=== block 1 ===
Block 1, metal 2:
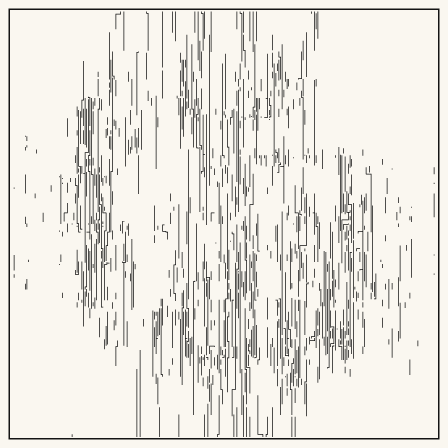

==> src/rtl/v_meminit.sv <==
// Memory initialiser: sweeps addresses 0..N-1 across a set of banks with a
// selectable data pattern, automatically after reset or on request.
module v_meminit #(
  parameter int N             = 256,
  parameter int W             = 32,
  parameter int BANKS         = 1,
  parameter int INIT_ON_RESET = 1
) (
  input  logic                          clk,
  input  logic                          rst,
  input  logic                          i_start,
  input  logic [1:0]                    i_mode,
  input  logic [W-1:0]                  i_fill,
  input  logic [BANKS-1:0]              i_bank_mask,
  input  logic                          i_stall,
  output logic [BANKS-1:0]              o_wen_r,
  output logic [((N > 2) ? $clog2(N) : 1)-1:0] o_waddr_r,
  output logic [W-1:0]                  o_wdata_r,
  output logic                          o_busy_r,
  output logic                          o_done_r
);

  localparam int AW = (N > 2) ? $clog2(N) : 1;
  localparam logic [AW-1:0] LAST_ADDR = AW'(N - 1);

  typedef enum logic [1:0] {PEND, IDLE, INIT} state_t;

  state_t           r_state;
  logic [1:0]       r_mode;
  logic [W-1:0]     r_fill;
  logic [BANKS-1:0] r_mask;
  logic [AW-1:0]    w_next_addr;

  // Address is zero-extended, or truncated to its low W bits when W < AW.
  function automatic logic [W-1:0] f_pattern(input logic [1:0]    mode,
                                             input logic [W-1:0]  fill,
                                             input logic [AW-1:0] addr);
    logic [W+AW-1:0] ext;
    logic [W-1:0]    a;
    ext = {{W{1'b0}}, addr};
    a   = ext[W-1:0];
    case (mode)
      2'd0:    return '0;
      2'd1:    return fill;
      2'd2:    return a;
      default: return a ^ fill;
    endcase
  endfunction

  always_comb begin
    w_next_addr = o_waddr_r + AW'(1);
  end

  always_ff @(posedge clk) begin
    if (rst) begin
      r_state   <= PEND;
      r_mode    <= '0;
      r_fill    <= '0;
      r_mask    <= '0;
      o_wen_r   <= '0;
      o_waddr_r <= '0;
      o_wdata_r <= '0;
      o_done_r  <= 1'b0;
      o_busy_r  <= (INIT_ON_RESET != 0);
    end else begin
      case (r_state)
        PEND: begin
          o_done_r <= 1'b0;
          if (INIT_ON_RESET != 0) begin
            r_state   <= INIT;
            r_mode    <= 2'd0;
            r_mask    <= '1;
            o_wen_r   <= '1;
            o_waddr_r <= '0;
            o_wdata_r <= '0;
            o_busy_r  <= 1'b1;
          end else begin
            r_state  <= IDLE;
            o_busy_r <= 1'b0;
          end
        end
        IDLE: begin
          o_done_r <= 1'b0;
          o_wen_r  <= '0;
          if (i_start && (i_bank_mask != '0)) begin
            r_state   <= INIT;
            r_mode    <= i_mode;
            r_fill    <= i_fill;
            r_mask    <= i_bank_mask;
            o_wen_r   <= i_bank_mask;
            o_waddr_r <= '0;
            o_wdata_r <= f_pattern(i_mode, i_fill, '0);
            o_busy_r  <= 1'b1;
          end
        end
        INIT: begin
          o_done_r <= 1'b0;
          if (!i_stall) begin
            if (o_waddr_r == LAST_ADDR) begin
              r_state  <= IDLE;
              o_wen_r  <= '0;
              o_busy_r <= 1'b0;
              o_done_r <= 1'b1;
            end else begin
              o_waddr_r <= w_next_addr;
              o_wdata_r <= f_pattern(r_mode, r_fill, w_next_addr);
              o_wen_r   <= r_mask;
            end
          end
        end
        default: r_state <= PEND;
      endcase
    end
  end

endmodule

==> config.mk <==
export PLATFORM = sky130hd
export DESIGN_NAME = v_meminit
export DESIGN_NICKNAME = d
export VERILOG_FILES = /design/src/rtl/v_meminit.sv
export SDC_FILE = /design/constraint.sdc
export NUM_CORES = 1
export LEC_CHECK = 0
export CORE_MARGIN = 4
export CORE_UTILIZATION = 29
export CTS_BUF_LIST = sky130_fd_sc_hd__clkbuf_4 sky130_fd_sc_hd__clkbuf_8
export DETAILED_ROUTE_END_ITERATION = 6
export PLACE_DENSITY = 0.57
export SYNTH_ARGS = -nofsm -noshare
export SYNTH_HDL_FRONTEND = slang
export SYNTH_SLANG_ARGS = --single-unit
==> constraint.sdc <==
create_clock -name clk -period 4.2 [get_ports clk]
set_input_delay 1.05 -clock clk [delete_from_list [all_inputs] [get_ports clk]]
set_output_delay 1.05 -clock clk [all_outputs]
set_load 0.03 [all_outputs]
=== block 2 ===
## config.mk

```make
export PLATFORM = sky130hd
export DESIGN_NAME = io_port_controller
export DESIGN_NICKNAME = d
export VERILOG_FILES = /design/src/rtl/io_port_controller.sv
export SDC_FILE = /design/constraint.sdc
export NUM_CORES = 1
export LEC_CHECK = 0
export ABC_AREA = 1
export CAP_MARGIN = 20
export CORE_AREA = 10 10 108 110
export DETAILED_ROUTE_END_ITERATION = 10
export DIE_AREA = 0 0 118 120
export HOLD_SLACK_MARGIN = 0.08
export PLACE_DENSITY = 0.83
export SLEW_MARGIN = 20
export SYNTH_ARGS = -nofsm -noshare
export SYNTH_HDL_FRONTEND = slang
export SYNTH_SLANG_ARGS = --single-unit
```

## constraint.sdc

```tcl
create_clock -name clk -period 2.2 [get_ports clk]
set_input_delay 0.55 -clock clk [delete_from_list [all_inputs] [get_ports clk]]
set_output_delay 0.55 -clock clk [all_outputs]
set_load 0.01 [all_outputs]
```

## src/rtl/io_port_controller.sv

```systemverilog
// Device end of the processor's IN/OUT/interrupt interface: input FIFO feeding inputPort,
// 2-entry output buffer capturing outputPort, and a holdoff-paced interrupt generator.
module io_port_controller #(
  parameter int unsigned DEPTH   = 4,
  parameter int unsigned IRQ_GAP = 8
) (
  input  logic        clk,
  input  logic        rst,
  input  logic [15:0] ext_in_data,
  input  logic        ext_in_valid,
  output logic        ext_in_ready,
  output logic [15:0] inputPort,
  input  logic        in_rd,
  input  logic [15:0] outputPort,
  input  logic        out_wr,
  output logic [15:0] ext_out_data,
  output logic        ext_out_valid,
  input  logic        ext_out_ready,
  input  logic        irq_en,
  output logic        interrupt,
  output logic        in_underflow,
  output logic        out_overflow,
  input  logic        clr_flags
);

  localparam int unsigned AW = $clog2(DEPTH);
  localparam int unsigned CW = AW + 1;
  localparam int unsigned GW = (IRQ_GAP > 1) ? $clog2(IRQ_GAP) : 1;

  typedef enum logic [1:0] {StIdle, StPulse, StHold} irq_state_e;

  // Input FIFO
  logic [15:0]   in_mem [DEPTH];
  logic [AW-1:0] in_wptr_q, in_wptr_d, in_rptr_q, in_rptr_d;
  logic [CW-1:0] in_count_q, in_count_d;
  logic          in_empty, in_push, in_pop;

  assign in_empty     = (in_count_q == '0);
  assign ext_in_ready = (in_count_q != CW'(DEPTH));
  assign in_push      = ext_in_valid & ext_in_ready;
  assign in_pop       = in_rd & ~in_empty;
  assign inputPort    = in_empty ? 16'h0000 : in_mem[in_rptr_q];

  always_comb begin
    in_wptr_d  = in_wptr_q;
    in_rptr_d  = in_rptr_q;
    in_count_d = in_count_q + CW'(in_push) - CW'(in_pop);
    if (in_push) in_wptr_d = in_wptr_q + AW'(1);
    if (in_pop)  in_rptr_d = in_rptr_q + AW'(1);
  end

  always_ff @(posedge clk) begin
    if (in_push) in_mem[in_wptr_q] <= ext_in_data;
  end

  // Output buffer: the write slot is head+count mod 2, which is the popped slot when full.
  logic [15:0] out_mem [2];
  logic        out_head_q, out_head_d;
  logic [1:0]  out_count_q, out_count_d;
  logic        out_pop, out_acc, out_wslot;

  assign ext_out_valid = (out_count_q != 2'd0);
  assign ext_out_data  = ext_out_valid ? out_mem[out_head_q] : 16'h0000;
  assign out_pop       = ext_out_valid & ext_out_ready;
  assign out_acc       = out_wr & ((out_count_q != 2'd2) | out_pop);
  assign out_wslot     = out_head_q ^ out_count_q[0];

  always_comb begin
    out_head_d  = out_head_q ^ out_pop;
    out_count_d = out_count_q + 2'(out_acc) - 2'(out_pop);
  end

  always_ff @(posedge clk) begin
    if (out_acc) out_mem[out_wslot] <= outputPort;
  end

  // Sticky flags: a set event beats a simultaneous clear
  logic in_underflow_q, in_underflow_d, out_overflow_q, out_overflow_d;

  always_comb begin
    in_underflow_d = (in_rd & in_empty) | (in_underflow_q & ~clr_flags);
    out_overflow_d = (out_wr & ~out_acc) | (out_overflow_q & ~clr_flags);
  end

  assign in_underflow = in_underflow_q;
  assign out_overflow = out_overflow_q;

  // Interrupt FSM
  irq_state_e    irq_state_q, irq_state_d;
  logic [GW-1:0] gap_q, gap_d;

  always_comb begin
    irq_state_d = irq_state_q;
    gap_d       = gap_q;
    unique case (irq_state_q)
      StIdle: begin
        if (irq_en && !in_empty) irq_state_d = StPulse;
      end
      StPulse: begin
        gap_d       = GW'(IRQ_GAP - 1);
        irq_state_d = StHold;
      end
      StHold: begin
        if (gap_q == '0) irq_state_d = StIdle;
        else             gap_d       = gap_q - GW'(1);
      end
      default: irq_state_d = StIdle;
    endcase
  end

  always_comb begin
    interrupt = (irq_state_q == StPulse);
  end

  always_ff @(posedge clk or posedge rst) begin
    if (rst) begin
      in_wptr_q      <= '0;
      in_rptr_q      <= '0;
      in_count_q     <= '0;
      out_head_q     <= 1'b0;
      out_count_q    <= 2'd0;
      in_underflow_q <= 1'b0;
      out_overflow_q <= 1'b0;
      irq_state_q    <= StIdle;
      gap_q          <= '0;
    end else begin
      in_wptr_q      <= in_wptr_d;
      in_rptr_q      <= in_rptr_d;
      in_count_q     <= in_count_d;
      out_head_q     <= out_head_d;
      out_count_q    <= out_count_d;
      in_underflow_q <= in_underflow_d;
      out_overflow_q <= out_overflow_d;
      irq_state_q    <= irq_state_d;
      gap_q          <= gap_d;
    end
  end

endmodule
```

=== block 3 ===
<file path="src/rtl/pipe_stage_reg_if.sv">
// Valid/ready word-set channel between Bellman-Ford pipeline stages.
// Word set is NUM_CH words of WORD_SIZE bits; channel k sits at [k*WORD_SIZE +: WORD_SIZE].
interface pipe_stage_reg_if #(
  parameter int WORD_SIZE = 8,
  parameter int NUM_CH    = 4
);
  logic                        valid;
  logic                        ready;
  logic [NUM_CH*WORD_SIZE-1:0] data;

  modport master (output valid, output data, input ready);
  modport slave  (input valid, input data, output ready);
endinterface

</file>
<file path="src/rtl/pipe_stage_reg.sv">
// Pipeline stage register with valid/ready backpressure, sync flush and saturating stall counter.
// Define PIPE_REG_SKID_EN for a 2-entry skid buffer with a registered in_ready.
module pipe_stage_reg #(
  parameter int WORD_SIZE = 8,
  parameter int NUM_CH    = 4,
  parameter int CNT_WIDTH = 16
) (
  input  logic                 clk,
  input  logic                 clear_n,
  input  logic                 flush,
  pipe_stage_reg_if.slave      in_bus,
  pipe_stage_reg_if.master     out_bus,
  output logic [CNT_WIDTH-1:0] stall_cnt
);

  typedef logic [NUM_CH-1:0][WORD_SIZE-1:0] word_set_t;
  typedef enum logic [1:0] {EMPTY, BUSY, FULL} state_t;

  state_t    state;
  logic      out_valid;
  logic      in_ready;
  logic      in_xfer;
  logic      out_xfer;
  logic      ld_main;
  word_set_t in_word;
  word_set_t out_word;

  assign in_word  = in_bus.data;
  assign in_xfer  = in_bus.valid && in_ready;
  assign out_xfer = out_valid && out_bus.ready;

`ifdef PIPE_REG_SKID_EN
  logic ld_skid;
  logic sel_skid;

  // Main reloads from input on EMPTY/BUSY, from skid when FULL drains.
  assign ld_main  = ((state == EMPTY) && in_xfer) ||
                    ((state == BUSY) && in_xfer && out_xfer) ||
                    ((state == FULL) && out_xfer);
  assign ld_skid  = (state == BUSY) && in_xfer && !out_xfer;
  assign sel_skid = (state == FULL);
`else
  // Without a skid entry we may only accept when main is free or draining now.
  assign in_ready = !out_valid || out_bus.ready;
  assign ld_main  = in_xfer;
`endif

  always_ff @(posedge clk or negedge clear_n) begin
    if (!clear_n) begin
      state     <= EMPTY;
      out_valid <= 1'b0;
`ifdef PIPE_REG_SKID_EN
      in_ready  <= 1'b1;
`endif
    end else if (flush) begin
      state     <= EMPTY;
      out_valid <= 1'b0;
`ifdef PIPE_REG_SKID_EN
      in_ready  <= 1'b1;
`endif
    end else begin
      case (state)
        EMPTY: if (in_xfer) begin
          state     <= BUSY;
          out_valid <= 1'b1;
        end
        BUSY: if (out_xfer && !in_xfer) begin
          state     <= EMPTY;
          out_valid <= 1'b0;
        end
`ifdef PIPE_REG_SKID_EN
        else if (in_xfer && !out_xfer) begin
          state    <= FULL;
          in_ready <= 1'b0;
        end
        FULL: if (out_xfer) begin
          state    <= BUSY;
          in_ready <= 1'b1;
        end
`endif
        default: begin
          state     <= EMPTY;
          out_valid <= 1'b0;
`ifdef PIPE_REG_SKID_EN
          in_ready  <= 1'b1;
`endif
        end
      endcase
    end
  end

  for (genvar k = 0; k < NUM_CH; k++) begin : g_ch
    logic [WORD_SIZE-1:0] main_r;
`ifdef PIPE_REG_SKID_EN
    logic [WORD_SIZE-1:0] skid_r;

    always_ff @(posedge clk or negedge clear_n) begin
      if (!clear_n)     skid_r <= '0;
      else if (flush)   skid_r <= '0;
      else if (ld_skid) skid_r <= in_word[k];
    end

    always_ff @(posedge clk or negedge clear_n) begin
      if (!clear_n)     main_r <= '0;
      else if (flush)   main_r <= '0;
      else if (ld_main) main_r <= sel_skid ? skid_r : in_word[k];
    end
`else
    always_ff @(posedge clk or negedge clear_n) begin
      if (!clear_n)     main_r <= '0;
      else if (flush)   main_r <= '0;
      else if (ld_main) main_r <= in_word[k];
    end
`endif
    assign out_word[k] = main_r;
  end

  always_ff @(posedge clk or negedge clear_n) begin
    if (!clear_n)
      stall_cnt <= '0;
    else if (flush)
      stall_cnt <= '0;
    else if (out_valid && !out_bus.ready && (stall_cnt != '1))
      stall_cnt <= stall_cnt + CNT_WIDTH'(1);
  end

  assign in_bus.ready  = in_ready;
  assign out_bus.valid = out_valid;
  assign out_bus.data  = out_word;

endmodule
</file>
<file path="src/flat_wrapper.sv">
// flat-port wrapper written by rule: the top's interface ports become plain ports
module pipe_stage_reg_flat 
#(
  parameter int WORD_SIZE = 8,
  parameter int NUM_CH    = 4,
  parameter int CNT_WIDTH = 16
)
  (clk, clear_n, flush, stall_cnt, in_bus_valid, in_bus_data, in_bus_ready, out_bus_valid, out_bus_data, out_bus_ready);
  pipe_stage_reg_if #(.WORD_SIZE(WORD_SIZE), .NUM_CH(NUM_CH)) in_bus_i ();
  pipe_stage_reg_if #(.WORD_SIZE(WORD_SIZE), .NUM_CH(NUM_CH)) out_bus_i ();
  input  logic clk;
  input  logic clear_n;
  input  logic flush;
  output logic [CNT_WIDTH-1:0] stall_cnt;
  input wire logic [$bits(in_bus_i.valid)-1:0] in_bus_valid;
  input wire logic [$bits(in_bus_i.data)-1:0] in_bus_data;
  output wire logic [$bits(in_bus_i.ready)-1:0] in_bus_ready;
  output wire logic [$bits(out_bus_i.valid)-1:0] out_bus_valid;
  output wire logic [$bits(out_bus_i.data)-1:0] out_bus_data;
  input wire logic [$bits(out_bus_i.ready)-1:0] out_bus_ready;
  assign in_bus_i.valid = in_bus_valid;
  assign in_bus_i.data = in_bus_data;
  assign in_bus_ready = in_bus_i.ready;
  assign out_bus_valid = out_bus_i.valid;
  assign out_bus_data = out_bus_i.data;
  assign out_bus_i.ready = out_bus_ready;
  pipe_stage_reg #(.WORD_SIZE(WORD_SIZE), .NUM_CH(NUM_CH), .CNT_WIDTH(CNT_WIDTH)) u_core (.clk(clk), .clear_n(clear_n), .flush(flush), .in_bus(in_bus_i), .out_bus(out_bus_i), .stall_cnt(stall_cnt));
endmodule
</file>
<file path="config.mk">
export PLATFORM = sky130hd
export DESIGN_NAME = pipe_stage_reg_flat
export DESIGN_NICKNAME = d
export VERILOG_FILES = /design/src/rtl/pipe_stage_reg_if.sv /design/src/rtl/pipe_stage_reg.sv /design/src/flat_wrapper.sv
export SDC_FILE = /design/constraint.sdc
export NUM_CORES = 1
export LEC_CHECK = 0
export ABC_CLOCK_PERIOD_IN_PS = 2650
export CAP_MARGIN = 20
export CELL_PAD_IN_SITES_DETAIL_PLACEMENT = 1
export CELL_PAD_IN_SITES_GLOBAL_PLACEMENT = 2
export CORE_ASPECT_RATIO = 1.4
export CORE_MARGIN = 2
export CORE_UTILIZATION = 28
export CTS_CLUSTER_SIZE = 28
export DETAILED_ROUTE_END_ITERATION = 16
export GPL_TIMING_DRIVEN = 0
export PLACE_DENSITY = 0.95
export SLEW_MARGIN = 20
export SYNTH_ARGS = -nofsm -noshare
export SYNTH_HDL_FRONTEND = slang
export SYNTH_SLANG_ARGS = --single-unit
</file>
<file path="constraint.sdc">
create_clock -name clk -period 2.65 [get_ports clk]
set_input_delay 0.6625 -clock clk [delete_from_list [all_inputs] [get_ports clk]]
set_output_delay 0.6625 -clock clk [all_outputs]
set_load 0.02 [all_outputs]
</file>
=== block 4 ===
--- src/rtl/wb_regfile_pkg.sv ---
// Shared RV32I definitions for the write-back stage and the register file.
package riscv_defs;
    localparam int XLEN       = 32;
    localparam int REG_ADDR_W = 5;
    localparam int NUM_REGS   = 1 << REG_ADDR_W;

    typedef logic [REG_ADDR_W-1:0] reg_addr_t;

    localparam reg_addr_t REG_ZERO = 5'd0;
    localparam reg_addr_t REG_SP   = 5'd2;
    localparam reg_addr_t REG_GP   = 5'd3;

    localparam logic WB_SEL_ALU = 1'b0;
    localparam logic WB_SEL_MEM = 1'b1;
endpackage

--- src/rtl/wb_regfile_if.sv ---
// MEM/WB, ID-read and debug signals of wb_regfile; WB_TRACE_EN adds the trace outputs.
interface wb_regfile_if
    import riscv_defs::*;
#(
    parameter int XLEN = riscv_defs::XLEN
);
    logic            wb_aluOut_WB_memOut;
    logic            wb_writeReg;
    logic [XLEN-1:0] wb_outMem;
    logic [XLEN-1:0] wb_outAlu;
    reg_addr_t       wb_rd;
    reg_addr_t       id_rs1;
    reg_addr_t       id_rs2;
    logic [XLEN-1:0] id_rdata1;
    logic [XLEN-1:0] id_rdata2;
    logic [XLEN-1:0] wb_data;
    reg_addr_t       dbg_addr;
    logic [XLEN-1:0] dbg_data;
`ifdef WB_TRACE_EN
    logic            trace_valid;
    reg_addr_t       trace_rd;
    logic [XLEN-1:0] trace_data;
    logic [31:0]     retire_cnt;

    modport master (
        output wb_aluOut_WB_memOut, wb_writeReg, wb_outMem, wb_outAlu, wb_rd,
               id_rs1, id_rs2, dbg_addr,
        input  id_rdata1, id_rdata2, wb_data, dbg_data,
               trace_valid, trace_rd, trace_data, retire_cnt
    );
    modport slave (
        input  wb_aluOut_WB_memOut, wb_writeReg, wb_outMem, wb_outAlu, wb_rd,
               id_rs1, id_rs2, dbg_addr,
        output id_rdata1, id_rdata2, wb_data, dbg_data,
               trace_valid, trace_rd, trace_data, retire_cnt
    );
`else
    modport master (
        output wb_aluOut_WB_memOut, wb_writeReg, wb_outMem, wb_outAlu, wb_rd,
               id_rs1, id_rs2, dbg_addr,
        input  id_rdata1, id_rdata2, wb_data, dbg_data
    );
    modport slave (
        input  wb_aluOut_WB_memOut, wb_writeReg, wb_outMem, wb_outAlu, wb_rd,
               id_rs1, id_rs2, dbg_addr,
        output id_rdata1, id_rdata2, wb_data, dbg_data
    );
`endif
endinterface

--- src/rtl/wb_regfile_read_port.sv ---
// One combinational source-operand port: x0 forces zero, a matching WB write wins over storage.
module regfile_read_port
    import riscv_defs::*;
#(
    parameter int XLEN = riscv_defs::XLEN
) (
    input  reg_addr_t       rs,
    input  logic            wr_en,
    input  reg_addr_t       wr_rd,
    input  logic [XLEN-1:0] wr_data,
    input  logic [XLEN-1:0] rf_data,
    output logic [XLEN-1:0] rdata
);
    always_comb begin
        rdata = rf_data;
        if (rs == REG_ZERO)
            rdata = '0;
        else if (wr_en && wr_rd == rs)
            rdata = wr_data;
    end
endmodule

--- src/rtl/wb_regfile.sv ---
// Write-back select plus x0..x31 register file with bypassed ID reads and a registered debug port.
// Optional trace/retire outputs are built when WB_TRACE_EN is defined.
module wb_regfile
    import riscv_defs::*;
#(
    parameter int               XLEN    = riscv_defs::XLEN,
    parameter logic [XLEN-1:0]  SP_INIT = 32'h0000_1000,
    parameter logic [XLEN-1:0]  GP_INIT = 32'h0000_0800
) (
    input logic         clk,
    input logic         rst,
    wb_regfile_if.slave bus
);
    localparam int NUM_RD = 2;

    logic [XLEN-1:0] rf [NUM_REGS];
    logic            commit;
    reg_addr_t       rs    [NUM_RD];
    logic [XLEN-1:0] rdata [NUM_RD];

    assign bus.wb_data = (bus.wb_aluOut_WB_memOut == WB_SEL_MEM) ? bus.wb_outMem : bus.wb_outAlu;
    assign commit      = bus.wb_writeReg && (bus.wb_rd != REG_ZERO);

    // rf[0] is only ever reset to zero, so every read of index 0 naturally yields 0
    always_ff @(posedge clk or negedge rst) begin
        if (!rst) begin
            for (int i = 0; i < NUM_REGS; i++)
                rf[i] <= '0;
            rf[REG_SP]   <= SP_INIT;
            rf[REG_GP]   <= GP_INIT;
            bus.dbg_data <= '0;
        end else begin
            if (commit)
                rf[bus.wb_rd] <= bus.wb_data;
            bus.dbg_data <= rf[bus.dbg_addr];
        end
    end

    assign rs[0] = bus.id_rs1;
    assign rs[1] = bus.id_rs2;

    for (genvar p = 0; p < NUM_RD; p++) begin : g_rp
        regfile_read_port #(.XLEN(XLEN)) u_rp (
            .rs      (rs[p]),
            .wr_en   (bus.wb_writeReg),
            .wr_rd   (bus.wb_rd),
            .wr_data (bus.wb_data),
            .rf_data (rf[rs[p]]),
            .rdata   (rdata[p])
        );
    end

    assign bus.id_rdata1 = rdata[0];
    assign bus.id_rdata2 = rdata[1];

`ifdef WB_TRACE_EN
    always_ff @(posedge clk or negedge rst) begin
        if (!rst) begin
            bus.trace_valid <= 1'b0;
            bus.trace_rd    <= '0;
            bus.trace_data  <= '0;
            bus.retire_cnt  <= '0;
        end else begin
            bus.trace_valid <= commit;
            if (commit) begin
                bus.trace_rd   <= bus.wb_rd;
                bus.trace_data <= bus.wb_data;
                bus.retire_cnt <= bus.retire_cnt + 32'd1;
            end
        end
    end
`endif
endmodule

--- src/flat_wrapper.sv ---
// flat-port wrapper written by rule: the top's interface ports become plain ports
module wb_regfile_flat import riscv_defs::*;
#(
    parameter int               XLEN    = riscv_defs::XLEN,
    parameter logic [XLEN-1:0]  SP_INIT = 32'h0000_1000,
    parameter logic [XLEN-1:0]  GP_INIT = 32'h0000_0800
)
  (clk, rst, bus_wb_aluOut_WB_memOut, bus_wb_writeReg, bus_wb_outMem, bus_wb_outAlu, bus_wb_rd, bus_id_rs1, bus_id_rs2, bus_dbg_addr, bus_id_rdata1, bus_id_rdata2, bus_wb_data, bus_dbg_data);
  wb_regfile_if #(.XLEN(XLEN)) bus_i ();
  input logic clk;
  input logic rst;
  input wire logic [$bits(bus_i.wb_aluOut_WB_memOut)-1:0] bus_wb_aluOut_WB_memOut;
  input wire logic [$bits(bus_i.wb_writeReg)-1:0] bus_wb_writeReg;
  input wire logic [$bits(bus_i.wb_outMem)-1:0] bus_wb_outMem;
  input wire logic [$bits(bus_i.wb_outAlu)-1:0] bus_wb_outAlu;
  input wire logic [$bits(bus_i.wb_rd)-1:0] bus_wb_rd;
  input wire logic [$bits(bus_i.id_rs1)-1:0] bus_id_rs1;
  input wire logic [$bits(bus_i.id_rs2)-1:0] bus_id_rs2;
  input wire logic [$bits(bus_i.dbg_addr)-1:0] bus_dbg_addr;
  output wire logic [$bits(bus_i.id_rdata1)-1:0] bus_id_rdata1;
  output wire logic [$bits(bus_i.id_rdata2)-1:0] bus_id_rdata2;
  output wire logic [$bits(bus_i.wb_data)-1:0] bus_wb_data;
  output wire logic [$bits(bus_i.dbg_data)-1:0] bus_dbg_data;
  assign bus_i.wb_aluOut_WB_memOut = bus_wb_aluOut_WB_memOut;
  assign bus_i.wb_writeReg = bus_wb_writeReg;
  assign bus_i.wb_outMem = bus_wb_outMem;
  assign bus_i.wb_outAlu = bus_wb_outAlu;
  assign bus_i.wb_rd = bus_wb_rd;
  assign bus_i.id_rs1 = bus_id_rs1;
  assign bus_i.id_rs2 = bus_id_rs2;
  assign bus_i.dbg_addr = bus_dbg_addr;
  assign bus_id_rdata1 = bus_i.id_rdata1;
  assign bus_id_rdata2 = bus_i.id_rdata2;
  assign bus_wb_data = bus_i.wb_data;
  assign bus_dbg_data = bus_i.dbg_data;
  wb_regfile #(.XLEN(XLEN), .SP_INIT(SP_INIT), .GP_INIT(GP_INIT)) u_core (.clk(clk), .rst(rst), .bus(bus_i));
endmodule
--- config.mk ---
export PLATFORM = sky130hd
export DESIGN_NAME = wb_regfile_flat
export DESIGN_NICKNAME = d
export VERILOG_FILES = /design/src/rtl/wb_regfile_pkg.sv /design/src/rtl/wb_regfile_if.sv /design/src/rtl/wb_regfile_read_port.sv /design/src/rtl/wb_regfile.sv /design/src/flat_wrapper.sv
export SDC_FILE = /design/constraint.sdc
export NUM_CORES = 2
export LEC_CHECK = 0
export CAP_MARGIN = 20
export CORE_ASPECT_RATIO = 1.4
export CORE_MARGIN = 4
export CORE_UTILIZATION = 52
export CTS_CLUSTER_DIAMETER = 60
export DETAILED_ROUTE_END_ITERATION = 16
export GPL_TIMING_DRIVEN = 0
export MAX_ROUTING_LAYER = met4
export PLACE_DENSITY = 0.69
export SLEW_MARGIN = 20
export SYNTH_ARGS = -nofsm -noshare
export SYNTH_HDL_FRONTEND = slang
export SYNTH_SLANG_ARGS = --single-unit
--- constraint.sdc ---
create_clock -name clk -period 3.3 [get_ports clk]
set_clock_uncertainty 0.05 [all_clocks]
set_input_delay 0.495 -clock clk [delete_from_list [all_inputs] [get_ports clk]]
set_output_delay 0.495 -clock clk [all_outputs]
set_load 0.02 [all_outputs]
=== block 5 ===
[src/rtl/sync_ff.sv]
// Multi-stage flip-flop synchroniser for a single asynchronous level.
// Latency: STAGES clock edges from d to q.
// No backpressure; the level is sampled on every clock edge.
module sync_ff #(
    parameter int STAGES = 2
) (
    input  logic clk,
    input  logic resetn,
    input  logic d,
    output logic q
);

    logic [STAGES-1:0] chain;

    always_ff @(posedge clk or negedge resetn) begin
        if (!resetn) begin
            chain <= '0;
        end else begin
            chain <= {chain[STAGES-2:0], d};
        end
    end

    assign q = chain[STAGES-1];

endmodule

[src/rtl/debouncer.sv]
// Push-button debouncer: synchronises button_in, then qualifies each new level.
// Latency: SYNC_STAGES + STABLE_CYCLES edges from first sampling edge to button_out.
// No backpressure; shorter pulses and bounces are discarded.
module debouncer #(
    parameter int SYNC_STAGES   = 2,
    parameter int STABLE_CYCLES = 16
) (
    input  logic clk,
    input  logic resetn,
    input  logic button_in,
    output logic button_out
);

    localparam int CNT_W = (STABLE_CYCLES > 1) ? $clog2(STABLE_CYCLES) : 1;
    localparam logic [CNT_W-1:0] CNT_MAX = CNT_W'(STABLE_CYCLES - 1);

    logic             sync_q;
    logic [CNT_W-1:0] cnt;

    sync_ff #(
        .STAGES (SYNC_STAGES)
    ) u_sync (
        .clk    (clk),
        .resetn (resetn),
        .d      (button_in),
        .q      (sync_q)
    );

    // Any return to the current output level restarts qualification from zero.
    always_ff @(posedge clk or negedge resetn) begin
        if (!resetn) begin
            cnt        <= '0;
            button_out <= 1'b0;
        end else if (sync_q == button_out) begin
            cnt <= '0;
        end else if (cnt == CNT_MAX) begin
            button_out <= sync_q;
            cnt        <= '0;
        end else begin
            cnt <= cnt + 1'b1;
        end
    end

endmodule

[config.mk]
export PLATFORM = sky130hd
export DESIGN_NAME = debouncer
export DESIGN_NICKNAME = d
export VERILOG_FILES = /design/src/rtl/sync_ff.sv /design/src/rtl/debouncer.sv
export SDC_FILE = /design/constraint.sdc
export NUM_CORES = 1
export LEC_CHECK = 0
export CAP_MARGIN = 30
export CORE_AREA = 2 2 39 41
export DETAILED_ROUTE_END_ITERATION = 6
export DIE_AREA = 0 0 41 43
export DONT_BUFFER_PORTS = 1
export HOLD_SLACK_MARGIN = 0.08
export REMOVE_ABC_BUFFERS = 1
export SYNTH_ARGS = -nofsm -noshare
export SYNTH_HDL_FRONTEND = slang
export SYNTH_SLANG_ARGS = --single-unit
export TNS_END_PERCENT = 50
[constraint.sdc]
create_clock -name clk -period 1.15 [get_ports clk]
set_input_delay 0.1725 -clock clk [delete_from_list [all_inputs] [get_ports clk]]
set_output_delay 0.1725 -clock clk [all_outputs]
set_load 0.02 [all_outputs]
Block 5, placement by cell class:
Scale bar: 10 µm. Fill, decap, tap and diode cells in gray.
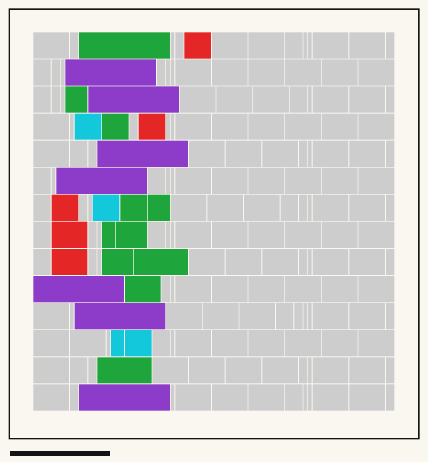
sequential cells -> purple  # cells 7, share of their area 49%
clock drivers and dummy loads -> cyan  # cells 4, share of their area 7.3%
remaining buffers and delay cells -> red  # cells 5, share of their area 12%
combinational and other logic -> green  # cells 11, share of their area 32%
Seq area share: 0.464
post-layout util: 0.273

==> changes_impl.md, block 5 <==
## Implementation

- Final WS setup: 65.3 ps
- DR vias: roughly 170
- Fin. Hold Viols: 0
- Int Power: 0.418 mW
- VDD IR max: 0.489 mV
- Flops: 7
- Rows: 14
- Buffers on Ports: 0
- WHS: around 250 ps
- Pleak: around 0.17 nW
- Post-Layout Cell Count: 43
- Vias in the first global route: 226
- Final instance area: 378 µm²
- Max cap viols: 0
- # IOs: 4
- Met2 WL post-DR: 295 µm
- Syn Area/Cell: between 15 and 20 µm²
- Number of logic gates: 11
- Die X: 41 µm
- Post-Synthesis Cells: 18
- Critical path buffer and inverter count: 0
- Tapcells: 16
- Clock network area share: 0.0695
- Run status: complete, no violations
- DRC: 0
- Tmin final: 1080 ps
- Pre-antenna DRT Iters: 2
-- block 5: synthesized netlist by cell type, drive strengths merged --
library cell / number / area share
a21o: 1 / 0.028
a311oi: 1 / 0.032
a31oi: 1 / 0.023
dfrtp: 7 / 0.65
ha: 1 / 0.046
mux2: 1 / 0.056
nand3: 1 / 0.037
nor2: 1 / 0.014
nor2b: 1 / 0.023
nor3b: 1 / 0.028
xnor2: 2 / 0.065
-- block 5: state kept, by name, summed over array words and instances (netlist names) --
signal        flops
cnt               4
u_sync.chain      2
button_out        1
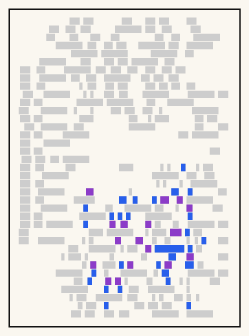
Block 3: gate families picked out
and/or cells -> purple  # cells 17
aoi and oai cells -> blue  # cells 28
Commonest Layout Cell: clkdlybuf4s50_1
Post-Layout Cell Count: 368
multi-input logic portion of the cell area: 0.250

==> changes_impl.md, block 3 <==
## Implementation

- Placer congestion estimate: 0.780
- Total power: roughly 1.5 mW
- Number of logic gates: 113
- Class of the worst hold path: in2async
- Setup Crit Path Kind: in2out
- Pre-CTS WS: -138 ps
- Core box area: around 7300 µm²
- Flop2flop setup slack: 540 ps
- Seq area share: 0.390
- Final Max-Slew Violation Tally: 0
- Largest register by flop count: u_core.g_ch.main_r
- Vias per cell: 5.01
- Leading area contributor after synthesis: dfrtp_1
- CTS tree: done
- H-Tree Depth: 2
- Pin slew with the least headroom to its limit: 547 ps
- DR vias: 1,842
- P_comb: 0.247 mW
- Run status: complete, no violations
- Synth top cell by count: dfrtp_1
- Post-Synthesis Cells: 176
- Pre-antenna DRT Iters: 4
- Synth area leaders: dfrtp_1 59%, a22o_1 14%, a21oi_1 3.4%
- Sequential power: 0.798 mW
- Critical register-to-register path endpoint: u_core.stall_cnt[1]$_DFFE_PN0P_
- Main power group: registers
- Post-layout period usage: 0.948
- Synth top cells by count: 49 x dfrtp_1, 32 x a22o_1, 14 x a21oi_1
- Arrival time worst endpoint: 1850 ps
- Die Area: ~8100 µm²
block 3: critical path, stage by stage:
cell	delay (ps)
clkdlybuf4s50_1	480
and2b_2	270
inv_2	100
dlygate4sd2_1	330
block 3: cells by family (layout without fill, tap and decap cells):
group | after synthesis | count (layout)
compound gates | 62 | 62
flops | 49 | 49
simple gates | 48 | 48
buf+inv | 14 | 109
fa+ha+maj | 1 | 1
xor+xnor | 1 | 1
mux | 1 | 1
block 3: metal layers:
metal / GRT usage / wire length [µm]
met1: 0.187 / 2430
met2: 0.257 / 3100
met3: 0.0317 / 196
met4: 0.0506 / 81
met5: 0 / 0
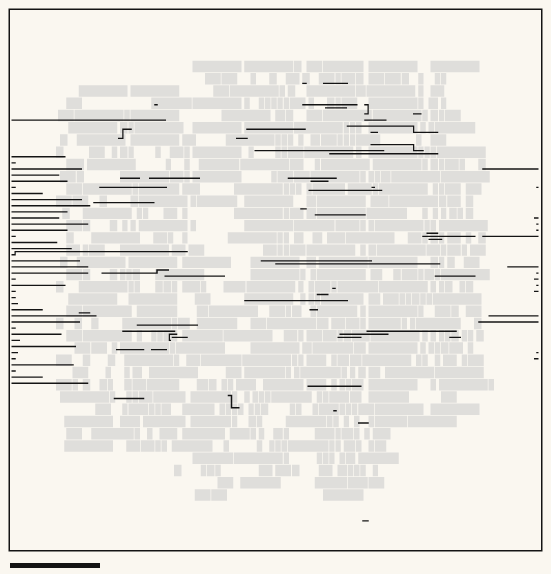
Block 2: metal 3
Scale bar: 20 µm. Cells faint in the background.
nets with wire on the layer = 89
longest straight run = 38.2 µm
wire length on this layer = 943 µm
met3 Use GR: 0.0633
DR vias: 3,583
Routed WL: 12.2 mm

==> changes_impl.md, block 2 <==
## Implementation

- Clock network area share: 0.0942
- Post-Syn Area: 5000 µm²
- Vias per cell: 5.03
- Die Y: 120 µm
- Clk root buf: clkbuf_8
- Seq. cell area: 3310 µm²
- Total power: 10.4 mW
- Regs by FF count: in_mem x64, out_mem x32
- Final WS setup: -65.4 ps
- Final tally of setup violations: 6
- Sw power: 3.68 mW
- Failing checks: negative setup slack
- Run status: finished, violations left
- Post-Synthesis Cells: 459
- FF-to-FF Start: out_count_q[1]$_DFF_PP0_
- Share of the synthesized area in the top cell type: 0.577
- Switching Fraction: 0.354
- Simple share: 0.162
- Largest register by flop count: in_mem
==> block 2: how the worst min path moves through the flow <==
| stage | endpoint | slack [ps] | cells past startpoint |
|---|---|---|---|
| finish | out_count_q[0]$_DFF_PP0_ | 440 | 2 |
| global route | gap_q[0]$_DFFE_PP0P_ | 510 | 2 |
| CTS | in_count_q[2]$_DFF_PP0_ | 460 | 2 |
| detailed placement | gap_q[0]$_DFFE_PP0P_ | 470 | 2 |
| global placement | gap_q[0]$_DFFE_PP0P_ | 460 | 2 |
| floorplan | gap_q[1]$_DFFE_PP0P_ | 450 | 2 |
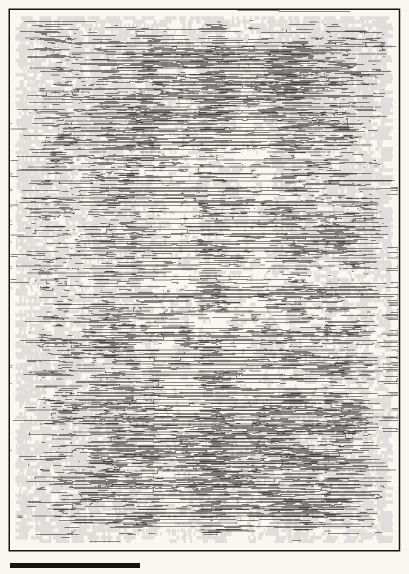
Block 4: metal 3
Scale bar: 100 µm. Cells faint in the background.
longest straight run = 247 µm
main direction = horizontal
wire length on this layer = 59.1 mm
Routed WL: 346 mm
met3 Use GR: 0.288
DR vias: 57,262

==> changes_impl.md, block 4 <==
## Implementation

- Switching Fraction: 0.364
- Clock power frac: 0.298
- Final tally of setup violations: 44
- Final WS setup: -223 ps
- Failing checks: negative setup slack
- Share of cells above drive strength 1: 0.312
- Largest net degree at the start of global routing: between 100 and 150
- Peak Freq: 284 MHz
- Worst path max stage delay: 640 ps
- Run status: finished, violations left
- Rows: 149
- XOR Share, Synth: 0.00142
- Final ANT Viol Nets: 0
- Avg WL per Cell: around 46 µm
- Top Family by Delay on Critical Path: buffers and inverters
- Regs by FF count: u_core.rf x1024, u_core.bus.dbg_data x32
- Power per cell area: between 600 and 700 nW/µm²
-- block 4: metrics by stage --
stage                     TNS (ps)  utilization
after floorplan                  0            -
after global placement           -        0.557
after detailed placement   -327050        0.564
after CTS                     -626        0.639
after global routing          -394        0.646
final                        -2230        0.646
-- block 4: layout make-up --
type                       count  area, µm²
buffer                       597       4840
fill                        9147      41700
tap                         1585       1980
clock inverter                65        937
multi-input combinational   3626      34600
sequential                  1056      26400
antenna                       30       75.1
clock buffer                 151       3210
inverter                      34        131
timing repair buffer         366       3990
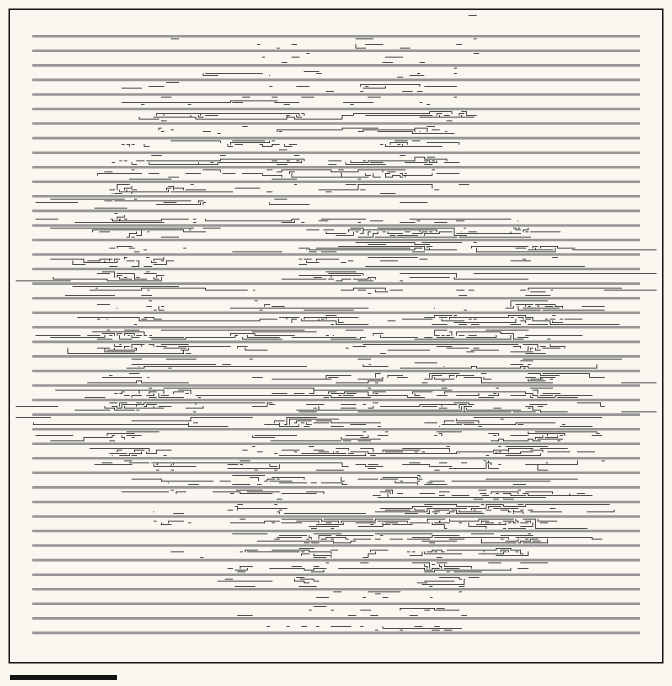
Block 1: the metal 1 layer
Scale bar: 20 µm. Supply wires on this layer in gray.
nets with wire on the layer = 506
longest straight run = 40.9 µm
main direction = horizontal
share of all routed wire = 45%
wire length on this layer = 4,700 µm
met1 capacity usage during global routing: 0.186
Routed WL: 10.4 mm

About 'metal 2' of block 1:
share of all routed wire = 47%
nets with wire on the layer = 453
longest straight run = 42.8 µm
DR vias: 3,468
met2 Resource Use GR: 0.231

==> changes_impl.md, block 1 <==
## Implementation

- Gr ovfl total: 0
- Endpoint class of the critical path: primary output
- Flops: 80
- Post-Route M1 WL: approximately 4.7 mm
- Run status: complete, no violations
- VDD IR max: 0.122 mV
- Post-layout util: 0.380
- Share of the synthesized area in the top cell type: 0.426
- Seq/Total Area, Yosys: 0.426
- Signal buffers share of area: 0.175
- Share of cells above drive strength 1: 0.0644
- Met2 WL post-DR: approximately 4.9 mm
- Critical path buffer and inverter count: 1
- Main logic family: simple AND/OR/NAND/NOR gates
- Class of the worst hold path: reg2reg
- First-pass GRT wire length: 16.8 mm
- Tmin final: 2700 ps
- Final ANT Viol Nets: 0
- Syn Area/Cell: 8.10 µm²
- Peak Freq: 371 MHz
- Hold depth: 2
- Hold path endpoint: o_wdata_r[19]$_SDFFE_PP0P_
- Commonest Layout Cell: nand2_1
[block 1: per-layer routing]
metal  vias to the layer above  GRT usage
li1                       1722          -
met1                      1636      0.186
met2                       101      0.231
met3                         9     0.0325
met4                         0     0.0539
met5                         -          0
[block 1: power by group]
group,internal [mW],switching [mW]
clock,0.319,0.276
combinational,0.0734,0.138
sequential,0.766,0.00894
total,1.16,0.423
[block 1: tightest hold or removal path, cell delays in order (launching register included)]
cell and delay (ps):
dfxtp_1 310, nand2_1 50, a21oi_1 50

=== block 6 ===
Block 6, clock nets:
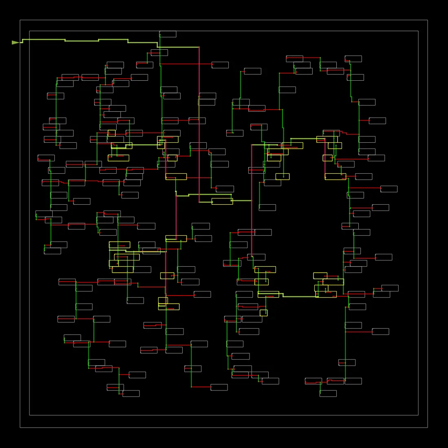

### config.mk
export PLATFORM = sky130hd
export DESIGN_NAME = sss_peak_search_flat
export DESIGN_NICKNAME = d
export VERILOG_FILES = /design/src/rtl/sss_pkg.sv /design/src/rtl/sss_peak_search_if.sv /design/src/rtl/sss_top2_tracker.sv /design/src/rtl/sss_peak_search.sv /design/src/flat_wrapper.sv
export SDC_FILE = /design/constraint.sdc
export NUM_CORES = 1
export LEC_CHECK = 0
export CAP_MARGIN = 20
export CORE_MARGIN = 4
export CORE_UTILIZATION = 37
export DETAILED_ROUTE_END_ITERATION = 8
export PLACE_DENSITY = 0.61
export SYNTH_ARGS = -nofsm -noshare
export SYNTH_HDL_FRONTEND = slang
export SYNTH_SLANG_ARGS = --single-unit
### constraint.sdc
create_clock -name clk -period 3.7 [get_ports clk]
set_input_delay 0.74 -clock clk [delete_from_list [all_inputs] [get_ports clk]]
set_output_delay 0.74 -clock clk [all_outputs]
set_load 0.05 [all_outputs]
### src/rtl/sss_pkg.sv
// Shared definitions for the SSS search blocks.
// Holds the default search dimensions and the state encoding used by
// sss_peak_search. Imported by the interface and every module of the slice.
package sss_pkg;

  localparam int NUM_SSS_CAND = 168;  // candidate local SSS sequences (N_ID1)
  localparam int SSS_LEN      = 62;   // SSS sequence length in subcarriers
  localparam int SSS_SCORE_W  = 32;   // correlation score width
  localparam int SSS_IDX_W    = 8;    // candidate index width

  typedef enum logic [1:0] {
    ST_IDLE   = 2'd0,
    ST_SEARCH = 2'd1,
    ST_DECIDE = 2'd2
  } sss_state_t;

endpackage

### src/rtl/sss_peak_search_if.sv
// Bus between the SSS correlator / cell-ID combiner and sss_peak_search.
// Signals:
//   start       search start/restart pulse
//   threshold   minimum best score for a detection (sampled on start)
//   margin      minimum best-minus-second gap for a detection (sampled on start)
//   corr_valid  corr_score qualifier
//   corr_score  score of the current candidate, candidates in index order
//   busy        search or decision in progress
//   done        one-cycle result strobe
//   detected    threshold and margin both met
//   timeout     search aborted after too many idle cycles
//   best_idx / best_score / second_score  search result
// Modports: master drives the requests, slave is the peak search itself.
interface sss_peak_search_if
  import sss_pkg::*;
#(
  parameter int SCORE_W = SSS_SCORE_W,
  parameter int IDX_W   = SSS_IDX_W
);

  logic               start;
  logic [SCORE_W-1:0] threshold;
  logic [SCORE_W-1:0] margin;
  logic               corr_valid;
  logic [SCORE_W-1:0] corr_score;
  logic               busy;
  logic               done;
  logic               detected;
  logic               timeout;
  logic [IDX_W-1:0]   best_idx;
  logic [SCORE_W-1:0] best_score;
  logic [SCORE_W-1:0] second_score;

  modport master (
    output start, threshold, margin, corr_valid, corr_score,
    input  busy, done, detected, timeout, best_idx, best_score, second_score
  );

  modport slave (
    input  start, threshold, margin, corr_valid, corr_score,
    output busy, done, detected, timeout, best_idx, best_score, second_score
  );

endinterface

### src/rtl/sss_top2_tracker.sv
// Best / second-best score tracker with index of the best.
// Shared between the PSS and SSS searches.
// Ports:
//   clk, reset  clock, synchronous active-high reset
//   clear       zero the tracked values (new search)
//   valid       update with score/idx this cycle
//   score, idx  candidate score and its index
//   best, second, best_idx  tracked results
// Strict compares: on a tie the earlier (lower) index keeps the best slot
// and the tied score becomes the second.
module sss_top2_tracker
  import sss_pkg::*;
#(
  parameter int SCORE_W = SSS_SCORE_W,
  parameter int IDX_W   = SSS_IDX_W
) (
  input  logic               clk,
  input  logic               reset,
  input  logic               clear,
  input  logic               valid,
  input  logic [SCORE_W-1:0] score,
  input  logic [IDX_W-1:0]   idx,
  output logic [SCORE_W-1:0] best,
  output logic [SCORE_W-1:0] second,
  output logic [IDX_W-1:0]   best_idx
);

  always_ff @(posedge clk) begin
    if (reset || clear) begin
      best     <= '0;
      second   <= '0;
      best_idx <= '0;
    end else if (valid) begin
      if (score > best) begin
        second   <= best;
        best     <= score;
        best_idx <= idx;
      end else if (score > second) begin
        second <= score;
      end
    end
  end

endmodule

### src/rtl/sss_peak_search.sv
// SSS peak search: consumes NUM_CAND correlation scores per search, tracks
// the best and second-best, then issues a detect/reject decision with a
// one-cycle done strobe. A search aborts with timeout if no score arrives
// for TIMEOUT_CYCLES consecutive cycles.
// Ports:
//   clk    clock
//   reset  synchronous, active-high reset
//   bus    sss_peak_search_if slave (start/threshold/margin/scores in,
//          busy/done/detected/timeout/result out)
//
// state     | meaning
// ----------+-----------------------------------------------------------
// ST_IDLE   | waiting for start; scores ignored; results held
// ST_SEARCH | accepting scores, counting candidates and idle cycles
// ST_DECIDE | one cycle: evaluate threshold/margin, pulse done
module sss_peak_search
  import sss_pkg::*;
#(
  parameter int NUM_CAND       = NUM_SSS_CAND,
  parameter int SCORE_W        = SSS_SCORE_W,
  parameter int IDX_W          = SSS_IDX_W,
  parameter int TIMEOUT_CYCLES = 1024
) (
  input  logic               clk,
  input  logic               reset,
  sss_peak_search_if.slave   bus
);

  localparam int CNT_W = (TIMEOUT_CYCLES > 1) ? $clog2(TIMEOUT_CYCLES) : 1;
  localparam logic [IDX_W-1:0] LAST_CAND = IDX_W'(NUM_CAND - 1);
  localparam logic [CNT_W-1:0] LAST_IDLE = CNT_W'(TIMEOUT_CYCLES - 1);

  sss_state_t         state, next_state;
  logic [IDX_W-1:0]   cand_cnt;
  logic [CNT_W-1:0]   idle_cnt;
  logic [SCORE_W-1:0] thr_q, mar_q;
  logic               done_q, detected_q, timeout_q;
  logic [SCORE_W-1:0] best, second;
  logic [IDX_W-1:0]   best_idx;

  logic clear, accept, last_score, idle_expire;

  // Start is honoured everywhere except DECIDE; a start wins over a score.
  assign clear       = bus.start && (state != ST_DECIDE);
  assign accept      = (state == ST_SEARCH) && !bus.start && bus.corr_valid;
  assign last_score  = accept && (cand_cnt == LAST_CAND);
  assign idle_expire = (state == ST_SEARCH) && !bus.start && !bus.corr_valid &&
                       (idle_cnt == LAST_IDLE);

  always_ff @(posedge clk) begin
    if (reset) state <= ST_IDLE;
    else       state <= next_state;
  end

  always_comb begin
    next_state = state;
    case (state)
      ST_IDLE:   if (bus.start) next_state = ST_SEARCH;
      ST_SEARCH: begin
        if (bus.start)        next_state = ST_SEARCH;
        else if (last_score)  next_state = ST_DECIDE;
        else if (idle_expire) next_state = ST_IDLE;
      end
      ST_DECIDE: next_state = ST_IDLE;
      default:   next_state = ST_IDLE;
    endcase
  end

  always_ff @(posedge clk) begin
    if (reset) begin
      cand_cnt   <= '0;
      idle_cnt   <= '0;
      thr_q      <= '0;
      mar_q      <= '0;
      done_q     <= 1'b0;
      detected_q <= 1'b0;
      timeout_q  <= 1'b0;
    end else begin
      done_q <= 1'b0;
      if (clear) begin
        cand_cnt   <= '0;
        idle_cnt   <= '0;
        thr_q      <= bus.threshold;
        mar_q      <= bus.margin;
        detected_q <= 1'b0;
        timeout_q  <= 1'b0;
      end else if (state == ST_SEARCH) begin
        if (bus.corr_valid) begin
          cand_cnt <= cand_cnt + 1'b1;
          idle_cnt <= '0;
        end else if (idle_expire) begin
          done_q     <= 1'b1;
          timeout_q  <= 1'b1;
          detected_q <= 1'b0;
        end else begin
          idle_cnt <= idle_cnt + 1'b1;
        end
      end else if (state == ST_DECIDE) begin
        // best >= second by construction, so the difference cannot wrap.
        detected_q <= (best >= thr_q) && ((best - second) >= mar_q);
        done_q     <= 1'b1;
      end
    end
  end

  sss_top2_tracker #(
    .SCORE_W (SCORE_W),
    .IDX_W   (IDX_W)
  ) u_tracker (
    .clk      (clk),
    .reset    (reset),
    .clear    (clear),
    .valid    (accept),
    .score    (bus.corr_score),
    .idx      (cand_cnt),
    .best     (best),
    .second   (second),
    .best_idx (best_idx)
  );

  assign bus.busy         = (state != ST_IDLE);
  assign bus.done         = done_q;
  assign bus.detected     = detected_q;
  assign bus.timeout      = timeout_q;
  assign bus.best_idx     = best_idx;
  assign bus.best_score   = best;
  assign bus.second_score = second;

endmodule

### src/flat_wrapper.sv
// flat-port wrapper written by rule: the top's interface ports become plain ports
module sss_peak_search_flat import sss_pkg::*;
#(
  parameter int NUM_CAND       = NUM_SSS_CAND,
  parameter int SCORE_W        = SSS_SCORE_W,
  parameter int IDX_W          = SSS_IDX_W,
  parameter int TIMEOUT_CYCLES = 1024
)
  (clk, reset, bus_start, bus_threshold, bus_margin, bus_corr_valid, bus_corr_score, bus_busy, bus_done, bus_detected, bus_timeout, bus_best_idx, bus_best_score, bus_second_score);
  sss_peak_search_if #(.SCORE_W(SCORE_W), .IDX_W(IDX_W)) bus_i ();
  input  logic clk;
  input  logic reset;
  input wire logic [$bits(bus_i.start)-1:0] bus_start;
  input wire logic [$bits(bus_i.threshold)-1:0] bus_threshold;
  input wire logic [$bits(bus_i.margin)-1:0] bus_margin;
  input wire logic [$bits(bus_i.corr_valid)-1:0] bus_corr_valid;
  input wire logic [$bits(bus_i.corr_score)-1:0] bus_corr_score;
  output wire logic [$bits(bus_i.busy)-1:0] bus_busy;
  output wire logic [$bits(bus_i.done)-1:0] bus_done;
  output wire logic [$bits(bus_i.detected)-1:0] bus_detected;
  output wire logic [$bits(bus_i.timeout)-1:0] bus_timeout;
  output wire logic [$bits(bus_i.best_idx)-1:0] bus_best_idx;
  output wire logic [$bits(bus_i.best_score)-1:0] bus_best_score;
  output wire logic [$bits(bus_i.second_score)-1:0] bus_second_score;
  assign bus_i.start = bus_start;
  assign bus_i.threshold = bus_threshold;
  assign bus_i.margin = bus_margin;
  assign bus_i.corr_valid = bus_corr_valid;
  assign bus_i.corr_score = bus_corr_score;
  assign bus_busy = bus_i.busy;
  assign bus_done = bus_i.done;
  assign bus_detected = bus_i.detected;
  assign bus_timeout = bus_i.timeout;
  assign bus_best_idx = bus_i.best_idx;
  assign bus_best_score = bus_i.best_score;
  assign bus_second_score = bus_i.second_score;
  sss_peak_search #(.NUM_CAND(NUM_CAND), .SCORE_W(SCORE_W), .IDX_W(IDX_W), .TIMEOUT_CYCLES(TIMEOUT_CYCLES)) u_core (.clk(clk), .reset(reset), .bus(bus_i));
endmodule
=== block 7 ===
### src/rtl/ram_loader.sv
// ram_loader: assembles a little-endian byte stream into 32-bit RAM words and verifies the checksum
module ram_loader #(
  parameter int MAX_WORDS = 256
) (
  input  logic        i_clk,
  input  logic        i_rst_n,
  input  logic        i_start,
  input  logic [7:0]  i_byte,
  input  logic        i_byte_valid,
  output logic        o_byte_ready,
  output logic        o_set,
  output logic [15:0] o_addr,
  output logic [31:0] o_data,
  output logic        o_busy,
  output logic        o_cpu_hold,
  output logic        o_done,
  output logic        o_err
);
  typedef enum logic [2:0] {IDLE, LEN0, LEN1, DATA, CSUM, DONE} state_t;
  state_t state, state_nx;
  logic [7:0] len_lo, sum;
  logic [15:0] n, idx, len;
  logic [1:0] cnt;
  logic [23:0] sh;
  logic acc, len_ok, last, go;
  always_comb begin
    o_busy = state inside {LEN0, LEN1, DATA, CSUM};
    o_byte_ready = o_busy;
    o_cpu_hold = o_busy;
    acc = i_byte_valid && o_byte_ready;
    go = (state == IDLE || state == DONE) && i_start;
    len = {i_byte, len_lo};
    len_ok = len != 16'd0 && 32'(len) <= MAX_WORDS;
    last = cnt == 2'd3 && idx == n - 16'd1;
    state_nx = state;
    unique case (state)
      IDLE, DONE: if (i_start) state_nx = LEN0;
      LEN0:       if (acc) state_nx = LEN1;
      LEN1:       if (acc) state_nx = len_ok ? DATA : DONE;
      DATA:       if (acc && last) state_nx = CSUM;
      CSUM:       if (acc) state_nx = DONE;
      default:    state_nx = IDLE;
    endcase
  end
  always_ff @(posedge i_clk or negedge i_rst_n)
    if (!i_rst_n) state <= IDLE;
    else state <= state_nx;
  always_ff @(posedge i_clk or negedge i_rst_n) begin
    if (!i_rst_n) begin
      o_set <= 1'b0;
      o_addr <= '0;
      o_data <= '0;
      o_done <= 1'b0;
      o_err <= 1'b0;
      len_lo <= '0;
      n <= '0;
      idx <= '0;
      cnt <= '0;
      sh <= '0;
      sum <= '0;
    end else begin
      o_set <= 1'b0;
      if (go) begin
        o_done <= 1'b0;
        o_err <= 1'b0;
        idx <= '0;
        cnt <= '0;
        sum <= '0;
      end
      if (acc && state == LEN0) len_lo <= i_byte;
      if (acc && state == LEN1) begin
        n <= len;
        if (!len_ok) begin
          o_done <= 1'b1;
          o_err <= 1'b1;
        end
      end
      if (acc && state == DATA) begin
        cnt <= cnt + 2'd1;
        sh <= {i_byte, sh[23:8]};
        sum <= sum + i_byte;
        if (cnt == 2'd3) begin
          o_set <= 1'b1;
          o_addr <= idx;
          o_data <= {i_byte, sh};
          idx <= idx + 16'd1;
        end
      end
      if (acc && state == CSUM) begin
        o_done <= 1'b1;
        o_err <= i_byte != sum;
      end
    end
  end
endmodule

### config.mk
export PLATFORM = sky130hd
export DESIGN_NAME = ram_loader
export DESIGN_NICKNAME = d
export VERILOG_FILES = /design/src/rtl/ram_loader.sv
export SDC_FILE = /design/constraint.sdc
export NUM_CORES = 1
export LEC_CHECK = 0
export ABC_AREA = 1
export CAP_MARGIN = 20
export CORE_MARGIN = 4
export CORE_UTILIZATION = 30
export DETAILED_ROUTE_END_ITERATION = 7
export PLACE_DENSITY = 0.49
export SLEW_MARGIN = 40
export SYNTH_ARGS = -nofsm -noshare
export SYNTH_HDL_FRONTEND = slang
export SYNTH_SLANG_ARGS = --single-unit
export TNS_END_PERCENT = 100
### constraint.sdc
create_clock -name i_clk -period 4.1 [get_ports i_clk]
set_clock_uncertainty 0.1 [all_clocks]
set_input_delay 0.82 -clock i_clk [delete_from_list [all_inputs] [get_ports i_clk]]
set_output_delay 0.82 -clock i_clk [all_outputs]
set_load 0.01 [all_outputs]

## Gallery

Metal 3.
Scale bar: 50 µm. Cells faint in the background.
shot_01.png
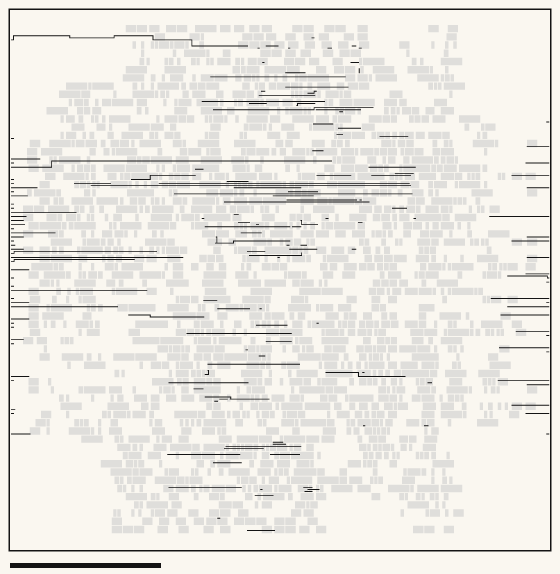
shot_02.png
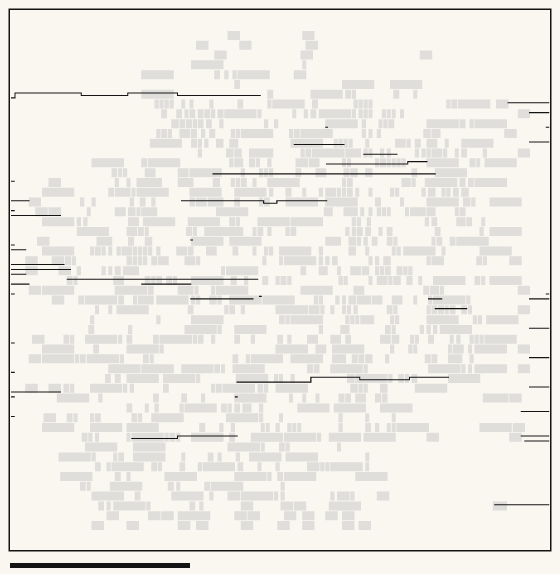
block 6 -> shot_01.png
block 7 -> shot_02.png
Of these, largest die: shot_01.png

Block 7, clock nets:
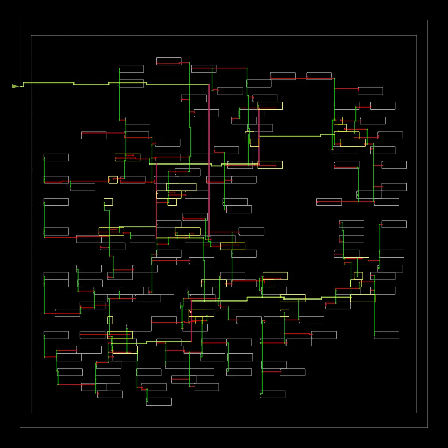
Flops: 128
TritonCTS Buffers: 17
clk pwr: 1.49 mW
CLK BUF: 17
Sink Count: 128

==> changes_impl.md, block 7 <==
## Implementation

- Final WS setup: 1130 ps
- Vias in the first global route: around 4,600
- Critical path depth: 6
- Share of total power in combinational logic: 0.292
- Arrival time worst endpoint: 2050 ps
- Clk root buf: clkbuf_16
- Post-Route M1 WL: 7.41 mm
- Largest register by flop count: o_data
- Initial antenna violation count: 0
- Post-Layout Cell Count: around 1,100
- Power per cell area: about 620 nW/µm²
- Critical path, cell by cell: inv_1 -> nand3_1 -> nand2_1 -> nor2_1 -> inv_1 -> clkdlybuf4s50_1
- Core box area: 19,700 µm²
- XOR Share, Synth: 0.0232
- Switching Fraction: 0.369
- Run status: complete, no violations
- Post-synthesis chip area from yosys: between 6000 and 7000 µm²
- Latest clock arrival within the worst-skew pair: 430 ps
- Cell repeated most along the worst path: inv_1
- Fa+ha+maj area frac: 0.0240
- # IOs: 66
- Clock power frac: 0.317
- Slowest-stage cell, CP: clkdlybuf4s50_1
- Yosys Instances: ~730
## block 7: area by class of cell
type	instances	area, µm²	share of cell area
inverter	70	263	0.0349
clock buffer	17	425	0.0566
clock inverter	15	149	0.0198
multi-input combinational	505	2450	0.325
tap	265	332	0.0441
timing repair buffer	70	702	0.0933
sequential	128	3200	0.426
## block 7: stage by stage
stage	util	hold WS (ps)	instance area [µm²]
6_report	0.383	279	7520
5_1_grt	0.383	317	7520
4_1_cts	0.383	285	7520
3_5_place_dp	0.353	371	6950
3_3_place_gp	0.353	369	6950
2_1_floorplan	-	353	6040
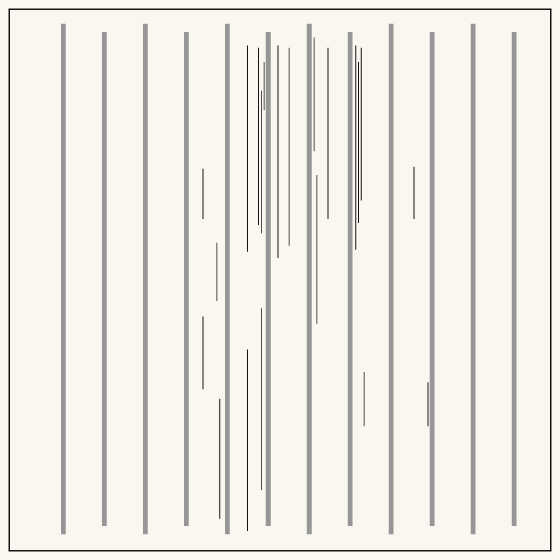
Block 6: signal wires on met4
Supply wires on this layer in gray.
wire length on this layer = 905 µm
longest straight run = 70.0 µm
main direction = vertical
nets with wire on the layer = 17
share of all routed wire = 2.8%
Routed WL: 32.8 mm
DR vias: 10,218

Notes on 'clock nets' of block 6 above:
clk pwr: 1.87 mW
CLK BUF: 17

==> changes_impl.md, block 6 <==
## Implementation

- Run status: finished, violations left
- Failing checks: negative setup slack
- Commonest Layout Cell: nand2_1
- Sum Neg Setup Slack: -37.0 ps
- Avg WL per Cell: 16.2 µm
- Die Area: around 32,000 µm²
- Met1 capacity usage during global routing: 0.275
- Clock transition at the registers of the reported paths: about 70 ps
- TritonCTS Buffers: 17
- Antenna cell count: 0
- Latest clock arrival within the worst-skew pair: around 440 ps
- Synth top cell by count: nand2_1
- Final WS setup: -37.0 ps
- Top sig layer: met4
- Worst path max stage delay: 350 ps
- FP Util: 0.375
- FF-to-FF Start: u_core.u_tracker.best[0]$_SDFFE_PP0P_
- Final tally of setup violations: 1
- Dpl hpwl: 26.2 mm
- Endpoint class of the critical path: flip-flop
- Peak Freq: ~270 MHz
- Initial antenna violation count: 0
==> block 6: power by group <==
part | internal (mW) | leakage (nW) | switching [mW]
clock network | 0.988 | 0.309 | 0.880
logic | 0.619 | 4.20 | 0.679
registers | 1.76 | 1.31 | 0.0296
==> block 6: stage by stage <==
stage	std cells	hold WS, ps
global route	2022	476
CTS	2021	458
finish	2022	455
floorplan	1369	436
global placement	1989	445
detailed placement	1989	448
==> block 6: area by class of cell <==
type	instances	area share
multi-input cells	1017	0.480
flip-flops and latches	159	0.222
repair buffers	288	0.184
inverters	142	0.0368
well taps	384	0.0332
clock buffers	17	0.0294
clock inverters	15	0.0149

=== block 8 ===
Block 8, metal 2:
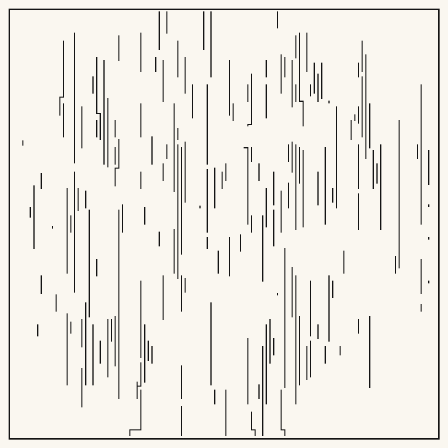

**src/rtl/lock_input_conditioner.sv**
```systemverilog
// Synchronises and debounces raw KEY/SW, emits one-cycle press/release pulses per key and
// captures the debounced switch code on each confirmed enter press.
module lock_input_conditioner #(
  parameter int unsigned DEBOUNCE_CYCLES = 3,
  parameter int unsigned CNT_W           = 2
) (
  input  logic       CLOCK_50,
  input  logic       rst,
  input  logic [1:0] KEY,
  input  logic [3:0] SW,
  output logic [1:0] key_level,
  output logic [1:0] key_press,
  output logic [1:0] key_release,
  output logic [3:0] sw_level,
  output logic       code_strobe,
  output logic [3:0] code_value
);

  localparam int unsigned NumIn = 6;
  localparam logic [CNT_W-1:0] CntMax = CNT_W'(DEBOUNCE_CYCLES - 1);
  localparam logic [CNT_W-1:0] CntOne = CNT_W'(1);

  logic [NumIn-1:0] raw;
  logic [NumIn-1:0] s1_q, s2_q;
  logic [NumIn-1:0] level_q, level_d;
  logic [CNT_W-1:0] cnt_q [NumIn];
  logic [CNT_W-1:0] cnt_d [NumIn];
  logic [1:0]       key_rise, key_fall;
  logic [1:0]       key_press_q, key_release_q;
  logic             code_strobe_q;
  logic [3:0]       code_value_q;

  assign raw = {SW, KEY};

  // Counter clears whenever the synced input agrees with the level, so it never wraps.
  always_comb begin
    for (int i = 0; i < NumIn; i++) begin
      level_d[i] = level_q[i];
      cnt_d[i]   = '0;
      if (s2_q[i] != level_q[i]) begin
        if (cnt_q[i] == CntMax) begin
          level_d[i] = s2_q[i];
        end else begin
          cnt_d[i] = cnt_q[i] + CntOne;
        end
      end
    end
  end

  assign key_rise = level_d[1:0] & ~level_q[1:0];
  assign key_fall = ~level_d[1:0] & level_q[1:0];

  always_ff @(posedge CLOCK_50) begin
    if (rst) begin
      s1_q          <= '0;
      s2_q          <= '0;
      level_q       <= '0;
      cnt_q         <= '{default: '0};
      key_press_q   <= '0;
      key_release_q <= '0;
      code_strobe_q <= 1'b0;
      code_value_q  <= '0;
    end else begin
      s1_q          <= raw;
      s2_q          <= s1_q;
      level_q       <= level_d;
      cnt_q         <= cnt_d;
      key_press_q   <= key_rise;
      key_release_q <= key_fall;
      code_strobe_q <= key_rise[1];
      // Capture the switch level as it stood before the enter edge.
      if (key_rise[1]) begin
        code_value_q <= level_q[5:2];
      end
    end
  end

  assign key_level   = level_q[1:0];
  assign sw_level    = level_q[5:2];
  assign key_press   = key_press_q;
  assign key_release = key_release_q;
  assign code_strobe = code_strobe_q;
  assign code_value  = code_value_q;

endmodule

```
**config.mk**
```make
export PLATFORM = sky130hd
export DESIGN_NAME = lock_input_conditioner
export DESIGN_NICKNAME = d
export VERILOG_FILES = /design/src/rtl/lock_input_conditioner.sv
export SDC_FILE = /design/constraint.sdc
export NUM_CORES = 1
export LEC_CHECK = 0
export CAP_MARGIN = 20
export CORE_UTILIZATION = 50
export CTS_CLUSTER_SIZE = 10
export DETAILED_ROUTE_END_ITERATION = 8
export PLACE_DENSITY = 0.76
export SYNTH_ARGS = -nofsm -noshare
export SYNTH_HDL_FRONTEND = slang
export SYNTH_SLANG_ARGS = --single-unit
```
**constraint.sdc**
```tcl
create_clock -name CLOCK_50 -period 1.4 [get_ports CLOCK_50]
set_clock_uncertainty 0.05 [all_clocks]
set_input_delay 0.28 -clock CLOCK_50 [delete_from_list [all_inputs] [get_ports CLOCK_50]]
set_output_delay 0.28 -clock CLOCK_50 [all_outputs]
set_load 0.005 [all_outputs]
```
=== block 9 ===
**src/rtl/sw_bounce_gen.sv**
```systemverilog
// Mechanical-switch emulator: turns a clean level command into a bouncy
// waveform (glitch burst, then a settled level) that drives a debouncer input.
module sw_bounce_gen #(
    parameter logic        INIT_LEVEL  = 1'b0,
    parameter int          FIX_BOUNCES = 2,
    parameter int          FIX_SEG     = 4,
    parameter int          NB_W        = 3,
    parameter int          SEG_W       = 5,
    parameter int          HOLD_CYC    = 8,
    parameter logic [15:0] LFSR_SEED   = 16'hACE1
) (
    input  logic clk50m,
    input  logic rst,
    input  logic cmd_level,
    input  logic rand_en,
    output logic sw_out,
    output logic busy,
    output logic done
);

    localparam int SEG_CW = (SEG_W > $clog2(FIX_SEG)) ? SEG_W : $clog2(FIX_SEG);
    localparam int HOLD_W = (HOLD_CYC > 1) ? $clog2(HOLD_CYC) : 1;
    localparam int FLIP_W = NB_W + 1;

    typedef enum logic [1:0] {
        IDLE,
        BOUNCE,
        HOLD
    } state_t;

    state_t              state_q, state_d;
    logic                sw_q, sw_d;
    logic                busy_q, busy_d;
    logic                done_q, done_d;
    logic                target_q, target_d;
    logic [FLIP_W-1:0]   flips_q, flips_d;
    logic [SEG_CW-1:0]   seg_q, seg_d;
    logic [HOLD_W-1:0]   hold_q, hold_d;
    logic [15:0]         lfsr_q;

    logic [FLIP_W-1:0]   flips_init;
    logic [SEG_CW-1:0]   seg_reload;

    // Counters are loaded with length-1, so the random segment of
    // lfsr[SEG_W-1:0]+1 cycles reloads as the raw LFSR slice.
    assign flips_init = rand_en ? {lfsr_q[NB_W-1:0], 1'b0} : FLIP_W'(2 * FIX_BOUNCES);
    assign seg_reload = rand_en ? SEG_CW'(lfsr_q[SEG_W-1:0]) : SEG_CW'(FIX_SEG - 1);

    // Galois form of x^16+x^14+x^13+x^11+1; a nonzero seed never reaches zero.
    always_ff @(posedge clk50m) begin
        if (rst) begin
            lfsr_q <= LFSR_SEED;
        end else begin
            lfsr_q <= {1'b0, lfsr_q[15:1]} ^ (lfsr_q[0] ? 16'hB400 : 16'h0000);
        end
    end

    always_comb begin
        // NOTE: every next-state signal gets a default first, so no path through
        // the case statement can leave one unassigned and infer a latch.
        state_d  = state_q;
        sw_d     = sw_q;
        busy_d   = busy_q;
        done_d   = 1'b0;
        target_d = target_q;
        flips_d  = flips_q;
        seg_d    = seg_q;
        hold_d   = hold_q;

        case (state_q)
            IDLE: begin
                if (cmd_level != sw_q) begin
                    target_d = cmd_level;
                    sw_d     = cmd_level;
                    busy_d   = 1'b1;
                    flips_d  = flips_init;
                    seg_d    = seg_reload;
                    state_d  = BOUNCE;
                end
            end
            BOUNCE: begin
                if (seg_q != '0) begin
                    seg_d = seg_q - SEG_CW'(1);
                end else if (flips_q != '0) begin
                    sw_d    = ~sw_q;
                    flips_d = flips_q - FLIP_W'(1);
                    seg_d   = seg_reload;
                end else begin
                    // Even flip count: the level is already back at target here.
                    sw_d    = target_q;
                    hold_d  = HOLD_W'(HOLD_CYC - 1);
                    state_d = HOLD;
                end
            end
            HOLD: begin
                sw_d = target_q;
                if (hold_q == '0) begin
                    busy_d  = 1'b0;
                    done_d  = 1'b1;
                    state_d = IDLE;
                end else begin
                    hold_d = hold_q - HOLD_W'(1);
                end
            end
            default: state_d = IDLE;
        endcase
    end

    // NOTE: state is updated only with non-blocking assignments so every
    // register samples the same pre-edge values regardless of statement order.
    always_ff @(posedge clk50m) begin
        if (rst) begin
            state_q  <= IDLE;
            sw_q     <= INIT_LEVEL;
            busy_q   <= 1'b0;
            done_q   <= 1'b0;
            target_q <= INIT_LEVEL;
            flips_q  <= '0;
            seg_q    <= '0;
            hold_q   <= '0;
        end else begin
            state_q  <= state_d;
            sw_q     <= sw_d;
            busy_q   <= busy_d;
            done_q   <= done_d;
            target_q <= target_d;
            flips_q  <= flips_d;
            seg_q    <= seg_d;
            hold_q   <= hold_d;
        end
    end

    assign sw_out = sw_q;
    assign busy   = busy_q;
    assign done   = done_q;

endmodule

```
**config.mk**
```make
export PLATFORM = sky130hd
export DESIGN_NAME = sw_bounce_gen
export DESIGN_NICKNAME = d
export VERILOG_FILES = /design/src/rtl/sw_bounce_gen.sv
export SDC_FILE = /design/constraint.sdc
export NUM_CORES = 1
export LEC_CHECK = 0
export ABC_AREA = 1
export CORE_AREA = 8 8 53 87
export DETAILED_ROUTE_END_ITERATION = 10
export DIE_AREA = 0 0 61 95
export GPL_TIMING_DRIVEN = 1
export PLACE_DENSITY = 0.68
export SYNTH_ARGS = -nofsm -noshare
export SYNTH_HDL_FRONTEND = slang
export SYNTH_SLANG_ARGS = --single-unit
```
**constraint.sdc**
```tcl
create_clock -name clk50m -period 1.74 [get_ports clk50m]
set_input_delay 0.348 -clock clk50m [delete_from_list [all_inputs] [get_ports clk50m]]
set_output_delay 0.348 -clock clk50m [all_outputs]
set_load 0.05 [all_outputs]
```
Block 9, the metal 1 layer:
Scale bar: 20 µm. Supply wires on this layer in gray.
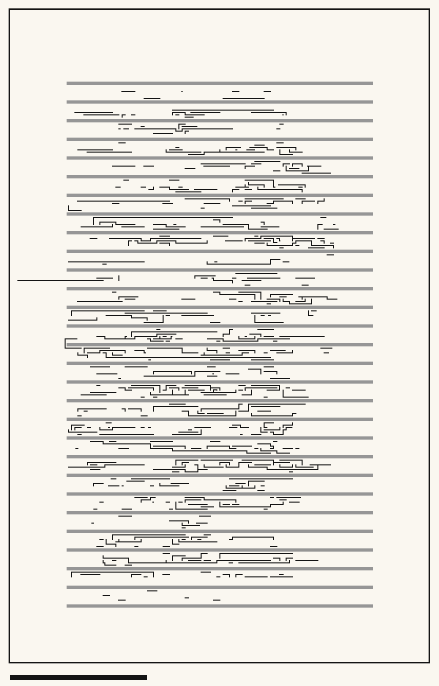
nets with wire on the layer = 240
share of all routed wire = 42%
met1 capacity usage during global routing: 0.122
DR vias: 1,381
Routed WL: 3.21 mm

==> changes_impl.md, block 9 <==
## Implementation

- Switching Fraction: 0.437
- Placed inst area: 1770 µm²
- Seq/Total Area, Yosys: 0.413
- Int Power: roughly 1.9 mW
- Post-CTS Setup Inserts: 0
- WHS: 408 ps
- Core box area: 3400 µm²
- Fa+ha+maj area frac: 0.0532
- Power per cell area: 1830 nW/µm²
- VDD IR max: between 1 and 1.5 mV
- Share of total power in combinational logic: 0.505
- Die X: 61 µm
- Busiest grt layer: met2
- Clock power frac: 0.177
- Required time worst endpoint: 1920 ps
- Final Max-Slew Violation Tally: 0
- Top class by area: combinational gates
- Run status: complete, no violations
- Share of the synthesized area in the top cell type: 0.413
- Simple share: 0.359
[block 9: worst max-delay path: stages, from the launching register on]
cell and delay, ps:
dfxtp_1 330, inv_1 80, ha_1 250, nand3_2 120, nand2_2 140, buf_4 200, inv_1 80, nand2_1 50
a21oi_1 140, nor2_1 50
[block 9: worst paths after layout]
check	endpoint	slack, ps	depth (start not counted)
hold / removal	lfsr_q[8]$_SDFF_PP0_	410	2
setup reg to reg	seg_q[0]$_SDFFE_PP0P_	200	9
hold reg to reg	lfsr_q[8]$_SDFF_PP0_	410	2
setup / recovery	seg_q[0]$_SDFFE_PP0P_	200	9
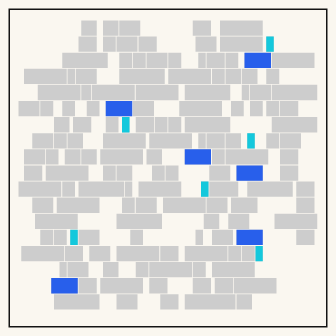
Block 8: gate families picked out
fa/ha/maj cells -> blue  # cells 6
inv cells -> cyan  # cells 6
multi-input logic portion of the cell area: 0.301
Commonest Layout Cell: dfxtp_1
Post-Layout Cell Count: 178

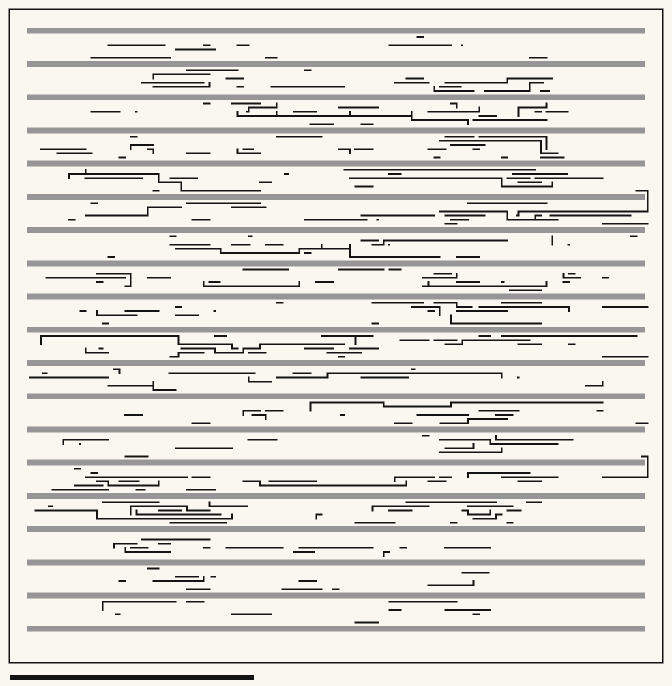
Block 8: the metal 1 layer
Scale bar: 20 µm. Supply wires on this layer in gray.
longest straight run = 15.6 µm
main direction = horizontal
share of all routed wire = 48%
Routed WL: 1.93 mm
met1 capacity usage during global routing: 0.189

Notes on 'metal 2' of block 8 above:
main direction = vertical
nets with wire on the layer = 137
longest straight run = 23.5 µm
wire length on this layer = 885 µm
share of all routed wire = 46%
DR vias: 850
met2 Resource Use GR: 0.260

==> changes_impl.md, block 8 <==
## Implementation

- Top Family by Delay on Critical Path: flip-flops
- Ys async rst share: 0
- Syn Area/Cell: 11.5 µm²
- Run status: complete, no violations
- Synth top cell by count: dfxtp_1
- Setup Crit Path Kind: reg2out
- Synth area leaders: dfxtp_1 58%, mux2i_1 7.6%, ha_1 5.7%
- Sink Count: 38
- CTS tree: done
- Post-synth EDFFs: 0
- Endpoint class of the critical path: primary output
- Synth-to-Final Area Change: 26.4%
- Placer congestion estimate: around 0.64
- Clock power frac: 0.330
- First-pass GRT wire length: 3.23 mm
- Final Max-Slew Violation Tally: 0
- Sum Neg Setup Slack: 0 ps
- Synth Flop Type: dfxtp_1
- Gr ovfl total: 0
- TritonCTS Buffers: 5
- H-Tree Depth: 2
- Post-Syn Area: 1320 µm²
- Power per cell area: between 1000 and 1500 nW/µm²
- Global-route usage over all layers: 0.168
- Final ANT Viol Nets: 0
- Met2 WL post-DR: 884 µm
- Pre-antenna DRT Iters: 4
block 8: metrics by stage:
step,cell area [µm²],power [mW],cells,utilization
floorplan,1320,1.18,115,-
global placement,1570,1.21,164,0.632
detailed placement,1570,1.21,164,0.632
CTS,1670,1.79,178,0.673
global route,1670,1.86,178,0.674
finish,1670,1.76,178,0.674
block 8: area by class of cell:
type,count,area [µm²]
fill,208,808
tap,30,37.5
multi-input combinational,65,503
sequential,38,777
clock buffer,7,55.1
inverter,6,22.5
clock inverter,1,5.00
timing repair buffer,31,269

=== block 10 ===
Block 10, metal 2:
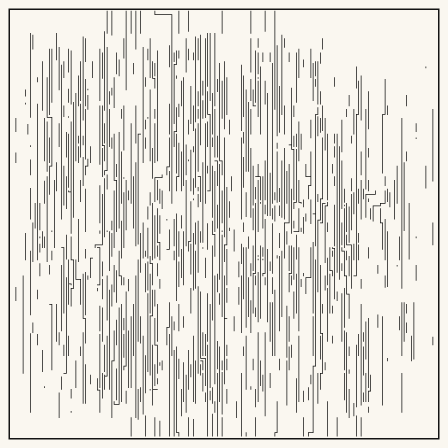

## config.mk

```make
export PLATFORM = sky130hd
export DESIGN_NAME = dac_stream_conv
export DESIGN_NICKNAME = d
export VERILOG_FILES = /design/src/rtl/dac_conv_pkg.sv /design/src/rtl/dac_code_conv.sv /design/src/rtl/dac_stream_conv.sv
export SDC_FILE = /design/constraint.sdc
export NUM_CORES = 1
export LEC_CHECK = 0
export CAP_MARGIN = 30
export CORE_MARGIN = 2
export CORE_UTILIZATION = 45
export CTS_BUF_LIST = sky130_fd_sc_hd__clkbuf_8
export CTS_CLUSTER_DIAMETER = 120
export DETAILED_ROUTE_END_ITERATION = 10
export PLACE_DENSITY = 0.71
export SLEW_MARGIN = 20
export SYNTH_ARGS = -nofsm -noshare
export SYNTH_HDL_FRONTEND = slang
export SYNTH_SLANG_ARGS = --single-unit
```

## constraint.sdc

```tcl
create_clock -name clk -period 2.6 [get_ports clk]
set_input_delay 0.52 -clock clk [delete_from_list [all_inputs] [get_ports clk]]
set_output_delay 0.52 -clock clk [all_outputs]
set_load 0.02 [all_outputs]
```

## src/rtl/dac_conv_pkg.sv

```systemverilog
`default_nettype none
// ============================================================================
// Module      : dac_conv_pkg
// Description : Shared types and helpers for the DAC stream converter.
//               - state_e     : serializer states (IDLE, EMIT)
//               - EXT_BITS    : guard bits added for the conversion arithmetic
//               - ext_width() : arithmetic width for a given code width (W+2)
//               - midscale()  : offset-binary midscale code 2^(W-1)
// Revision    : 1.0 - initial release
// ============================================================================
package dac_conv_pkg;

   typedef enum logic [0:0] {
      ST_IDLE = 1'b0,
      ST_EMIT = 1'b1
   } state_e;

   // Two guard bits: one absorbs the sum of sample, offset and midscale,
   // the other carries the sign so underflow is visible.
   localparam int EXT_BITS = 2;

   function automatic int ext_width(input int w);
      return w + EXT_BITS;
   endfunction

   function automatic longint unsigned midscale(input int w);
      return 64'd1 << (w - 1);
   endfunction

endpackage : dac_conv_pkg
`default_nettype wire

```

## src/rtl/dac_code_conv.sv

```systemverilog
`default_nettype none
// ============================================================================
// Module      : dac_code_conv
// Description : Combinational single-channel signed-sample to offset-binary
//               DAC code converter: optional negate, signed offset, midscale
//               shift, then clamp (DAC_CONV_SAT_EN defined) or wrap modulo
//               2^W (DAC_CONV_SAT_EN undefined, legacy behaviour).
// Ports       : sample_i  [W-1:0] signed sample
//               invert_i          negate sample before offsetting
//               offset_i  [W-1:0] signed offset
//               code_o    [W-1:0] unsigned DAC code
//               clip_o            result left the code range (always 0 when
//                                 DAC_CONV_SAT_EN is undefined)
// Revision    : 1.0 - initial release
// ============================================================================
module dac_code_conv
   import dac_conv_pkg::*;
#(
   parameter int W = 12
) (
   input  logic [W-1:0] sample_i,
   input  logic         invert_i,
   input  logic [W-1:0] offset_i,
   output logic [W-1:0] code_o,
   output logic         clip_o
);

   localparam int                    EW    = ext_width(W);
   localparam logic signed [EW-1:0]  C_MID = EW'(midscale(W));

   logic signed [EW-1:0] w_x;
   logic signed [EW-1:0] w_off;
   logic signed [EW-1:0] w_v;
   logic signed [EW-1:0] w_r;

   // Sign-extend into the wider arithmetic width; -(-2^(W-1)) and the full
   // three-term sum both fit, so no intermediate overflow is possible.
   assign w_x   = {{(EW-W){sample_i[W-1]}}, sample_i};
   assign w_off = {{(EW-W){offset_i[W-1]}}, offset_i};
   assign w_v   = invert_i ? -w_x : w_x;
   assign w_r   = w_v + w_off + C_MID;

`ifdef DAC_CONV_SAT_EN
   logic w_under;
   logic w_over;

   // |r| < 2^(W+1): the top bit is the sign, bit W flags r >= 2^W.
   assign w_under = w_r[EW-1];
   assign w_over  = ~w_r[EW-1] & w_r[W];

   always_comb begin
      code_o = w_r[W-1:0];
      if (w_under) begin
         code_o = '0;
      end else if (w_over) begin
         code_o = '1;
      end
   end

   assign clip_o = w_under | w_over;
`else
   logic w_unused_hi;

   assign code_o      = w_r[W-1:0];
   assign clip_o      = 1'b0;
   assign w_unused_hi = ^w_r[EW-1:W];
`endif

endmodule : dac_code_conv
`default_nettype wire

```

## src/rtl/dac_stream_conv.sv

```systemverilog
`default_nettype none
// ============================================================================
// Module      : dac_stream_conv
// Description : Multi-channel signed-to-DAC-code converter and serializer.
//               Captures one beat of CH samples, converts every channel in
//               parallel and emits the codes channel 0..CH-1 over a
//               valid/ready stream. A new beat may be accepted on the cycle
//               the last channel is taken, giving bubble-free throughput.
//               Build option DAC_CONV_SAT_EN: clamp out-of-range results and
//               raise the sticky clip flag; otherwise results wrap and clip
//               is tied low.
// Ports       : clk, rst_n            clock, async active-low reset
//               in_valid/in_ready     input beat handshake
//               in_samples [CH*W]     signed samples, ch k at [k*W +: W]
//               cfg_invert [CH]       per-channel negate
//               cfg_offset [CH*W]     signed per-channel offset
//               out_valid/out_ready   code handshake
//               out_code [W]          unsigned DAC code
//               out_chan [CW]         channel index of out_code
//               out_last              out_code is channel CH-1
//               clip / clip_clr       sticky range flag and its clear
// Revision    : 1.0 - initial release
// ============================================================================
module dac_stream_conv
   import dac_conv_pkg::*;
#(
   parameter  int W  = 12,
   parameter  int CH = 2,
   localparam int CW = $clog2(CH)
) (
   input  logic            clk,
   input  logic            rst_n,
   input  logic            in_valid,
   output logic            in_ready,
   input  logic [CH*W-1:0] in_samples,
   input  logic [CH-1:0]   cfg_invert,
   input  logic [CH*W-1:0] cfg_offset,
   output logic            out_valid,
   input  logic            out_ready,
   output logic [W-1:0]    out_code,
   output logic [CW-1:0]   out_chan,
   output logic            out_last,
   output logic            clip,
   input  logic            clip_clr
);

   localparam logic [W-1:0]  C_MID      = W'(midscale(W));
   localparam logic [CW-1:0] C_LAST_CH  = CW'(CH - 1);

   state_e        state_q;
   logic          out_valid_q;
   logic          out_last_q;
   logic [W-1:0]  out_code_q;
   logic [CW-1:0] out_chan_q;
   logic [CW-1:0] out_chan_d;
   logic [W-1:0]  codes_q [CH];

   logic [W-1:0]  w_codes [CH];
   logic [CH-1:0] w_clip;
   logic          w_out_acc;
   logic          w_in_ready;
   logic          w_in_acc;

   generate
      for (genvar k = 0; k < CH; k++) begin : g_chan
         dac_code_conv #(
            .W (W)
         ) u_conv (
            .sample_i (in_samples[k*W +: W]),
            .invert_i (cfg_invert[k]),
            .offset_i (cfg_offset[k*W +: W]),
            .code_o   (w_codes[k]),
            .clip_o   (w_clip[k])
         );
      end
   endgenerate

   assign w_out_acc  = out_valid_q && out_ready;
   // Ready while idle, or on the very cycle the last channel is taken so the
   // next beat follows without a bubble (combinational from out_ready).
   assign w_in_ready = (state_q == ST_IDLE) || (w_out_acc && out_last_q);
   assign w_in_acc   = in_valid && w_in_ready;
   assign out_chan_d = out_chan_q + 1'b1;

   always_ff @(posedge clk or negedge rst_n) begin
      if (!rst_n) begin
         state_q     <= ST_IDLE;
         out_valid_q <= 1'b0;
         out_last_q  <= 1'b0;
         out_code_q  <= C_MID;
         out_chan_q  <= '0;
         for (int i = 0; i < CH; i++) begin
            codes_q[i] <= C_MID;
         end
      end else if (w_in_acc) begin
         // Covers both a capture from IDLE and the back-to-back capture on
         // the last-channel accept.
         codes_q     <= w_codes;
         state_q     <= ST_EMIT;
         out_valid_q <= 1'b1;
         out_code_q  <= w_codes[0];
         out_chan_q  <= '0;
         out_last_q  <= 1'b0;
      end else if (w_out_acc) begin
         if (out_last_q) begin
            state_q     <= ST_IDLE;
            out_valid_q <= 1'b0;
            out_last_q  <= 1'b0;
            out_chan_q  <= '0;
         end else begin
            out_chan_q  <= out_chan_d;
            out_code_q  <= codes_q[out_chan_d];
            out_last_q  <= (out_chan_d == C_LAST_CH);
         end
      end
   end

`ifdef DAC_CONV_SAT_EN
   logic clip_q;

   // A capture that clips takes priority over a simultaneous clear.
   always_ff @(posedge clk or negedge rst_n) begin
      if (!rst_n) begin
         clip_q <= 1'b0;
      end else if (w_in_acc && (|w_clip)) begin
         clip_q <= 1'b1;
      end else if (clip_clr) begin
         clip_q <= 1'b0;
      end
   end

   assign clip = clip_q;
`else
   logic w_unused_clip;

   assign w_unused_clip = ^{clip_clr, w_clip};
   assign clip          = 1'b0;
`endif

   assign in_ready  = w_in_ready;
   assign out_valid = out_valid_q;
   assign out_code  = out_code_q;
   assign out_chan  = out_chan_q;
   assign out_last  = out_last_q;

endmodule : dac_stream_conv
`default_nettype wire
```

=== block 11 ===
$ cat config.mk
export PLATFORM = sky130hd
export DESIGN_NAME = seq_divider_flat
export DESIGN_NICKNAME = d
export VERILOG_FILES = /design/src/rtl/seq_divider_if.sv /design/src/rtl/seq_divider.sv /design/src/flat_wrapper.sv
export SDC_FILE = /design/constraint.sdc
export NUM_CORES = 1
export LEC_CHECK = 0
export CORE_MARGIN = 4
export CORE_UTILIZATION = 30
export CTS_BUF_LIST = sky130_fd_sc_hd__clkbuf_16
export CTS_CLUSTER_DIAMETER = 40
export CTS_CLUSTER_SIZE = 12
export DETAILED_ROUTE_END_ITERATION = 8
export GPL_TIMING_DRIVEN = 0
export HOLD_SLACK_MARGIN = 0.15
export PLACE_DENSITY = 0.45
export SLEW_MARGIN = 20
export SYNTH_ARGS = -nofsm -noshare
export SYNTH_HDL_FRONTEND = slang
export SYNTH_SLANG_ARGS = --single-unit
$ cat constraint.sdc
create_clock -name clk -period 7.15 [get_ports clk]
set_input_delay 1.0725 -clock clk [delete_from_list [all_inputs] [get_ports clk]]
set_output_delay 1.0725 -clock clk [all_outputs]
set_load 0.01 [all_outputs]
$ cat src/rtl/seq_divider_if.sv
// Handshake and result bundle for the sequential divider.
// Ports (master = controller, slave = divider):
//   start, dividend, divisor              : controller -> divider
//   quotient, remainder, busy, done,
//   div_by_zero                           : divider -> controller
interface seq_divider_if #(
    parameter int unsigned WIDTH = 8
) ();
    logic             start;
    logic [WIDTH-1:0] dividend;
    logic [WIDTH-1:0] divisor;
    logic [WIDTH-1:0] quotient;
    logic [WIDTH-1:0] remainder;
    logic             busy;
    logic             done;
    logic             div_by_zero;

    modport master (
        output start, dividend, divisor,
        input  quotient, remainder, busy, done, div_by_zero
    );

    modport slave (
        input  start, dividend, divisor,
        output quotient, remainder, busy, done, div_by_zero
    );
endinterface

$ cat src/rtl/seq_divider.sv
// Multi-cycle unsigned restoring divider: one conditional subtract per clock,
// WIDTH iterations per division, single WIDTH+1-bit subtract stage.
// Ports:
//   clk    : rising-edge clock
//   rst_n  : asynchronous active-low reset
//   bus    : seq_divider_if.slave (start/operands in; quotient, remainder,
//            busy, done, div_by_zero out, all registered)
module seq_divider #(
    parameter int unsigned WIDTH = 8
) (
    input  logic          clk,
    input  logic          rst_n,
    seq_divider_if.slave  bus
);
    localparam int unsigned CNT_W = $clog2(WIDTH + 1);
    localparam int unsigned SUM_W = WIDTH + 2;

    typedef enum logic [1:0] {
        IDLE = 2'd0,
        RUN  = 2'd1,
        DONE = 2'd2
    } state_e;

    state_e           state_q, state_d;
    logic [CNT_W-1:0] cnt_q, cnt_d;
    logic [WIDTH-1:0] r_q, r_d;
    logic [WIDTH-1:0] q_q, q_d;
    logic [WIDTH-1:0] dvs_q, dvs_d;
    logic [WIDTH-1:0] quot_q, quot_d;
    logic [WIDTH-1:0] rem_q, rem_d;
    logic             dbz_q, dbz_d;
    logic             busy_q, busy_d;
    logic             done_q, done_d;

    logic [WIDTH:0]   trial;
    logic [SUM_W-1:0] sum;
    logic             no_borrow;
    logic [WIDTH-1:0] r_next;
    logic [WIDTH-1:0] q_next;

    // State and datapath registers
    always_ff @(posedge clk or negedge rst_n) begin
        if (!rst_n) begin
            state_q <= IDLE;
            cnt_q   <= '0;
            r_q     <= '0;
            q_q     <= '0;
            dvs_q   <= '0;
            quot_q  <= '0;
            rem_q   <= '0;
            dbz_q   <= 1'b0;
            busy_q  <= 1'b0;
            done_q  <= 1'b0;
        end else begin
            state_q <= state_d;
            cnt_q   <= cnt_d;
            r_q     <= r_d;
            q_q     <= q_d;
            dvs_q   <= dvs_d;
            quot_q  <= quot_d;
            rem_q   <= rem_d;
            dbz_q   <= dbz_d;
            busy_q  <= busy_d;
            done_q  <= done_d;
        end
    end

    // Next-state, iteration datapath and registered-output next values
    always_comb begin
        state_d = state_q;
        cnt_d   = cnt_q;
        r_d     = r_q;
        q_d     = q_q;
        dvs_d   = dvs_q;
        quot_d  = quot_q;
        rem_d   = rem_q;
        dbz_d   = dbz_q;
        busy_d  = 1'b0;
        done_d  = 1'b0;

        // T - {0,divisor} as T + ~{0,divisor} + 1; the top sum bit is the carry
        trial     = {r_q, q_q[WIDTH-1]};
        sum       = SUM_W'({1'b0, trial}) + SUM_W'({1'b0, ~{1'b0, dvs_q}}) + SUM_W'(1);
        // R < divisor keeps the difference below 2^WIDTH whenever there is no
        // borrow, so bit WIDTH is zero there; including it keeps the test exact.
        no_borrow = sum[SUM_W-1] & ~sum[WIDTH];
        r_next    = no_borrow ? sum[WIDTH-1:0] : trial[WIDTH-1:0];
        q_next    = {q_q[WIDTH-2:0], no_borrow};

        unique case (state_q)
            IDLE: begin
                if (bus.start) begin
                    dvs_d = bus.divisor;
                    r_d   = '0;
                    if (bus.divisor == '0) begin
                        state_d = DONE;
                        done_d  = 1'b1;
                        quot_d  = '1;
                        rem_d   = bus.dividend;
                        dbz_d   = 1'b1;
                    end else begin
                        state_d = RUN;
                        busy_d  = 1'b1;
                        cnt_d   = CNT_W'(WIDTH);
                        q_d     = bus.dividend;
                        dbz_d   = 1'b0;
                    end
                end
            end
            RUN: begin
                r_d   = r_next;
                q_d   = q_next;
                cnt_d = cnt_q - CNT_W'(1);
                if (cnt_q == CNT_W'(1)) begin
                    state_d = DONE;
                    done_d  = 1'b1;
                    quot_d  = q_next;
                    rem_d   = r_next;
                end else begin
                    busy_d = 1'b1;
                end
            end
            DONE: begin
                state_d = IDLE;
            end
            default: begin
                state_d = IDLE;
            end
        endcase
    end

    assign bus.quotient    = quot_q;
    assign bus.remainder   = rem_q;
    assign bus.busy        = busy_q;
    assign bus.done        = done_q;
    assign bus.div_by_zero = dbz_q;
endmodule
$ cat src/flat_wrapper.sv
// flat-port wrapper written by rule: the top's interface ports become plain ports
module seq_divider_flat 
#(
    parameter int unsigned WIDTH = 8
)
  (clk, rst_n, bus_start, bus_dividend, bus_divisor, bus_quotient, bus_remainder, bus_busy, bus_done, bus_div_by_zero);
  seq_divider_if #(.WIDTH(WIDTH)) bus_i ();
  input  logic clk;
  input  logic rst_n;
  input wire logic [$bits(bus_i.start)-1:0] bus_start;
  input wire logic [$bits(bus_i.dividend)-1:0] bus_dividend;
  input wire logic [$bits(bus_i.divisor)-1:0] bus_divisor;
  output wire logic [$bits(bus_i.quotient)-1:0] bus_quotient;
  output wire logic [$bits(bus_i.remainder)-1:0] bus_remainder;
  output wire logic [$bits(bus_i.busy)-1:0] bus_busy;
  output wire logic [$bits(bus_i.done)-1:0] bus_done;
  output wire logic [$bits(bus_i.div_by_zero)-1:0] bus_div_by_zero;
  assign bus_i.start = bus_start;
  assign bus_i.dividend = bus_dividend;
  assign bus_i.divisor = bus_divisor;
  assign bus_quotient = bus_i.quotient;
  assign bus_remainder = bus_i.remainder;
  assign bus_busy = bus_i.busy;
  assign bus_done = bus_i.done;
  assign bus_div_by_zero = bus_i.div_by_zero;
  seq_divider #(.WIDTH(WIDTH)) u_core (.clk(clk), .rst_n(rst_n), .bus(bus_i));
endmodule
Block 10, metal 3:
Scale bar: 20 µm. Cells faint in the background.
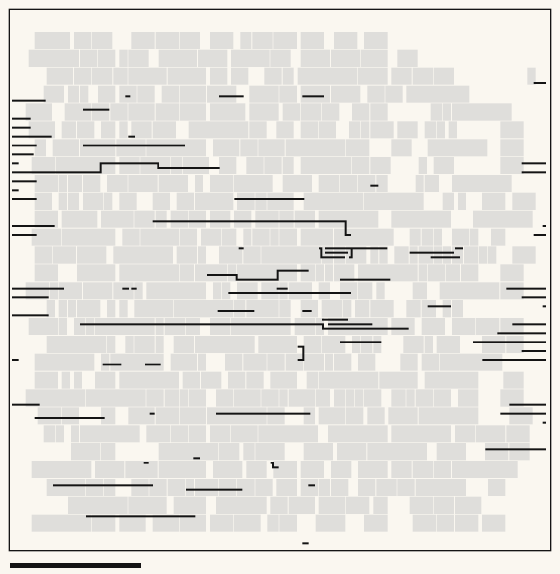
main direction = horizontal
share of all routed wire = 5.3%
wire length on this layer = 470 µm
nets with wire on the layer = 64
Routed WL: 8.96 mm
DR vias: 2,981
met3 Use GR: 0.0348

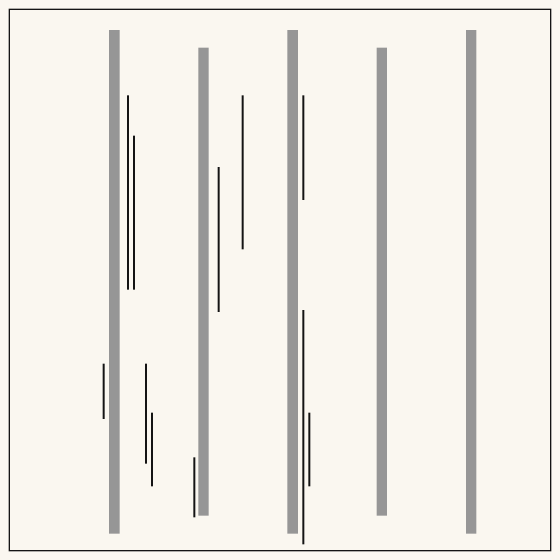
Block 10: signal wires on met4
Supply wires on this layer in gray.
wire length on this layer = 202 µm
main direction = vertical

Notes on 'metal 2' of block 10 above:
longest straight run = 36.2 µm
nets with wire on the layer = 511
share of all routed wire = 52%
wire length on this layer = 4,690 µm
main direction = vertical
met2 Resource Use GR: 0.427

==> changes_impl.md, block 10 <==
## Implementation

- Run status: finished, violations left
- Failing checks: negative setup slack
- CTS Hold Bufs: 0
- VDD IR max: 0.496 mV
- Share of cells above drive strength 1: 0.403
- Avg WL per Cell: 16.5 µm
- Slowest-stage cell, CP: ha_1
- Main logic family: adder cells
- Critical path launch point: in_samples[14]
- Switching Fraction: 0.406
- Clk pwr: between 0.2 and 0.25 mW
- Final WS setup: -310 ps
- Synth cell types: 53
- Worst path max stage delay: 340 ps
- Final Max-Slew Violation Tally: 0
- Number of fill cells: 349
- Clock network area share: 0.00964
- Logic area: 2590 µm²
- Synth-to-Final Area Change: 74.8%
- Final tally of setup violations: 11
- Flop2flop setup slack: 690 ps
- XOR Share, Synth: 0.126
- Worst hold start: codes_q[11]$_DFFE_PN1P_
- Max-Slew Margin vs Limit: 0.567
- Dpl hpwl: 5.88 mm
- Number of logic gates: 273
- Placed cells: 512
- Buffers on Ports: 69
- Clk root buf: clkbuf_8
block 10: synthesized netlist by cell type (2+ instances only):
cell type,instances
or2_2,2
a21o_1,5
fa_1,2
clkbuf_1,8
xnor2_1,33
ha_1,44
o21ai_0,29
nor2b_1,4
o21a_1,6
dfstp_2,2
xor2_1,4
o41ai_1,2
or3_1,4
nand2b_1,7
a221o_1,2
buf_2,2
a31oi_1,6
o211ai_1,2
a221oi_1,2
o22ai_1,2
nor2_1,25
inv_1,10
buf_4,2
nand2_1,41
dfrtp_1,25
a21oi_1,12
o31ai_1,6
nor3_1,5
o21bai_1,2
nand3_1,2
nor4_1,2
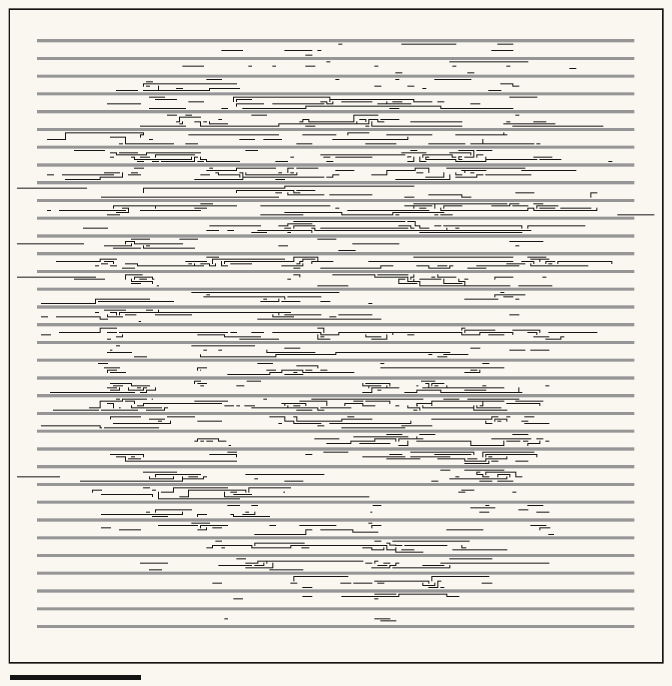
Block 11: the metal 1 layer
Scale bar: 20 µm. Supply wires on this layer in gray.
share of all routed wire = 48%
wire length on this layer = 3,050 µm
DR vias: 1,987
Routed WL: 6.30 mm
met1 capacity usage during global routing: 0.182

==> changes_impl.md, block 11 <==
## Implementation

- Critical path buffer and inverter count: 3
- Pre-CTS WS: 3800 ps
- Main power group: combinational logic
- Largest net degree at the start of global routing: 50
- Flops: 49
- Die Y: around 100 µm
- Buffers on Ports: 37
- Pleak: between 1 and 1.5 nW
- Synth Register Bits: 49
- Run status: complete, no violations
- Share of cells above drive strength 1: 0.100
- Seq. cell area: roughly 1200 µm²
- Ys Warns: 0
- Clock network area share: 0.0472
- Synth-to-Final Area Change: 25.6%
- VDD IR max: 0.239 mV
- Metal3 WL: approximately 190 µm
- Post-synthesis chip area from yosys: around 2500 µm²
- Int Power: approximately 0.95 mW
- P_comb: between 0.8 and 0.9 mW
- Post-layout util: 0.387
- CLK BUF: 5
- Vias per cell: 4.80
- Top Family by Delay on Critical Path: simple AND/OR/NAND/NOR gates
- Post-Route M1 WL: 3.05 mm
- TritonCTS Buffers: 5
- Final ANT Viol Nets: 0
- Switching Fraction: 0.411
- Placer congestion estimate: 0.733
- Logic area: 1170 µm²
## block 11: cells by family after synthesis
kind of cell	synth area share
flip-flops	0.484
XOR/XNOR	0.0138
multiplexers	0.0395
adder cells (fa/ha/maj)	0.0573
AND-OR/OR-AND	0.191
AND/OR/NAND/NOR	0.159
buffers and inverters	0.0558
## block 11: stage by stage
stage / cell area [µm²] / std cells / hold WS (ps)
floorplan: 2530 / 264 / 452
global placement: 3040 / 406 / 468
detailed placement: 3030 / 406 / 473
CTS: 3180 / 414 / 491
global route: 3180 / 414 / 504
finish: 3180 / 414 / 485

=== block 12 ===
Block 12, signal wires on met4:
Supply wires on this layer in gray.
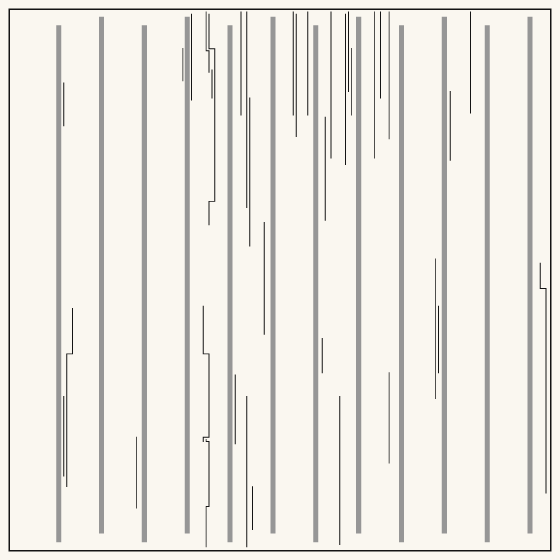

--- src/rtl/memory_arbiter.sv ---
`default_nettype none
// ============================================================================
//  Module      : memory_arbiter
//  Description : Single-port RAM arbiter for instruction fetch and data
//                accesses. Data has priority over fetch. A ready-based RAM
//                handshake is used. The block also provides sticky halt
//                tracking, a ram_ready timeout watchdog and per-source
//                completion counters.
//  Revision    : 1.0 - initial release
// ============================================================================
module memory_arbiter #(
  parameter int TIMEOUT = 255,
  parameter int CNT_W   = 32
) (
  input  logic              CLK,
  input  logic              nRST,
  input  logic              iREN,
  input  logic [31:0]       iaddr,
  input  logic              dREN,
  input  logic              dWEN,
  input  logic [31:0]       daddr,
  input  logic [31:0]       dstore,
  input  logic              halt,
  output logic              ihit,
  output logic              dhit,
  output logic [31:0]       iload,
  output logic [31:0]       dload,
  output logic              ramREN,
  output logic              ramWEN,
  output logic [31:0]       ramaddr,
  output logic [31:0]       ramstore,
  input  logic [31:0]       ramload,
  input  logic              ram_ready,
  output logic              halted,
  output logic              mem_err,
  output logic [CNT_W-1:0]  icount,
  output logic [CNT_W-1:0]  dcount
);

  // Wait counter is wide enough to hold TIMEOUT itself.
  localparam int WAIT_W = (TIMEOUT < 1) ? 1 : $clog2(TIMEOUT + 1);
  localparam logic [WAIT_W-1:0] TIMEOUT_CNT = WAIT_W'(TIMEOUT);

  typedef enum logic [2:0] {
    IDLE = 3'd0,
    DACC = 3'd1,
    IACC = 3'd2,
    RESP = 3'd3,
    ERR  = 3'd4
  } state_t;

  state_t            state;
  logic              halt_seen;
  logic              halt_seen_nxt;
  logic [WAIT_W-1:0] wait_cnt;

  // Byte-offset bits are dropped: the RAM is word addressed.
  logic unused_addr_bits;
  assign unused_addr_bits = ^{iaddr[1:0], daddr[1:0]};

  // Halt is sticky; the value after the current edge decides `halted`.
  assign halt_seen_nxt = halt_seen | halt;

  // Arbitration FSM with all outputs registered.
  always_ff @(posedge CLK) begin
    if (!nRST) begin
      state     <= IDLE;
      halt_seen <= 1'b0;
      wait_cnt  <= '0;
      ihit      <= 1'b0;
      dhit      <= 1'b0;
      iload     <= '0;
      dload     <= '0;
      ramREN    <= 1'b0;
      ramWEN    <= 1'b0;
      ramaddr   <= '0;
      ramstore  <= '0;
      halted    <= 1'b0;
      mem_err   <= 1'b0;
      icount    <= '0;
      dcount    <= '0;
    end else begin
      halt_seen <= halt_seen_nxt;
      // Hits are single-cycle strobes; only the RAM-completion edge raises them.
      ihit      <= 1'b0;
      dhit      <= 1'b0;
      case (state)
        IDLE: begin
          if (dREN || dWEN) begin
            // A simultaneous read+write request is treated as a write.
            ramREN   <= ~dWEN;
            ramWEN   <= dWEN;
            ramaddr  <= {daddr[31:2], 2'b00};
            ramstore <= dWEN ? dstore : 32'd0;
            wait_cnt <= WAIT_W'(1);
            halted   <= 1'b0;
            state    <= DACC;
          end else if (iREN && !halt_seen) begin
            ramREN   <= 1'b1;
            ramWEN   <= 1'b0;
            ramaddr  <= {iaddr[31:2], 2'b00};
            ramstore <= 32'd0;
            wait_cnt <= WAIT_W'(1);
            halted   <= 1'b0;
            state    <= IACC;
          end else begin
            halted   <= halt_seen_nxt;
          end
        end
        DACC, IACC: begin
          if (ram_ready) begin
            ramREN   <= 1'b0;
            ramWEN   <= 1'b0;
            ramaddr  <= '0;
            ramstore <= '0;
            wait_cnt <= '0;
            state    <= RESP;
            if (state == DACC) begin
              dhit   <= 1'b1;
              dload  <= ramWEN ? 32'd0 : ramload;
              dcount <= dcount + CNT_W'(1);
            end else begin
              ihit   <= 1'b1;
              iload  <= ramload;
              icount <= icount + CNT_W'(1);
            end
          end else if (wait_cnt == TIMEOUT_CNT) begin
            // wait_cnt counts enabled cycles, so the RAM gets exactly TIMEOUT of them.
            ramREN   <= 1'b0;
            ramWEN   <= 1'b0;
            ramaddr  <= '0;
            ramstore <= '0;
            mem_err  <= 1'b1;
            state    <= ERR;
          end else begin
            wait_cnt <= wait_cnt + WAIT_W'(1);
          end
        end
        RESP: begin
          // One dead cycle lets the requester drop its request before re-arbitration.
          halted <= halt_seen_nxt;
          state  <= IDLE;
        end
        ERR: begin
          state <= ERR;
        end
        default: begin
          state <= IDLE;
        end
      endcase
    end
  end

endmodule
`default_nettype wire

--- config.mk ---
export PLATFORM = sky130hd
export DESIGN_NAME = memory_arbiter
export DESIGN_NICKNAME = d
export VERILOG_FILES = /design/src/rtl/memory_arbiter.sv
export SDC_FILE = /design/constraint.sdc
export NUM_CORES = 1
export LEC_CHECK = 0
export ABC_AREA = 1
export CELL_PAD_IN_SITES_DETAIL_PLACEMENT = 1
export CELL_PAD_IN_SITES_GLOBAL_PLACEMENT = 1
export CORE_MARGIN = 1.5
export CORE_UTILIZATION = 34
export CTS_CLUSTER_DIAMETER = 200
export DETAILED_ROUTE_END_ITERATION = 6
export PLACE_DENSITY = 0.92
export SLEW_MARGIN = 20
export SYNTH_ARGS = -nofsm -noshare
export SYNTH_HDL_FRONTEND = slang
export SYNTH_SLANG_ARGS = --single-unit
--- constraint.sdc ---
create_clock -name CLK -period 4.5 [get_ports CLK]
set_input_delay 0.9 -clock CLK [delete_from_list [all_inputs] [get_ports CLK]]
set_output_delay 0.9 -clock CLK [all_outputs]
set_load 0.01 [all_outputs]
=== block 13 ===
$ cat config.mk
export PLATFORM = sky130hd
export DESIGN_NAME = reaction_arena
export DESIGN_NICKNAME = d
export VERILOG_FILES = /design/src/rtl/reaction_arena.sv
export SDC_FILE = /design/constraint.sdc
export NUM_CORES = 1
export LEC_CHECK = 0
export ABC_AREA = 1
export CAP_MARGIN = 25
export CORE_UTILIZATION = 25
export CTS_CLUSTER_DIAMETER = 150
export DETAILED_ROUTE_END_ITERATION = 12
export PLACE_DENSITY_LB_ADDON = 0.2
export RECOVER_POWER = 50
export REMOVE_ABC_BUFFERS = 1
export SLEW_MARGIN = 10
export SYNTH_ARGS = -nofsm -noshare
export SYNTH_HDL_FRONTEND = slang
export SYNTH_SLANG_ARGS = --single-unit
export TNS_END_PERCENT = 10
$ cat constraint.sdc
create_clock -name clk -period 6.8 [get_ports clk]
set_input_delay 1.36 -clock clk [delete_from_list [all_inputs] [get_ports clk]]
set_output_delay 1.36 -clock clk [all_outputs]
set_load 0.1 [all_outputs]
$ cat src/rtl/reaction_arena.sv
`timescale 1ns/1ps
// Multi-player reaction-time game: random wait, stimulus LED, per-player ms timing, winner and best time.
// Outputs are registered, so a press shows up one cycle later. Pulse inputs only, no backpressure.
module reaction_arena #(
  parameter int N_PLAYERS    = 2,
  parameter int MAX_MS       = 2047,
  parameter int CLKS_PER_MS  = 50000,
  parameter int MIN_DELAY_MS = 500,
  localparam int TW = $clog2(MAX_MS + 1),
  localparam int WW = (N_PLAYERS > 1) ? $clog2(N_PLAYERS) : 1
) (
  input  logic                    clk,
  input  logic                    reset,
  input  logic                    start,
  input  logic [N_PLAYERS-1:0]    btn_pressed,
  input  logic [TW-1:0]           random_value,
  output logic                    led_on,
  output logic                    busy,
  output logic                    round_done,
  output logic [N_PLAYERS*TW-1:0] player_time,
  output logic [N_PLAYERS-1:0]    false_start,
  output logic [WW-1:0]           winner,
  output logic                    winner_valid,
  output logic [TW-1:0]           best_time
);

  localparam int PW = (CLKS_PER_MS > 1) ? $clog2(CLKS_PER_MS) : 1;
  localparam logic [TW-1:0] MAX_T    = TW'(MAX_MS);
  localparam logic [TW-1:0] MIN_T    = TW'(MIN_DELAY_MS);
  localparam logic [PW-1:0] PRE_LAST = PW'(CLKS_PER_MS - 1);

  typedef enum logic [1:0] {IDLE, WAIT, REACT, RESULT} state_t;

  state_t                  state, nxt_state;
  logic [PW-1:0]           presc;
  logic [TW-1:0]           ms_cnt;
  logic [TW-1:0]           delay, nxt_delay;
  logic [N_PLAYERS-1:0]    recorded, nxt_rec, nxt_fs, new_press;
  logic [N_PLAYERS*TW-1:0] nxt_pt;
  logic                    nxt_wv;
  logic [WW-1:0]           nxt_win;
  logic [TW-1:0]           win_time;
  logic                    tick;
  logic                    entering;
  logic                    wait_done;

  assign tick      = (presc == PRE_LAST);
  assign entering  = (nxt_state != state);
  assign wait_done = tick && (({1'b0, ms_cnt} + 1'b1) >= {1'b0, delay});

  always_comb begin
    nxt_state = state;
    nxt_delay = delay;
    nxt_rec   = recorded;
    nxt_fs    = false_start;
    nxt_pt    = player_time;
    nxt_wv    = winner_valid;
    nxt_win   = winner;
    new_press = '0;
    win_time  = MAX_T;
    case (state)
      IDLE, RESULT: begin
        if (start) begin
          nxt_state = WAIT;
          nxt_delay = (random_value < MIN_T) ? MIN_T : random_value;
          nxt_rec   = '0;
          nxt_fs    = '0;
          nxt_pt    = {N_PLAYERS{MAX_T}};
          nxt_wv    = 1'b0;
          nxt_win   = '0;
        end
      end
      WAIT: begin
        nxt_fs = false_start | btn_pressed;
        if (&nxt_fs) begin
          nxt_state = RESULT;
        end else if (wait_done) begin
          nxt_state = REACT;
        end
      end
      REACT: begin
        new_press = btn_pressed & ~(false_start | recorded);
        nxt_rec   = recorded | new_press;
        for (int i = 0; i < N_PLAYERS; i++) begin
          if (new_press[i]) nxt_pt[i*TW +: TW] = ms_cnt;
        end
        // Descending scan leaves the lowest simultaneous presser as winner.
        if (!winner_valid && (|new_press)) begin
          nxt_wv = 1'b1;
          for (int i = N_PLAYERS - 1; i >= 0; i--) begin
            if (new_press[i]) nxt_win = WW'(i);
          end
        end
        if (((nxt_rec | false_start) == {N_PLAYERS{1'b1}}) || (ms_cnt == MAX_T)) begin
          nxt_state = RESULT;
        end
      end
      default: nxt_state = IDLE;
    endcase
    for (int i = 0; i < N_PLAYERS; i++) begin
      if (nxt_win == WW'(i)) win_time = nxt_pt[i*TW +: TW];
    end
  end

  always_ff @(posedge clk) begin
    if (reset) begin
      state        <= IDLE;
      presc        <= '0;
      ms_cnt       <= '0;
      delay        <= MIN_T;
      recorded     <= '0;
      false_start  <= '0;
      player_time  <= {N_PLAYERS{MAX_T}};
      winner       <= '0;
      winner_valid <= 1'b0;
      best_time    <= MAX_T;
      led_on       <= 1'b0;
      busy         <= 1'b0;
      round_done   <= 1'b0;
    end else begin
      state        <= nxt_state;
      delay        <= nxt_delay;
      recorded     <= nxt_rec;
      false_start  <= nxt_fs;
      player_time  <= nxt_pt;
      winner       <= nxt_win;
      winner_valid <= nxt_wv;
      led_on       <= (nxt_state == REACT);
      busy         <= (nxt_state == WAIT) || (nxt_state == REACT);
      round_done   <= entering && (nxt_state == RESULT);
      if (entering && (nxt_state == RESULT) && nxt_wv && (win_time < best_time)) begin
        best_time <= win_time;
      end
      // Timebase restarts on every state entry so the first tick is a full ms later.
      if (entering) begin
        presc  <= '0;
        ms_cnt <= '0;
      end else begin
        presc <= tick ? '0 : presc + 1'b1;
        if (tick && ((state == WAIT) || ((state == REACT) && (ms_cnt != MAX_T)))) begin
          ms_cnt <= ms_cnt + 1'b1;
        end
      end
    end
  end

endmodule

=== block 14 ===
==> config.mk <==
export PLATFORM = sky130hd
export DESIGN_NAME = wb_mem_arbiter
export DESIGN_NICKNAME = d
export VERILOG_FILES = /design/src/rtl/wb_mem_arbiter_pkg.sv /design/src/rtl/wb_arb_watchdog.sv /design/src/rtl/wb_mem_arbiter.sv
export SDC_FILE = /design/constraint.sdc
export NUM_CORES = 1
export LEC_CHECK = 0
export CAP_MARGIN = 20
export CORE_AREA = 2 2 128 130
export DETAILED_ROUTE_END_ITERATION = 12
export DIE_AREA = 0 0 130 132
export DONT_BUFFER_PORTS = 1
export PLACE_DENSITY = 0.3
export SYNTH_ARGS = -nofsm -noshare
export SYNTH_HDL_FRONTEND = slang
export SYNTH_SLANG_ARGS = --single-unit
==> constraint.sdc <==
create_clock -name clk -period 1.8 [get_ports clk]
set_input_delay 0.36 -clock clk [delete_from_list [all_inputs] [get_ports clk]]
set_output_delay 0.36 -clock clk [all_outputs]
set_load 0.05 [all_outputs]
==> src/rtl/wb_mem_arbiter_pkg.sv <==
// Shared state encodings, Wishbone CTI/BTE codes and the round-robin pick
// used by the two-master memory arbiter.
package wb_mem_arbiter_pkg;

  typedef enum logic [1:0] {
    ARB_IDLE = 2'b00,
    ARB_GNT0 = 2'b01,
    ARB_GNT1 = 2'b10
  } arb_state_e;

  localparam logic [2:0] WB_CTI_CLASSIC = 3'b000;
  localparam logic [2:0] WB_CTI_INCR    = 3'b010;
  localparam logic [2:0] WB_CTI_EOB     = 3'b111;
  localparam logic [1:0] WB_BTE_LINEAR  = 2'b00;

  // Grant decision from IDLE; last_m1 is 1 when m1 held the most recent grant.
  function automatic arb_state_e arb_pick(input logic req0, input logic req1,
                                          input logic last_m1);
    if (req0 && req1) return last_m1 ? ARB_GNT0 : ARB_GNT1;
    else if (req0)    return ARB_GNT0;
    else if (req1)    return ARB_GNT1;
    else              return ARB_IDLE;
  endfunction

endpackage

==> src/rtl/wb_arb_watchdog.sv <==
// Stall watchdog for the arbiter: counts unanswered strobe cycles and emits a
// one-cycle timeout pulse. Only compiled when ARB_WATCHDOG_EN is defined.
`ifdef ARB_WATCHDOG_EN
module wb_arb_watchdog
  import wb_mem_arbiter_pkg::*;
#(
  parameter int unsigned TIMEOUT_CYCLES = 1024
) (
  input  logic clk,
  input  logic rst,
  input  logic granted_i,
  input  logic stb_i,
  input  logic ack_i,
  input  logic err_i,
  input  logic state_chg_i,
  output logic timeout_o
);

  localparam int unsigned CNT_W = (TIMEOUT_CYCLES > 2) ? $clog2(TIMEOUT_CYCLES) : 1;
  localparam logic [CNT_W-1:0] CNT_LAST = CNT_W'(TIMEOUT_CYCLES - 1);

  logic [CNT_W-1:0] count_q, count_d;
  logic             timeout_q, timeout_d;

  always_comb begin
    count_d   = count_q;
    timeout_d = 1'b0;
    if (!granted_i || !stb_i || ack_i || err_i || state_chg_i) begin
      count_d = '0;
    end else if (count_q == CNT_LAST) begin
      count_d   = '0;
      timeout_d = 1'b1;
    end else begin
      count_d = count_q + 1'b1;
    end
  end

  always_ff @(posedge clk) begin
    if (rst) begin
      count_q   <= '0;
      timeout_q <= 1'b0;
    end else begin
      count_q   <= count_d;
      timeout_q <= timeout_d;
    end
  end

  assign timeout_o = timeout_q;

endmodule
`endif

==> src/rtl/wb_mem_arbiter.sv <==
// Two-master round-robin Wishbone arbiter in front of the shared RAM port.
// Define ARB_WATCHDOG_EN to terminate transactions the slave never answers.
module wb_mem_arbiter
  import wb_mem_arbiter_pkg::*;
#(
  parameter int unsigned TIMEOUT_CYCLES = 1024
) (
  input  logic        clk,
  input  logic        rst,
  input  logic        m0_cyc_i,
  input  logic        m0_stb_i,
  input  logic        m0_we_i,
  input  logic [29:0] m0_addr_i,
  input  logic [2:0]  m0_cti_i,
  input  logic [1:0]  m0_bte_i,
  input  logic [3:0]  m0_sel_i,
  input  logic [31:0] m0_data_i,
  output logic [31:0] m0_data_o,
  output logic        m0_ack_o,
  output logic        m0_err_o,
  input  logic        m1_cyc_i,
  input  logic        m1_stb_i,
  input  logic        m1_we_i,
  input  logic [29:0] m1_addr_i,
  input  logic [2:0]  m1_cti_i,
  input  logic [1:0]  m1_bte_i,
  input  logic [3:0]  m1_sel_i,
  input  logic [31:0] m1_data_i,
  output logic [31:0] m1_data_o,
  output logic        m1_ack_o,
  output logic        m1_err_o,
  output logic        s_cyc_o,
  output logic        s_stb_o,
  output logic        s_we_o,
  output logic [29:0] s_addr_o,
  output logic [2:0]  s_cti_o,
  output logic [1:0]  s_bte_o,
  output logic [3:0]  s_sel_o,
  output logic [31:0] s_data_o,
  input  logic [31:0] s_data_i,
  input  logic        s_ack_i,
  input  logic        s_err_i
);

  if (TIMEOUT_CYCLES < 2) begin : g_bad_timeout
    $error("wb_mem_arbiter: TIMEOUT_CYCLES must be at least 2");
  end

  arb_state_e state_q, state_d;
  logic       last_q, last_d;
  logic       wd_timeout;

  always_comb begin
    state_d = state_q;
    last_d  = last_q;
    case (state_q)
      ARB_IDLE: begin
        state_d = arb_pick(m0_cyc_i, m1_cyc_i, last_q);
        if (state_d == ARB_GNT0)      last_d = 1'b0;
        else if (state_d == ARB_GNT1) last_d = 1'b1;
      end
      ARB_GNT0: if (!m0_cyc_i) state_d = ARB_IDLE;
      ARB_GNT1: if (!m1_cyc_i) state_d = ARB_IDLE;
      default:  state_d = ARB_IDLE;
    endcase
  end

  always_ff @(posedge clk) begin
    if (rst) begin
      state_q <= ARB_IDLE;
      last_q  <= 1'b1;
    end else begin
      state_q <= state_d;
      last_q  <= last_d;
    end
  end

`ifdef ARB_WATCHDOG_EN
  logic wd_granted, wd_state_chg;
  assign wd_granted   = (state_q != ARB_IDLE);
  assign wd_state_chg = (state_d != state_q);

  wb_arb_watchdog #(
    .TIMEOUT_CYCLES(TIMEOUT_CYCLES)
  ) u_watchdog (
    .clk        (clk),
    .rst        (rst),
    .granted_i  (wd_granted),
    .stb_i      (s_stb_o),
    .ack_i      (s_ack_i),
    .err_i      (s_err_i),
    .state_chg_i(wd_state_chg),
    .timeout_o  (wd_timeout)
  );
`else
  assign wd_timeout = 1'b0;
`endif

  // The timeout cycle drops cyc/stb toward the slave and turns into an err
  // for the owner; the grant itself is only released when the owner drops cyc.
  always_comb begin
    s_cyc_o   = 1'b0;
    s_stb_o   = 1'b0;
    s_we_o    = 1'b0;
    s_addr_o  = '0;
    s_cti_o   = '0;
    s_bte_o   = '0;
    s_sel_o   = '0;
    s_data_o  = '0;
    m0_data_o = '0;
    m0_ack_o  = 1'b0;
    m0_err_o  = 1'b0;
    m1_data_o = '0;
    m1_ack_o  = 1'b0;
    m1_err_o  = 1'b0;
    case (state_q)
      ARB_GNT0: begin
        s_cyc_o   = m0_cyc_i & ~wd_timeout;
        s_stb_o   = m0_stb_i & ~wd_timeout;
        s_we_o    = m0_we_i;
        s_addr_o  = m0_addr_i;
        s_cti_o   = m0_cti_i;
        s_bte_o   = m0_bte_i;
        s_sel_o   = m0_sel_i;
        s_data_o  = m0_data_i;
        m0_data_o = s_data_i;
        m0_ack_o  = s_ack_i & ~wd_timeout;
        m0_err_o  = s_err_i | wd_timeout;
      end
      ARB_GNT1: begin
        s_cyc_o   = m1_cyc_i & ~wd_timeout;
        s_stb_o   = m1_stb_i & ~wd_timeout;
        s_we_o    = m1_we_i;
        s_addr_o  = m1_addr_i;
        s_cti_o   = m1_cti_i;
        s_bte_o   = m1_bte_i;
        s_sel_o   = m1_sel_i;
        s_data_o  = m1_data_i;
        m1_data_o = s_data_i;
        m1_ack_o  = s_ack_i & ~wd_timeout;
        m1_err_o  = s_err_i | wd_timeout;
      end
      default: ;
    endcase
  end

endmodule

Block 12, metal 3:
Scale bar: 50 µm. Cells faint in the background.
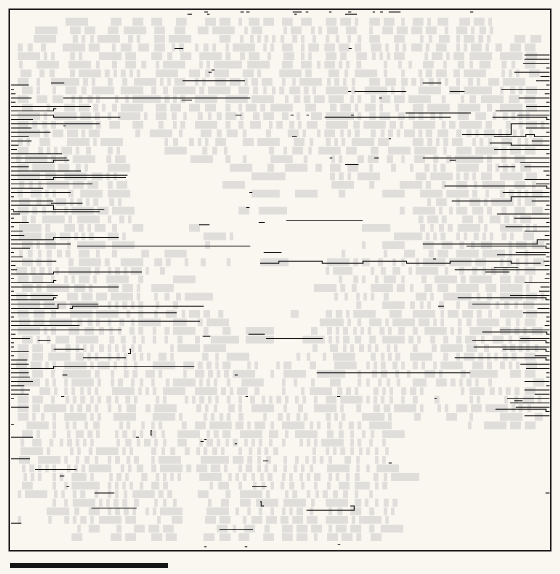
main direction = horizontal
wire length on this layer = 2,540 µm
longest straight run = 59.6 µm
Routed WL: 36.1 mm
met3 Use GR: 0.0627

About 'signal wires on met4' of block 12:
longest straight run = 64.8 µm
share of all routed wire = 3.5%
main direction = vertical
DR vias: 10,662

==> changes_impl.md, block 12 <==
## Implementation

- Initial antenna violation count: 0
- Initial DRC count: 448
- Multi-input logic portion of the cell area: 0.338
- FF-to-FF Start: state[0]$_SDFFE_PN0P_
- Clock network area share: 0.0568
- Leading area contributor after synthesis: dfxtp_1
- Top class by area: combinational gates
- Critical path buffer and inverter count: 2
- Top Family by Delay on Critical Path: buffers and inverters
- Synth area leaders: dfxtp_1 43%, nand2_1 18%, a21oi_1 8.6%
- Run status: complete, no violations
- Int Power: 3.58 mW
- Synth Register Bits: around 210
- Clk pwr: 1.94 mW
- Metal3 WL: 2.54 mm
- Sequential power: about 2 mW
- P_comb: 1.09 mW
- Post-layout period usage: 0.628
- Post-layout util: 0.496
- Critical path, cell by cell: clkdlybuf4s50_1 -> nand4_4 -> inv_2 -> nand2_1 -> xor2_1 -> nor2_1
- Die X: 171 µm
- Busiest grt layer: met2
- Global-route usage over all layers: 0.239
- Post-CTS resize count: 0
- CLK BUF: 38
- Clock transition at the registers of the reported paths: 60 ps
- CTS tree: done
-- block 12: placed cells by master (no fill, tap or decap), types with 2 or more instances in the layout --
master	n
inv_2	5
clkbuf_16	25
nand4_1	46
nand3b_1	2
dfxtp_1	208
clkbuf_8	6
nor3_1	15
nand2_1	454
inv_1	84
nor2_4	4
conb_1	2
nor3_2	2
clkdlybuf4s50_1	326
xor2_1	7
clkinv_2	2
nand2_2	3
or2_2	4
ha_1	3
a21oi_1	164
nor2_1	169
o21ai_0	19
buf_4	9
nand3_1	124
clkbuf_1	7
nor3b_1	8
a31oi_1	2
xnor2_1	2
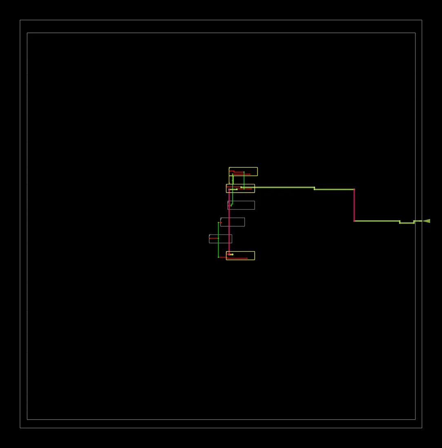
Block 14: clock nets
CLK BUF: 4
latest clock arrival within the worst-skew pair: 230 ps
clk_skew: 1.60 ps
Sink Count: 3
TritonCTS Buffers: 3

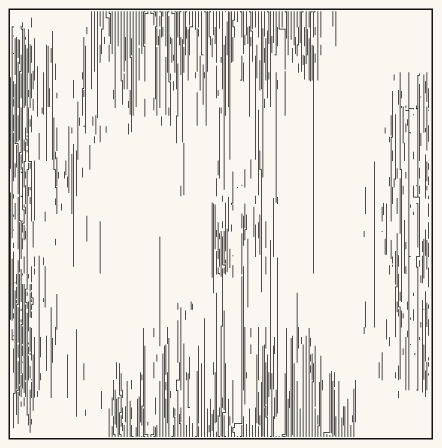
Block 14: metal 2
nets with wire on the layer = 562
share of all routed wire = 61%
longest straight run = 97.9 µm
met2 Resource Use GR: 0.264
DR vias: 2,691
Routed WL: 12.3 mm

==> changes_impl.md, block 14 <==
## Implementation

- Final tally of setup violations: 119
- Sequential power: 0.0820 mW
- Placed inst area: 5440 µm²
- Final Max-Slew Violation Tally: 0
- Mux share: 0
- Synth area leaders: a22oi_1 31%, nor2b_1 26%, and2_1 24%
- Share of the synthesized area in the top cell type: 0.307
- Commonest Layout Cell: buf_12
- Final WS setup: -198 ps
- Endpoint class of the critical path: primary output
- Post-Syn Nets: between 400 and 500
- CTS tree: done
- Flops: 3
- Placed cells: 608
- RSZ-0062 raised after global routing: yes
- Critical path, cell by cell: buf_6 -> ha_4 -> buf_12 -> a22oi_2 -> buf_4 -> nor2b_4 -> buf_12
- Die Y: 132 µm
- Failing checks: negative setup slack
- Run status: finished, violations left
-- block 14: synth_stat cells --
cell type	instances
a21oi_1	3
a22o_1	1
a22oi_1	73
a22oi_2	1
a31oi_1	1
and2_1	69
buf_2	13
buf_6	4
clkbuf_1	15
dfxtp_1	3
ha_1	3
inv_1	3
nand2_1	3
nand4_1	1
nor2b_1	73
o2111ai_1	1
or2_2	1
-- block 14: per-layer routing --
layer | global-route usage | share of wire
met3 | 0.0333 | 0.073
met2 | 0.264 | 0.61
met5 | 0 | 0
met4 | 0.0108 | 0.0025
met1 | 0.113 | 0.32
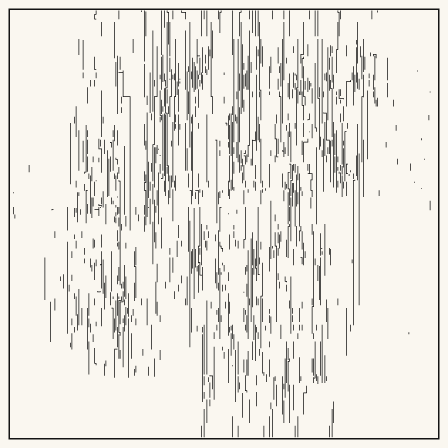
Block 13: metal 2
main direction = vertical
nets with wire on the layer = 576
wire length on this layer = 5,390 µm
longest straight run = 49.0 µm
DR vias: 4,117
Routed WL: 11.6 mm
met2 Resource Use GR: 0.222

==> changes_impl.md, block 13 <==
## Implementation

- Met2 WL post-DR: 5.39 mm
- Rows: a little under 50
- DRC: 6
- Pin slew with the least headroom to its limit: ~1300 ps
- Regs by FF count: player_time x22, presc x16
- Post-CTS Setup Inserts: 0
- Seq/Total Area, Yosys: 0.353
- Startpoint types: primary input
- Share of cells above drive strength 1: 0.0760
- Post-layout util: 0.316
- Run status: finished, violations left
- WHS: 442 ps
- Largest register by flop count: player_time
- Failing checks: design-rule violations
- Share of the synthesized area in the top cell type: 0.353
- Core box area: 18,100 µm²
- CTS tree: done
- Clock network area share: 0.0515
- Multi-input logic portion of the cell area: 0.434
block 13: cells in the mapped netlist (6+ instances only):
| cell | count |
|---|---|
| nor3_1 | 6 |
| clkbuf_1 | 20 |
| o22ai_1 | 6 |
| xor2_1 | 12 |
| nor2_1 | 54 |
| dfxtp_1 | 82 |
| nand3_1 | 35 |
| inv_1 | 107 |
| nand4_1 | 13 |
| o21ai_0 | 75 |
| or2_2 | 14 |
| nand2_1 | 154 |
| a21oi_1 | 25 |
| buf_2 | 6 |
| ha_1 | 27 |
| nor2_4 | 13 |

==> layout pictures side by side <==
The metal 1 layer.
Scale bar: 50 µm. Supply wires on this layer in gray.
picture 1
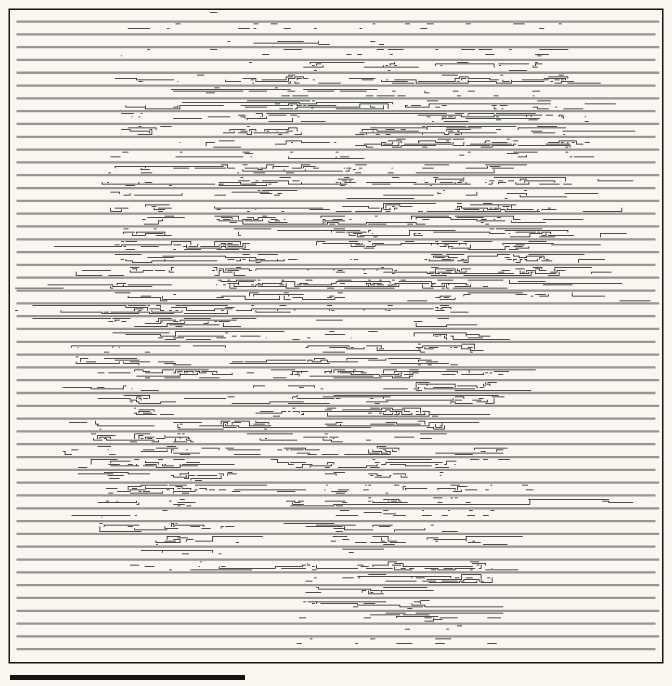
picture 2
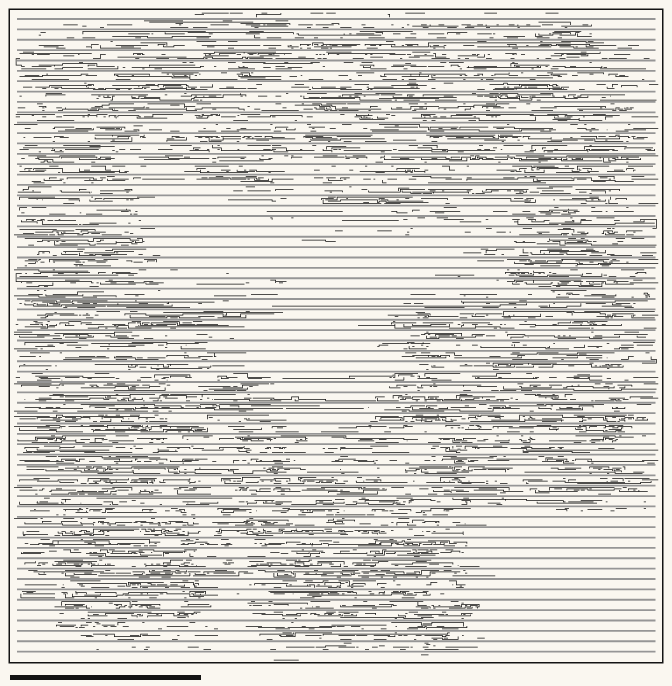
picture 3
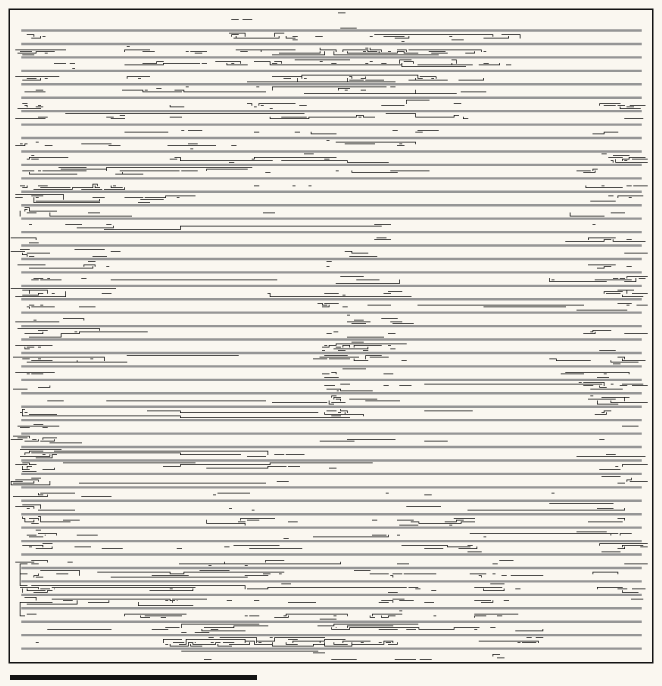
block 12: picture 2
block 13: picture 1
block 14: picture 3
Of these, largest die: picture 2

Key to picture 1:
wire length on this layer = 5,660 µm
share of all routed wire = 49%
nets with wire on the layer = 715
longest straight run = 41.6 µm
main direction = horizontal


=== block 15 ===
`src/rtl/dds_phase_accumulator.sv`:
```
// DDS phase accumulator: tuning-word accumulation at a divided sample rate,
// phase offset, and ROM address/strobe generation. Optional dither: DDS_PHASE_DITHER_EN.
module dds_phase_accumulator #(
  parameter int ACC_WIDTH  = 32,
  parameter int ADDR_WIDTH = 10,
  parameter int DIV_WIDTH  = 16
) (
  input  logic                  clock,
  input  logic                  reset,
  input  logic                  enable,
  input  logic                  phase_clear,
  input  logic [DIV_WIDTH-1:0]  clk_div,
  input  logic [ADDR_WIDTH-1:0] phase_offset,
  input  logic [ACC_WIDTH-1:0]  ftw_in,
  input  logic                  ftw_valid,
  output logic                  ftw_ready,
  output logic [ADDR_WIDTH-1:0] addr,
  output logic                  addr_valid,
  output logic                  sample_valid,
  output logic                  wrap
);

  typedef enum logic {IDLE, RUN} state_t;

  state_t state_reg, state_next;

  logic [ACC_WIDTH-1:0]  acc_reg;
  logic [ACC_WIDTH-1:0]  ftw_active_reg;
  logic [ACC_WIDTH-1:0]  pending_reg;
  logic                  pending_valid_reg;
  logic                  pending_valid_next;
  logic                  ftw_ready_reg;
  logic [DIV_WIDTH-1:0]  div_cnt_reg;
  logic [ADDR_WIDTH-1:0] addr_reg;
  logic                  addr_valid_reg;
  logic                  sample_valid_reg;
  logic                  wrap_reg;

  logic [ACC_WIDTH:0]    acc_sum;
  logic [ACC_WIDTH-1:0]  acc_next;
  logic                  acc_carry;
  logic [ADDR_WIDTH-1:0] phase_sel;
  logic [ADDR_WIDTH-1:0] addr_next;
  logic                  tick_raw;
  logic                  tick;
  logic                  ftw_take;
  logic                  ftw_load;

  // Run/hold FSM
  always_ff @(posedge clock) begin
    if (reset) state_reg <= IDLE;
    else       state_reg <= state_next;
  end

  always_comb begin
    state_next = state_reg;
    case (state_reg)
      IDLE:    if (enable)  state_next = RUN;
      RUN:     if (!enable) state_next = IDLE;
      default: state_next = IDLE;
    endcase
  end

  // A clear suppresses the tick entirely, including the pending-word move.
  assign tick_raw = (state_reg == RUN) && (div_cnt_reg >= clk_div);
  assign tick     = tick_raw && !phase_clear;

  assign acc_sum   = {1'b0, acc_reg} + {1'b0, ftw_active_reg};
  assign acc_next  = acc_sum[ACC_WIDTH-1:0];
  assign acc_carry = acc_sum[ACC_WIDTH];

  assign ftw_take = ftw_valid && ftw_ready_reg;
  assign ftw_load = pending_valid_reg && ((state_reg == IDLE) || tick);

  always_comb begin
    pending_valid_next = pending_valid_reg;
    if (ftw_take)      pending_valid_next = 1'b1;
    else if (ftw_load) pending_valid_next = 1'b0;
  end

`ifdef DDS_PHASE_DITHER_EN
  localparam int DITHER_SHIFT = ACC_WIDTH - ADDR_WIDTH - 16;

  logic [15:0]          lfsr_reg;
  logic                 lfsr_fb;
  logic [ACC_WIDTH-1:0] dither_phase;

  // x^16 + x^14 + x^13 + x^11 + 1
  assign lfsr_fb      = lfsr_reg[15] ^ lfsr_reg[13] ^ lfsr_reg[12] ^ lfsr_reg[10];
  assign dither_phase = acc_next + (ACC_WIDTH'(lfsr_reg) << DITHER_SHIFT);
  assign phase_sel    = dither_phase[ACC_WIDTH-1 -: ADDR_WIDTH];

  always_ff @(posedge clock) begin
    if (reset)     lfsr_reg <= 16'hACE1;
    else if (tick) lfsr_reg <= {lfsr_reg[14:0], lfsr_fb};
  end
`else
  assign phase_sel = acc_next[ACC_WIDTH-1 -: ADDR_WIDTH];
`endif

  assign addr_next = phase_sel + phase_offset;

  // Datapath, divider and FTW handshake
  always_ff @(posedge clock) begin
    if (reset) begin
      acc_reg           <= '0;
      ftw_active_reg    <= '0;
      pending_reg       <= '0;
      pending_valid_reg <= 1'b0;
      ftw_ready_reg     <= 1'b1;
      div_cnt_reg       <= '0;
      addr_reg          <= '0;
      addr_valid_reg    <= 1'b0;
      sample_valid_reg  <= 1'b0;
      wrap_reg          <= 1'b0;
    end else begin
      pending_valid_reg <= pending_valid_next;
      ftw_ready_reg     <= !pending_valid_next;
      if (ftw_take) pending_reg    <= ftw_in;
      if (ftw_load) ftw_active_reg <= pending_reg;

      addr_valid_reg   <= tick;
      wrap_reg         <= tick && acc_carry;
      sample_valid_reg <= addr_valid_reg;

      if (phase_clear) begin
        acc_reg     <= '0;
        div_cnt_reg <= '0;
      end else if (tick) begin
        acc_reg     <= acc_next;
        addr_reg    <= addr_next;
        div_cnt_reg <= '0;
      end else if (state_reg == RUN) begin
        div_cnt_reg <= div_cnt_reg + DIV_WIDTH'(1);
      end else begin
        div_cnt_reg <= '0;
      end
    end
  end

  assign ftw_ready    = ftw_ready_reg;
  assign addr         = addr_reg;
  assign addr_valid   = addr_valid_reg;
  assign sample_valid = sample_valid_reg;
  assign wrap         = wrap_reg;

endmodule

```
`config.mk`:
```
export PLATFORM = sky130hd
export DESIGN_NAME = dds_phase_accumulator
export DESIGN_NICKNAME = d
export VERILOG_FILES = /design/src/rtl/dds_phase_accumulator.sv
export SDC_FILE = /design/constraint.sdc
export NUM_CORES = 1
export LEC_CHECK = 0
export CAP_MARGIN = 25
export CORE_MARGIN = 1
export CORE_UTILIZATION = 38
export CTS_CLUSTER_DIAMETER = 50
export DETAILED_ROUTE_END_ITERATION = 6
export PLACE_DENSITY = 0.55
export SYNTH_ARGS = -nofsm -noshare
export SYNTH_HDL_FRONTEND = slang
export SYNTH_SLANG_ARGS = --single-unit
```
`constraint.sdc`:
```
create_clock -name clock -period 5.4 [get_ports clock]
set_input_delay 1.08 -clock clock [delete_from_list [all_inputs] [get_ports clock]]
set_output_delay 1.08 -clock clock [all_outputs]
set_load 0.01 [all_outputs]
```
=== block 16 ===
## src/rtl/big_and_seq_pkg.sv

```systemverilog
// Shared types and helpers for the big_and stimulus sequencer.
package big_and_seq_pkg;

    typedef enum logic [1:0] {
        THERM = 2'd0,
        WALK  = 2'd1,
        BIN   = 2'd2,
        RSVD  = 2'd3
    } mode_e;

    typedef enum logic [1:0] {
        IDLE  = 2'd0,
        APPLY = 2'd1,
        TAIL  = 2'd2,
        DONE  = 2'd3
    } state_e;

    // Number of vectors a run applies; the reserved mode behaves as thermometer.
    function automatic int unsigned steps_for_mode(input mode_e mode, input int unsigned n_in);
        return (mode == BIN) ? (32'd1 << n_in) : (n_in + 32'd1);
    endfunction

endpackage

```

## src/rtl/big_and_seq_vec_gen.sv

```systemverilog
// Maps (pattern, step index) to the AND input vector and its expected AND-reduction.
module big_and_vec_gen
    import big_and_seq_pkg::*;
#(
    parameter int unsigned N_IN  = 4,
    parameter int unsigned CNT_W = N_IN + 1
) (
    input  mode_e             mode,
    input  logic [CNT_W-1:0]  step,
    output logic [N_IN-1:0]   vec_c,
    output logic              exp_c
);

    always_comb begin
        vec_c = '0;
        case (mode)
            WALK: begin
                for (int i = 0; i < int'(N_IN); i++) begin
                    vec_c[i] = (step == CNT_W'(i + 1));
                end
            end
            BIN: vec_c = N_IN'(step);
            default: begin
                for (int i = 0; i < int'(N_IN); i++) begin
                    vec_c[i] = (CNT_W'(i) < step);
                end
            end
        endcase
    end

    assign exp_c = &vec_c;

endmodule

```

## src/rtl/big_and_seq.sv

```systemverilog
// Sequencer that walks the big_and inputs through a pattern, checks each sample and ends with a quiet tail.
module big_and_seq
    import big_and_seq_pkg::*;
#(
    parameter int unsigned N_IN        = 4,
    parameter int unsigned HOLD_CYCLES = 1,
    parameter int unsigned TAIL_CYCLES = 10,
    parameter int unsigned CNT_W       = N_IN + 1
) (
    input  logic              clk,
    input  logic              rst_n,
    input  logic              start_i,
    input  logic [1:0]        mode_i,
    input  logic              out_i,
    output logic [N_IN-1:0]   in_o,
    output logic              busy_o,
    output logic              done_o,
    output logic [CNT_W-1:0]  step_o,
    output logic [CNT_W-1:0]  ones_cnt_o,
    output logic [CNT_W-1:0]  err_cnt_o
);

    localparam int unsigned HOLD_W    = (HOLD_CYCLES > 1) ? $clog2(HOLD_CYCLES) : 1;
    localparam int unsigned TAIL_W    = (TAIL_CYCLES > 1) ? $clog2(TAIL_CYCLES) : 1;
    localparam int unsigned HOLD_LAST = (HOLD_CYCLES > 0) ? HOLD_CYCLES - 1 : 0;
    localparam int unsigned TAIL_LAST = (TAIL_CYCLES > 0) ? TAIL_CYCLES - 1 : 0;
    localparam logic [CNT_W-1:0] CNT_MAX = '1;

    // The binary pattern has 2^N_IN steps, so the counters need at least N_IN+1 bits.
    if (CNT_W <= N_IN) begin : g_cnt_w_check
        $error("big_and_seq: CNT_W must exceed N_IN to count the binary pattern");
    end

    state_e              state_q, state_d;
    mode_e               mode_q, mode_d, mode_sel;
    logic [HOLD_W-1:0]   hold_q, hold_d;
    logic [TAIL_W-1:0]   tail_q, tail_d;
    logic                exp_q, exp_d;
    logic [N_IN-1:0]     in_d;
    logic                busy_d, done_d;
    logic [CNT_W-1:0]    step_d, ones_d, err_d;
    logic [CNT_W-1:0]    idx_nxt, step_last;
    logic [N_IN-1:0]     vec_nxt;
    logic                exp_nxt;

    // Generator always looks one vector ahead: vector 0 in IDLE, vector k+1 while applying k.
    assign mode_sel  = (state_q == IDLE) ? mode_e'(mode_i) : mode_q;
    assign idx_nxt   = (state_q == IDLE) ? '0 : CNT_W'(step_o + CNT_W'(1));
    assign step_last = CNT_W'(steps_for_mode(mode_q, N_IN) - 32'd1);

    big_and_vec_gen #(
        .N_IN  (N_IN),
        .CNT_W (CNT_W)
    ) u_vec_gen (
        .mode  (mode_sel),
        .step  (idx_nxt),
        .vec_c (vec_nxt),
        .exp_c (exp_nxt)
    );

    always_ff @(posedge clk or negedge rst_n) begin
        if (!rst_n) begin
            state_q <= IDLE;
        end else begin
            state_q <= state_d;
        end
    end

    always_comb begin
        state_d = state_q;
        mode_d  = mode_q;
        hold_d  = hold_q;
        tail_d  = tail_q;
        exp_d   = exp_q;
        in_d    = in_o;
        step_d  = step_o;
        busy_d  = busy_o;
        done_d  = 1'b0;
        ones_d  = ones_cnt_o;
        err_d   = err_cnt_o;
        case (state_q)
            IDLE: begin
                if (start_i) begin
                    state_d = APPLY;
                    mode_d  = mode_sel;
                    hold_d  = '0;
                    tail_d  = '0;
                    in_d    = vec_nxt;
                    exp_d   = exp_nxt;
                    step_d  = '0;
                    busy_d  = 1'b1;
                    ones_d  = '0;
                    err_d   = '0;
                end
            end
            APPLY: begin
                if (hold_q == HOLD_W'(HOLD_LAST)) begin
                    hold_d = '0;
                    ones_d = CNT_W'(ones_cnt_o + CNT_W'(out_i));
                    if ((out_i != exp_q) && (err_cnt_o != CNT_MAX)) begin
                        err_d = CNT_W'(err_cnt_o + CNT_W'(1));
                    end
                    if (step_o != step_last) begin
                        step_d = idx_nxt;
                        in_d   = vec_nxt;
                        exp_d  = exp_nxt;
                    end else if (TAIL_CYCLES == 0) begin
                        state_d = DONE;
                        busy_d  = 1'b0;
                        done_d  = 1'b1;
                    end else begin
                        state_d = TAIL;
                    end
                end else begin
                    hold_d = HOLD_W'(hold_q + HOLD_W'(1));
                end
            end
            TAIL: begin
                if (tail_q == TAIL_W'(TAIL_LAST)) begin
                    state_d = DONE;
                    busy_d  = 1'b0;
                    done_d  = 1'b1;
                end else begin
                    tail_d = TAIL_W'(tail_q + TAIL_W'(1));
                end
            end
            DONE:    state_d = IDLE;
            default: state_d = IDLE;
        endcase
    end

    always_ff @(posedge clk or negedge rst_n) begin
        if (!rst_n) begin
            mode_q     <= THERM;
            hold_q     <= '0;
            tail_q     <= '0;
            exp_q      <= 1'b0;
            in_o       <= '0;
            busy_o     <= 1'b0;
            done_o     <= 1'b0;
            step_o     <= '0;
            ones_cnt_o <= '0;
            err_cnt_o  <= '0;
        end else begin
            mode_q     <= mode_d;
            hold_q     <= hold_d;
            tail_q     <= tail_d;
            exp_q      <= exp_d;
            in_o       <= in_d;
            busy_o     <= busy_d;
            done_o     <= done_d;
            step_o     <= step_d;
            ones_cnt_o <= ones_d;
            err_cnt_o  <= err_d;
        end
    end

endmodule

```

## config.mk

```make
export PLATFORM = sky130hd
export DESIGN_NAME = big_and_seq
export DESIGN_NICKNAME = d
export VERILOG_FILES = /design/src/rtl/big_and_seq_pkg.sv /design/src/rtl/big_and_seq_vec_gen.sv /design/src/rtl/big_and_seq.sv
export SDC_FILE = /design/constraint.sdc
export NUM_CORES = 1
export LEC_CHECK = 0
export CORE_ASPECT_RATIO = 1.25
export CORE_UTILIZATION = 50
export CTS_CLUSTER_SIZE = 24
export DETAILED_ROUTE_END_ITERATION = 8
export GPL_ROUTABILITY_DRIVEN = 0
export PLACE_DENSITY = 0.74
export SETUP_SLACK_MARGIN = 0.15
export SKIP_CTS_REPAIR_TIMING = 1
export SYNTH_ARGS = -nofsm -noshare
export SYNTH_HDL_FRONTEND = slang
export SYNTH_HIERARCHICAL = 1
export SYNTH_SLANG_ARGS = --single-unit
```

## constraint.sdc

```tcl
create_clock -name clk -period 3.26 [get_ports clk]
set_input_delay 0.978 -clock clk [delete_from_list [all_inputs] [get_ports clk]]
set_output_delay 0.978 -clock clk [all_outputs]
set_load 0.02 [all_outputs]
```

Block 15, metal 3:
Scale bar: 50 µm. Cells faint in the background.
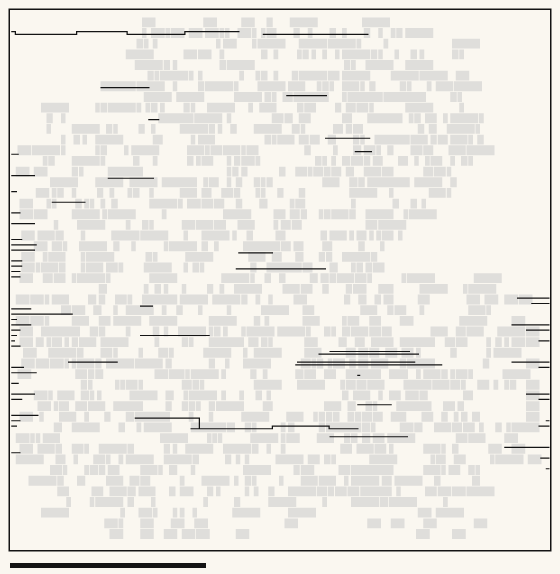
main direction = horizontal
share of all routed wire = 3.7%
wire length on this layer = 587 µm
nets with wire on the layer = 54
longest straight run = 37.3 µm
DR vias: 5,782
Routed WL: 15.8 mm
met3 Use GR: 0.0342

==> changes_impl.md, block 15 <==
## Implementation

- Post-layout period usage: 0.868
- Power per cell area: 267 nW/µm²
- Critical path buffer and inverter count: 1
- Post-Synthesis Cells: 860
- Sum Neg Setup Slack: 0 ps
- Synth Flop Type: dfxtp_1
- Buffers on Ports: 76
- Seq/Total Area, Yosys: 0.366
- Vias in the first global route: about 5,300
- Initial antenna violation count: 0
- XOR Share, Synth: 0.0607
- Final tally of setup violations: 0
- Pin slew with the least headroom to its limit: 716 ps
- Critical register-to-register path endpoint: addr[9]$_SDFFE_PP0P_
- Core box area: 18,000 µm²
- Startpoint types: flip-flop
- Share of the synthesized area in the top cell type: 0.366
- Gr ovfl total: 0
- Vias per cell: around 5
- Dpl hpwl: 11.5 mm
- Final Max-Slew Violation Tally: 0
- Clk_skew: 19.0 ps
- Peak Freq: 213 MHz
- Sw power: 0.489 mW
- Synth cell types: 67
- Run status: complete, no violations
- Post-CTS resize count: 0
- CTS Hold Bufs: 0
- Required time worst endpoint: 5740 ps
==> block 15: layer usage <==
layer | routed length (µm) | global-route usage
met4 | 144 | 0.0634
met3 | 586 | 0.0342
met5 | 0 | 0
met2 | 6670 | 0.260
met1 | 8380 | 0.257
==> block 15: tightest hold or removal path, cell delays in order (launching register included) <==
cell     delay (ps)
dfxtp_1         310
nand2_1          50
a21oi_1          50
==> block 15: area by class of cell <==
class / instances / area share
well taps: 229 / 0.0339
multi-input cells: 653 / 0.482
repair buffers: 83 / 0.0980
clock inverters: 7 / 0.0133
inverters: 35 / 0.0157
clock buffers: 22 / 0.0537
flip-flops and latches: 128 / 0.303
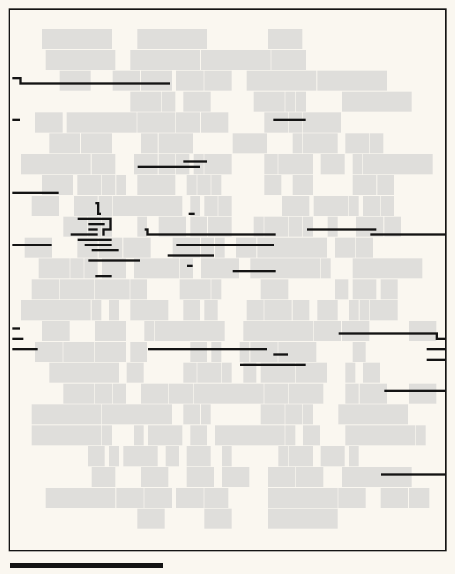
Block 16: metal 3
Scale bar: 20 µm. Cells faint in the background.
wire length on this layer = 204 µm
nets with wire on the layer = 29
longest straight run = 19.3 µm
share of all routed wire = 5.0%
main direction = horizontal
Routed WL: 4.08 mm
DR vias: 1,560
met3 Use GR: 0.0370

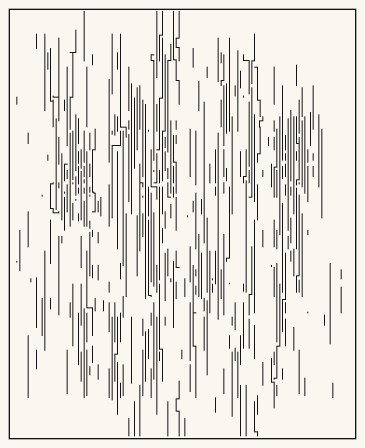
Block 16: metal 2
wire length on this layer = 2,190 µm
share of all routed wire = 54%
nets with wire on the layer = 214
met2 Resource Use GR: 0.426

==> changes_impl.md, block 16 <==
## Implementation

- Run status: finished, violations left
- Failing checks: design-rule violations
- Share of cells above drive strength 1: 0.128
- Fa+ha+maj area frac: 0.0868
- Busiest grt layer: met2
- Met1 capacity usage during global routing: 0.248
- Commonest Layout Cell: dfrtp_1
- Synth-to-Final Area Change: 21.3%
- Placed inst area: approximately 2200 µm²
- Die X: 56.7 µm
- Pleak: 0.990 nW
- Worst hold start: in_o[1]$_DFFE_PN0P_
- Clk_skew: 3.54 ps
- Signal buffers share of area: 0.124
- Main logic family: simple AND/OR/NAND/NOR gates
- Most instantiated logic cells after routing: 30 x dfrtp_1, 26 x clkdlybuf4s50_1, 18 x nor2_1
- Critical path launch point: mode_i[1]
- Antenna cell count: 0
- DRC: 2
==> block 16: report_power, final <==
group	internal (mW)	leakage, nW	switching (mW)
Sequential	0.479	0.393	0.110
Clock	0.170	0.0482	0.140
Combinational	0.493	0.549	0.589
==> block 16: worst max-delay path, stage by stage <==
cell	delay [ps]
clkdlybuf4s50_1	420
mux2_2	280
inv_1	60
ha_1	210
nand2b_1	80
or4_1	420
a21oi_2	150
and4_1	200
mux2_2	130

==> notes/layouts.md <==
Pictures saved along the way, in no particular order.

The metal 1 layer.
panel A
Scale bar: 20 µm. Supply wires on this layer in gray.
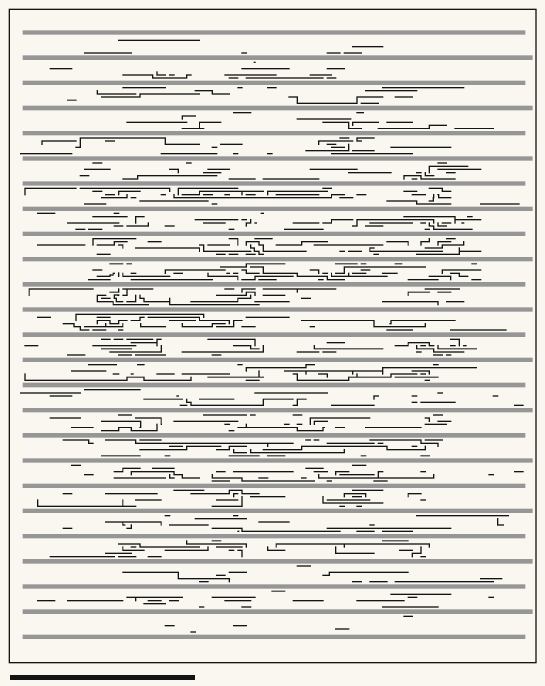
panel B
Scale bar: 50 µm. Supply wires on this layer in gray.
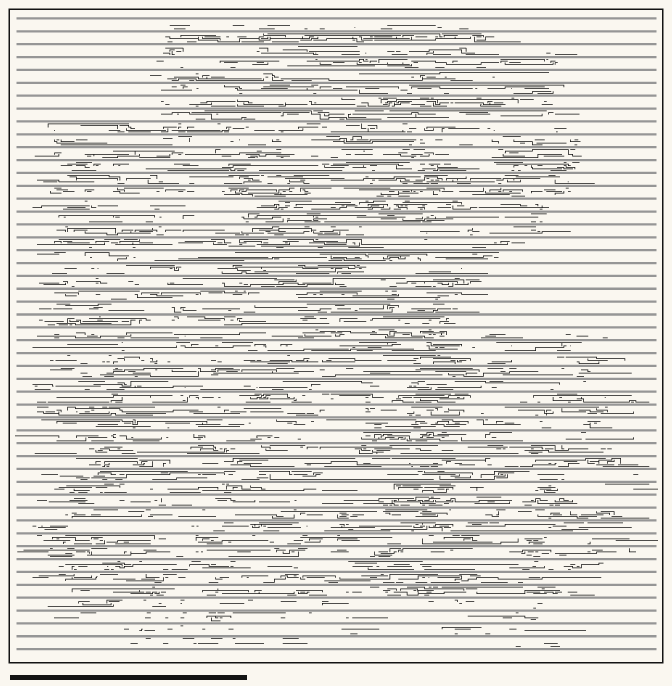
| from | picture |
|---|---|
| block 16 | panel A |
| block 15 | panel B |


=== block 17 ===
Block 17, clock nets:
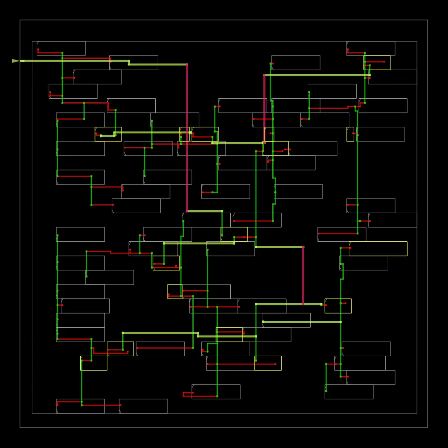

===== src/rtl/uart_tx_sched.sv =====
// uart_tx_sched: pops 32-bit words from the CSR-fed FIFO and sends each one as four UART frames, least-significant byte first.
// Define UART_TX_PARITY_EN to add an even parity bit to each frame (8E1). The default build sends plain 8N1 frames.
module uart_tx_sched #(
   parameter int unsigned BaudDiv      = 174,
   parameter int unsigned BytesPerWord = 4
) (
   input  logic        clk_i,
   input  logic        reset_i,
   input  logic        have_next,
   input  logic [31:0] data,
   output logic        next,
   output logic        tx,
   output logic        busy
);

   localparam logic [15:0] BaudLast    = 16'(BaudDiv - 1);
   localparam logic [1:0]  ByteLast    = 2'(BytesPerWord - 1);
   localparam logic [1:0]  HoldoffInit = 2'd2;

   if (BaudDiv < 4 || BaudDiv > 65535) begin : g_bad_baud
      $error("uart_tx_sched: BaudDiv must be in 4..65535");
   end
   if (BytesPerWord != 4) begin : g_bad_bytes
      $error("uart_tx_sched: BytesPerWord is fixed at 4");
   end

   typedef enum logic [2:0] {
      ST_IDLE   = 3'd0,
      ST_START  = 3'd1,
      ST_DATA   = 3'd2,
`ifdef UART_TX_PARITY_EN
      ST_PARITY = 3'd3,
`endif
      ST_STOP   = 3'd4
   } state_t;

   state_t      state, state_d;
   logic [15:0] baud_cnt, baud_d;
   logic [2:0]  bit_cnt, bit_d;
   logic [1:0]  byte_idx, byte_d;
   logic [31:0] shift_reg, shift_d;
   logic [1:0]  holdoff, holdoff_d;
   logic        tx_d;
   logic        bit_done;
   logic [7:0]  cur_byte;

   assign bit_done = (baud_cnt == BaudLast);

   // NOTE: every variable driven here gets a default at the top, so no path can leave one unassigned and infer a latch.
   always_comb begin
      state_d   = state;
      baud_d    = baud_cnt;
      bit_d     = bit_cnt;
      byte_d    = byte_idx;
      shift_d   = shift_reg;
      holdoff_d = holdoff;
      next      = 1'b0;

      if (state != ST_IDLE) begin
         baud_d = bit_done ? 16'd0 : baud_cnt + 16'd1;
      end

      case (state)
         ST_IDLE: begin
            // The FIFO flag is registered and may still read 1 just after a pop.
            if (holdoff != 2'd0) begin
               holdoff_d = holdoff - 2'd1;
            end else if (have_next && !reset_i) begin
               next    = 1'b1;
               shift_d = data;
               byte_d  = 2'd0;
               bit_d   = 3'd0;
               baud_d  = 16'd0;
               state_d = ST_START;
            end
         end
         ST_START: begin
            if (bit_done) state_d = ST_DATA;
         end
         ST_DATA: begin
            if (bit_done) begin
               bit_d = bit_cnt + 3'd1;
`ifdef UART_TX_PARITY_EN
               if (bit_cnt == 3'd7) state_d = ST_PARITY;
`else
               if (bit_cnt == 3'd7) state_d = ST_STOP;
`endif
            end
         end
`ifdef UART_TX_PARITY_EN
         ST_PARITY: begin
            if (bit_done) state_d = ST_STOP;
         end
`endif
         ST_STOP: begin
            if (bit_done) begin
               if (byte_idx != ByteLast) begin
                  byte_d  = byte_idx + 2'd1;
                  shift_d = {8'h00, shift_reg[31:8]};
                  state_d = ST_START;
               end else begin
                  holdoff_d = HoldoffInit;
                  state_d   = ST_IDLE;
               end
            end
         end
         default: state_d = ST_IDLE;
      endcase
   end

   // The line level is decoded from the next state, so tx can sit in a flop and still change on the bit boundary.
   assign cur_byte = shift_d[7:0];

   always_comb begin
      tx_d = 1'b1;
      case (state_d)
         ST_START:  tx_d = 1'b0;
         ST_DATA:   tx_d = cur_byte[bit_d];
`ifdef UART_TX_PARITY_EN
         ST_PARITY: tx_d = ^cur_byte;
`endif
         default:   tx_d = 1'b1;
      endcase
   end

   // NOTE: state registers use non-blocking assignments only, so every flop samples the pre-edge values.
   always_ff @(posedge clk_i or posedge reset_i) begin
      if (reset_i) begin
         state     <= ST_IDLE;
         baud_cnt  <= 16'd0;
         bit_cnt   <= 3'd0;
         byte_idx  <= 2'd0;
         shift_reg <= 32'd0;
         holdoff   <= 2'd0;
         tx        <= 1'b1;
         busy      <= 1'b0;
      end else begin
         state     <= state_d;
         baud_cnt  <= baud_d;
         bit_cnt   <= bit_d;
         byte_idx  <= byte_d;
         shift_reg <= shift_d;
         holdoff   <= holdoff_d;
         tx        <= tx_d;
         busy      <= (state_d != ST_IDLE);
      end
   end

   a_next_only_idle: assert property (@(posedge clk_i) disable iff (reset_i) next |-> !busy);
   a_next_one_cycle: assert property (@(posedge clk_i) disable iff (reset_i) next |=> !next);
   a_idle_line_high: assert property (@(posedge clk_i) disable iff (reset_i) !busy |-> tx);

endmodule


===== config.mk =====
export PLATFORM = sky130hd
export DESIGN_NAME = uart_tx_sched
export DESIGN_NICKNAME = d
export VERILOG_FILES = /design/src/rtl/uart_tx_sched.sv
export SDC_FILE = /design/constraint.sdc
export NUM_CORES = 1
export LEC_CHECK = 0
export CAP_MARGIN = 20
export CORE_MARGIN = 2
export CORE_UTILIZATION = 54
export CTS_CLUSTER_SIZE = 30
export DETAILED_ROUTE_END_ITERATION = 8
export GPL_TIMING_DRIVEN = 0
export HOLD_SLACK_MARGIN = 0.06
export PLACE_DENSITY_LB_ADDON = 0.12
export SLEW_MARGIN = 20
export SYNTH_ARGS = -nofsm -noshare
export SYNTH_HDL_FRONTEND = slang
export SYNTH_SLANG_ARGS = --single-unit

===== constraint.sdc =====
create_clock -name clk_i -period 3.3 [get_ports clk_i]
set_input_delay 0.66 -clock clk_i [delete_from_list [all_inputs] [get_ports clk_i]]
set_output_delay 0.66 -clock clk_i [all_outputs]
set_load 0.01 [all_outputs]

=== block 18 ===
### src/rtl/exec_clock_ctrl.sv
// exec_clock_ctrl: processor clock-enable controller (halt / single-step /
// divided run / full-rate run) with input synchronisers, step debounce,
// break latch and an enabled-cycle counter.
// Optional feature: define EXEC_CYCLE_COUNTER_EN to build the cycle counter;
// without it CycleCount is tied to 0 and ClearCount is ignored.
module exec_clock_ctrl #(
  parameter int unsigned DIV_RATIO       = 50000000,
  parameter int unsigned DEBOUNCE_CYCLES = 500000,
  parameter int unsigned CNT_WIDTH       = 32
) (
  input  logic                 Clk,
  input  logic                 Reset,
  input  logic                 Play,
  input  logic                 FullSpeed,
  input  logic                 StepBtn,
  input  logic                 BreakHalt,
  input  logic                 ClearCount,
  output logic                 CpuEn,
  output logic [1:0]           Mode,
  output logic [CNT_WIDTH-1:0] CycleCount
);

  localparam int unsigned DIV_W = (DIV_RATIO > 1) ? $clog2(DIV_RATIO) : 1;
  localparam int unsigned DEB_W = (DEBOUNCE_CYCLES > 1) ? $clog2(DEBOUNCE_CYCLES) : 1;
  localparam logic [DIV_W-1:0] DIV_LAST = DIV_W'(DIV_RATIO - 1);
  localparam logic [DEB_W-1:0] DEB_LAST = DEB_W'(DEBOUNCE_CYCLES - 1);

  typedef enum logic [1:0] {
    HALT     = 2'd0,
    STEP     = 2'd1,
    RUN_SLOW = 2'd2,
    RUN_FULL = 2'd3
  } mode_e;

  mode_e            state;
  logic [1:0]       play_sync;
  logic [1:0]       fs_sync;
  logic [1:0]       step_sync;
  logic             play_s;
  logic             fs_s;
  logic             step_s;
  logic             deb_level;
  logic [DEB_W-1:0] deb_cnt;
  logic             step_pulse;
  logic             break_latch;
  logic [DIV_W-1:0] div_cnt;

  assign play_s = play_sync[1];
  assign fs_s   = fs_sync[1];
  assign step_s = step_sync[1];

  // Two-flop synchronisers for the asynchronous panel inputs
  always_ff @(posedge Clk or posedge Reset) begin
    if (Reset) begin
      play_sync <= 2'b00;
      fs_sync   <= 2'b00;
      step_sync <= 2'b00;
    end else begin
      play_sync <= {play_sync[0], Play};
      fs_sync   <= {fs_sync[0], FullSpeed};
      step_sync <= {step_sync[0], StepBtn};
    end
  end

  // Step debounce: accept a new level after it holds for DEBOUNCE_CYCLES
  // consecutive cycles; the rising acceptance produces a one-cycle pulse
  always_ff @(posedge Clk or posedge Reset) begin
    if (Reset) begin
      deb_level  <= 1'b0;
      deb_cnt    <= '0;
      step_pulse <= 1'b0;
    end else if (step_s != deb_level) begin
      if (deb_cnt == DEB_LAST) begin
        deb_level  <= step_s;
        deb_cnt    <= '0;
        step_pulse <= step_s;
      end else begin
        deb_cnt    <= deb_cnt + DEB_W'(1);
        step_pulse <= 1'b0;
      end
    end else begin
      deb_cnt    <= '0;
      step_pulse <= 1'b0;
    end
  end

  // Mode FSM with break latch and slow-run divider (divider restarts at 0
  // on every entry into RUN_SLOW and only advances while staying there)
  always_ff @(posedge Clk or posedge Reset) begin
    if (Reset) begin
      state       <= HALT;
      div_cnt     <= '0;
      break_latch <= 1'b0;
    end else begin
      div_cnt <= '0;

      if (!play_s) begin
        break_latch <= 1'b0;
      end else if (BreakHalt && (state == RUN_SLOW || state == RUN_FULL)) begin
        break_latch <= 1'b1;
      end

      case (state)
        HALT: begin
          if (step_pulse) begin
            state <= STEP;
          end else if (play_s && !break_latch) begin
            state <= fs_s ? RUN_FULL : RUN_SLOW;
          end
        end
        STEP: begin
          state <= HALT;
        end
        RUN_SLOW, RUN_FULL: begin
          if (BreakHalt || !play_s) begin
            state <= HALT;
          end else if (fs_s) begin
            state <= RUN_FULL;
          end else begin
            state <= RUN_SLOW;
            if (state == RUN_SLOW) begin
              div_cnt <= (div_cnt == DIV_LAST) ? '0 : div_cnt + DIV_W'(1);
            end
          end
        end
        default: begin
          state <= HALT;
        end
      endcase
    end
  end

  // Clock enable decoded purely from state registers so it cannot glitch
  assign CpuEn = (state == STEP) || (state == RUN_FULL) ||
                 ((state == RUN_SLOW) && (div_cnt == DIV_LAST));
  assign Mode  = state;

`ifdef EXEC_CYCLE_COUNTER_EN
  logic [CNT_WIDTH-1:0] cycle_cnt;

  // Enabled-cycle counter; clear wins over increment
  always_ff @(posedge Clk or posedge Reset) begin
    if (Reset) begin
      cycle_cnt <= '0;
    end else if (ClearCount) begin
      cycle_cnt <= '0;
    end else if (CpuEn) begin
      cycle_cnt <= cycle_cnt + CNT_WIDTH'(1);
    end
  end

  assign CycleCount = cycle_cnt;
`else
  logic unused_clear_count;

  assign unused_clear_count = ClearCount;
  assign CycleCount         = '0;
`endif

endmodule

### config.mk
export PLATFORM = sky130hd
export DESIGN_NAME = exec_clock_ctrl
export DESIGN_NICKNAME = d
export VERILOG_FILES = /design/src/rtl/exec_clock_ctrl.sv
export SDC_FILE = /design/constraint.sdc
export NUM_CORES = 1
export LEC_CHECK = 0
export ABC_AREA = 1
export CAP_MARGIN = 40
export CORE_ASPECT_RATIO = 1.5
export CORE_MARGIN = 1.5
export CORE_UTILIZATION = 40
export CTS_CLUSTER_SIZE = 10
export DETAILED_ROUTE_END_ITERATION = 8
export PLACE_DENSITY = 0.75
export SETUP_SLACK_MARGIN = 0.05
export SLEW_MARGIN = 20
export SYNTH_ARGS = -nofsm -noshare
export SYNTH_HDL_FRONTEND = slang
export SYNTH_SLANG_ARGS = --single-unit
### constraint.sdc
create_clock -name Clk -period 1.4 [get_ports Clk]
set_input_delay 0.14 -clock Clk [delete_from_list [all_inputs] [get_ports Clk]]
set_output_delay 0.14 -clock Clk [all_outputs]
set_load 0.02 [all_outputs]
Block 17, gate families picked out:
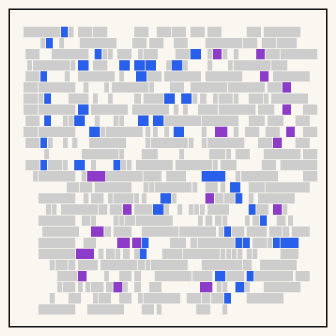
and/or cells -> purple  # cells 19, where spread over the die
aoi and oai cells -> blue  # cells 43
Post-Layout Cell Count: 420
multi-input logic portion of the cell area: 0.359

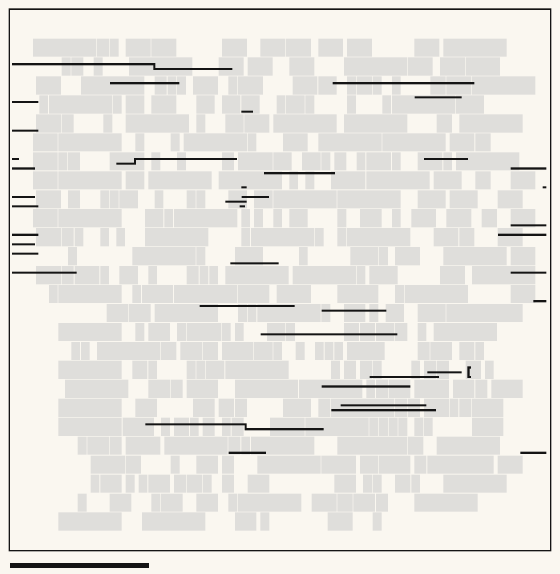
Block 17: metal 3
Scale bar: 20 µm. Cells faint in the background.
share of all routed wire = 5.0%
wire length on this layer = 307 µm
longest straight run = 20.2 µm
Routed WL: 6.15 mm
met3 Use GR: 0.0628
DR vias: 2,303

Notes on 'clock nets' of block 17 above:
CLK BUF: 12
latest clock arrival within the worst-skew pair: 350 ps
clk pwr: 0.674 mW
TritonCTS Buffers: 9
Flops: 60

==> changes_impl.md, block 17 <==
## Implementation

- Avg WL per Cell: ~15 µm
- Run status: complete, no violations
- Core box area: between 5000 and 6000 µm²
- Required time worst endpoint: 2640 ps
- Placer congestion estimate: 0.828
- Final tally of setup violations: 0
- Ys async rst share: 1.00
- Die Y: 77.5 µm
- Peak Freq: 330 MHz
- Buffers on Ports: 37
- Tmin final: 3030 ps
- Yosys Instances: roughly 300
- Seq area share: 0.417
- Post-Route M1 WL: 2.83 mm
- P_comb: 0.432 mW
- Initial antenna violation count: 0
- Critical register-to-register path endpoint: shift_reg[12]$_DFFE_PP0P_
- Sum Neg Setup Slack: 0 ps
- Tapcells: roughly 70
- Seq/Total Area, Yosys: 0.515
block 17: cell usage in the layout (no fill, tap or decap), drive strengths merged, types with 8 or more instances in the layout:
| cell type | count |
|---|---|
| nand2 | 69 |
| dfrtp | 59 |
| xor2 | 11 |
| and3 | 11 |
| a221o | 8 |
| a22oi | 16 |
| o21ai | 14 |
| nor2 | 21 |
| clkbuf | 24 |
| clkdlybuf4s50 | 37 |
block 17: per-stage QoR:
step,setup slack [ps],hold slack (ps)
floorplan,1030,446
global placement,11.7,460
detailed placement,-121,465
CTS,244,480
global route,149,502
finish,267,476
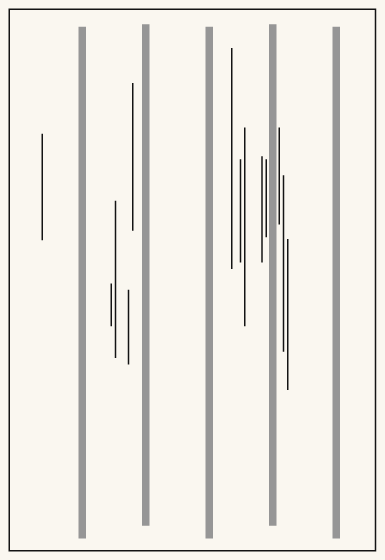
Block 18: signal wires on met4
Supply wires on this layer in gray.
wire length on this layer = 351 µm
main direction = vertical
share of all routed wire = 4.5%
longest straight run = 46.9 µm
nets with wire on the layer = 13
Routed WL: 7.87 mm
DR vias: 2,912

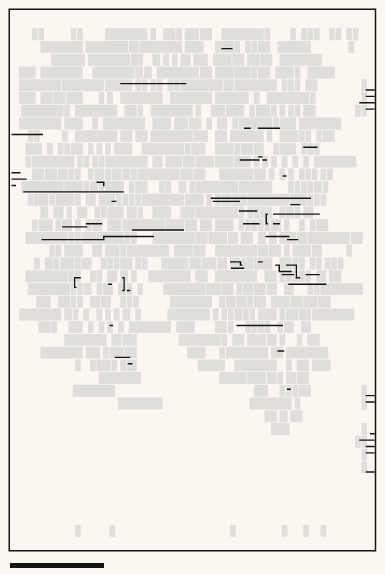
Block 18: metal 3
Scale bar: 20 µm. Cells faint in the background.
wire length on this layer = 235 µm
main direction = horizontal
share of all routed wire = 3.0%
longest straight run = 21.2 µm
met3 Use GR: 0.0278

==> changes_impl.md, block 18 <==
## Implementation

- Run status: finished, violations left
- Final tally of setup violations: 26
- Flops: ~56
- CLK BUF: 5
- Fa+ha+maj area frac: 0.00743
- Max reg flops: 26
- Final instance area: 4380 µm²
- Max cap viols: 0
- TritonCTS Buffers: 5
- Largest register by flop count: div_cnt
- Simple share: 0.367
- First-pass GRT wire length: between 10 and 15 mm
- Failing checks: negative setup slack
- Share of the synthesized area in the top cell type: 0.416
- Int Power: 2.53 mW
- Number of logic gates: roughly 330
- Sink Count: 56
- CTS max path bufs: 2
- Post-Synthesis Cells: ~430
- Post-Syn Area: 3370 µm²
- Post-synthesis chip area from yosys: ~3400 µm²
- Peak Freq: about 630 MHz
- Max FO, Critical Path: 2
- Yosys Instances: 434
- Post-Route M1 WL: 2.81 mm
- Synth-to-Final Area Change: 30.0%
- DRC: 0
- Final WS setup: -189 ps
- Top class by area: combinational gates
- Clk root buf: clkbuf_16
block 18: cell families after synthesis:
family	after synthesis
other	1
and+or+nand+nor	264
AOI/OAI and AO/OA	9
buffers and inverters	80
xor gates and xnor gates	22
adders and majority gates	2
DFF	56
block 18: critical path: stages, from the launching register on:
cell and delay [ps]:
dfrtp_1 390, ha_4 160, nand2_4 50, nor2_4 110, nand3_2 100, nor2_4 100, a21o_2 130, buf_6 110
block 18: what timing repair did:
item,4_1_cts,5_1_grt
buffers inserted,10,6
pin swaps,8,22
gates cloned,1,0
hold buffers,0,0
gates resized,36,44
endpoints found under the hold margin,0,0
setup endpoints to repair,44,46

==> gallery <==
The metal 1 layer.
Scale bar: 20 µm. Supply wires on this layer in gray.
image #1
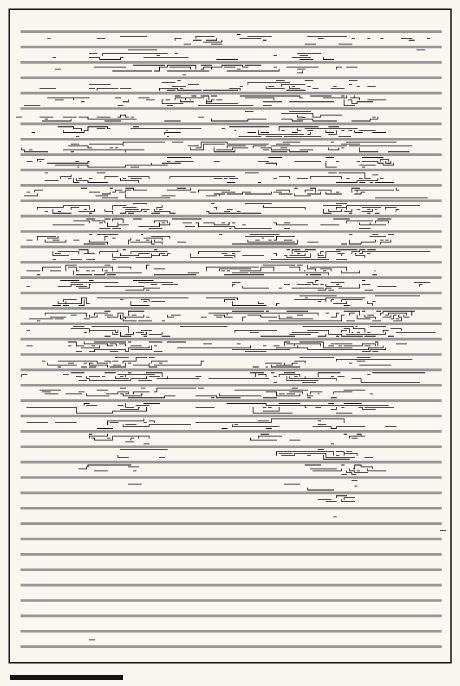
image #2
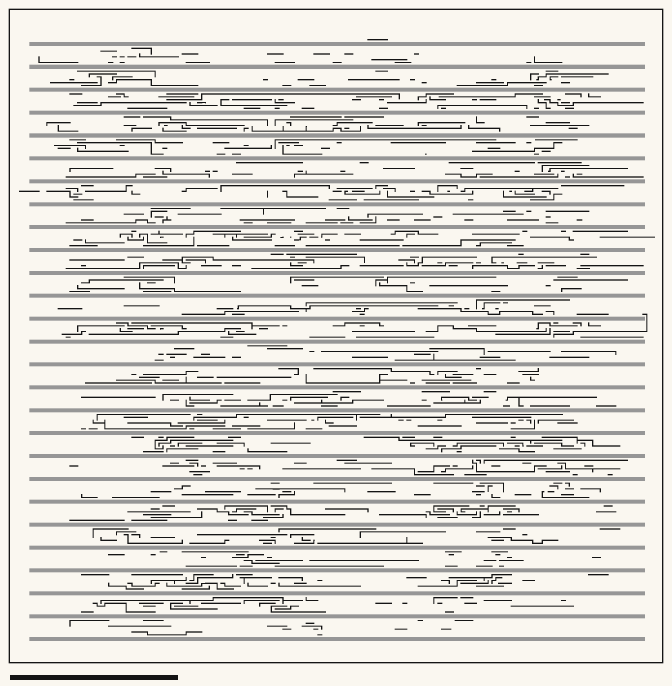
The one with the largest die is image #1.
block 17 -> image #2
block 18 -> image #1

Key to image #2:
nets with wire on the layer = 343
share of all routed wire = 46%
wire length on this layer = 2,830 µm
main direction = horizontal


=== block 19 ===
Block 19, the metal 1 layer:
Scale bar: 20 µm. Supply wires on this layer in gray.
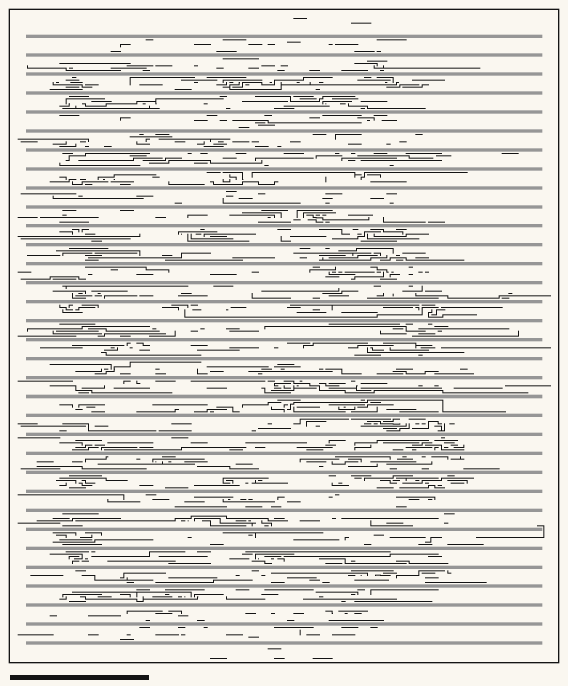

`src/rtl/settings_bus_arbiter_pkg.sv`:
```
// Shared definitions for the settings bus arbiter: FSM states, requester IDs, bus widths.
// No logic here; latency and backpressure live in the modules that import it.
package settings_bus_arbiter_pkg;

  localparam int ADDR_W = 7;
  localparam int DATA_W = 32;

  typedef enum logic [1:0] {
    IDLE  = 2'd0,
    ISSUE = 2'd1,
    GAP   = 2'd2
  } sba_state_e;

  localparam logic REQ_H = 1'b0;
  localparam logic REQ_S = 1'b1;

  typedef struct packed {
    logic [ADDR_W-1:0] addr;
    logic [DATA_W-1:0] data;
  } sba_wr_t;

  function automatic sba_wr_t sba_pick(input logic sel_s, input sba_wr_t h_wr, input sba_wr_t s_wr);
    return sel_s ? s_wr : h_wr;
  endfunction

endpackage

```
`src/rtl/sba_lock_timer.sv`:
```
// Sequencer lock flag with idle timeout and sticky lock_err; set/clear/timeout take effect next cycle.
// No backpressure: the counter simply holds whenever idle_tick is low.
module sba_lock_timer #(
  parameter int LOCK_TIMEOUT = 16
) (
  input  logic clock,
  input  logic reset,
  input  logic lock_set,
  input  logic lock_clr,
  input  logic idle_tick,
  output logic lock,
  output logic lock_err
);

  logic       lock_q, lock_d;
  logic       err_q, err_d;
  logic [7:0] cnt_q, cnt_d;

  always_comb begin
    lock_d = lock_q;
    err_d  = err_q;
    cnt_d  = cnt_q;
    if (lock_set) begin
      lock_d = 1'b1;
      cnt_d  = '0;
    end else if (lock_clr) begin
      lock_d = 1'b0;
      cnt_d  = '0;
    end else if (idle_tick && lock_q) begin
      // The tick that reaches the limit releases the lock on this edge.
      if (cnt_q == 8'(LOCK_TIMEOUT - 1)) begin
        lock_d = 1'b0;
        err_d  = 1'b1;
        cnt_d  = '0;
      end else begin
        cnt_d = cnt_q + 8'd1;
      end
    end
  end

  always_ff @(posedge clock or negedge reset) begin
    if (!reset) begin
      lock_q <= 1'b0;
      err_q  <= 1'b0;
      cnt_q  <= '0;
    end else begin
      lock_q <= lock_d;
      err_q  <= err_d;
      cnt_q  <= cnt_d;
    end
  end

  assign lock     = lock_q;
  assign lock_err = err_q;

endmodule

```
`src/rtl/settings_bus_arbiter.sv`:
```
// Two-writer arbiter for the serial settings bus (optional SBA_ADDR_GUARD_EN drops host writes at/above GUARD_BASE).
// Ready at N, strobe at N+1, next accept at N+2+GAP_CYCLES; requesters hold valid while ready is low.
module settings_bus_arbiter
  import settings_bus_arbiter_pkg::*;
#(
  parameter int GAP_CYCLES    = 1,
  parameter int HOST_PRIORITY = 0,
  parameter int LOCK_TIMEOUT  = 16
`ifdef SBA_ADDR_GUARD_EN
  ,
  parameter logic [ADDR_W-1:0] GUARD_BASE = 7'd64
`endif
) (
  input  logic              clock,
  input  logic              reset,
  input  logic              enable,
  input  logic              h_valid,
  input  logic [ADDR_W-1:0] h_addr,
  input  logic [DATA_W-1:0] h_data,
  output logic              h_ready,
  input  logic              s_valid,
  input  logic [ADDR_W-1:0] s_addr,
  input  logic [DATA_W-1:0] s_data,
  input  logic              s_lock,
  output logic              s_ready,
  output logic [ADDR_W-1:0] serial_addr,
  output logic [DATA_W-1:0] serial_data,
  output logic              serial_strobe,
  output logic              busy,
  output logic              lock_err,
`ifdef SBA_ADDR_GUARD_EN
  output logic              guard_hit,
`endif
  output logic              last_grant
);

  sba_state_e state_q, state_d;
  logic [3:0] gap_q, gap_d;
  sba_wr_t    wr_q, wr_d;
  logic       strobe_q, strobe_d;
  logic       last_q, last_d;
  logic       rr_s_q, rr_s_d;     // round-robin pointer: 1 = S wins the next tie

  sba_wr_t h_wr, s_wr;
  logic    lock;
  logic    h_elig, s_elig, h_win, can_grant, guarded;

  assign h_wr = {h_addr, h_data};
  assign s_wr = {s_addr, s_data};

  assign h_elig    = h_valid & ~lock;
  assign s_elig    = s_valid;
  assign can_grant = (state_q == IDLE) & enable;

  always_comb begin
    h_win = h_elig;
    if (h_elig && s_elig) h_win = (HOST_PRIORITY != 0) || !rr_s_q;
  end

  assign h_ready = can_grant & h_elig & h_win;
  assign s_ready = can_grant & s_elig & ~h_win;

`ifdef SBA_ADDR_GUARD_EN
  logic guard_q, guard_d;

  assign guarded = h_ready & (h_addr >= GUARD_BASE);
  assign guard_d = guard_q | guarded;

  always_ff @(posedge clock or negedge reset) begin
    if (!reset) guard_q <= 1'b0;
    else        guard_q <= guard_d;
  end

  assign guard_hit = guard_q;
`else
  assign guarded = 1'b0;
`endif

  always_comb begin
    state_d  = state_q;
    gap_d    = gap_q;
    wr_d     = wr_q;
    strobe_d = 1'b0;
    last_d   = last_q;
    rr_s_d   = rr_s_q;
    case (state_q)
      IDLE: begin
        if (h_ready || s_ready) begin
          last_d = s_ready ? REQ_S : REQ_H;
          rr_s_d = h_ready;
          gap_d  = '0;
          // A guarded host write still consumes its gap slot but never reaches the bus.
          if (guarded) begin
            state_d = (GAP_CYCLES > 0) ? GAP : IDLE;
          end else begin
            wr_d     = sba_pick(s_ready, h_wr, s_wr);
            strobe_d = 1'b1;
            state_d  = ISSUE;
          end
        end
      end
      ISSUE: begin
        gap_d   = '0;
        state_d = (GAP_CYCLES > 0) ? GAP : IDLE;
      end
      GAP: begin
        if (gap_q == 4'(GAP_CYCLES - 1)) state_d = IDLE;
        else                             gap_d   = gap_q + 4'd1;
      end
      default: state_d = IDLE;
    endcase
  end

  always_ff @(posedge clock or negedge reset) begin
    if (!reset) begin
      state_q  <= IDLE;
      gap_q    <= '0;
      wr_q     <= '0;
      strobe_q <= 1'b0;
      last_q   <= REQ_H;
      rr_s_q   <= 1'b0;
    end else begin
      state_q  <= state_d;
      gap_q    <= gap_d;
      wr_q     <= wr_d;
      strobe_q <= strobe_d;
      last_q   <= last_d;
      rr_s_q   <= rr_s_d;
    end
  end

  // The timer only advances while the arbiter could grant and S is silent.
  sba_lock_timer #(
    .LOCK_TIMEOUT(LOCK_TIMEOUT)
  ) u_lock_timer (
    .clock    (clock),
    .reset    (reset),
    .lock_set (s_ready & s_lock),
    .lock_clr (s_ready & ~s_lock),
    .idle_tick(can_grant & ~s_valid),
    .lock     (lock),
    .lock_err (lock_err)
  );

  assign serial_addr   = wr_q.addr;
  assign serial_data   = wr_q.data;
  assign serial_strobe = strobe_q;
  assign last_grant    = last_q;
  assign busy          = (state_q != IDLE) | lock;

  a_ready_exclusive: assert property (@(posedge clock) disable iff (!reset) !(h_ready && s_ready));
  a_strobe_single:   assert property (@(posedge clock) disable iff (!reset) serial_strobe |=> !serial_strobe);
  a_lock_blocks_h:   assert property (@(posedge clock) disable iff (!reset) lock |-> !h_ready);

endmodule
```
`config.mk`:
```
export PLATFORM = sky130hd
export DESIGN_NAME = settings_bus_arbiter
export DESIGN_NICKNAME = d
export VERILOG_FILES = /design/src/rtl/settings_bus_arbiter_pkg.sv /design/src/rtl/sba_lock_timer.sv /design/src/rtl/settings_bus_arbiter.sv
export SDC_FILE = /design/constraint.sdc
export NUM_CORES = 1
export LEC_CHECK = 0
export CAP_MARGIN = 20
export CORE_ASPECT_RATIO = 1.2
export CORE_MARGIN = 2
export CORE_UTILIZATION = 41
export CTS_CLUSTER_SIZE = 24
export DETAILED_ROUTE_END_ITERATION = 10
export GPL_TIMING_DRIVEN = 1
export MAX_ROUTING_LAYER = met4
export PLACE_DENSITY = 0.82
export REMOVE_ABC_BUFFERS = 1
export SLEW_MARGIN = 20
export SYNTH_ARGS = -nofsm -noshare
export SYNTH_HDL_FRONTEND = slang
export SYNTH_SLANG_ARGS = --single-unit
export TNS_END_PERCENT = 100
```
`constraint.sdc`:
```
create_clock -name clock -period 2.12 [get_ports clock]
set_input_delay 0.318 -clock clock [delete_from_list [all_inputs] [get_ports clock]]
set_output_delay 0.318 -clock clock [all_outputs]
set_load 0.01 [all_outputs]
```
=== block 20 ===
==> src/rtl/imem_loader.sv <==
// Boot loader that streams a byte-framed program (header, big-endian words, XOR checksum)
// into instruction memory and releases the CPU once the image checks out.
module imem_loader #(
  parameter int DataSize = 32,
  parameter int PCsize   = 6
) (
  input  logic                clk,
  input  logic                rst_n,
  input  logic                start,
  input  logic                in_valid,
  input  logic [7:0]          in_data,
  output logic                in_ready,
  output logic                imem_we,
  output logic [PCsize-1:0]   imem_waddr,
  output logic [DataSize-1:0] imem_wdata,
  output logic                busy,
  output logic                done,
  output logic                error,
  output logic                cpu_run
);

  typedef enum logic [2:0] {IDLE, HDR, DATA, CHK, DONE, ERR} state_e;

  state_e              state_q;
  logic [PCsize-1:0]   wordCnt_q;
  logic [PCsize-1:0]   lastIdx_q;
  logic [1:0]          byteCnt_q;
  logic [7:0]          chk_q;
  logic [23:0]         shift_q;
  logic                we_q;
  logic                busy_q;
  logic                done_q;
  logic                error_q;
  logic [PCsize-1:0]   waddr_q;
  logic [DataSize-1:0] wdata_q;

  logic                xfer;
  logic                hdrOver;
  logic [31:0]         word_d;

  assign xfer    = in_valid && busy_q;
  assign hdrOver = (in_data >> PCsize) != 8'd0;
  assign word_d  = {shift_q, in_data};

  always_ff @(posedge clk or negedge rst_n) begin
    if (!rst_n) begin
      state_q   <= IDLE;
      wordCnt_q <= '0;
      lastIdx_q <= '0;
      byteCnt_q <= '0;
      chk_q     <= '0;
      shift_q   <= '0;
      we_q      <= 1'b0;
      busy_q    <= 1'b0;
      done_q    <= 1'b0;
      error_q   <= 1'b0;
      waddr_q   <= '0;
      wdata_q   <= '0;
    end else begin
      we_q <= 1'b0;
      case (state_q)
        IDLE, DONE, ERR: begin
          if (start) begin
            state_q   <= HDR;
            busy_q    <= 1'b1;
            done_q    <= 1'b0;
            error_q   <= 1'b0;
            wordCnt_q <= '0;
            byteCnt_q <= '0;
            chk_q     <= '0;
          end
        end
        HDR: begin
          if (xfer) begin
            chk_q <= in_data;
            if (hdrOver) begin
              state_q <= ERR;
              busy_q  <= 1'b0;
              error_q <= 1'b1;
            end else begin
              state_q   <= DATA;
              lastIdx_q <= PCsize'(in_data);
            end
          end
        end
        DATA: begin
          if (xfer) begin
            chk_q     <= chk_q ^ in_data;
            byteCnt_q <= byteCnt_q + 2'd1;
            if (byteCnt_q == 2'd3) begin
              we_q    <= 1'b1;
              waddr_q <= wordCnt_q;
              wdata_q <= DataSize'(word_d);
              // The counter parks on the last index so a full 2^PCsize image never wraps
              if (wordCnt_q == lastIdx_q) state_q <= CHK;
              else wordCnt_q <= wordCnt_q + 1'b1;
            end else begin
              shift_q <= {shift_q[15:0], in_data};
            end
          end
        end
        CHK: begin
          if (xfer) begin
            busy_q <= 1'b0;
            if (in_data == chk_q) begin
              state_q <= DONE;
              done_q  <= 1'b1;
            end else begin
              state_q <= ERR;
              error_q <= 1'b1;
            end
          end
        end
        default: state_q <= IDLE;
      endcase
    end
  end

  assign in_ready   = busy_q;
  assign busy       = busy_q;
  assign done       = done_q;
  assign error      = error_q;
  assign cpu_run    = done_q;
  assign imem_we    = we_q;
  assign imem_waddr = waddr_q;
  assign imem_wdata = wdata_q;

endmodule

==> config.mk <==
export PLATFORM = sky130hd
export DESIGN_NAME = imem_loader
export DESIGN_NICKNAME = d
export VERILOG_FILES = /design/src/rtl/imem_loader.sv
export SDC_FILE = /design/constraint.sdc
export NUM_CORES = 1
export LEC_CHECK = 0
export ABC_AREA = 1
export CORE_AREA = 2 2 108 84
export DETAILED_ROUTE_END_ITERATION = 6
export DIE_AREA = 0 0 110 86
export PLACE_DENSITY_LB_ADDON = 0.1
export SYNTH_ARGS = -nofsm -noshare
export SYNTH_HDL_FRONTEND = slang
export SYNTH_SLANG_ARGS = --single-unit
export TNS_END_PERCENT = 5
==> constraint.sdc <==
create_clock -name clk -period 1.4 [get_ports clk]
set_input_delay 0.21 -clock clk [delete_from_list [all_inputs] [get_ports clk]]
set_output_delay 0.21 -clock clk [all_outputs]
set_load 0.01 [all_outputs]
=== block 21 ===
==> src/rtl/common.sv <==
// rtl/common.sv - shared rv5stage pipeline types and stage indices.
package common;

  localparam int STAGE_IF   = 0;
  localparam int STAGE_ID   = 1;
  localparam int STAGE_EX   = 2;
  localparam int STAGE_MEM  = 3;
  localparam int STAGE_WB   = 4;
  localparam int NUM_STAGES = 5;

  typedef struct packed {
    logic       stall_req;
    logic [3:0] flush_req;
  } PipeRequest;

  typedef struct packed {
    logic stall;
    logic flush;
  } PipeControl;

  typedef struct packed {
    logic       enable;
    logic       mem_read;
    logic       rd_valid;
    logic [4:0] rd;
    logic       rs1_valid;
    logic [4:0] rs1;
    logic       rs2_valid;
    logic [4:0] rs2;
  } DecodeInfo;

  function automatic PipeControl make_ctrl(input logic stall, input logic flush);
    return '{stall: stall, flush: flush};
  endfunction

endpackage

==> src/rtl/load_use_detect.sv <==
// rtl/load_use_detect.sv - flags a decode source that needs a load still in EX.
module load_use_detect
  import common::*;
(
  input  DecodeInfo dec_info,
  input  DecodeInfo exe_info,
  output logic      lu
);

  logic producer;
  logic consumer;

  // x0 is hardwired zero, so a load into it never creates a dependency
  assign producer = exe_info.enable && exe_info.mem_read && exe_info.rd_valid &&
                    (exe_info.rd != 5'd0);
  assign consumer = (dec_info.rs1_valid && (dec_info.rs1 == exe_info.rd)) ||
                    (dec_info.rs2_valid && (dec_info.rs2 == exe_info.rd));
  assign lu = dec_info.enable && producer && consumer;

endmodule

==> src/rtl/pipe_ctrl.sv <==
// rtl/pipe_ctrl.sv - rv5stage stall/flush arbitration, bubbles, perf counters, watchdog.
module pipe_ctrl
  import common::*;
#(
  parameter int STALL_LIMIT = 1024,
  parameter int CNT_W       = 32
) (
  input  logic             clk,
  input  logic             rst,
  input  PipeRequest       req_if,
  input  PipeRequest       req_id,
  input  PipeRequest       req_ex,
  input  PipeRequest       req_mem,
  input  PipeRequest       req_wb,
  input  DecodeInfo        dec_info,
  input  DecodeInfo        exe_info,
  output PipeControl       pipe_if,
  output PipeControl       pipe_id,
  output PipeControl       pipe_ex,
  output PipeControl       pipe_mem,
  output PipeControl       pipe_wb,
  output logic [CNT_W-1:0] stall_cycles,
  output logic [CNT_W-1:0] flush_events,
  output logic [CNT_W-1:0] lu_hazards,
  output logic             hang
);

  localparam int RUN_W = $clog2(STALL_LIMIT + 1);
  localparam logic [RUN_W-1:0] RUN_LIM = RUN_W'(STALL_LIMIT);
  localparam logic [RUN_W-1:0] RUN_PRE = RUN_W'(STALL_LIMIT - 1);

  PipeRequest            req [NUM_STAGES];
  logic                  lu;
  logic                  acc;
  logic [NUM_STAGES-1:0] stall;
  logic [NUM_STAGES-1:0] rflush;
  logic [NUM_STAGES-1:0] bubble;
  logic [NUM_STAGES-1:0] flush;
  logic [3:0]            held;
  logic [RUN_W-1:0]      run_cnt;

  assign req[STAGE_IF]  = req_if;
  assign req[STAGE_ID]  = req_id;
  assign req[STAGE_EX]  = req_ex;
  assign req[STAGE_MEM] = req_mem;
  assign req[STAGE_WB]  = req_wb;

  load_use_detect u_lu (
    .dec_info (dec_info),
    .exe_info (exe_info),
    .lu       (lu)
  );

  always_comb begin
    acc    = 1'b0;
    stall  = '0;
    rflush = '0;
    bubble = '0;
    for (int j = NUM_STAGES - 1; j >= 0; j--) begin
      acc      = acc | req[j].stall_req;
      stall[j] = acc;
    end
    stall[STAGE_IF] = stall[STAGE_IF] | lu;
    // a stalled requester may be acting on stale state, so its flush is dropped
    for (int j = 0; j < 4; j++) begin
      for (int k = 0; k < NUM_STAGES; k++) begin
        if (req[k].flush_req[j] && !stall[k]) rflush[j] = 1'b1;
      end
    end
    for (int j = 1; j < NUM_STAGES; j++) begin
      bubble[j] = stall[j-1] & held[j-1] & ~stall[j];
    end
    flush = rflush | bubble;
    flush[STAGE_ID] = flush[STAGE_ID] | lu;
  end

  assign pipe_if  = rst ? PipeControl'('0) : make_ctrl(stall[STAGE_IF],  flush[STAGE_IF]);
  assign pipe_id  = rst ? PipeControl'('0) : make_ctrl(stall[STAGE_ID],  flush[STAGE_ID]);
  assign pipe_ex  = rst ? PipeControl'('0) : make_ctrl(stall[STAGE_EX],  flush[STAGE_EX]);
  assign pipe_mem = rst ? PipeControl'('0) : make_ctrl(stall[STAGE_MEM], flush[STAGE_MEM]);
  assign pipe_wb  = rst ? PipeControl'('0) : make_ctrl(stall[STAGE_WB],  flush[STAGE_WB]);

  always_ff @(posedge clk or posedge rst) begin
    if (rst) begin
      held         <= '0;
      stall_cycles <= '0;
      flush_events <= '0;
      lu_hazards   <= '0;
      run_cnt      <= '0;
      hang         <= 1'b0;
    end else begin
      held <= stall[3:0];
      if (|stall)  stall_cycles <= stall_cycles + 1'b1;
      if (|rflush) flush_events <= flush_events + 1'b1;
      if (lu)      lu_hazards   <= lu_hazards + 1'b1;
      if (stall[STAGE_IF]) begin
        if (run_cnt != RUN_LIM) run_cnt <= run_cnt + 1'b1;
        if (run_cnt >= RUN_PRE) hang <= 1'b1;
      end else begin
        run_cnt <= '0;
      end
    end
  end

endmodule

==> config.mk <==
export PLATFORM = sky130hd
export DESIGN_NAME = pipe_ctrl
export DESIGN_NICKNAME = d
export VERILOG_FILES = /design/src/rtl/common.sv /design/src/rtl/load_use_detect.sv /design/src/rtl/pipe_ctrl.sv
export SDC_FILE = /design/constraint.sdc
export NUM_CORES = 1
export LEC_CHECK = 0
export ABC_CLOCK_PERIOD_IN_PS = 4600
export CORE_MARGIN = 2
export CORE_UTILIZATION = 47
export CTS_CLUSTER_DIAMETER = 100
export DETAILED_ROUTE_END_ITERATION = 7
export HOLD_SLACK_MARGIN = 0.02
export PLACE_DENSITY = 0.91
export SKIP_LAST_GASP = 1
export SYNTH_ARGS = -nofsm -noshare
export SYNTH_HDL_FRONTEND = slang
export SYNTH_SLANG_ARGS = --single-unit
==> constraint.sdc <==
create_clock -name clk -period 4.6 [get_ports clk]
set_input_delay 0.69 -clock clk [delete_from_list [all_inputs] [get_ports clk]]
set_output_delay 0.69 -clock clk [all_outputs]
set_load 0.02 [all_outputs]
=== block 22 ===
[config.mk]
export PLATFORM = sky130hd
export DESIGN_NAME = dm_access_arbiter
export DESIGN_NICKNAME = d
export VERILOG_FILES = /design/src/rtl/dm_access_arbiter.sv
export SDC_FILE = /design/constraint.sdc
export NUM_CORES = 1
export LEC_CHECK = 0
export ABC_CLOCK_PERIOD_IN_PS = 3000
export CORE_AREA = 5 5 111 71
export DETAILED_ROUTE_END_ITERATION = 10
export DIE_AREA = 0 0 116 76
export GPL_TIMING_DRIVEN = 1
export HOLD_SLACK_MARGIN = 0.08
export PLACE_DENSITY = 0.9
export SETUP_SLACK_MARGIN = 0.1
export SLEW_MARGIN = 20
export SYNTH_ARGS = -nofsm -noshare
export SYNTH_HDL_FRONTEND = slang
export SYNTH_SLANG_ARGS = --single-unit
[constraint.sdc]
create_clock -name clk -period 3 [get_ports clk]
set_input_delay 0.6 -clock clk [delete_from_list [all_inputs] [get_ports clk]]
set_output_delay 0.6 -clock clk [all_outputs]
set_load 0.1 [all_outputs]
[src/rtl/dm_access_arbiter.sv]
// dm_access_arbiter
// Shares the single data-memory port between the pipeline EX-stage access and
// an external loader/debug master. The pipeline has priority. The external
// master gets bounded bursts, and a starvation guard forces a grant after
// STARVE_LIMIT consecutive losing cycles.
// Optional feature macro: DM_ARB_CPU_PREEMPT_EN. When it is defined, a CPU
// access may take the port in the middle of a burst, with its own starvation
// bound. When it is undefined, the CPU is stalled for the whole burst.
module dm_access_arbiter #(
    parameter int AW           = 16,
    parameter int DW           = 16,
    parameter int MAX_BURST    = 8,
    parameter int STARVE_LIMIT = 4
) (
    input  logic          clk,
    input  logic          reset,
    input  logic          cpu_en,
    input  logic          cpu_rw,
    input  logic [AW-1:0] cpu_addr,
    input  logic [DW-1:0] cpu_wdata,
    output logic          cpu_stall,
    input  logic          ext_req,
    input  logic          ext_rw,
    input  logic [AW-1:0] ext_addr,
    input  logic [3:0]    ext_len,
    input  logic [DW-1:0] ext_wdata,
    output logic          ext_gnt,
    output logic          ext_ack,
    output logic          ext_rvalid,
    output logic [DW-1:0] ext_rdata,
    output logic          ext_done,
    output logic          dm_en,
    output logic          dm_rw,
    output logic [AW-1:0] dm_addr,
    output logic [DW-1:0] dm_wdata,
    input  logic [DW-1:0] dm_rdata,
    output logic [DW-1:0] cpu_rdata
);

    localparam logic [1:0] IDLE = 2'd0;
    localparam logic [1:0] EXT  = 2'd1;
    localparam logic [1:0] DONE = 2'd2;

    // The counter must be able to hold STARVE_LIMIT itself, so the width always has room for it.
    localparam int            SW          = $clog2(STARVE_LIMIT + 2);
    localparam logic [SW-1:0] STARVE_MAX  = SW'(STARVE_LIMIT);
    // ext_len is only 4 bits wide, so a MAX_BURST above 15 can never be reached.
    localparam int            BURST_CAP   = (MAX_BURST > 15) ? 15 : MAX_BURST;
    localparam logic [3:0]    BURST_CAP_L = 4'(BURST_CAP);

    logic [1:0]    state;
    logic [SW-1:0] starve_cnt;
    logic          lat_rw;
    logic [AW-1:0] lat_addr;
    logic [3:0]    lat_len;
    logic [3:0]    beat;
    logic          rvalid_q;

    logic          grant;
    logic          cpu_wins;
    logic          ext_beat;
    logic          last_beat;
    logic [3:0]    eff_len;

    // Normalise the requested length: 0 is one word, and anything too long is clamped.
    always_comb begin
        // NOTE: every always_comb output gets a default first so that no path leaves it unassigned (no latch).
        eff_len = ext_len;
        if (ext_len == 4'd0) begin
            eff_len = 4'd1;
        end else if (ext_len > BURST_CAP_L) begin
            eff_len = BURST_CAP_L;
        end
    end

    // Grant from IDLE only: the CPU is idle, or the master has lost often enough.
    assign grant = (state == IDLE) && ext_req && (!cpu_en || (starve_cnt == STARVE_MAX));

`ifdef DM_ARB_CPU_PREEMPT_EN
    logic [SW-1:0] preempt_cnt;

    // The CPU may take the port mid-burst, but only for STARVE_LIMIT cycles in a row.
    assign cpu_wins = (state == EXT) && cpu_en && (preempt_cnt != STARVE_MAX);

    // Count consecutive CPU wins inside a burst. Any ext beat clears the count.
    always_ff @(posedge clk) begin
        if (!reset) begin
            preempt_cnt <= '0;
        end else if (cpu_wins) begin
            preempt_cnt <= preempt_cnt + SW'(1);
        end else begin
            preempt_cnt <= '0;
        end
    end
`else
    assign cpu_wins = 1'b0;
`endif

    assign ext_beat  = (state == EXT) && !cpu_wins;
    assign last_beat = ext_beat && (beat == (lat_len - 4'd1));

    // Port mux and handshakes. All of these are forced low while reset is held.
    always_comb begin
        dm_en     = 1'b0;
        dm_rw     = 1'b0;
        dm_addr   = '0;
        dm_wdata  = '0;
        cpu_stall = 1'b0;
        ext_gnt   = 1'b0;
        ext_ack   = 1'b0;
        ext_done  = 1'b0;
        if (reset) begin
            ext_gnt  = (state == EXT);
            ext_done = (state == DONE);
            if (ext_beat) begin
                dm_en     = 1'b1;
                dm_rw     = lat_rw;
                dm_addr   = lat_addr + AW'(beat);
                dm_wdata  = ext_wdata;
                ext_ack   = 1'b1;
                cpu_stall = cpu_en;
            end else begin
                dm_en    = cpu_en;
                dm_rw    = cpu_rw;
                dm_addr  = cpu_addr;
                dm_wdata = cpu_wdata;
            end
        end
    end

    assign ext_rvalid = reset && rvalid_q;
    assign ext_rdata  = dm_rdata;
    assign cpu_rdata  = dm_rdata;

    // Control FSM, burst bookkeeping, starvation counter and the read-valid delay.
    always_ff @(posedge clk) begin
        // NOTE: state is updated with non-blocking assignments so every register samples the pre-edge values.
        if (!reset) begin
            state      <= IDLE;
            starve_cnt <= '0;
            // NOTE: the latched burst fields are reset as well, so dm_addr never shows stale values after reset.
            lat_rw     <= 1'b0;
            lat_addr   <= '0;
            lat_len    <= 4'd1;
            beat       <= 4'd0;
            rvalid_q   <= 1'b0;
        end else begin
            rvalid_q <= ext_beat && !lat_rw;
            case (state)
                IDLE: begin
                    if (grant) begin
                        state      <= EXT;
                        lat_rw     <= ext_rw;
                        lat_addr   <= ext_addr;
                        lat_len    <= eff_len;
                        beat       <= 4'd0;
                        starve_cnt <= '0;
                    end else if (!ext_req) begin
                        starve_cnt <= '0;
                    end else if (cpu_en && (starve_cnt != STARVE_MAX)) begin
                        starve_cnt <= starve_cnt + SW'(1);
                    end
                end
                EXT: begin
                    if (last_beat) begin
                        state <= DONE;
                    end else if (ext_beat) begin
                        beat <= beat + 4'd1;
                    end
                end
                DONE: begin
                    state <= IDLE;
                end
                default: begin
                    state <= IDLE;
                end
            endcase
        end
    end

endmodule

Block 20, metal 3:
Scale bar: 20 µm. Cells faint in the background.
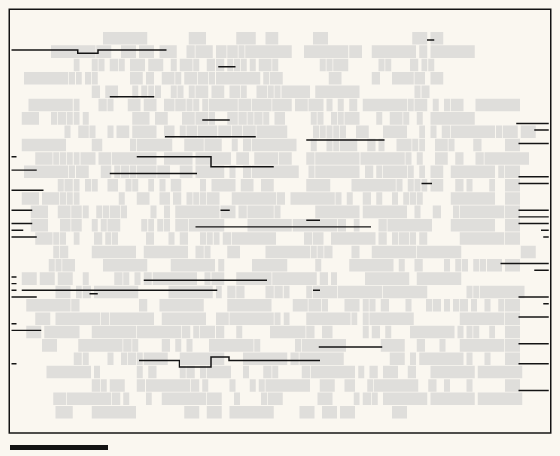
share of all routed wire = 4.7%
nets with wire on the layer = 42
longest straight run = 39.6 µm
main direction = horizontal
DR vias: 3,330
Routed WL: 8.98 mm
met3 Use GR: 0.0540

==> changes_impl.md, block 20 <==
## Implementation

- Pre-antenna DRT Iters: 4
- Sum Neg Setup Slack: -455 ps
- Placed inst area: 5010 µm²
- Post-CTS resize count: approximately 64
- Clk root buf: clkbuf_8
- Final tally of setup violations: 28
- Synth top cell by count: nand2_1
- WHS: ~250 ps
- Failing checks: negative setup slack
- Final WS setup: -41.3 ps
- Post-Layout Cell Count: between 600 and 700
- Share of cells above drive strength 1: 0.198
- Run status: finished, violations left
- Endpoint class of the critical path: flip-flop
- Share of total power in combinational logic: 0.357
[block 20: sequential cells by signal, summed over array words and instances (netlist names), 2 cells and up]
signal / flops
imem_wdata: 32
shift_q: 24
chk_q: 8
imem_waddr: 6
lastIdx_q: 6
wordCnt_q: 6
state_q: 3
byteCnt_q: 2
[block 20: power by group through the flow]
stage / logic, mW / clock network (mW) / registers (mW)
2_1_floorplan: 1.48 / 0 / 3.41
3_3_place_gp: 2.44 / 0 / 3.44
3_5_place_dp: 2.50 / 0 / 3.46
4_1_cts: 2.63 / 1.80 / 3.42
5_1_grt: 3.25 / 1.89 / 3.51
6_report: 2.87 / 1.73 / 3.43
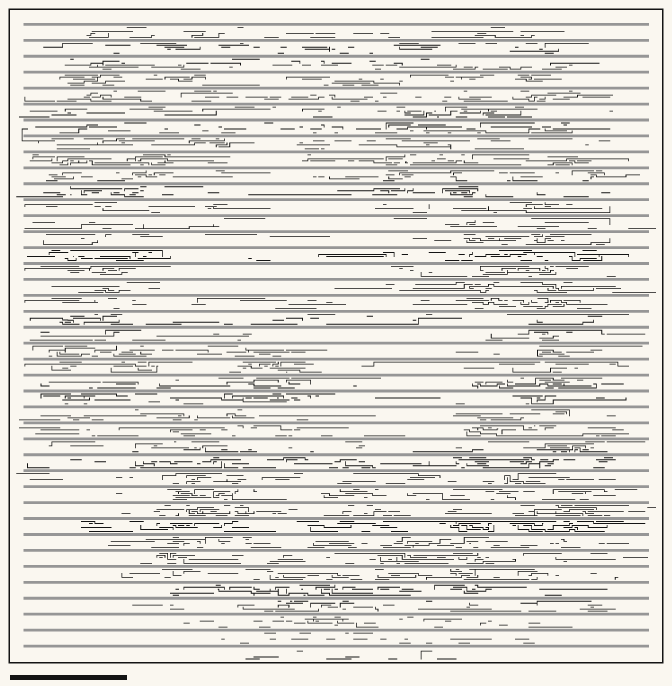
Block 21: the metal 1 layer
Scale bar: 20 µm. Supply wires on this layer in gray.
nets with wire on the layer = 628
main direction = horizontal
met1 capacity usage during global routing: 0.252
Routed WL: 13.1 mm

==> changes_impl.md, block 21 <==
## Implementation

- Post-Syn Area: ~5400 µm²
- Pre-antenna DRT Iters: 4
- Die X: 111 µm
- Cell repeated most along the worst path: clkdlybuf4s50_1
- Die Y: 111 µm
- Initial DRC count: ~220
- Flop2flop setup slack: 1870 ps
- Setup Crit Path Kind: in2out
- Tmin final: about 4000 ps
- Simple share: 0.218
- Seq area share: 0.379
- Multi-input logic portion of the cell area: 0.334
- Final instance area: 7400 µm²
- CLK BUF: 10
- Logic area: 2470 µm²
- Seq/Total Area, Yosys: 0.518
- FF-to-FF path depth: 7
- Final tally of setup violations: 0
- Yosys Instances: 507
- Run status: complete, no violations
- Synth Flop Type: dfrtp_1
block 21: state kept, by name (all words and copies together), names as in the netlist:
name	count
stall_cycles	32
hang	1
run_cnt	11
lu_hazards	32
held	4
flush_events	32
block 21: where the power goes:
group          internal (mW)  switching [mW]
Clock                  0.432           0.379
Combinational          0.302           0.306
Sequential              1.09           0.138
block 21: through the flow:
stage               total power [mW]  setup slack [ps]
floorplan                       1.57               191
global placement                1.82               592
detailed placement              1.86               537
CTS                             2.68               535
global route                    2.78               329
finish                          2.65               594
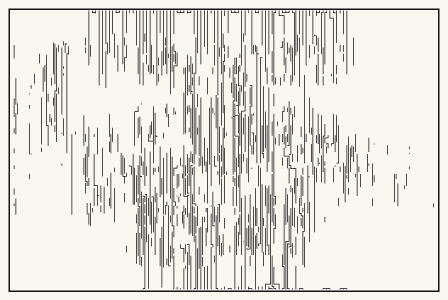
Block 22: metal 2
main direction = vertical
longest straight run = 31.6 µm
share of all routed wire = 49%
Routed WL: 8.21 mm
met2 Resource Use GR: 0.299
DR vias: 2,557

==> changes_impl.md, block 22 <==
## Implementation

- Syn Area/Cell: 6.97 µm²
- Most instantiated logic cells after routing: 87 x nand2_1, 73 x clkdlybuf4s50_1, 42 x buf_12
- Run status: complete, no violations
- Dpl hpwl: around 6.3 mm
- Critical path, cell by cell: ha_4 -> fa_2 -> a21o_1 -> a21oi_2 -> buf_6 -> nor4b_2 -> xnor2_1 -> a21oi_2 -> buf_12
- Pre-CTS WS: 135 ps
- Int Power: 1.11 mW
- Synth Register Bits: 31
- CTS Hold Bufs: 0
- Initial DRC count: 146
- Synth Flop Type: dfxtp_1
- Sink Count: 31
- Max reg flops: 16
- Post-CTS Setup Inserts: 2
- Endpoint class of the critical path: primary output
- Vias per cell: 5.02
- Final instance area: 4150 µm²
- Signal buffers share of area: 0.394
- Avg WL per Cell: between 15 and 20 µm
- Power per cell area: 431 nW/µm²
- CTS tree: done
- Startpoint types: flip-flop
- Post-synthesis chip area from yosys: 2350 µm²
- DRC: 0
block 22: worst paths after layout:
kind | slack [ps] | cells after the start | endpoint | from
hold / removal | 470 | 2 | lat_len[3]$_SDFFE_PN0P_ | lat_len[3]$_SDFFE_PN0P_
hold reg to reg | 470 | 2 | lat_len[3]$_SDFFE_PN0P_ | lat_len[3]$_SDFFE_PN0P_
setup / recovery | 60 | 9 | dm_addr[10] | lat_addr[0]$_SDFFE_PN0P_
setup reg to reg | 920 | 7 | beat[3]$_SDFFE_PN0P_ | lat_len[0]$_SDFFE_PN1P_
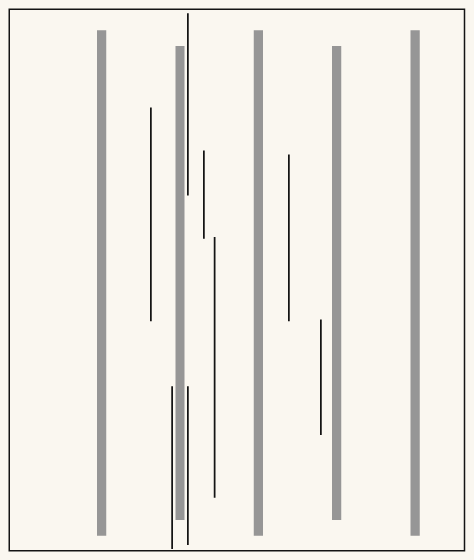
Block 19: signal wires on met4
Supply wires on this layer in gray.
main direction = vertical
wire length on this layer = 231 µm
nets with wire on the layer = 6
longest straight run = 44.9 µm
DR vias: 2,459
Routed WL: 7.64 mm

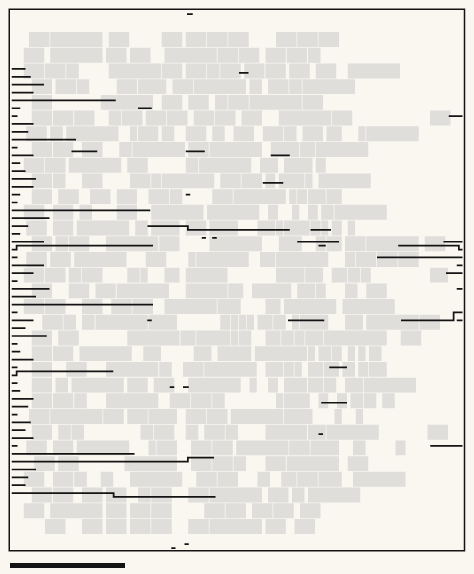
Block 19: metal 3
Scale bar: 20 µm. Cells faint in the background.
share of all routed wire = 5.9%
longest straight run = 30.4 µm
met3 Use GR: 0.0541

Notes on 'the metal 1 layer' of block 19 above:
share of all routed wire = 42%
wire length on this layer = 3,180 µm
longest straight run = 27.6 µm
met1 capacity usage during global routing: 0.272

==> changes_impl.md, block 19 <==
## Implementation

- Run status: complete, no violations
- Simple share: 0.175
- Clock power frac: 0.212
- Busiest grt layer: met2
- Final ANT Viol Nets: 0
- # IOs: 129
- CLK BUF: 14
- Sink Count: 58
- P_comb: 2.08 mW
- Signal buffers: 142
- Total power: 4.86 mW
- Critical register-to-register path endpoint: u_lock_timer.cnt_q[6]$_DFFE_PN0P_
- Pre-CTS WS: -108 ps
- Main power group: combinational logic
- Required time worst endpoint: 1800 ps
- Pleak: 1.84 nW
- CTS max path bufs: 2
- Seq. cell area: 1450 µm²
- Die Area: 7350 µm²
- Startpoint types: flip-flop
- Gr ovfl total: 0
[block 19: synthesized netlist by cell type (5+ instances only)]
master	n	area [µm²]
a21oi_1	5	25.0
a221o_1	39	390
and2_0	32	200
and2_1	8	50.1
buf_2	9	45.0
dfrtp_1	58	1450
inv_1	7	26.3
nand2_1	8	30.0
nand3_1	7	35.0
nor2_1	6	22.5
o21ai_0	6	30.0
[block 19: what timing repair did]
item / CTS / global route
hold buffers: 1 / 0
endpoints found under the hold margin: 12 / 0
resized: 3 / 0
setup endpoints to repair: 3 / 0

==> layout pictures side by side <==
Clock nets.
Plate I
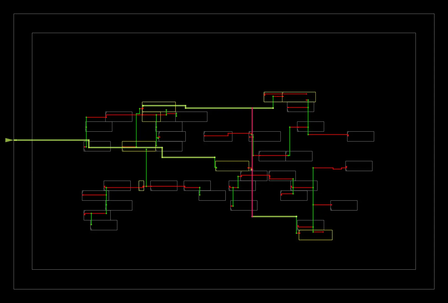
Plate II
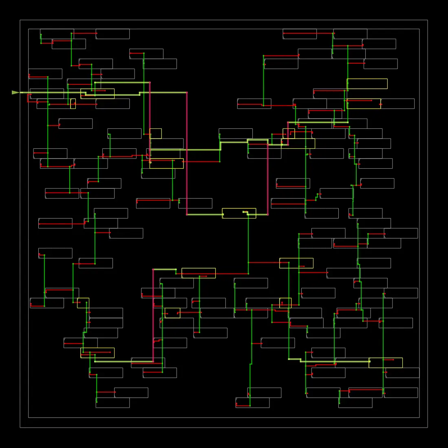
Plate III
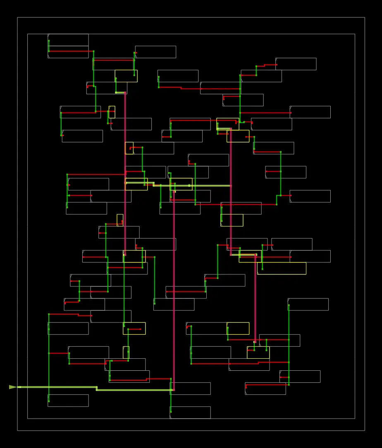
Plate IV
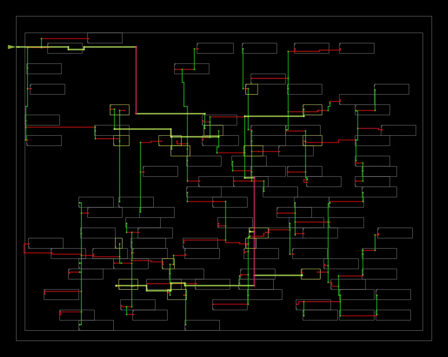
- Plate II = block 21
- Plate III = block 19
- Plate IV = block 20
- Plate I = block 22


=== block 23 ===
Block 23, gate families picked out:
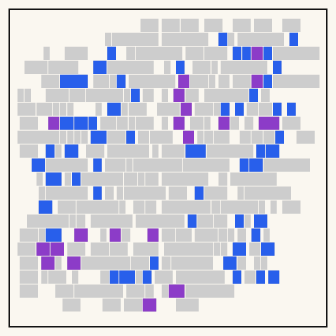

--- src/rtl/mux_rr_sched_pkg.sv ---
// Shared types and helpers for the round-robin mux scheduler.
package mux_sched_pkg;

    localparam int NCH   = 8;
    localparam int SEL_W = 3;

    typedef enum logic {
        IDLE  = 1'b0,
        SERVE = 1'b1
    } state_t;

    // One-hot decode of a channel index, used for the grant vector.
    function automatic logic [NCH-1:0] onehot8(input logic [SEL_W-1:0] sel);
        logic [NCH-1:0] v;
        v      = '0;
        v[sel] = 1'b1;
        return v;
    endfunction

endpackage

--- src/rtl/mux_rr_sched_if.sv ---
// Request/handshake bundle between the channels, the scheduler and the downstream mux consumer.
interface mux_rr_sched_if;
    import mux_sched_pkg::*;

    logic [NCH-1:0]   req;
    logic [NCH-1:0]   chan_en;
    logic             ready;
    logic [SEL_W-1:0] sel;
    logic             valid;
    logic [NCH-1:0]   grant;
    logic             beat_last;

    // Drives requests/ready and observes the schedule.
    modport master (
        output req, chan_en, ready,
        input  sel, valid, grant, beat_last
    );

    // The scheduler itself.
    modport slave (
        input  req, chan_en, ready,
        output sel, valid, grant, beat_last
    );

endinterface

--- src/rtl/mux_rr_sched_rr_pick8.sv ---
// Combinational round-robin picker: first eligible channel at or after i_start, wrapping 7->0.
module rr_pick8
    import mux_sched_pkg::*;
(
    input  logic [NCH-1:0]   i_eligible,
    input  logic [SEL_W-1:0] i_start,
    output logic             o_found,
    output logic [SEL_W-1:0] o_idx
);

    logic [NCH-1:0]   w_rot;
    logic [SEL_W-1:0] w_off;

    // Rotate right by i_start so bit 0 is the highest-priority candidate; index math wraps in 3 bits.
    always_comb begin
        for (int i = 0; i < NCH; i++) begin
            w_rot[i] = i_eligible[i_start + SEL_W'(i)];
        end
    end

    // Priority-encode the lowest set bit of the rotated vector (scan high to low, last hit wins).
    always_comb begin
        w_off = '0;
        for (int i = NCH - 1; i >= 0; i--) begin
            if (w_rot[i]) begin
                w_off = SEL_W'(i);
            end
        end
    end

    assign o_found = |i_eligible;
    assign o_idx   = i_start + w_off;

endmodule

--- src/rtl/mux_rr_sched.sv ---
// Round-robin scheduler for the 8:1 byte mux: grants a channel for up to BURST handshakes,
// then rotates to the next eligible channel with no idle bubble between grants.
module mux_rr_sched
    import mux_sched_pkg::*;
#(
    parameter int BURST = 4,   // 1..255 handshakes per grant
    parameter int CNT_W = 8    // 2**CNT_W > BURST-1
) (
    input  logic         clk,
    input  logic         rst_n,
    mux_rr_sched_if.slave s_bus
);

    localparam logic [CNT_W-1:0] LAST_BEAT = CNT_W'(BURST - 1);

    state_t           r_state, w_state_nxt;
    logic [SEL_W-1:0] r_sel, w_sel_nxt;
    logic [SEL_W-1:0] r_ptr, w_ptr_nxt;
    logic [CNT_W-1:0] r_beat_cnt, w_beat_cnt_nxt;

    logic [NCH-1:0]   w_eligible;
    logic [SEL_W-1:0] w_sel_inc;
    logic             w_valid;
    logic             w_hs;
    logic             w_last;
    logic             w_end_grant;
    logic             w_idle_found, w_next_found;
    logic [SEL_W-1:0] w_idle_idx, w_next_idx;

    assign w_eligible  = s_bus.req & s_bus.chan_en;
    assign w_valid     = (r_state == SERVE);
    assign w_sel_inc   = r_sel + SEL_W'(1);
    assign w_hs        = w_valid && s_bus.ready;
    assign w_last      = (r_beat_cnt == LAST_BEAT);
    // A grant ends on its final handshake, or immediately when the served channel stops being eligible.
    assign w_end_grant = w_valid && ((w_hs && w_last) || !w_eligible[r_sel]);

    // Winner for a fresh grant out of IDLE: search from the rotation pointer.
    rr_pick8 u_pick_idle (
        .i_eligible (w_eligible),
        .i_start    (r_ptr),
        .o_found    (w_idle_found),
        .o_idx      (w_idle_idx)
    );

    // Winner for a back-to-back grant: search from the channel after the one just served.
    rr_pick8 u_pick_next (
        .i_eligible (w_eligible),
        .i_start    (w_sel_inc),
        .o_found    (w_next_found),
        .o_idx      (w_next_idx)
    );

    // FSM state register.
    always_ff @(posedge clk or negedge rst_n) begin
        // NOTE: state is updated with non-blocking assignments so every register samples pre-edge values.
        if (!rst_n) begin
            r_state <= IDLE;
        end else begin
            r_state <= w_state_nxt;
        end
    end

    // FSM next-state: enter SERVE on any eligible request, leave only when a grant ends with no successor.
    always_comb begin
        // NOTE: every comb output gets a default first so no path leaves it unassigned (no latch).
        w_state_nxt = r_state;
        case (r_state)
            IDLE:    if (w_idle_found)                 w_state_nxt = SERVE;
            SERVE:   if (w_end_grant && !w_next_found) w_state_nxt = IDLE;
            default: w_state_nxt = IDLE;
        endcase
    end

    // Next values for select, rotation pointer and beat counter.
    always_comb begin
        w_sel_nxt      = r_sel;
        w_ptr_nxt      = r_ptr;
        w_beat_cnt_nxt = r_beat_cnt;
        case (r_state)
            IDLE: begin
                if (w_idle_found) begin
                    w_sel_nxt      = w_idle_idx;
                    w_beat_cnt_nxt = '0;
                end
            end
            SERVE: begin
                if (w_end_grant) begin
                    w_ptr_nxt = w_sel_inc;
                    if (w_next_found) begin
                        w_sel_nxt      = w_next_idx;
                        w_beat_cnt_nxt = '0;
                    end
                end else if (w_hs) begin
                    w_beat_cnt_nxt = r_beat_cnt + CNT_W'(1);
                end
            end
            default: ;
        endcase
    end

    // Select, pointer and beat-counter registers.
    always_ff @(posedge clk or negedge rst_n) begin
        if (!rst_n) begin
            r_sel      <= '0;
            r_ptr      <= '0;
            r_beat_cnt <= '0;
        end else begin
            r_sel      <= w_sel_nxt;
            r_ptr      <= w_ptr_nxt;
            r_beat_cnt <= w_beat_cnt_nxt;
        end
    end

    // Output decode, purely from registered state.
    always_comb begin
        s_bus.valid     = w_valid;
        s_bus.sel       = r_sel;
        s_bus.grant     = w_valid ? onehot8(r_sel) : '0;
        s_bus.beat_last = w_valid && w_last;
    end

endmodule

--- src/flat_wrapper.sv ---
// flat-port wrapper written by rule: the top's interface ports become plain ports
module mux_rr_sched_flat import mux_sched_pkg::*;
#(
    parameter int BURST = 4,                                 
    parameter int CNT_W = 8                         
)
  (clk, rst_n, s_bus_req, s_bus_chan_en, s_bus_ready, s_bus_sel, s_bus_valid, s_bus_grant, s_bus_beat_last);
  mux_rr_sched_if s_bus_i ();
  input  logic clk;
  input  logic rst_n;
  input wire logic [$bits(s_bus_i.req)-1:0] s_bus_req;
  input wire logic [$bits(s_bus_i.chan_en)-1:0] s_bus_chan_en;
  input wire logic [$bits(s_bus_i.ready)-1:0] s_bus_ready;
  output wire logic [$bits(s_bus_i.sel)-1:0] s_bus_sel;
  output wire logic [$bits(s_bus_i.valid)-1:0] s_bus_valid;
  output wire logic [$bits(s_bus_i.grant)-1:0] s_bus_grant;
  output wire logic [$bits(s_bus_i.beat_last)-1:0] s_bus_beat_last;
  assign s_bus_i.req = s_bus_req;
  assign s_bus_i.chan_en = s_bus_chan_en;
  assign s_bus_i.ready = s_bus_ready;
  assign s_bus_sel = s_bus_i.sel;
  assign s_bus_valid = s_bus_i.valid;
  assign s_bus_grant = s_bus_i.grant;
  assign s_bus_beat_last = s_bus_i.beat_last;
  mux_rr_sched #(.BURST(BURST), .CNT_W(CNT_W)) u_core (.clk(clk), .rst_n(rst_n), .s_bus(s_bus_i));
endmodule
--- config.mk ---
export PLATFORM = sky130hd
export DESIGN_NAME = mux_rr_sched_flat
export DESIGN_NICKNAME = d
export VERILOG_FILES = /design/src/rtl/mux_rr_sched_pkg.sv /design/src/rtl/mux_rr_sched_if.sv /design/src/rtl/mux_rr_sched_rr_pick8.sv /design/src/rtl/mux_rr_sched.sv /design/src/flat_wrapper.sv
export SDC_FILE = /design/constraint.sdc
export NUM_CORES = 1
export LEC_CHECK = 0
export ABC_CLOCK_PERIOD_IN_PS = 7200
export CAP_MARGIN = 30
export CORE_UTILIZATION = 60
export DETAILED_ROUTE_END_ITERATION = 8
export PLACE_DENSITY = 0.95
export SETUP_SLACK_MARGIN = 0.02
export SLEW_MARGIN = 40
export SYNTH_ARGS = -nofsm -noshare
export SYNTH_HDL_FRONTEND = slang
export SYNTH_SLANG_ARGS = --single-unit
--- constraint.sdc ---
create_clock -name clk -period 7.2 [get_ports clk]
set_clock_uncertainty 0.2 [all_clocks]
set_input_delay 0.72 -clock clk [delete_from_list [all_inputs] [get_ports clk]]
set_output_delay 0.72 -clock clk [all_outputs]
set_load 0.01 [all_outputs]
=== block 24 ===
===== config.mk =====
export PLATFORM = sky130hd
export DESIGN_NAME = seq_edge_8b_max_switch_gen_flat
export DESIGN_NICKNAME = d
export VERILOG_FILES = /design/src/rtl/seq_edge_8b_max_switch_gen_pkg.sv /design/src/rtl/seq_edge_8b_max_switch_gen_if.sv /design/src/rtl/seq_edge_8b_max_switch_gen.sv /design/src/flat_wrapper.sv
export SDC_FILE = /design/constraint.sdc
export NUM_CORES = 1
export LEC_CHECK = 0
export CAP_MARGIN = 20
export CORE_UTILIZATION = 46
export CTS_BUF_LIST = sky130_fd_sc_hd__clkbuf_2 sky130_fd_sc_hd__clkbuf_4 sky130_fd_sc_hd__clkbuf_8
export DETAILED_ROUTE_END_ITERATION = 10
export GPL_TIMING_DRIVEN = 0
export PLACE_DENSITY = 0.73
export SLEW_MARGIN = 20
export SYNTH_ARGS = -nofsm -noshare
export SYNTH_HDL_FRONTEND = slang
export SYNTH_SLANG_ARGS = --single-unit

===== constraint.sdc =====
create_clock -name clk -period 1.81 [get_ports clk]
set_input_delay 0.2715 -clock clk [delete_from_list [all_inputs] [get_ports clk]]
set_output_delay 0.2715 -clock clk [all_outputs]
set_load 0.05 [all_outputs]

===== src/rtl/seq_edge_8b_max_switch_gen_pkg.sv =====
// Shared types and constants for the max-switching burst generator and its benches.
package seq_edge_8b_max_switch_gen_pkg;
   typedef enum logic [1:0] {IDLE = 2'd0, RUN = 2'd1, DONE = 2'd2} state_e;

   localparam logic [7:0] PAT_A = 8'h55;
   localparam logic [7:0] PAT_B = 8'hAA;
   localparam int         CNT_W = 6;

   // len=0 means a full 32-word burst, hence the extra counter bit
   function automatic logic [CNT_W-1:0] len_to_cnt(input logic [4:0] len);
      return (len == 5'd0) ? 6'd32 : {1'b0, len};
   endfunction
endpackage


===== src/rtl/seq_edge_8b_max_switch_gen_if.sv =====
// Request/response bundle of the burst generator; master drives requests, slave is the generator.
interface seq_edge_8b_max_switch_gen_if;
   logic       start;
   logic [4:0] len;
   logic       first;
   logic       stall;
   logic [7:0] out_;
   logic       out_val;
   logic       busy;
   logic       done;

   modport master (output start, len, first, stall,
                   input  out_, out_val, busy, done);
   modport slave  (input  start, len, first, stall,
                   output out_, out_val, busy, done);
endinterface


===== src/rtl/seq_edge_8b_max_switch_gen.sv =====
// Emits bursts of alternating 55/AA words (every bit toggles each word) with back-pressure.
module seq_edge_8b_max_switch_gen
   import seq_edge_8b_max_switch_gen_pkg::*;
#(
   parameter logic [7:0] IDLE_WORD = 8'h00
) (
   input  logic                         clk,
   input  logic                         reset,
   seq_edge_8b_max_switch_gen_if.slave  bus
);

   state_e           state_q, state_d;
   logic [7:0]       out_q, out_d;
   logic             out_val_q, out_val_d;
   logic [CNT_W-1:0] rem_q, rem_d;

   always_ff @(posedge clk or negedge reset) begin
      if (!reset) begin
         state_q   <= IDLE;
         out_q     <= IDLE_WORD;
         out_val_q <= 1'b0;
         rem_q     <= '0;
      end else begin
         state_q   <= state_d;
         out_q     <= out_d;
         out_val_q <= out_val_d;
         rem_q     <= rem_d;
      end
   end

   always_comb begin
      state_d   = state_q;
      out_d     = out_q;
      out_val_d = out_val_q;
      rem_d     = rem_q;
      unique case (state_q)
         IDLE: begin
            out_d     = IDLE_WORD;
            out_val_d = 1'b0;
            if (bus.start) begin
               state_d   = RUN;
               out_d     = bus.first ? PAT_B : PAT_A;
               out_val_d = 1'b1;
               rem_d     = len_to_cnt(bus.len);
            end
         end
         RUN: begin
            // stall freezes word, valid and count together
            if (!bus.stall) begin
               if (rem_q == 6'd1) begin
                  state_d   = DONE;
                  out_d     = IDLE_WORD;
                  out_val_d = 1'b0;
                  rem_d     = '0;
               end else begin
                  rem_d = rem_q - 6'd1;
                  out_d = ~out_q;
               end
            end
         end
         DONE: begin
            state_d   = IDLE;
            out_d     = IDLE_WORD;
            out_val_d = 1'b0;
         end
         default: begin
            state_d   = IDLE;
            out_d     = IDLE_WORD;
            out_val_d = 1'b0;
            rem_d     = '0;
         end
      endcase
   end

   assign bus.out_    = out_q;
   assign bus.out_val = out_val_q;
   assign bus.busy    = (state_q != IDLE);
   assign bus.done    = (state_q == DONE);

endmodule


===== src/flat_wrapper.sv =====
// flat-port wrapper written by rule: the top's interface ports become plain ports
module seq_edge_8b_max_switch_gen_flat import seq_edge_8b_max_switch_gen_pkg::*;
#(
   parameter logic [7:0] IDLE_WORD = 8'h00
)
  (clk, reset, bus_start, bus_len, bus_first, bus_stall, bus_out_, bus_out_val, bus_busy, bus_done);
  seq_edge_8b_max_switch_gen_if bus_i ();
  input  logic clk;
  input  logic reset;
  input wire logic [$bits(bus_i.start)-1:0] bus_start;
  input wire logic [$bits(bus_i.len)-1:0] bus_len;
  input wire logic [$bits(bus_i.first)-1:0] bus_first;
  input wire logic [$bits(bus_i.stall)-1:0] bus_stall;
  output wire logic [$bits(bus_i.out_)-1:0] bus_out_;
  output wire logic [$bits(bus_i.out_val)-1:0] bus_out_val;
  output wire logic [$bits(bus_i.busy)-1:0] bus_busy;
  output wire logic [$bits(bus_i.done)-1:0] bus_done;
  assign bus_i.start = bus_start;
  assign bus_i.len = bus_len;
  assign bus_i.first = bus_first;
  assign bus_i.stall = bus_stall;
  assign bus_out_ = bus_i.out_;
  assign bus_out_val = bus_i.out_val;
  assign bus_busy = bus_i.busy;
  assign bus_done = bus_i.done;
  seq_edge_8b_max_switch_gen #(.IDLE_WORD(IDLE_WORD)) u_core (.clk(clk), .reset(reset), .bus(bus_i));
endmodule

=== block 25 ===
**config.mk**
```make
export PLATFORM = sky130hd
export DESIGN_NAME = arcade_video_timing
export DESIGN_NICKNAME = d
export VERILOG_FILES = /design/src/rtl/arcade_video_timing.sv
export SDC_FILE = /design/constraint.sdc
export NUM_CORES = 1
export LEC_CHECK = 0
export CAP_MARGIN = 25
export CORE_UTILIZATION = 50
export DETAILED_ROUTE_END_ITERATION = 6
export GPL_ROUTABILITY_DRIVEN = 1
export PLACE_DENSITY = 0.76
export SYNTH_ARGS = -nofsm -noshare
export SYNTH_HDL_FRONTEND = slang
export SYNTH_SLANG_ARGS = --single-unit
```
**constraint.sdc**
```tcl
create_clock -name clk_video -period 4.7 [get_ports clk_video]
set_clock_uncertainty 0.15 [all_clocks]
set_input_delay 1.41 -clock clk_video [delete_from_list [all_inputs] [get_ports clk_video]]
set_output_delay 1.41 -clock clk_video [all_outputs]
set_load 0.03 [all_outputs]
```
**src/rtl/arcade_video_timing.sv**
```systemverilog
// Raster timing generator: pixel enable, H/V counters, blanks, syncs and frame pulse.
// All outputs registered and updated together on the pixel-enable edge; no backpressure.
module arcade_video_timing #(
   parameter int CLK_DIV      = 4,
   parameter int H_TOTAL      = 384,
   parameter int H_ACTIVE     = 256,
   parameter int H_SYNC_START = 288,
   parameter int H_SYNC_W     = 32,
   parameter int V_TOTAL      = 264,
   parameter int V_ACTIVE     = 240,
   parameter int V_SYNC_START = 244,
   parameter int V_SYNC_W     = 3
) (
   input  logic       clk_video,
   input  logic       reset,
   input  logic [3:0] h_adj,
   input  logic [3:0] v_adj,
   output logic       ce_pix,
   output logic [9:0] hcnt,
   output logic [9:0] vcnt,
   output logic       HBlank,
   output logic       VBlank,
   output logic       HSync,
   output logic       VSync,
   output logic       frame_start
);

   localparam int DW = $clog2(CLK_DIV);
   localparam logic [DW-1:0] DIV_LAST = DW'(CLK_DIV - 1);
   localparam logic [9:0] H_LAST = 10'(H_TOTAL - 1);
   localparam logic [9:0] V_LAST = 10'(V_TOTAL - 1);
   localparam logic [9:0] H_ACT  = 10'(H_ACTIVE);
   localparam logic [9:0] V_ACT  = 10'(V_ACTIVE);

   // 12-bit signed sync arithmetic leaves headroom for start+adj near 1023
   localparam logic signed [11:0] HSS = 12'(H_SYNC_START);
   localparam logic signed [11:0] HLO = 12'(H_ACTIVE);
   localparam logic signed [11:0] HHI = 12'(H_TOTAL - H_SYNC_W);
   localparam logic signed [11:0] HW  = 12'(H_SYNC_W);
   localparam logic signed [11:0] VSS = 12'(V_SYNC_START);
   localparam logic signed [11:0] VLO = 12'(V_ACTIVE);
   localparam logic signed [11:0] VHI = 12'(V_TOTAL - V_SYNC_W);
   localparam logic signed [11:0] VW  = 12'(V_SYNC_W);

   function automatic logic signed [11:0] clamp(input logic signed [11:0] x,
                                                input logic signed [11:0] lo,
                                                input logic signed [11:0] hi);
      return (x < lo) ? lo : ((x > hi) ? hi : x);
   endfunction

   logic [DW-1:0] div;
   logic [3:0]    hadj_r, vadj_r;
   logic          tick, h_wrap, adj_latch;
   logic [9:0]    hcnt_n, vcnt_n;
   logic [3:0]    hadj_n, vadj_n;
   logic signed [11:0] hs_raw, vs_raw, hs_start, vs_start, hpos, vpos;
   logic          hsync_n, vsync_n;

   assign tick = (div == DIV_LAST);

   always_comb begin
      h_wrap    = (hcnt == H_LAST);
      hcnt_n    = h_wrap ? 10'd0 : hcnt + 10'd1;
      vcnt_n    = vcnt;
      if (h_wrap) begin
         vcnt_n = (vcnt == V_LAST) ? 10'd0 : vcnt + 10'd1;
      end
      // adjust is captured as VBlank rises and applies from that line onward
      adj_latch = h_wrap && (vcnt_n == V_ACT);
      hadj_n    = adj_latch ? h_adj : hadj_r;
      vadj_n    = adj_latch ? v_adj : vadj_r;

      hs_raw    = HSS + {{8{hadj_n[3]}}, hadj_n};
      vs_raw    = VSS + {{8{vadj_n[3]}}, vadj_n};
      hs_start  = clamp(hs_raw, HLO, HHI);
      vs_start  = clamp(vs_raw, VLO, VHI);
      hpos      = $signed({2'b00, hcnt_n});
      vpos      = $signed({2'b00, vcnt_n});
      hsync_n   = (hpos >= hs_start) && (hpos < hs_start + HW);
      vsync_n   = (vpos >= vs_start) && (vpos < vs_start + VW);
   end

   always_ff @(posedge clk_video) begin
      if (reset) begin
         div         <= '0;
         ce_pix      <= 1'b0;
         hcnt        <= 10'd0;
         vcnt        <= 10'd0;
         HBlank      <= 1'b0;
         VBlank      <= 1'b0;
         HSync       <= 1'b0;
         VSync       <= 1'b0;
         frame_start <= 1'b0;
         hadj_r      <= 4'd0;
         vadj_r      <= 4'd0;
      end else begin
         div    <= tick ? '0 : div + DW'(1);
         ce_pix <= tick;
         if (tick) begin
            hcnt        <= hcnt_n;
            vcnt        <= vcnt_n;
            HBlank      <= (hcnt_n >= H_ACT);
            VBlank      <= (vcnt_n >= V_ACT);
            HSync       <= hsync_n;
            VSync       <= vsync_n;
            frame_start <= (hcnt_n == 10'd0) && (vcnt_n == 10'd0);
            hadj_r      <= hadj_n;
            vadj_r      <= vadj_n;
         end
      end
   end

endmodule

```
Block 23, metal 2:
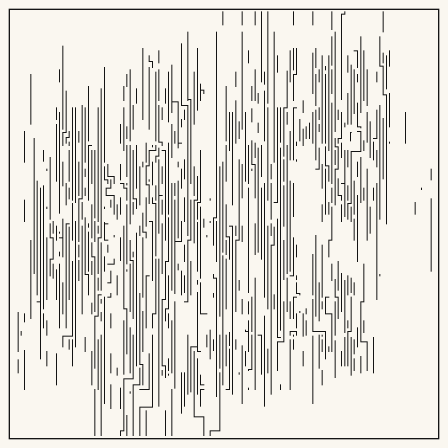
main direction = vertical
share of all routed wire = 50%
nets with wire on the layer = 259
longest straight run = 26.7 µm
Routed WL: 5.58 mm
DR vias: 2,078
met2 Resource Use GR: 0.557

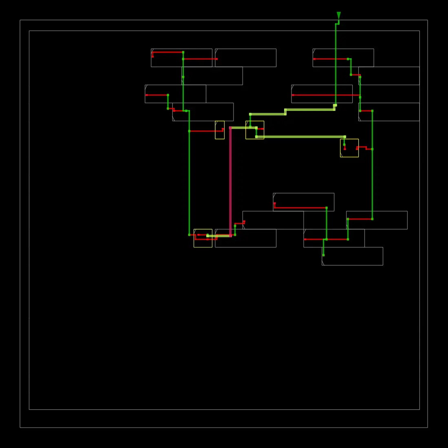
Block 23: clock nets
latest clock arrival within the worst-skew pair: 290 ps
Flops: 15

Notes on 'gate families picked out' of block 23 above:
and/or cells -> purple  # cells 19
aoi and oai cells -> blue  # cells 54, where spread over the die
Post-Layout Cell Count: 303
multi-input logic portion of the cell area: 0.665
Commonest Layout Cell: clkdlybuf4s50_1

==> changes_impl.md, block 23 <==
## Implementation

- Run status: complete, no violations
- Ys Warns: 0
- Post-synthesis chip area from yosys: 2120 µm²
- Max cap viols: 0
- Gr ovfl total: 0
- Clk pwr: 0.0504 mW
- Critical path buffer and inverter count: 1
- Share of total power in combinational logic: 0.809
- Required time worst endpoint: 7170 ps
- Post-Syn Area: roughly 2100 µm²
- Number of fill cells: 263
- Int Power: 0.606 mW
- Rows: 21
- Synth Register Bits: 15
- Synth top cell by count: nand2_1
- Arrival time worst endpoint: 4080 ps
- Most instantiated logic cells after routing: 31 x clkdlybuf4s50_1, 23 x nand2_1, 17 x nor2_1
- CTS max path bufs: 2
[block 23: kinds of logic (layout without fill, tap and decap cells)]
group / count (synthesis) / count (layout) / synth area share
mux: 27 / 27 / 0.250
xor+xnor: 7 / 7 / 0.0324
simple gates: 91 / 91 / 0.230
flops: 15 / 15 / 0.177
fa+ha+maj: 12 / 12 / 0.0778
compound gates: 58 / 58 / 0.175
buf+inv: 20 / 47 / 0.0578
[block 23: registers in the layout, indices dropped and copies added, names as in the netlist]
signal              cells
u_core.r_ptr            3
u_core.s_bus.valid      1
u_core.s_bus.sel        3
u_core.r_beat_cnt       8
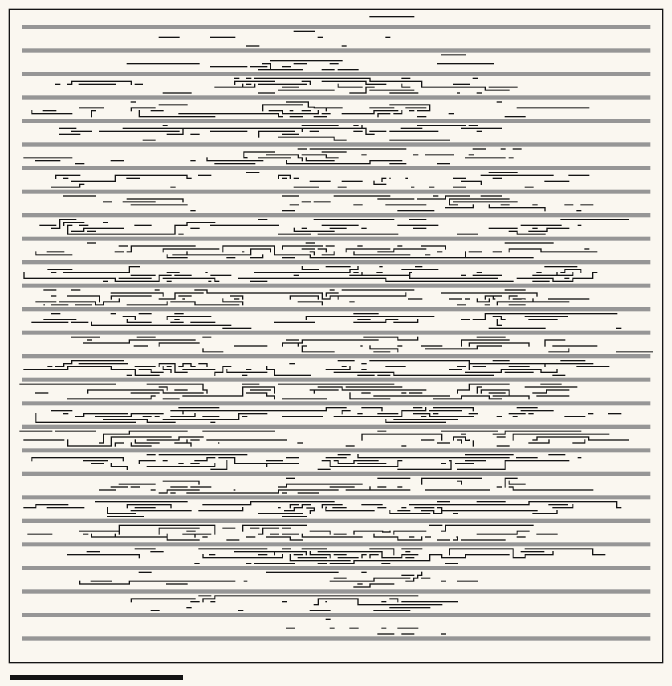
Block 25: the metal 1 layer
Scale bar: 20 µm. Supply wires on this layer in gray.
main direction = horizontal
nets with wire on the layer = 349
share of all routed wire = 45%
wire length on this layer = 2,820 µm
Routed WL: 6.21 mm
DR vias: 2,348
met1 capacity usage during global routing: 0.304

==> changes_impl.md, block 25 <==
## Implementation

- Run status: complete, no violations
- Post-Layout Cell Count: 419
- Switching Fraction: 0.287
- Critical register-to-register path endpoint: VSync$_SDFFE_PP0P_
- Critical path buffer and inverter count: 2
- Setup crit end: VSync$_SDFFE_PP0P_
- Logic area: 1880 µm²
- Sum Neg Setup Slack: 0 ps
- Rows: 26
- Hold path endpoint: div[0]$_SDFF_PP0_
- Pin slew with the least headroom to its limit: roughly 740 ps
- FP Util: 0.524
- Share of cells above drive strength 1: 0.115
- Max FO, Critical Path: 7
- Top class by area: combinational gates
- Yosys Instances: roughly 310
- Syn Area/Cell: 8.69 µm²
- Max cap viols: 0
- Pleak: 1.26 nW
- Synth area leaders: dfxtp_1 27%, ha_1 12%, mux2i_1 7.4%
- Aoi share: 0.148
- WHS: 315 ps
- Total power: between 0.6 and 0.7 mW
- Synth Flop Type: dfxtp_1
- Post-CTS Setup Inserts: 0
- Share of the synthesized area in the top cell type: 0.268
- Main logic family: simple AND/OR/NAND/NOR gates
block 25: worst register-to-register path: stages, from the launching register on:
cell and delay, ps:
dfxtp_1 450, ha_1 230, buf_4 160, and2_1 190, nand3_2 180, or4b_2 710, o211ai_4 170, nor4_4 120
buf_4 140, o21a_1 190, ha_1 280, ha_1 260, nor2b_1 130, o21a_1 160, o21a_1 170, o2111ai_1 160
a21boi_0 120, o31ai_1 220, a31o_2 180
block 25: flip-flops by register name, indices dropped and copies added (netlist names):
name,flops
VSync,1
vadj_r,4
vcnt,10
ce_pix,1
frame_start,1
HBlank,1
div,2
hcnt,10
hadj_r,4
HSync,1
VBlank,1
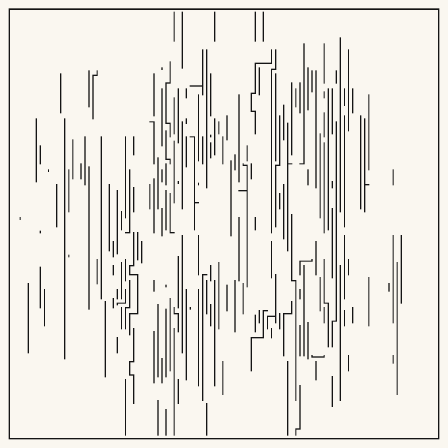
Block 24: metal 2
nets with wire on the layer = 109
share of all routed wire = 47%
met2 Resource Use GR: 0.338
Routed WL: 2.36 mm
DR vias: 888

==> changes_impl.md, block 24 <==
## Implementation

- WHS: 394 ps
- Rows: 16
- Pleak: 0.565 nW
- Post-Layout Cell Count: 149
- Tool warnings: 27
- Pre-CTS WS: -79.5 ps
- Commonest Layout Cell: dfrtp_1
- Post-synth EDFFs: 0
- Dpl hpwl: 1.70 mm
- Setup crit end: bus_out_[5]
- # IOs: 21
- Critical path launch point: u_core.bus.out_[5]$_DFFE_PN0P_
- Synth Flop Type: dfrtp_1
- Main power group: combinational logic
- Post-CTS resize count: 8
- Die X: 48.6 µm
- Seq area share: 0.336
- Pin slew with the least headroom to its limit: 764 ps
- Final tally of setup violations: 0
- Run status: complete, no violations
- Flop2flop setup slack: approximately 240 ps
- Clk pwr: 0.226 mW
block 24: layer usage:
metal  up-vias  track usage  wire length (µm)
met5         -            0                 0
met4         0        0.113                48
met3         4       0.0283               112
met2        27        0.338              1100
met1       428        0.321              1100
li1        429            -                 -
block 24: stage by stage:
step	utilization	TNS, ps
after detailed placement	0.615	-97.2
after global placement	0.615	-65.9
after CTS	0.628	0
after global routing	0.633	0
final	0.633	0
after floorplan	-	0
block 24: registers in the layout, indices dropped and copies added, names as in the netlist:
| name | cells |
|---|---|
| u_core.bus.out_ | 8 |
| u_core.rem_q | 6 |
| u_core.state_q | 2 |
| u_core.bus.out_val | 1 |

==> screenshots <==
Metal 3.
(a)
Scale bar: 10 µm. Cells faint in the background.
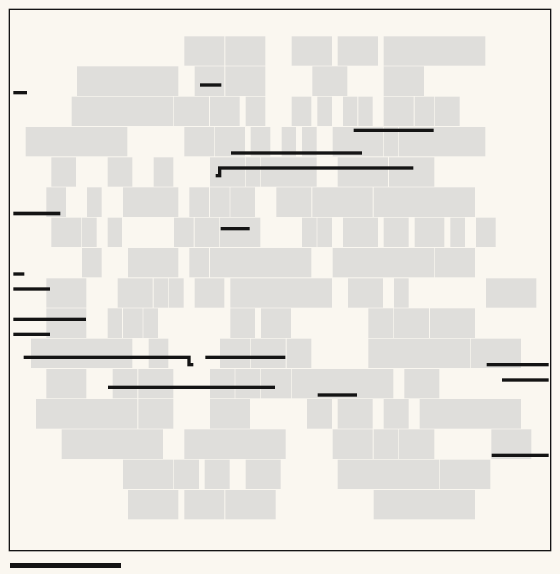
(b)
Scale bar: 20 µm. Cells faint in the background.
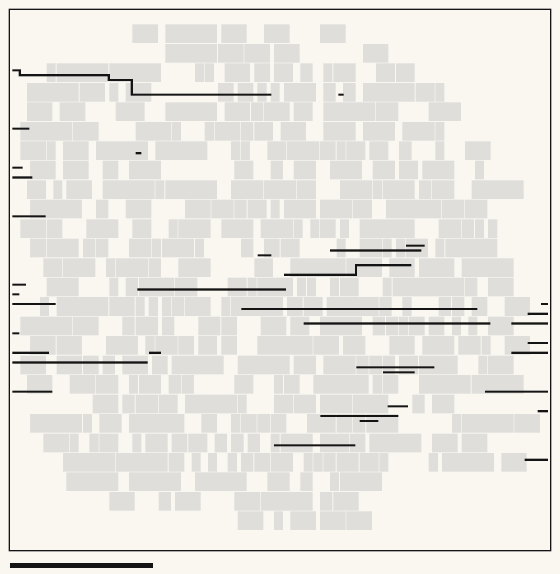
(c)
Scale bar: 20 µm. Cells faint in the background.
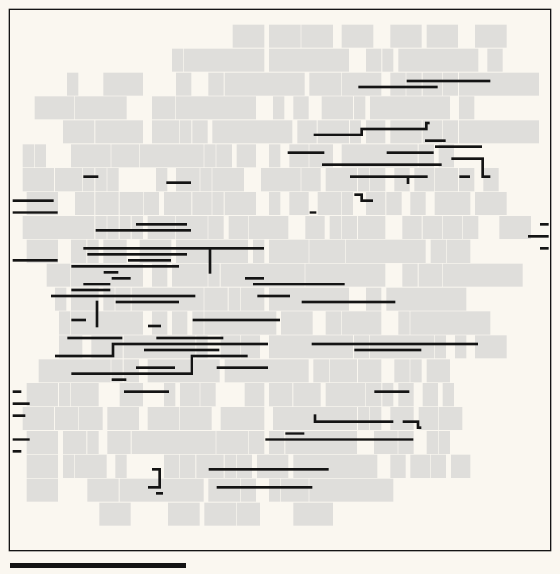
- block 23 = (c)
- block 25 = (b)
- block 24 = (a)
The one with the smallest die is (a).
The one with the largest die is (b).


=== block 26 ===
### src/rtl/ai_rd_dispatcher.sv
// ai_rd_dispatcher: per-master read-path dispatcher.
// Decodes the AR address to one of SLV_AMT slave ports, forwards the AR there,
// and returns R bursts to the master strictly in AR issue order. An order FIFO
// of slave indices holds up to OUTSTANDING_AMT outstanding reads. When the FIFO
// is full, new ARs are backpressured.
// Optional feature: define AI_DSP_AR_SLICE_EN to insert a one-entry AR register
// slice in front of the slave ports. This adds one cycle of AR latency. The
// order entry is reserved when the slice loads.
module ai_rd_dispatcher #(
    parameter int SLV_AMT           = 2,
    parameter int OUTSTANDING_AMT   = 8,
    parameter int DATA_WIDTH        = 32,
    parameter int ADDR_WIDTH        = 32,
    parameter int TRANS_MST_ID_W    = 5,
    parameter int TRANS_BURST_W     = 2,
    parameter int TRANS_DATA_LEN_W  = 8,
    parameter int TRANS_DATA_SIZE_W = 3,
    parameter int SLV_ID_MSB_IDX    = 30,
    parameter int SLV_ID_LSB_IDX    = 30
) (
    input  logic                                   ACLK_i,
    input  logic                                   ARESETn_i,
    input  logic [TRANS_MST_ID_W-1:0]              m_ARID_i,
    input  logic [ADDR_WIDTH-1:0]                  m_ARADDR_i,
    input  logic [TRANS_BURST_W-1:0]               m_ARBURST_i,
    input  logic [TRANS_DATA_LEN_W-1:0]            m_ARLEN_i,
    input  logic [TRANS_DATA_SIZE_W-1:0]           m_ARSIZE_i,
    input  logic                                   m_ARVALID_i,
    output logic                                   m_ARREADY_o,
    input  logic                                   m_RREADY_i,
    output logic [TRANS_MST_ID_W-1:0]              m_RID_o,
    output logic [DATA_WIDTH-1:0]                  m_RDATA_o,
    output logic                                   m_RLAST_o,
    output logic                                   m_RVALID_o,
    output logic [SLV_AMT*TRANS_MST_ID_W-1:0]      sa_ARID_o,
    output logic [SLV_AMT*ADDR_WIDTH-1:0]          sa_ARADDR_o,
    output logic [SLV_AMT*TRANS_BURST_W-1:0]       sa_ARBURST_o,
    output logic [SLV_AMT*TRANS_DATA_LEN_W-1:0]    sa_ARLEN_o,
    output logic [SLV_AMT*TRANS_DATA_SIZE_W-1:0]   sa_ARSIZE_o,
    output logic [SLV_AMT-1:0]                     sa_ARVALID_o,
    input  logic [SLV_AMT-1:0]                     sa_ARREADY_i,
    output logic [SLV_AMT-1:0]                     sa_AR_outst_full_o,
    input  logic [SLV_AMT*TRANS_MST_ID_W-1:0]      sa_RID_i,
    input  logic [SLV_AMT*DATA_WIDTH-1:0]          sa_RDATA_i,
    input  logic [SLV_AMT-1:0]                     sa_RLAST_i,
    input  logic [SLV_AMT-1:0]                     sa_RVALID_i,
    output logic [SLV_AMT-1:0]                     sa_RREADY_o
);

    localparam int SEL_W = SLV_ID_MSB_IDX - SLV_ID_LSB_IDX + 1;
    localparam int IDX_W = (SLV_AMT > 1) ? $clog2(SLV_AMT) : 1;
    localparam int PTR_W = (OUTSTANDING_AMT > 1) ? $clog2(OUTSTANDING_AMT) : 1;
    localparam int CNT_W = PTR_W + 1;

    logic [SEL_W-1:0] sel_raw;
    logic [IDX_W-1:0] dec_sel;

    logic [IDX_W-1:0] order_mem [OUTSTANDING_AMT];
    logic [PTR_W-1:0] wr_ptr;
    logic [PTR_W-1:0] rd_ptr;
    logic [CNT_W-1:0] cnt;
    logic             full;
    logic             empty;
    logic             push;
    logic             pop;
    logic [IDX_W-1:0] push_sel;
    logic [IDX_W-1:0] head;

    logic                          ar_vld;
    logic [IDX_W-1:0]              ar_sel;
    logic [TRANS_MST_ID_W-1:0]     ar_id;
    logic [ADDR_WIDTH-1:0]         ar_addr;
    logic [TRANS_BURST_W-1:0]      ar_burst;
    logic [TRANS_DATA_LEN_W-1:0]   ar_len;
    logic [TRANS_DATA_SIZE_W-1:0]  ar_size;

    logic [TRANS_MST_ID_W-1:0]     head_rid;
    logic [DATA_WIDTH-1:0]         head_rdata;
    logic                          head_rlast;
    logic                          head_rvalid;
    logic                          r_active;

    assign full  = (cnt == CNT_W'(OUTSTANDING_AMT));
    assign empty = (cnt == '0);

    // Address decode; out-of-range select values fall through to the last slave.
    always_comb begin
        sel_raw = m_ARADDR_i[SLV_ID_MSB_IDX:SLV_ID_LSB_IDX];
        if (32'(sel_raw) >= 32'(SLV_AMT))
            dec_sel = IDX_W'(SLV_AMT - 1);
        else
            dec_sel = IDX_W'(sel_raw);
    end

`ifdef AI_DSP_AR_SLICE_EN
    logic slc_vld;
    logic slc_drain;
    logic slc_open;

    assign slc_drain   = slc_vld & sa_ARREADY_i[ar_sel];
    // The order entry is reserved when the slice loads, so a full FIFO blocks the load.
    assign slc_open    = (~slc_vld | slc_drain) & ~full & ARESETn_i;
    assign m_ARREADY_o = slc_open;
    assign push        = m_ARVALID_i & slc_open;
    assign push_sel    = dec_sel;
    assign ar_vld      = slc_vld;

    // One-entry AR slice: load on master handshake, clear when the slave takes it.
    always_ff @(posedge ACLK_i or negedge ARESETn_i) begin
        if (!ARESETn_i) begin
            slc_vld  <= 1'b0;
            ar_sel   <= '0;
            ar_id    <= '0;
            ar_addr  <= '0;
            ar_burst <= '0;
            ar_len   <= '0;
            ar_size  <= '0;
        end else if (push) begin
            slc_vld  <= 1'b1;
            ar_sel   <= dec_sel;
            ar_id    <= m_ARID_i;
            ar_addr  <= m_ARADDR_i;
            ar_burst <= m_ARBURST_i;
            ar_len   <= m_ARLEN_i;
            ar_size  <= m_ARSIZE_i;
        end else if (slc_drain) begin
            slc_vld  <= 1'b0;
        end
    end
`else
    assign ar_vld      = m_ARVALID_i & ~full;
    assign ar_sel      = dec_sel;
    assign ar_id       = m_ARID_i;
    assign ar_addr     = m_ARADDR_i;
    assign ar_burst    = m_ARBURST_i;
    assign ar_len      = m_ARLEN_i;
    assign ar_size     = m_ARSIZE_i;
    assign m_ARREADY_o = sa_ARREADY_i[dec_sel] & ~full & ARESETn_i;
    assign push        = m_ARVALID_i & m_ARREADY_o;
    assign push_sel    = dec_sel;
`endif

    assign sa_ARID_o          = {SLV_AMT{ar_id}};
    assign sa_ARADDR_o        = {SLV_AMT{ar_addr}};
    assign sa_ARBURST_o       = {SLV_AMT{ar_burst}};
    assign sa_ARLEN_o         = {SLV_AMT{ar_len}};
    assign sa_ARSIZE_o        = {SLV_AMT{ar_size}};
    assign sa_AR_outst_full_o = {SLV_AMT{full}};

    // One-hot AR valid toward the selected slave; held low during reset.
    always_comb begin
        sa_ARVALID_o = '0;
        for (int s = 0; s < SLV_AMT; s++)
            sa_ARVALID_o[s] = ar_vld & ARESETn_i & (ar_sel == IDX_W'(s));
    end

    assign head = order_mem[rd_ptr];

    // R payload mux from the slave at the head of the order FIFO.
    always_comb begin
        head_rid    = '0;
        head_rdata  = '0;
        head_rlast  = 1'b0;
        head_rvalid = 1'b0;
        for (int s = 0; s < SLV_AMT; s++) begin
            if (head == IDX_W'(s)) begin
                head_rid    = sa_RID_i[s*TRANS_MST_ID_W +: TRANS_MST_ID_W];
                head_rdata  = sa_RDATA_i[s*DATA_WIDTH +: DATA_WIDTH];
                head_rlast  = sa_RLAST_i[s];
                head_rvalid = sa_RVALID_i[s];
            end
        end
    end

    assign r_active   = ~empty & ARESETn_i;
    assign m_RID_o    = head_rid;
    assign m_RDATA_o  = head_rdata;
    assign m_RLAST_o  = head_rlast;
    assign m_RVALID_o = r_active & head_rvalid;
    assign pop        = m_RVALID_o & m_RREADY_i & head_rlast;

    // Only the head slave sees RREADY; all other slaves stall until they reach the head.
    always_comb begin
        sa_RREADY_o = '0;
        for (int s = 0; s < SLV_AMT; s++)
            sa_RREADY_o[s] = r_active & m_RREADY_i & (head == IDX_W'(s));
    end

    // Order FIFO storage; contents are don't-care while the entry is not counted.
    always_ff @(posedge ACLK_i) begin
        if (push)
            order_mem[wr_ptr] <= push_sel;
    end

    // Order FIFO pointers and occupancy.
    always_ff @(posedge ACLK_i or negedge ARESETn_i) begin
        if (!ARESETn_i) begin
            wr_ptr <= '0;
            rd_ptr <= '0;
            cnt    <= '0;
        end else begin
            if (push)
                wr_ptr <= wr_ptr + PTR_W'(1);
            if (pop)
                rd_ptr <= rd_ptr + PTR_W'(1);
            case ({push, pop})
                2'b10:   cnt <= cnt + CNT_W'(1);
                2'b01:   cnt <= cnt - CNT_W'(1);
                default: cnt <= cnt;
            endcase
        end
    end

endmodule

### config.mk
export PLATFORM = sky130hd
export DESIGN_NAME = ai_rd_dispatcher
export DESIGN_NICKNAME = d
export VERILOG_FILES = /design/src/rtl/ai_rd_dispatcher.sv
export SDC_FILE = /design/constraint.sdc
export NUM_CORES = 1
export LEC_CHECK = 0
export ABC_CLOCK_PERIOD_IN_PS = 3000
export CAP_MARGIN = 10
export CORE_AREA = 2 2 108 110
export CTS_CLUSTER_SIZE = 25
export DETAILED_ROUTE_END_ITERATION = 6
export DIE_AREA = 0 0 110 112
export PLACE_DENSITY_LB_ADDON = 0.05
export SLEW_MARGIN = 10
export SYNTH_ARGS = -nofsm -noshare
export SYNTH_HDL_FRONTEND = slang
export SYNTH_SLANG_ARGS = --single-unit
### constraint.sdc
create_clock -name ACLK_i -period 3 [get_ports ACLK_i]
set_input_delay 0.6 -clock ACLK_i [delete_from_list [all_inputs] [get_ports ACLK_i]]
set_output_delay 0.6 -clock ACLK_i [all_outputs]
set_load 0.02 [all_outputs]
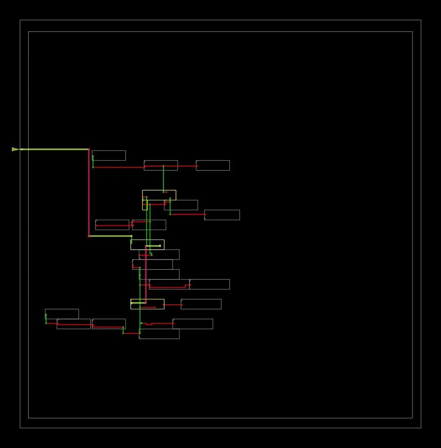
Block 26: clock nets
clk pwr: 0.267 mW
Sink Count: 18
clk_skew: 1.11 ps
latest clock arrival within the worst-skew pair: 250 ps

==> changes_impl.md <==
## Implementation

- Signal buffers share of area: 0.456
- Synth Register Bits: 18
- Main logic family: buffers and inverters
- Post-Route M1 WL: 2.53 mm
- Multi-input logic portion of the cell area: 0.290
- Pin slew with the least headroom to its limit: 233 ps
- Synth cell types: 26
- Post-synthesis chip area from yosys: 2180 µm²
- H-Tree Depth: 1
- Share of the synthesized area in the top cell type: 0.351
- First-pass GRT wire length: 9.61 mm
- Sum Neg Setup Slack: 0 ps
- FF-to-FF Start: rd_ptr[0]$_DFFE_PN0P_
- Reg power frac: 0.168
- TritonCTS Buffers: 3
- Synth top cells by count: 102 x buf_4, 41 x mux2_2, 10 x dfrtp_1, 10 x nor2_1, 8 x edfxtp_1
- Top sig layer: met4
- Antenna cell count: 1
- Pleak: 1.24 nW
- Setup Crit Path Kind: reg2out
- FP Util: 0.195
- Seq/Total Area, Yosys: 0.225
- Post-Synthesis Cells: 224
- Flop2flop setup slack: 180 ps
- Run status: complete, no violations
- Aoi share: 0.0132
- Commonest Layout Cell: clkdlybuf4s50_1
- Syn Area/Cell: 9.74 µm²
- Clock power frac: 0.107
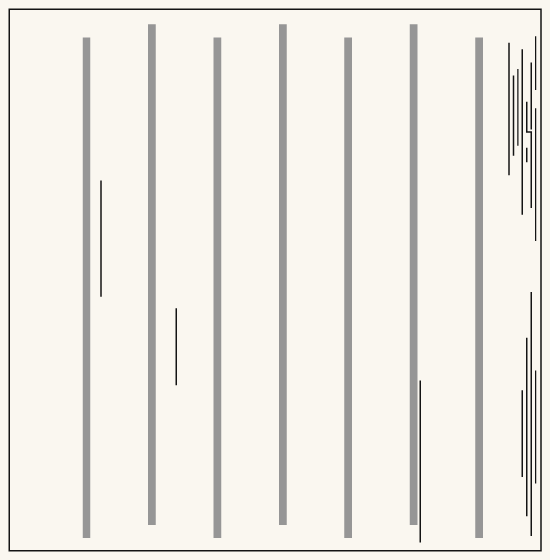
Block 26: signal wires on met4
Supply wires on this layer in gray.
longest straight run = 50.3 µm
nets with wire on the layer = 15
share of all routed wire = 5.5%
DR vias: 1,543
Routed WL: 6.75 mm

[sequential cells by signal, indices dropped and copies added, names as in the netlist]
| name | flops |
|---|---|
| cnt | 4 |
| wr_ptr | 3 |
| rd_ptr | 3 |
| order_mem | 8 |
[metal layers]
| metal | global-route usage | vias up |
|---|---|---|
| met5 | 0 | - |
| met4 | 0.0667 | 0 |
| met3 | 0.0445 | 38 |
| met1 | 0.120 | 681 |
| met2 | 0.160 | 86 |
| li1 | - | 738 |


==> notes/layouts.md <==
Pictures saved along the way, in no particular order.

Signal wires on met4.
Supply wires on this layer in gray.
Plate I
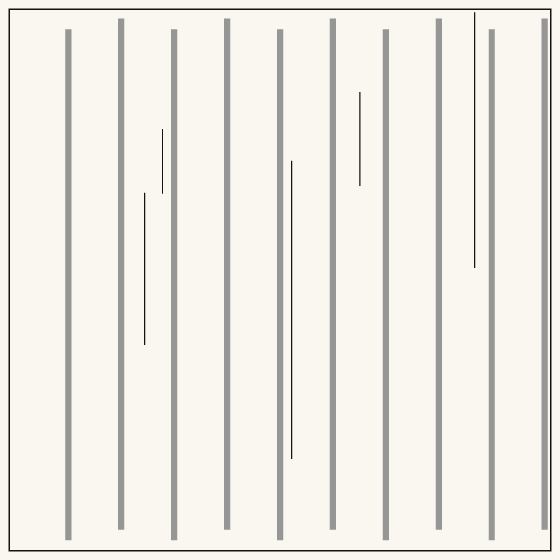
Plate II
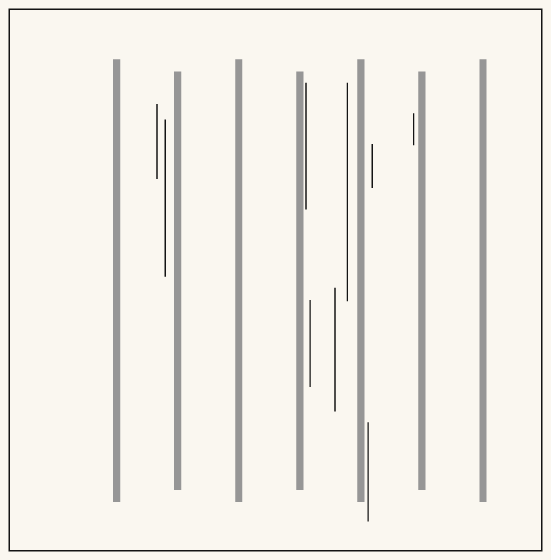
Plate III
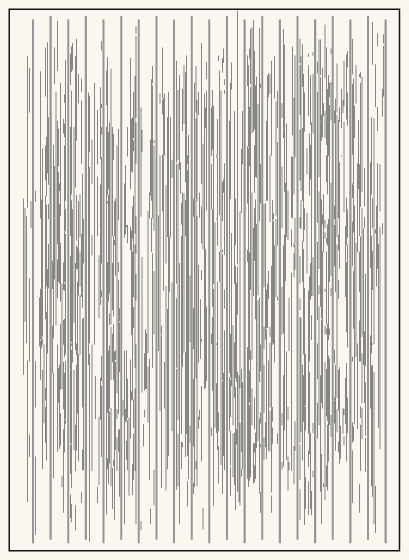
Plate IV
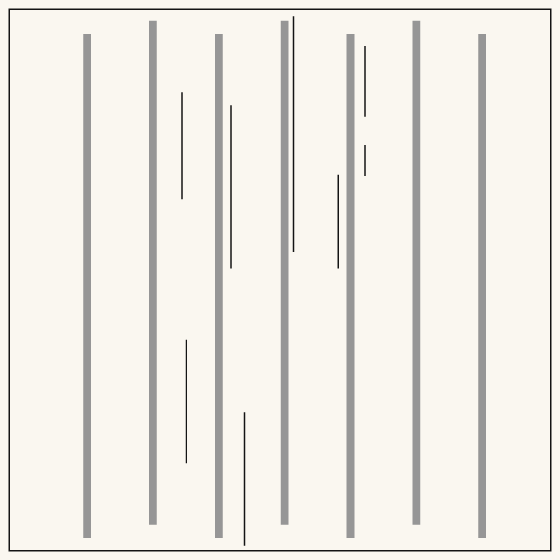
Plate V
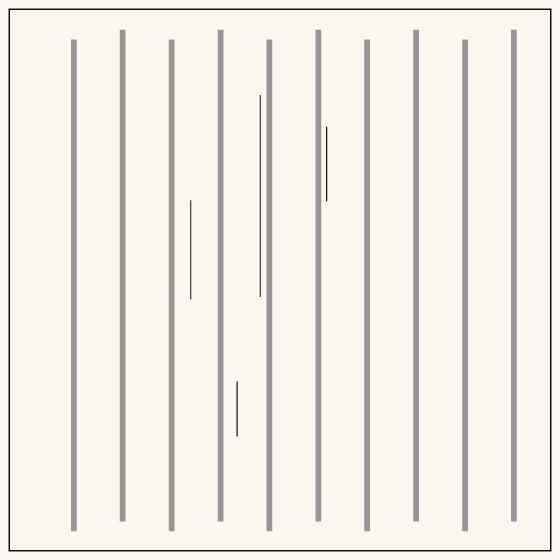
Plate VI
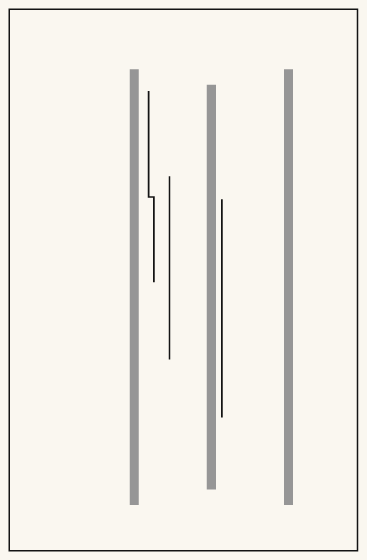
Plate II -> block 2
Plate V -> block 7
Plate I -> block 13
Plate III -> block 4
Plate IV -> block 21
Plate VI -> block 9

Key to Plate II:
nets with wire on the layer = 6
main direction = vertical
wire length on this layer = 212 µm


## Gallery

Metal 3.
Scale bar: 20 µm. Cells faint in the background.
shot_01.png
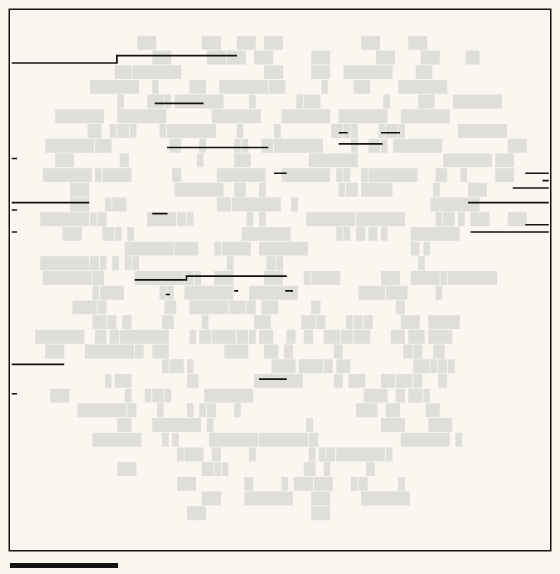
shot_02.png
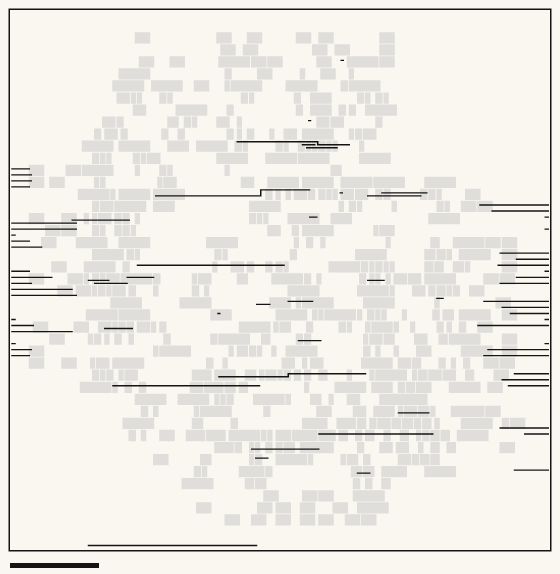
shot_03.png
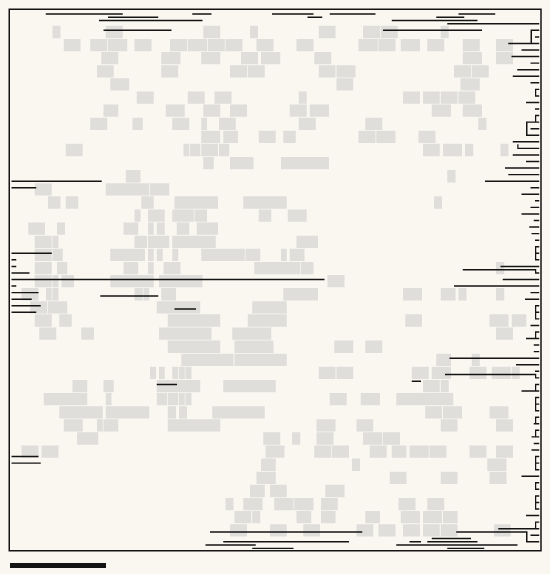
shot_04.png
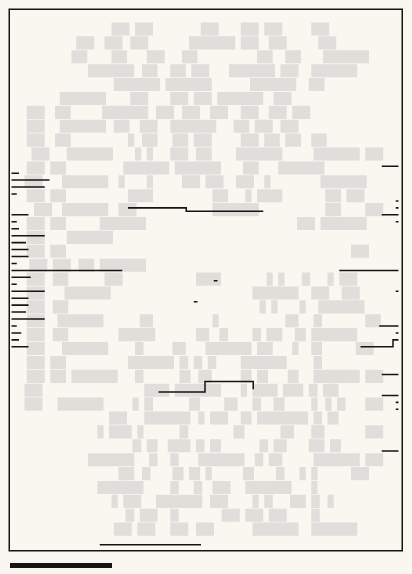
shot_05.png
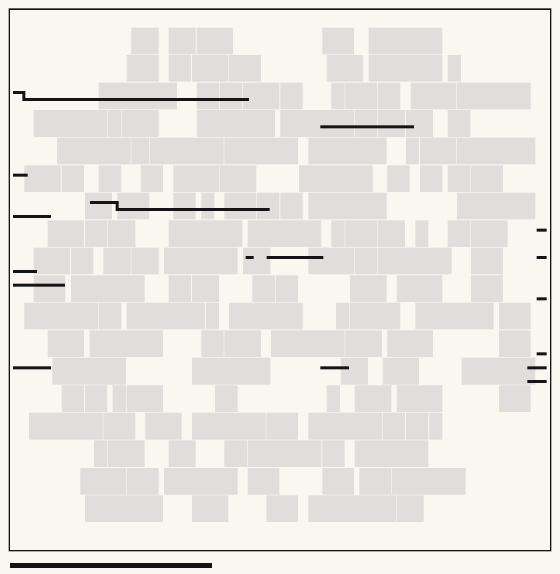
shot_06.png
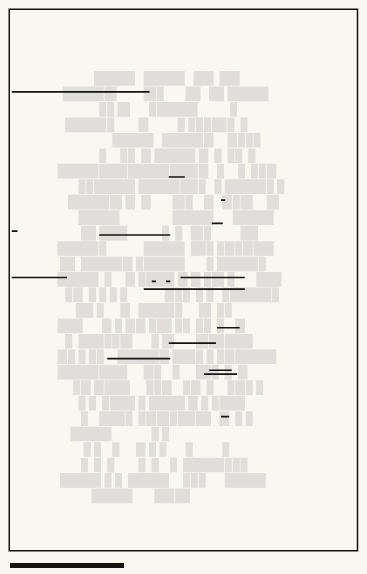
- block 26 = shot_03.png
- block 8 = shot_05.png
- block 3 = shot_04.png
- block 11 = shot_01.png
- block 1 = shot_02.png
- block 9 = shot_06.png

Key to shot_06.png:
longest straight run = 23.9 µm
main direction = horizontal
share of all routed wire = 3.5%

Power figures rest on the tool's default switching activity, not on a simulated workload.
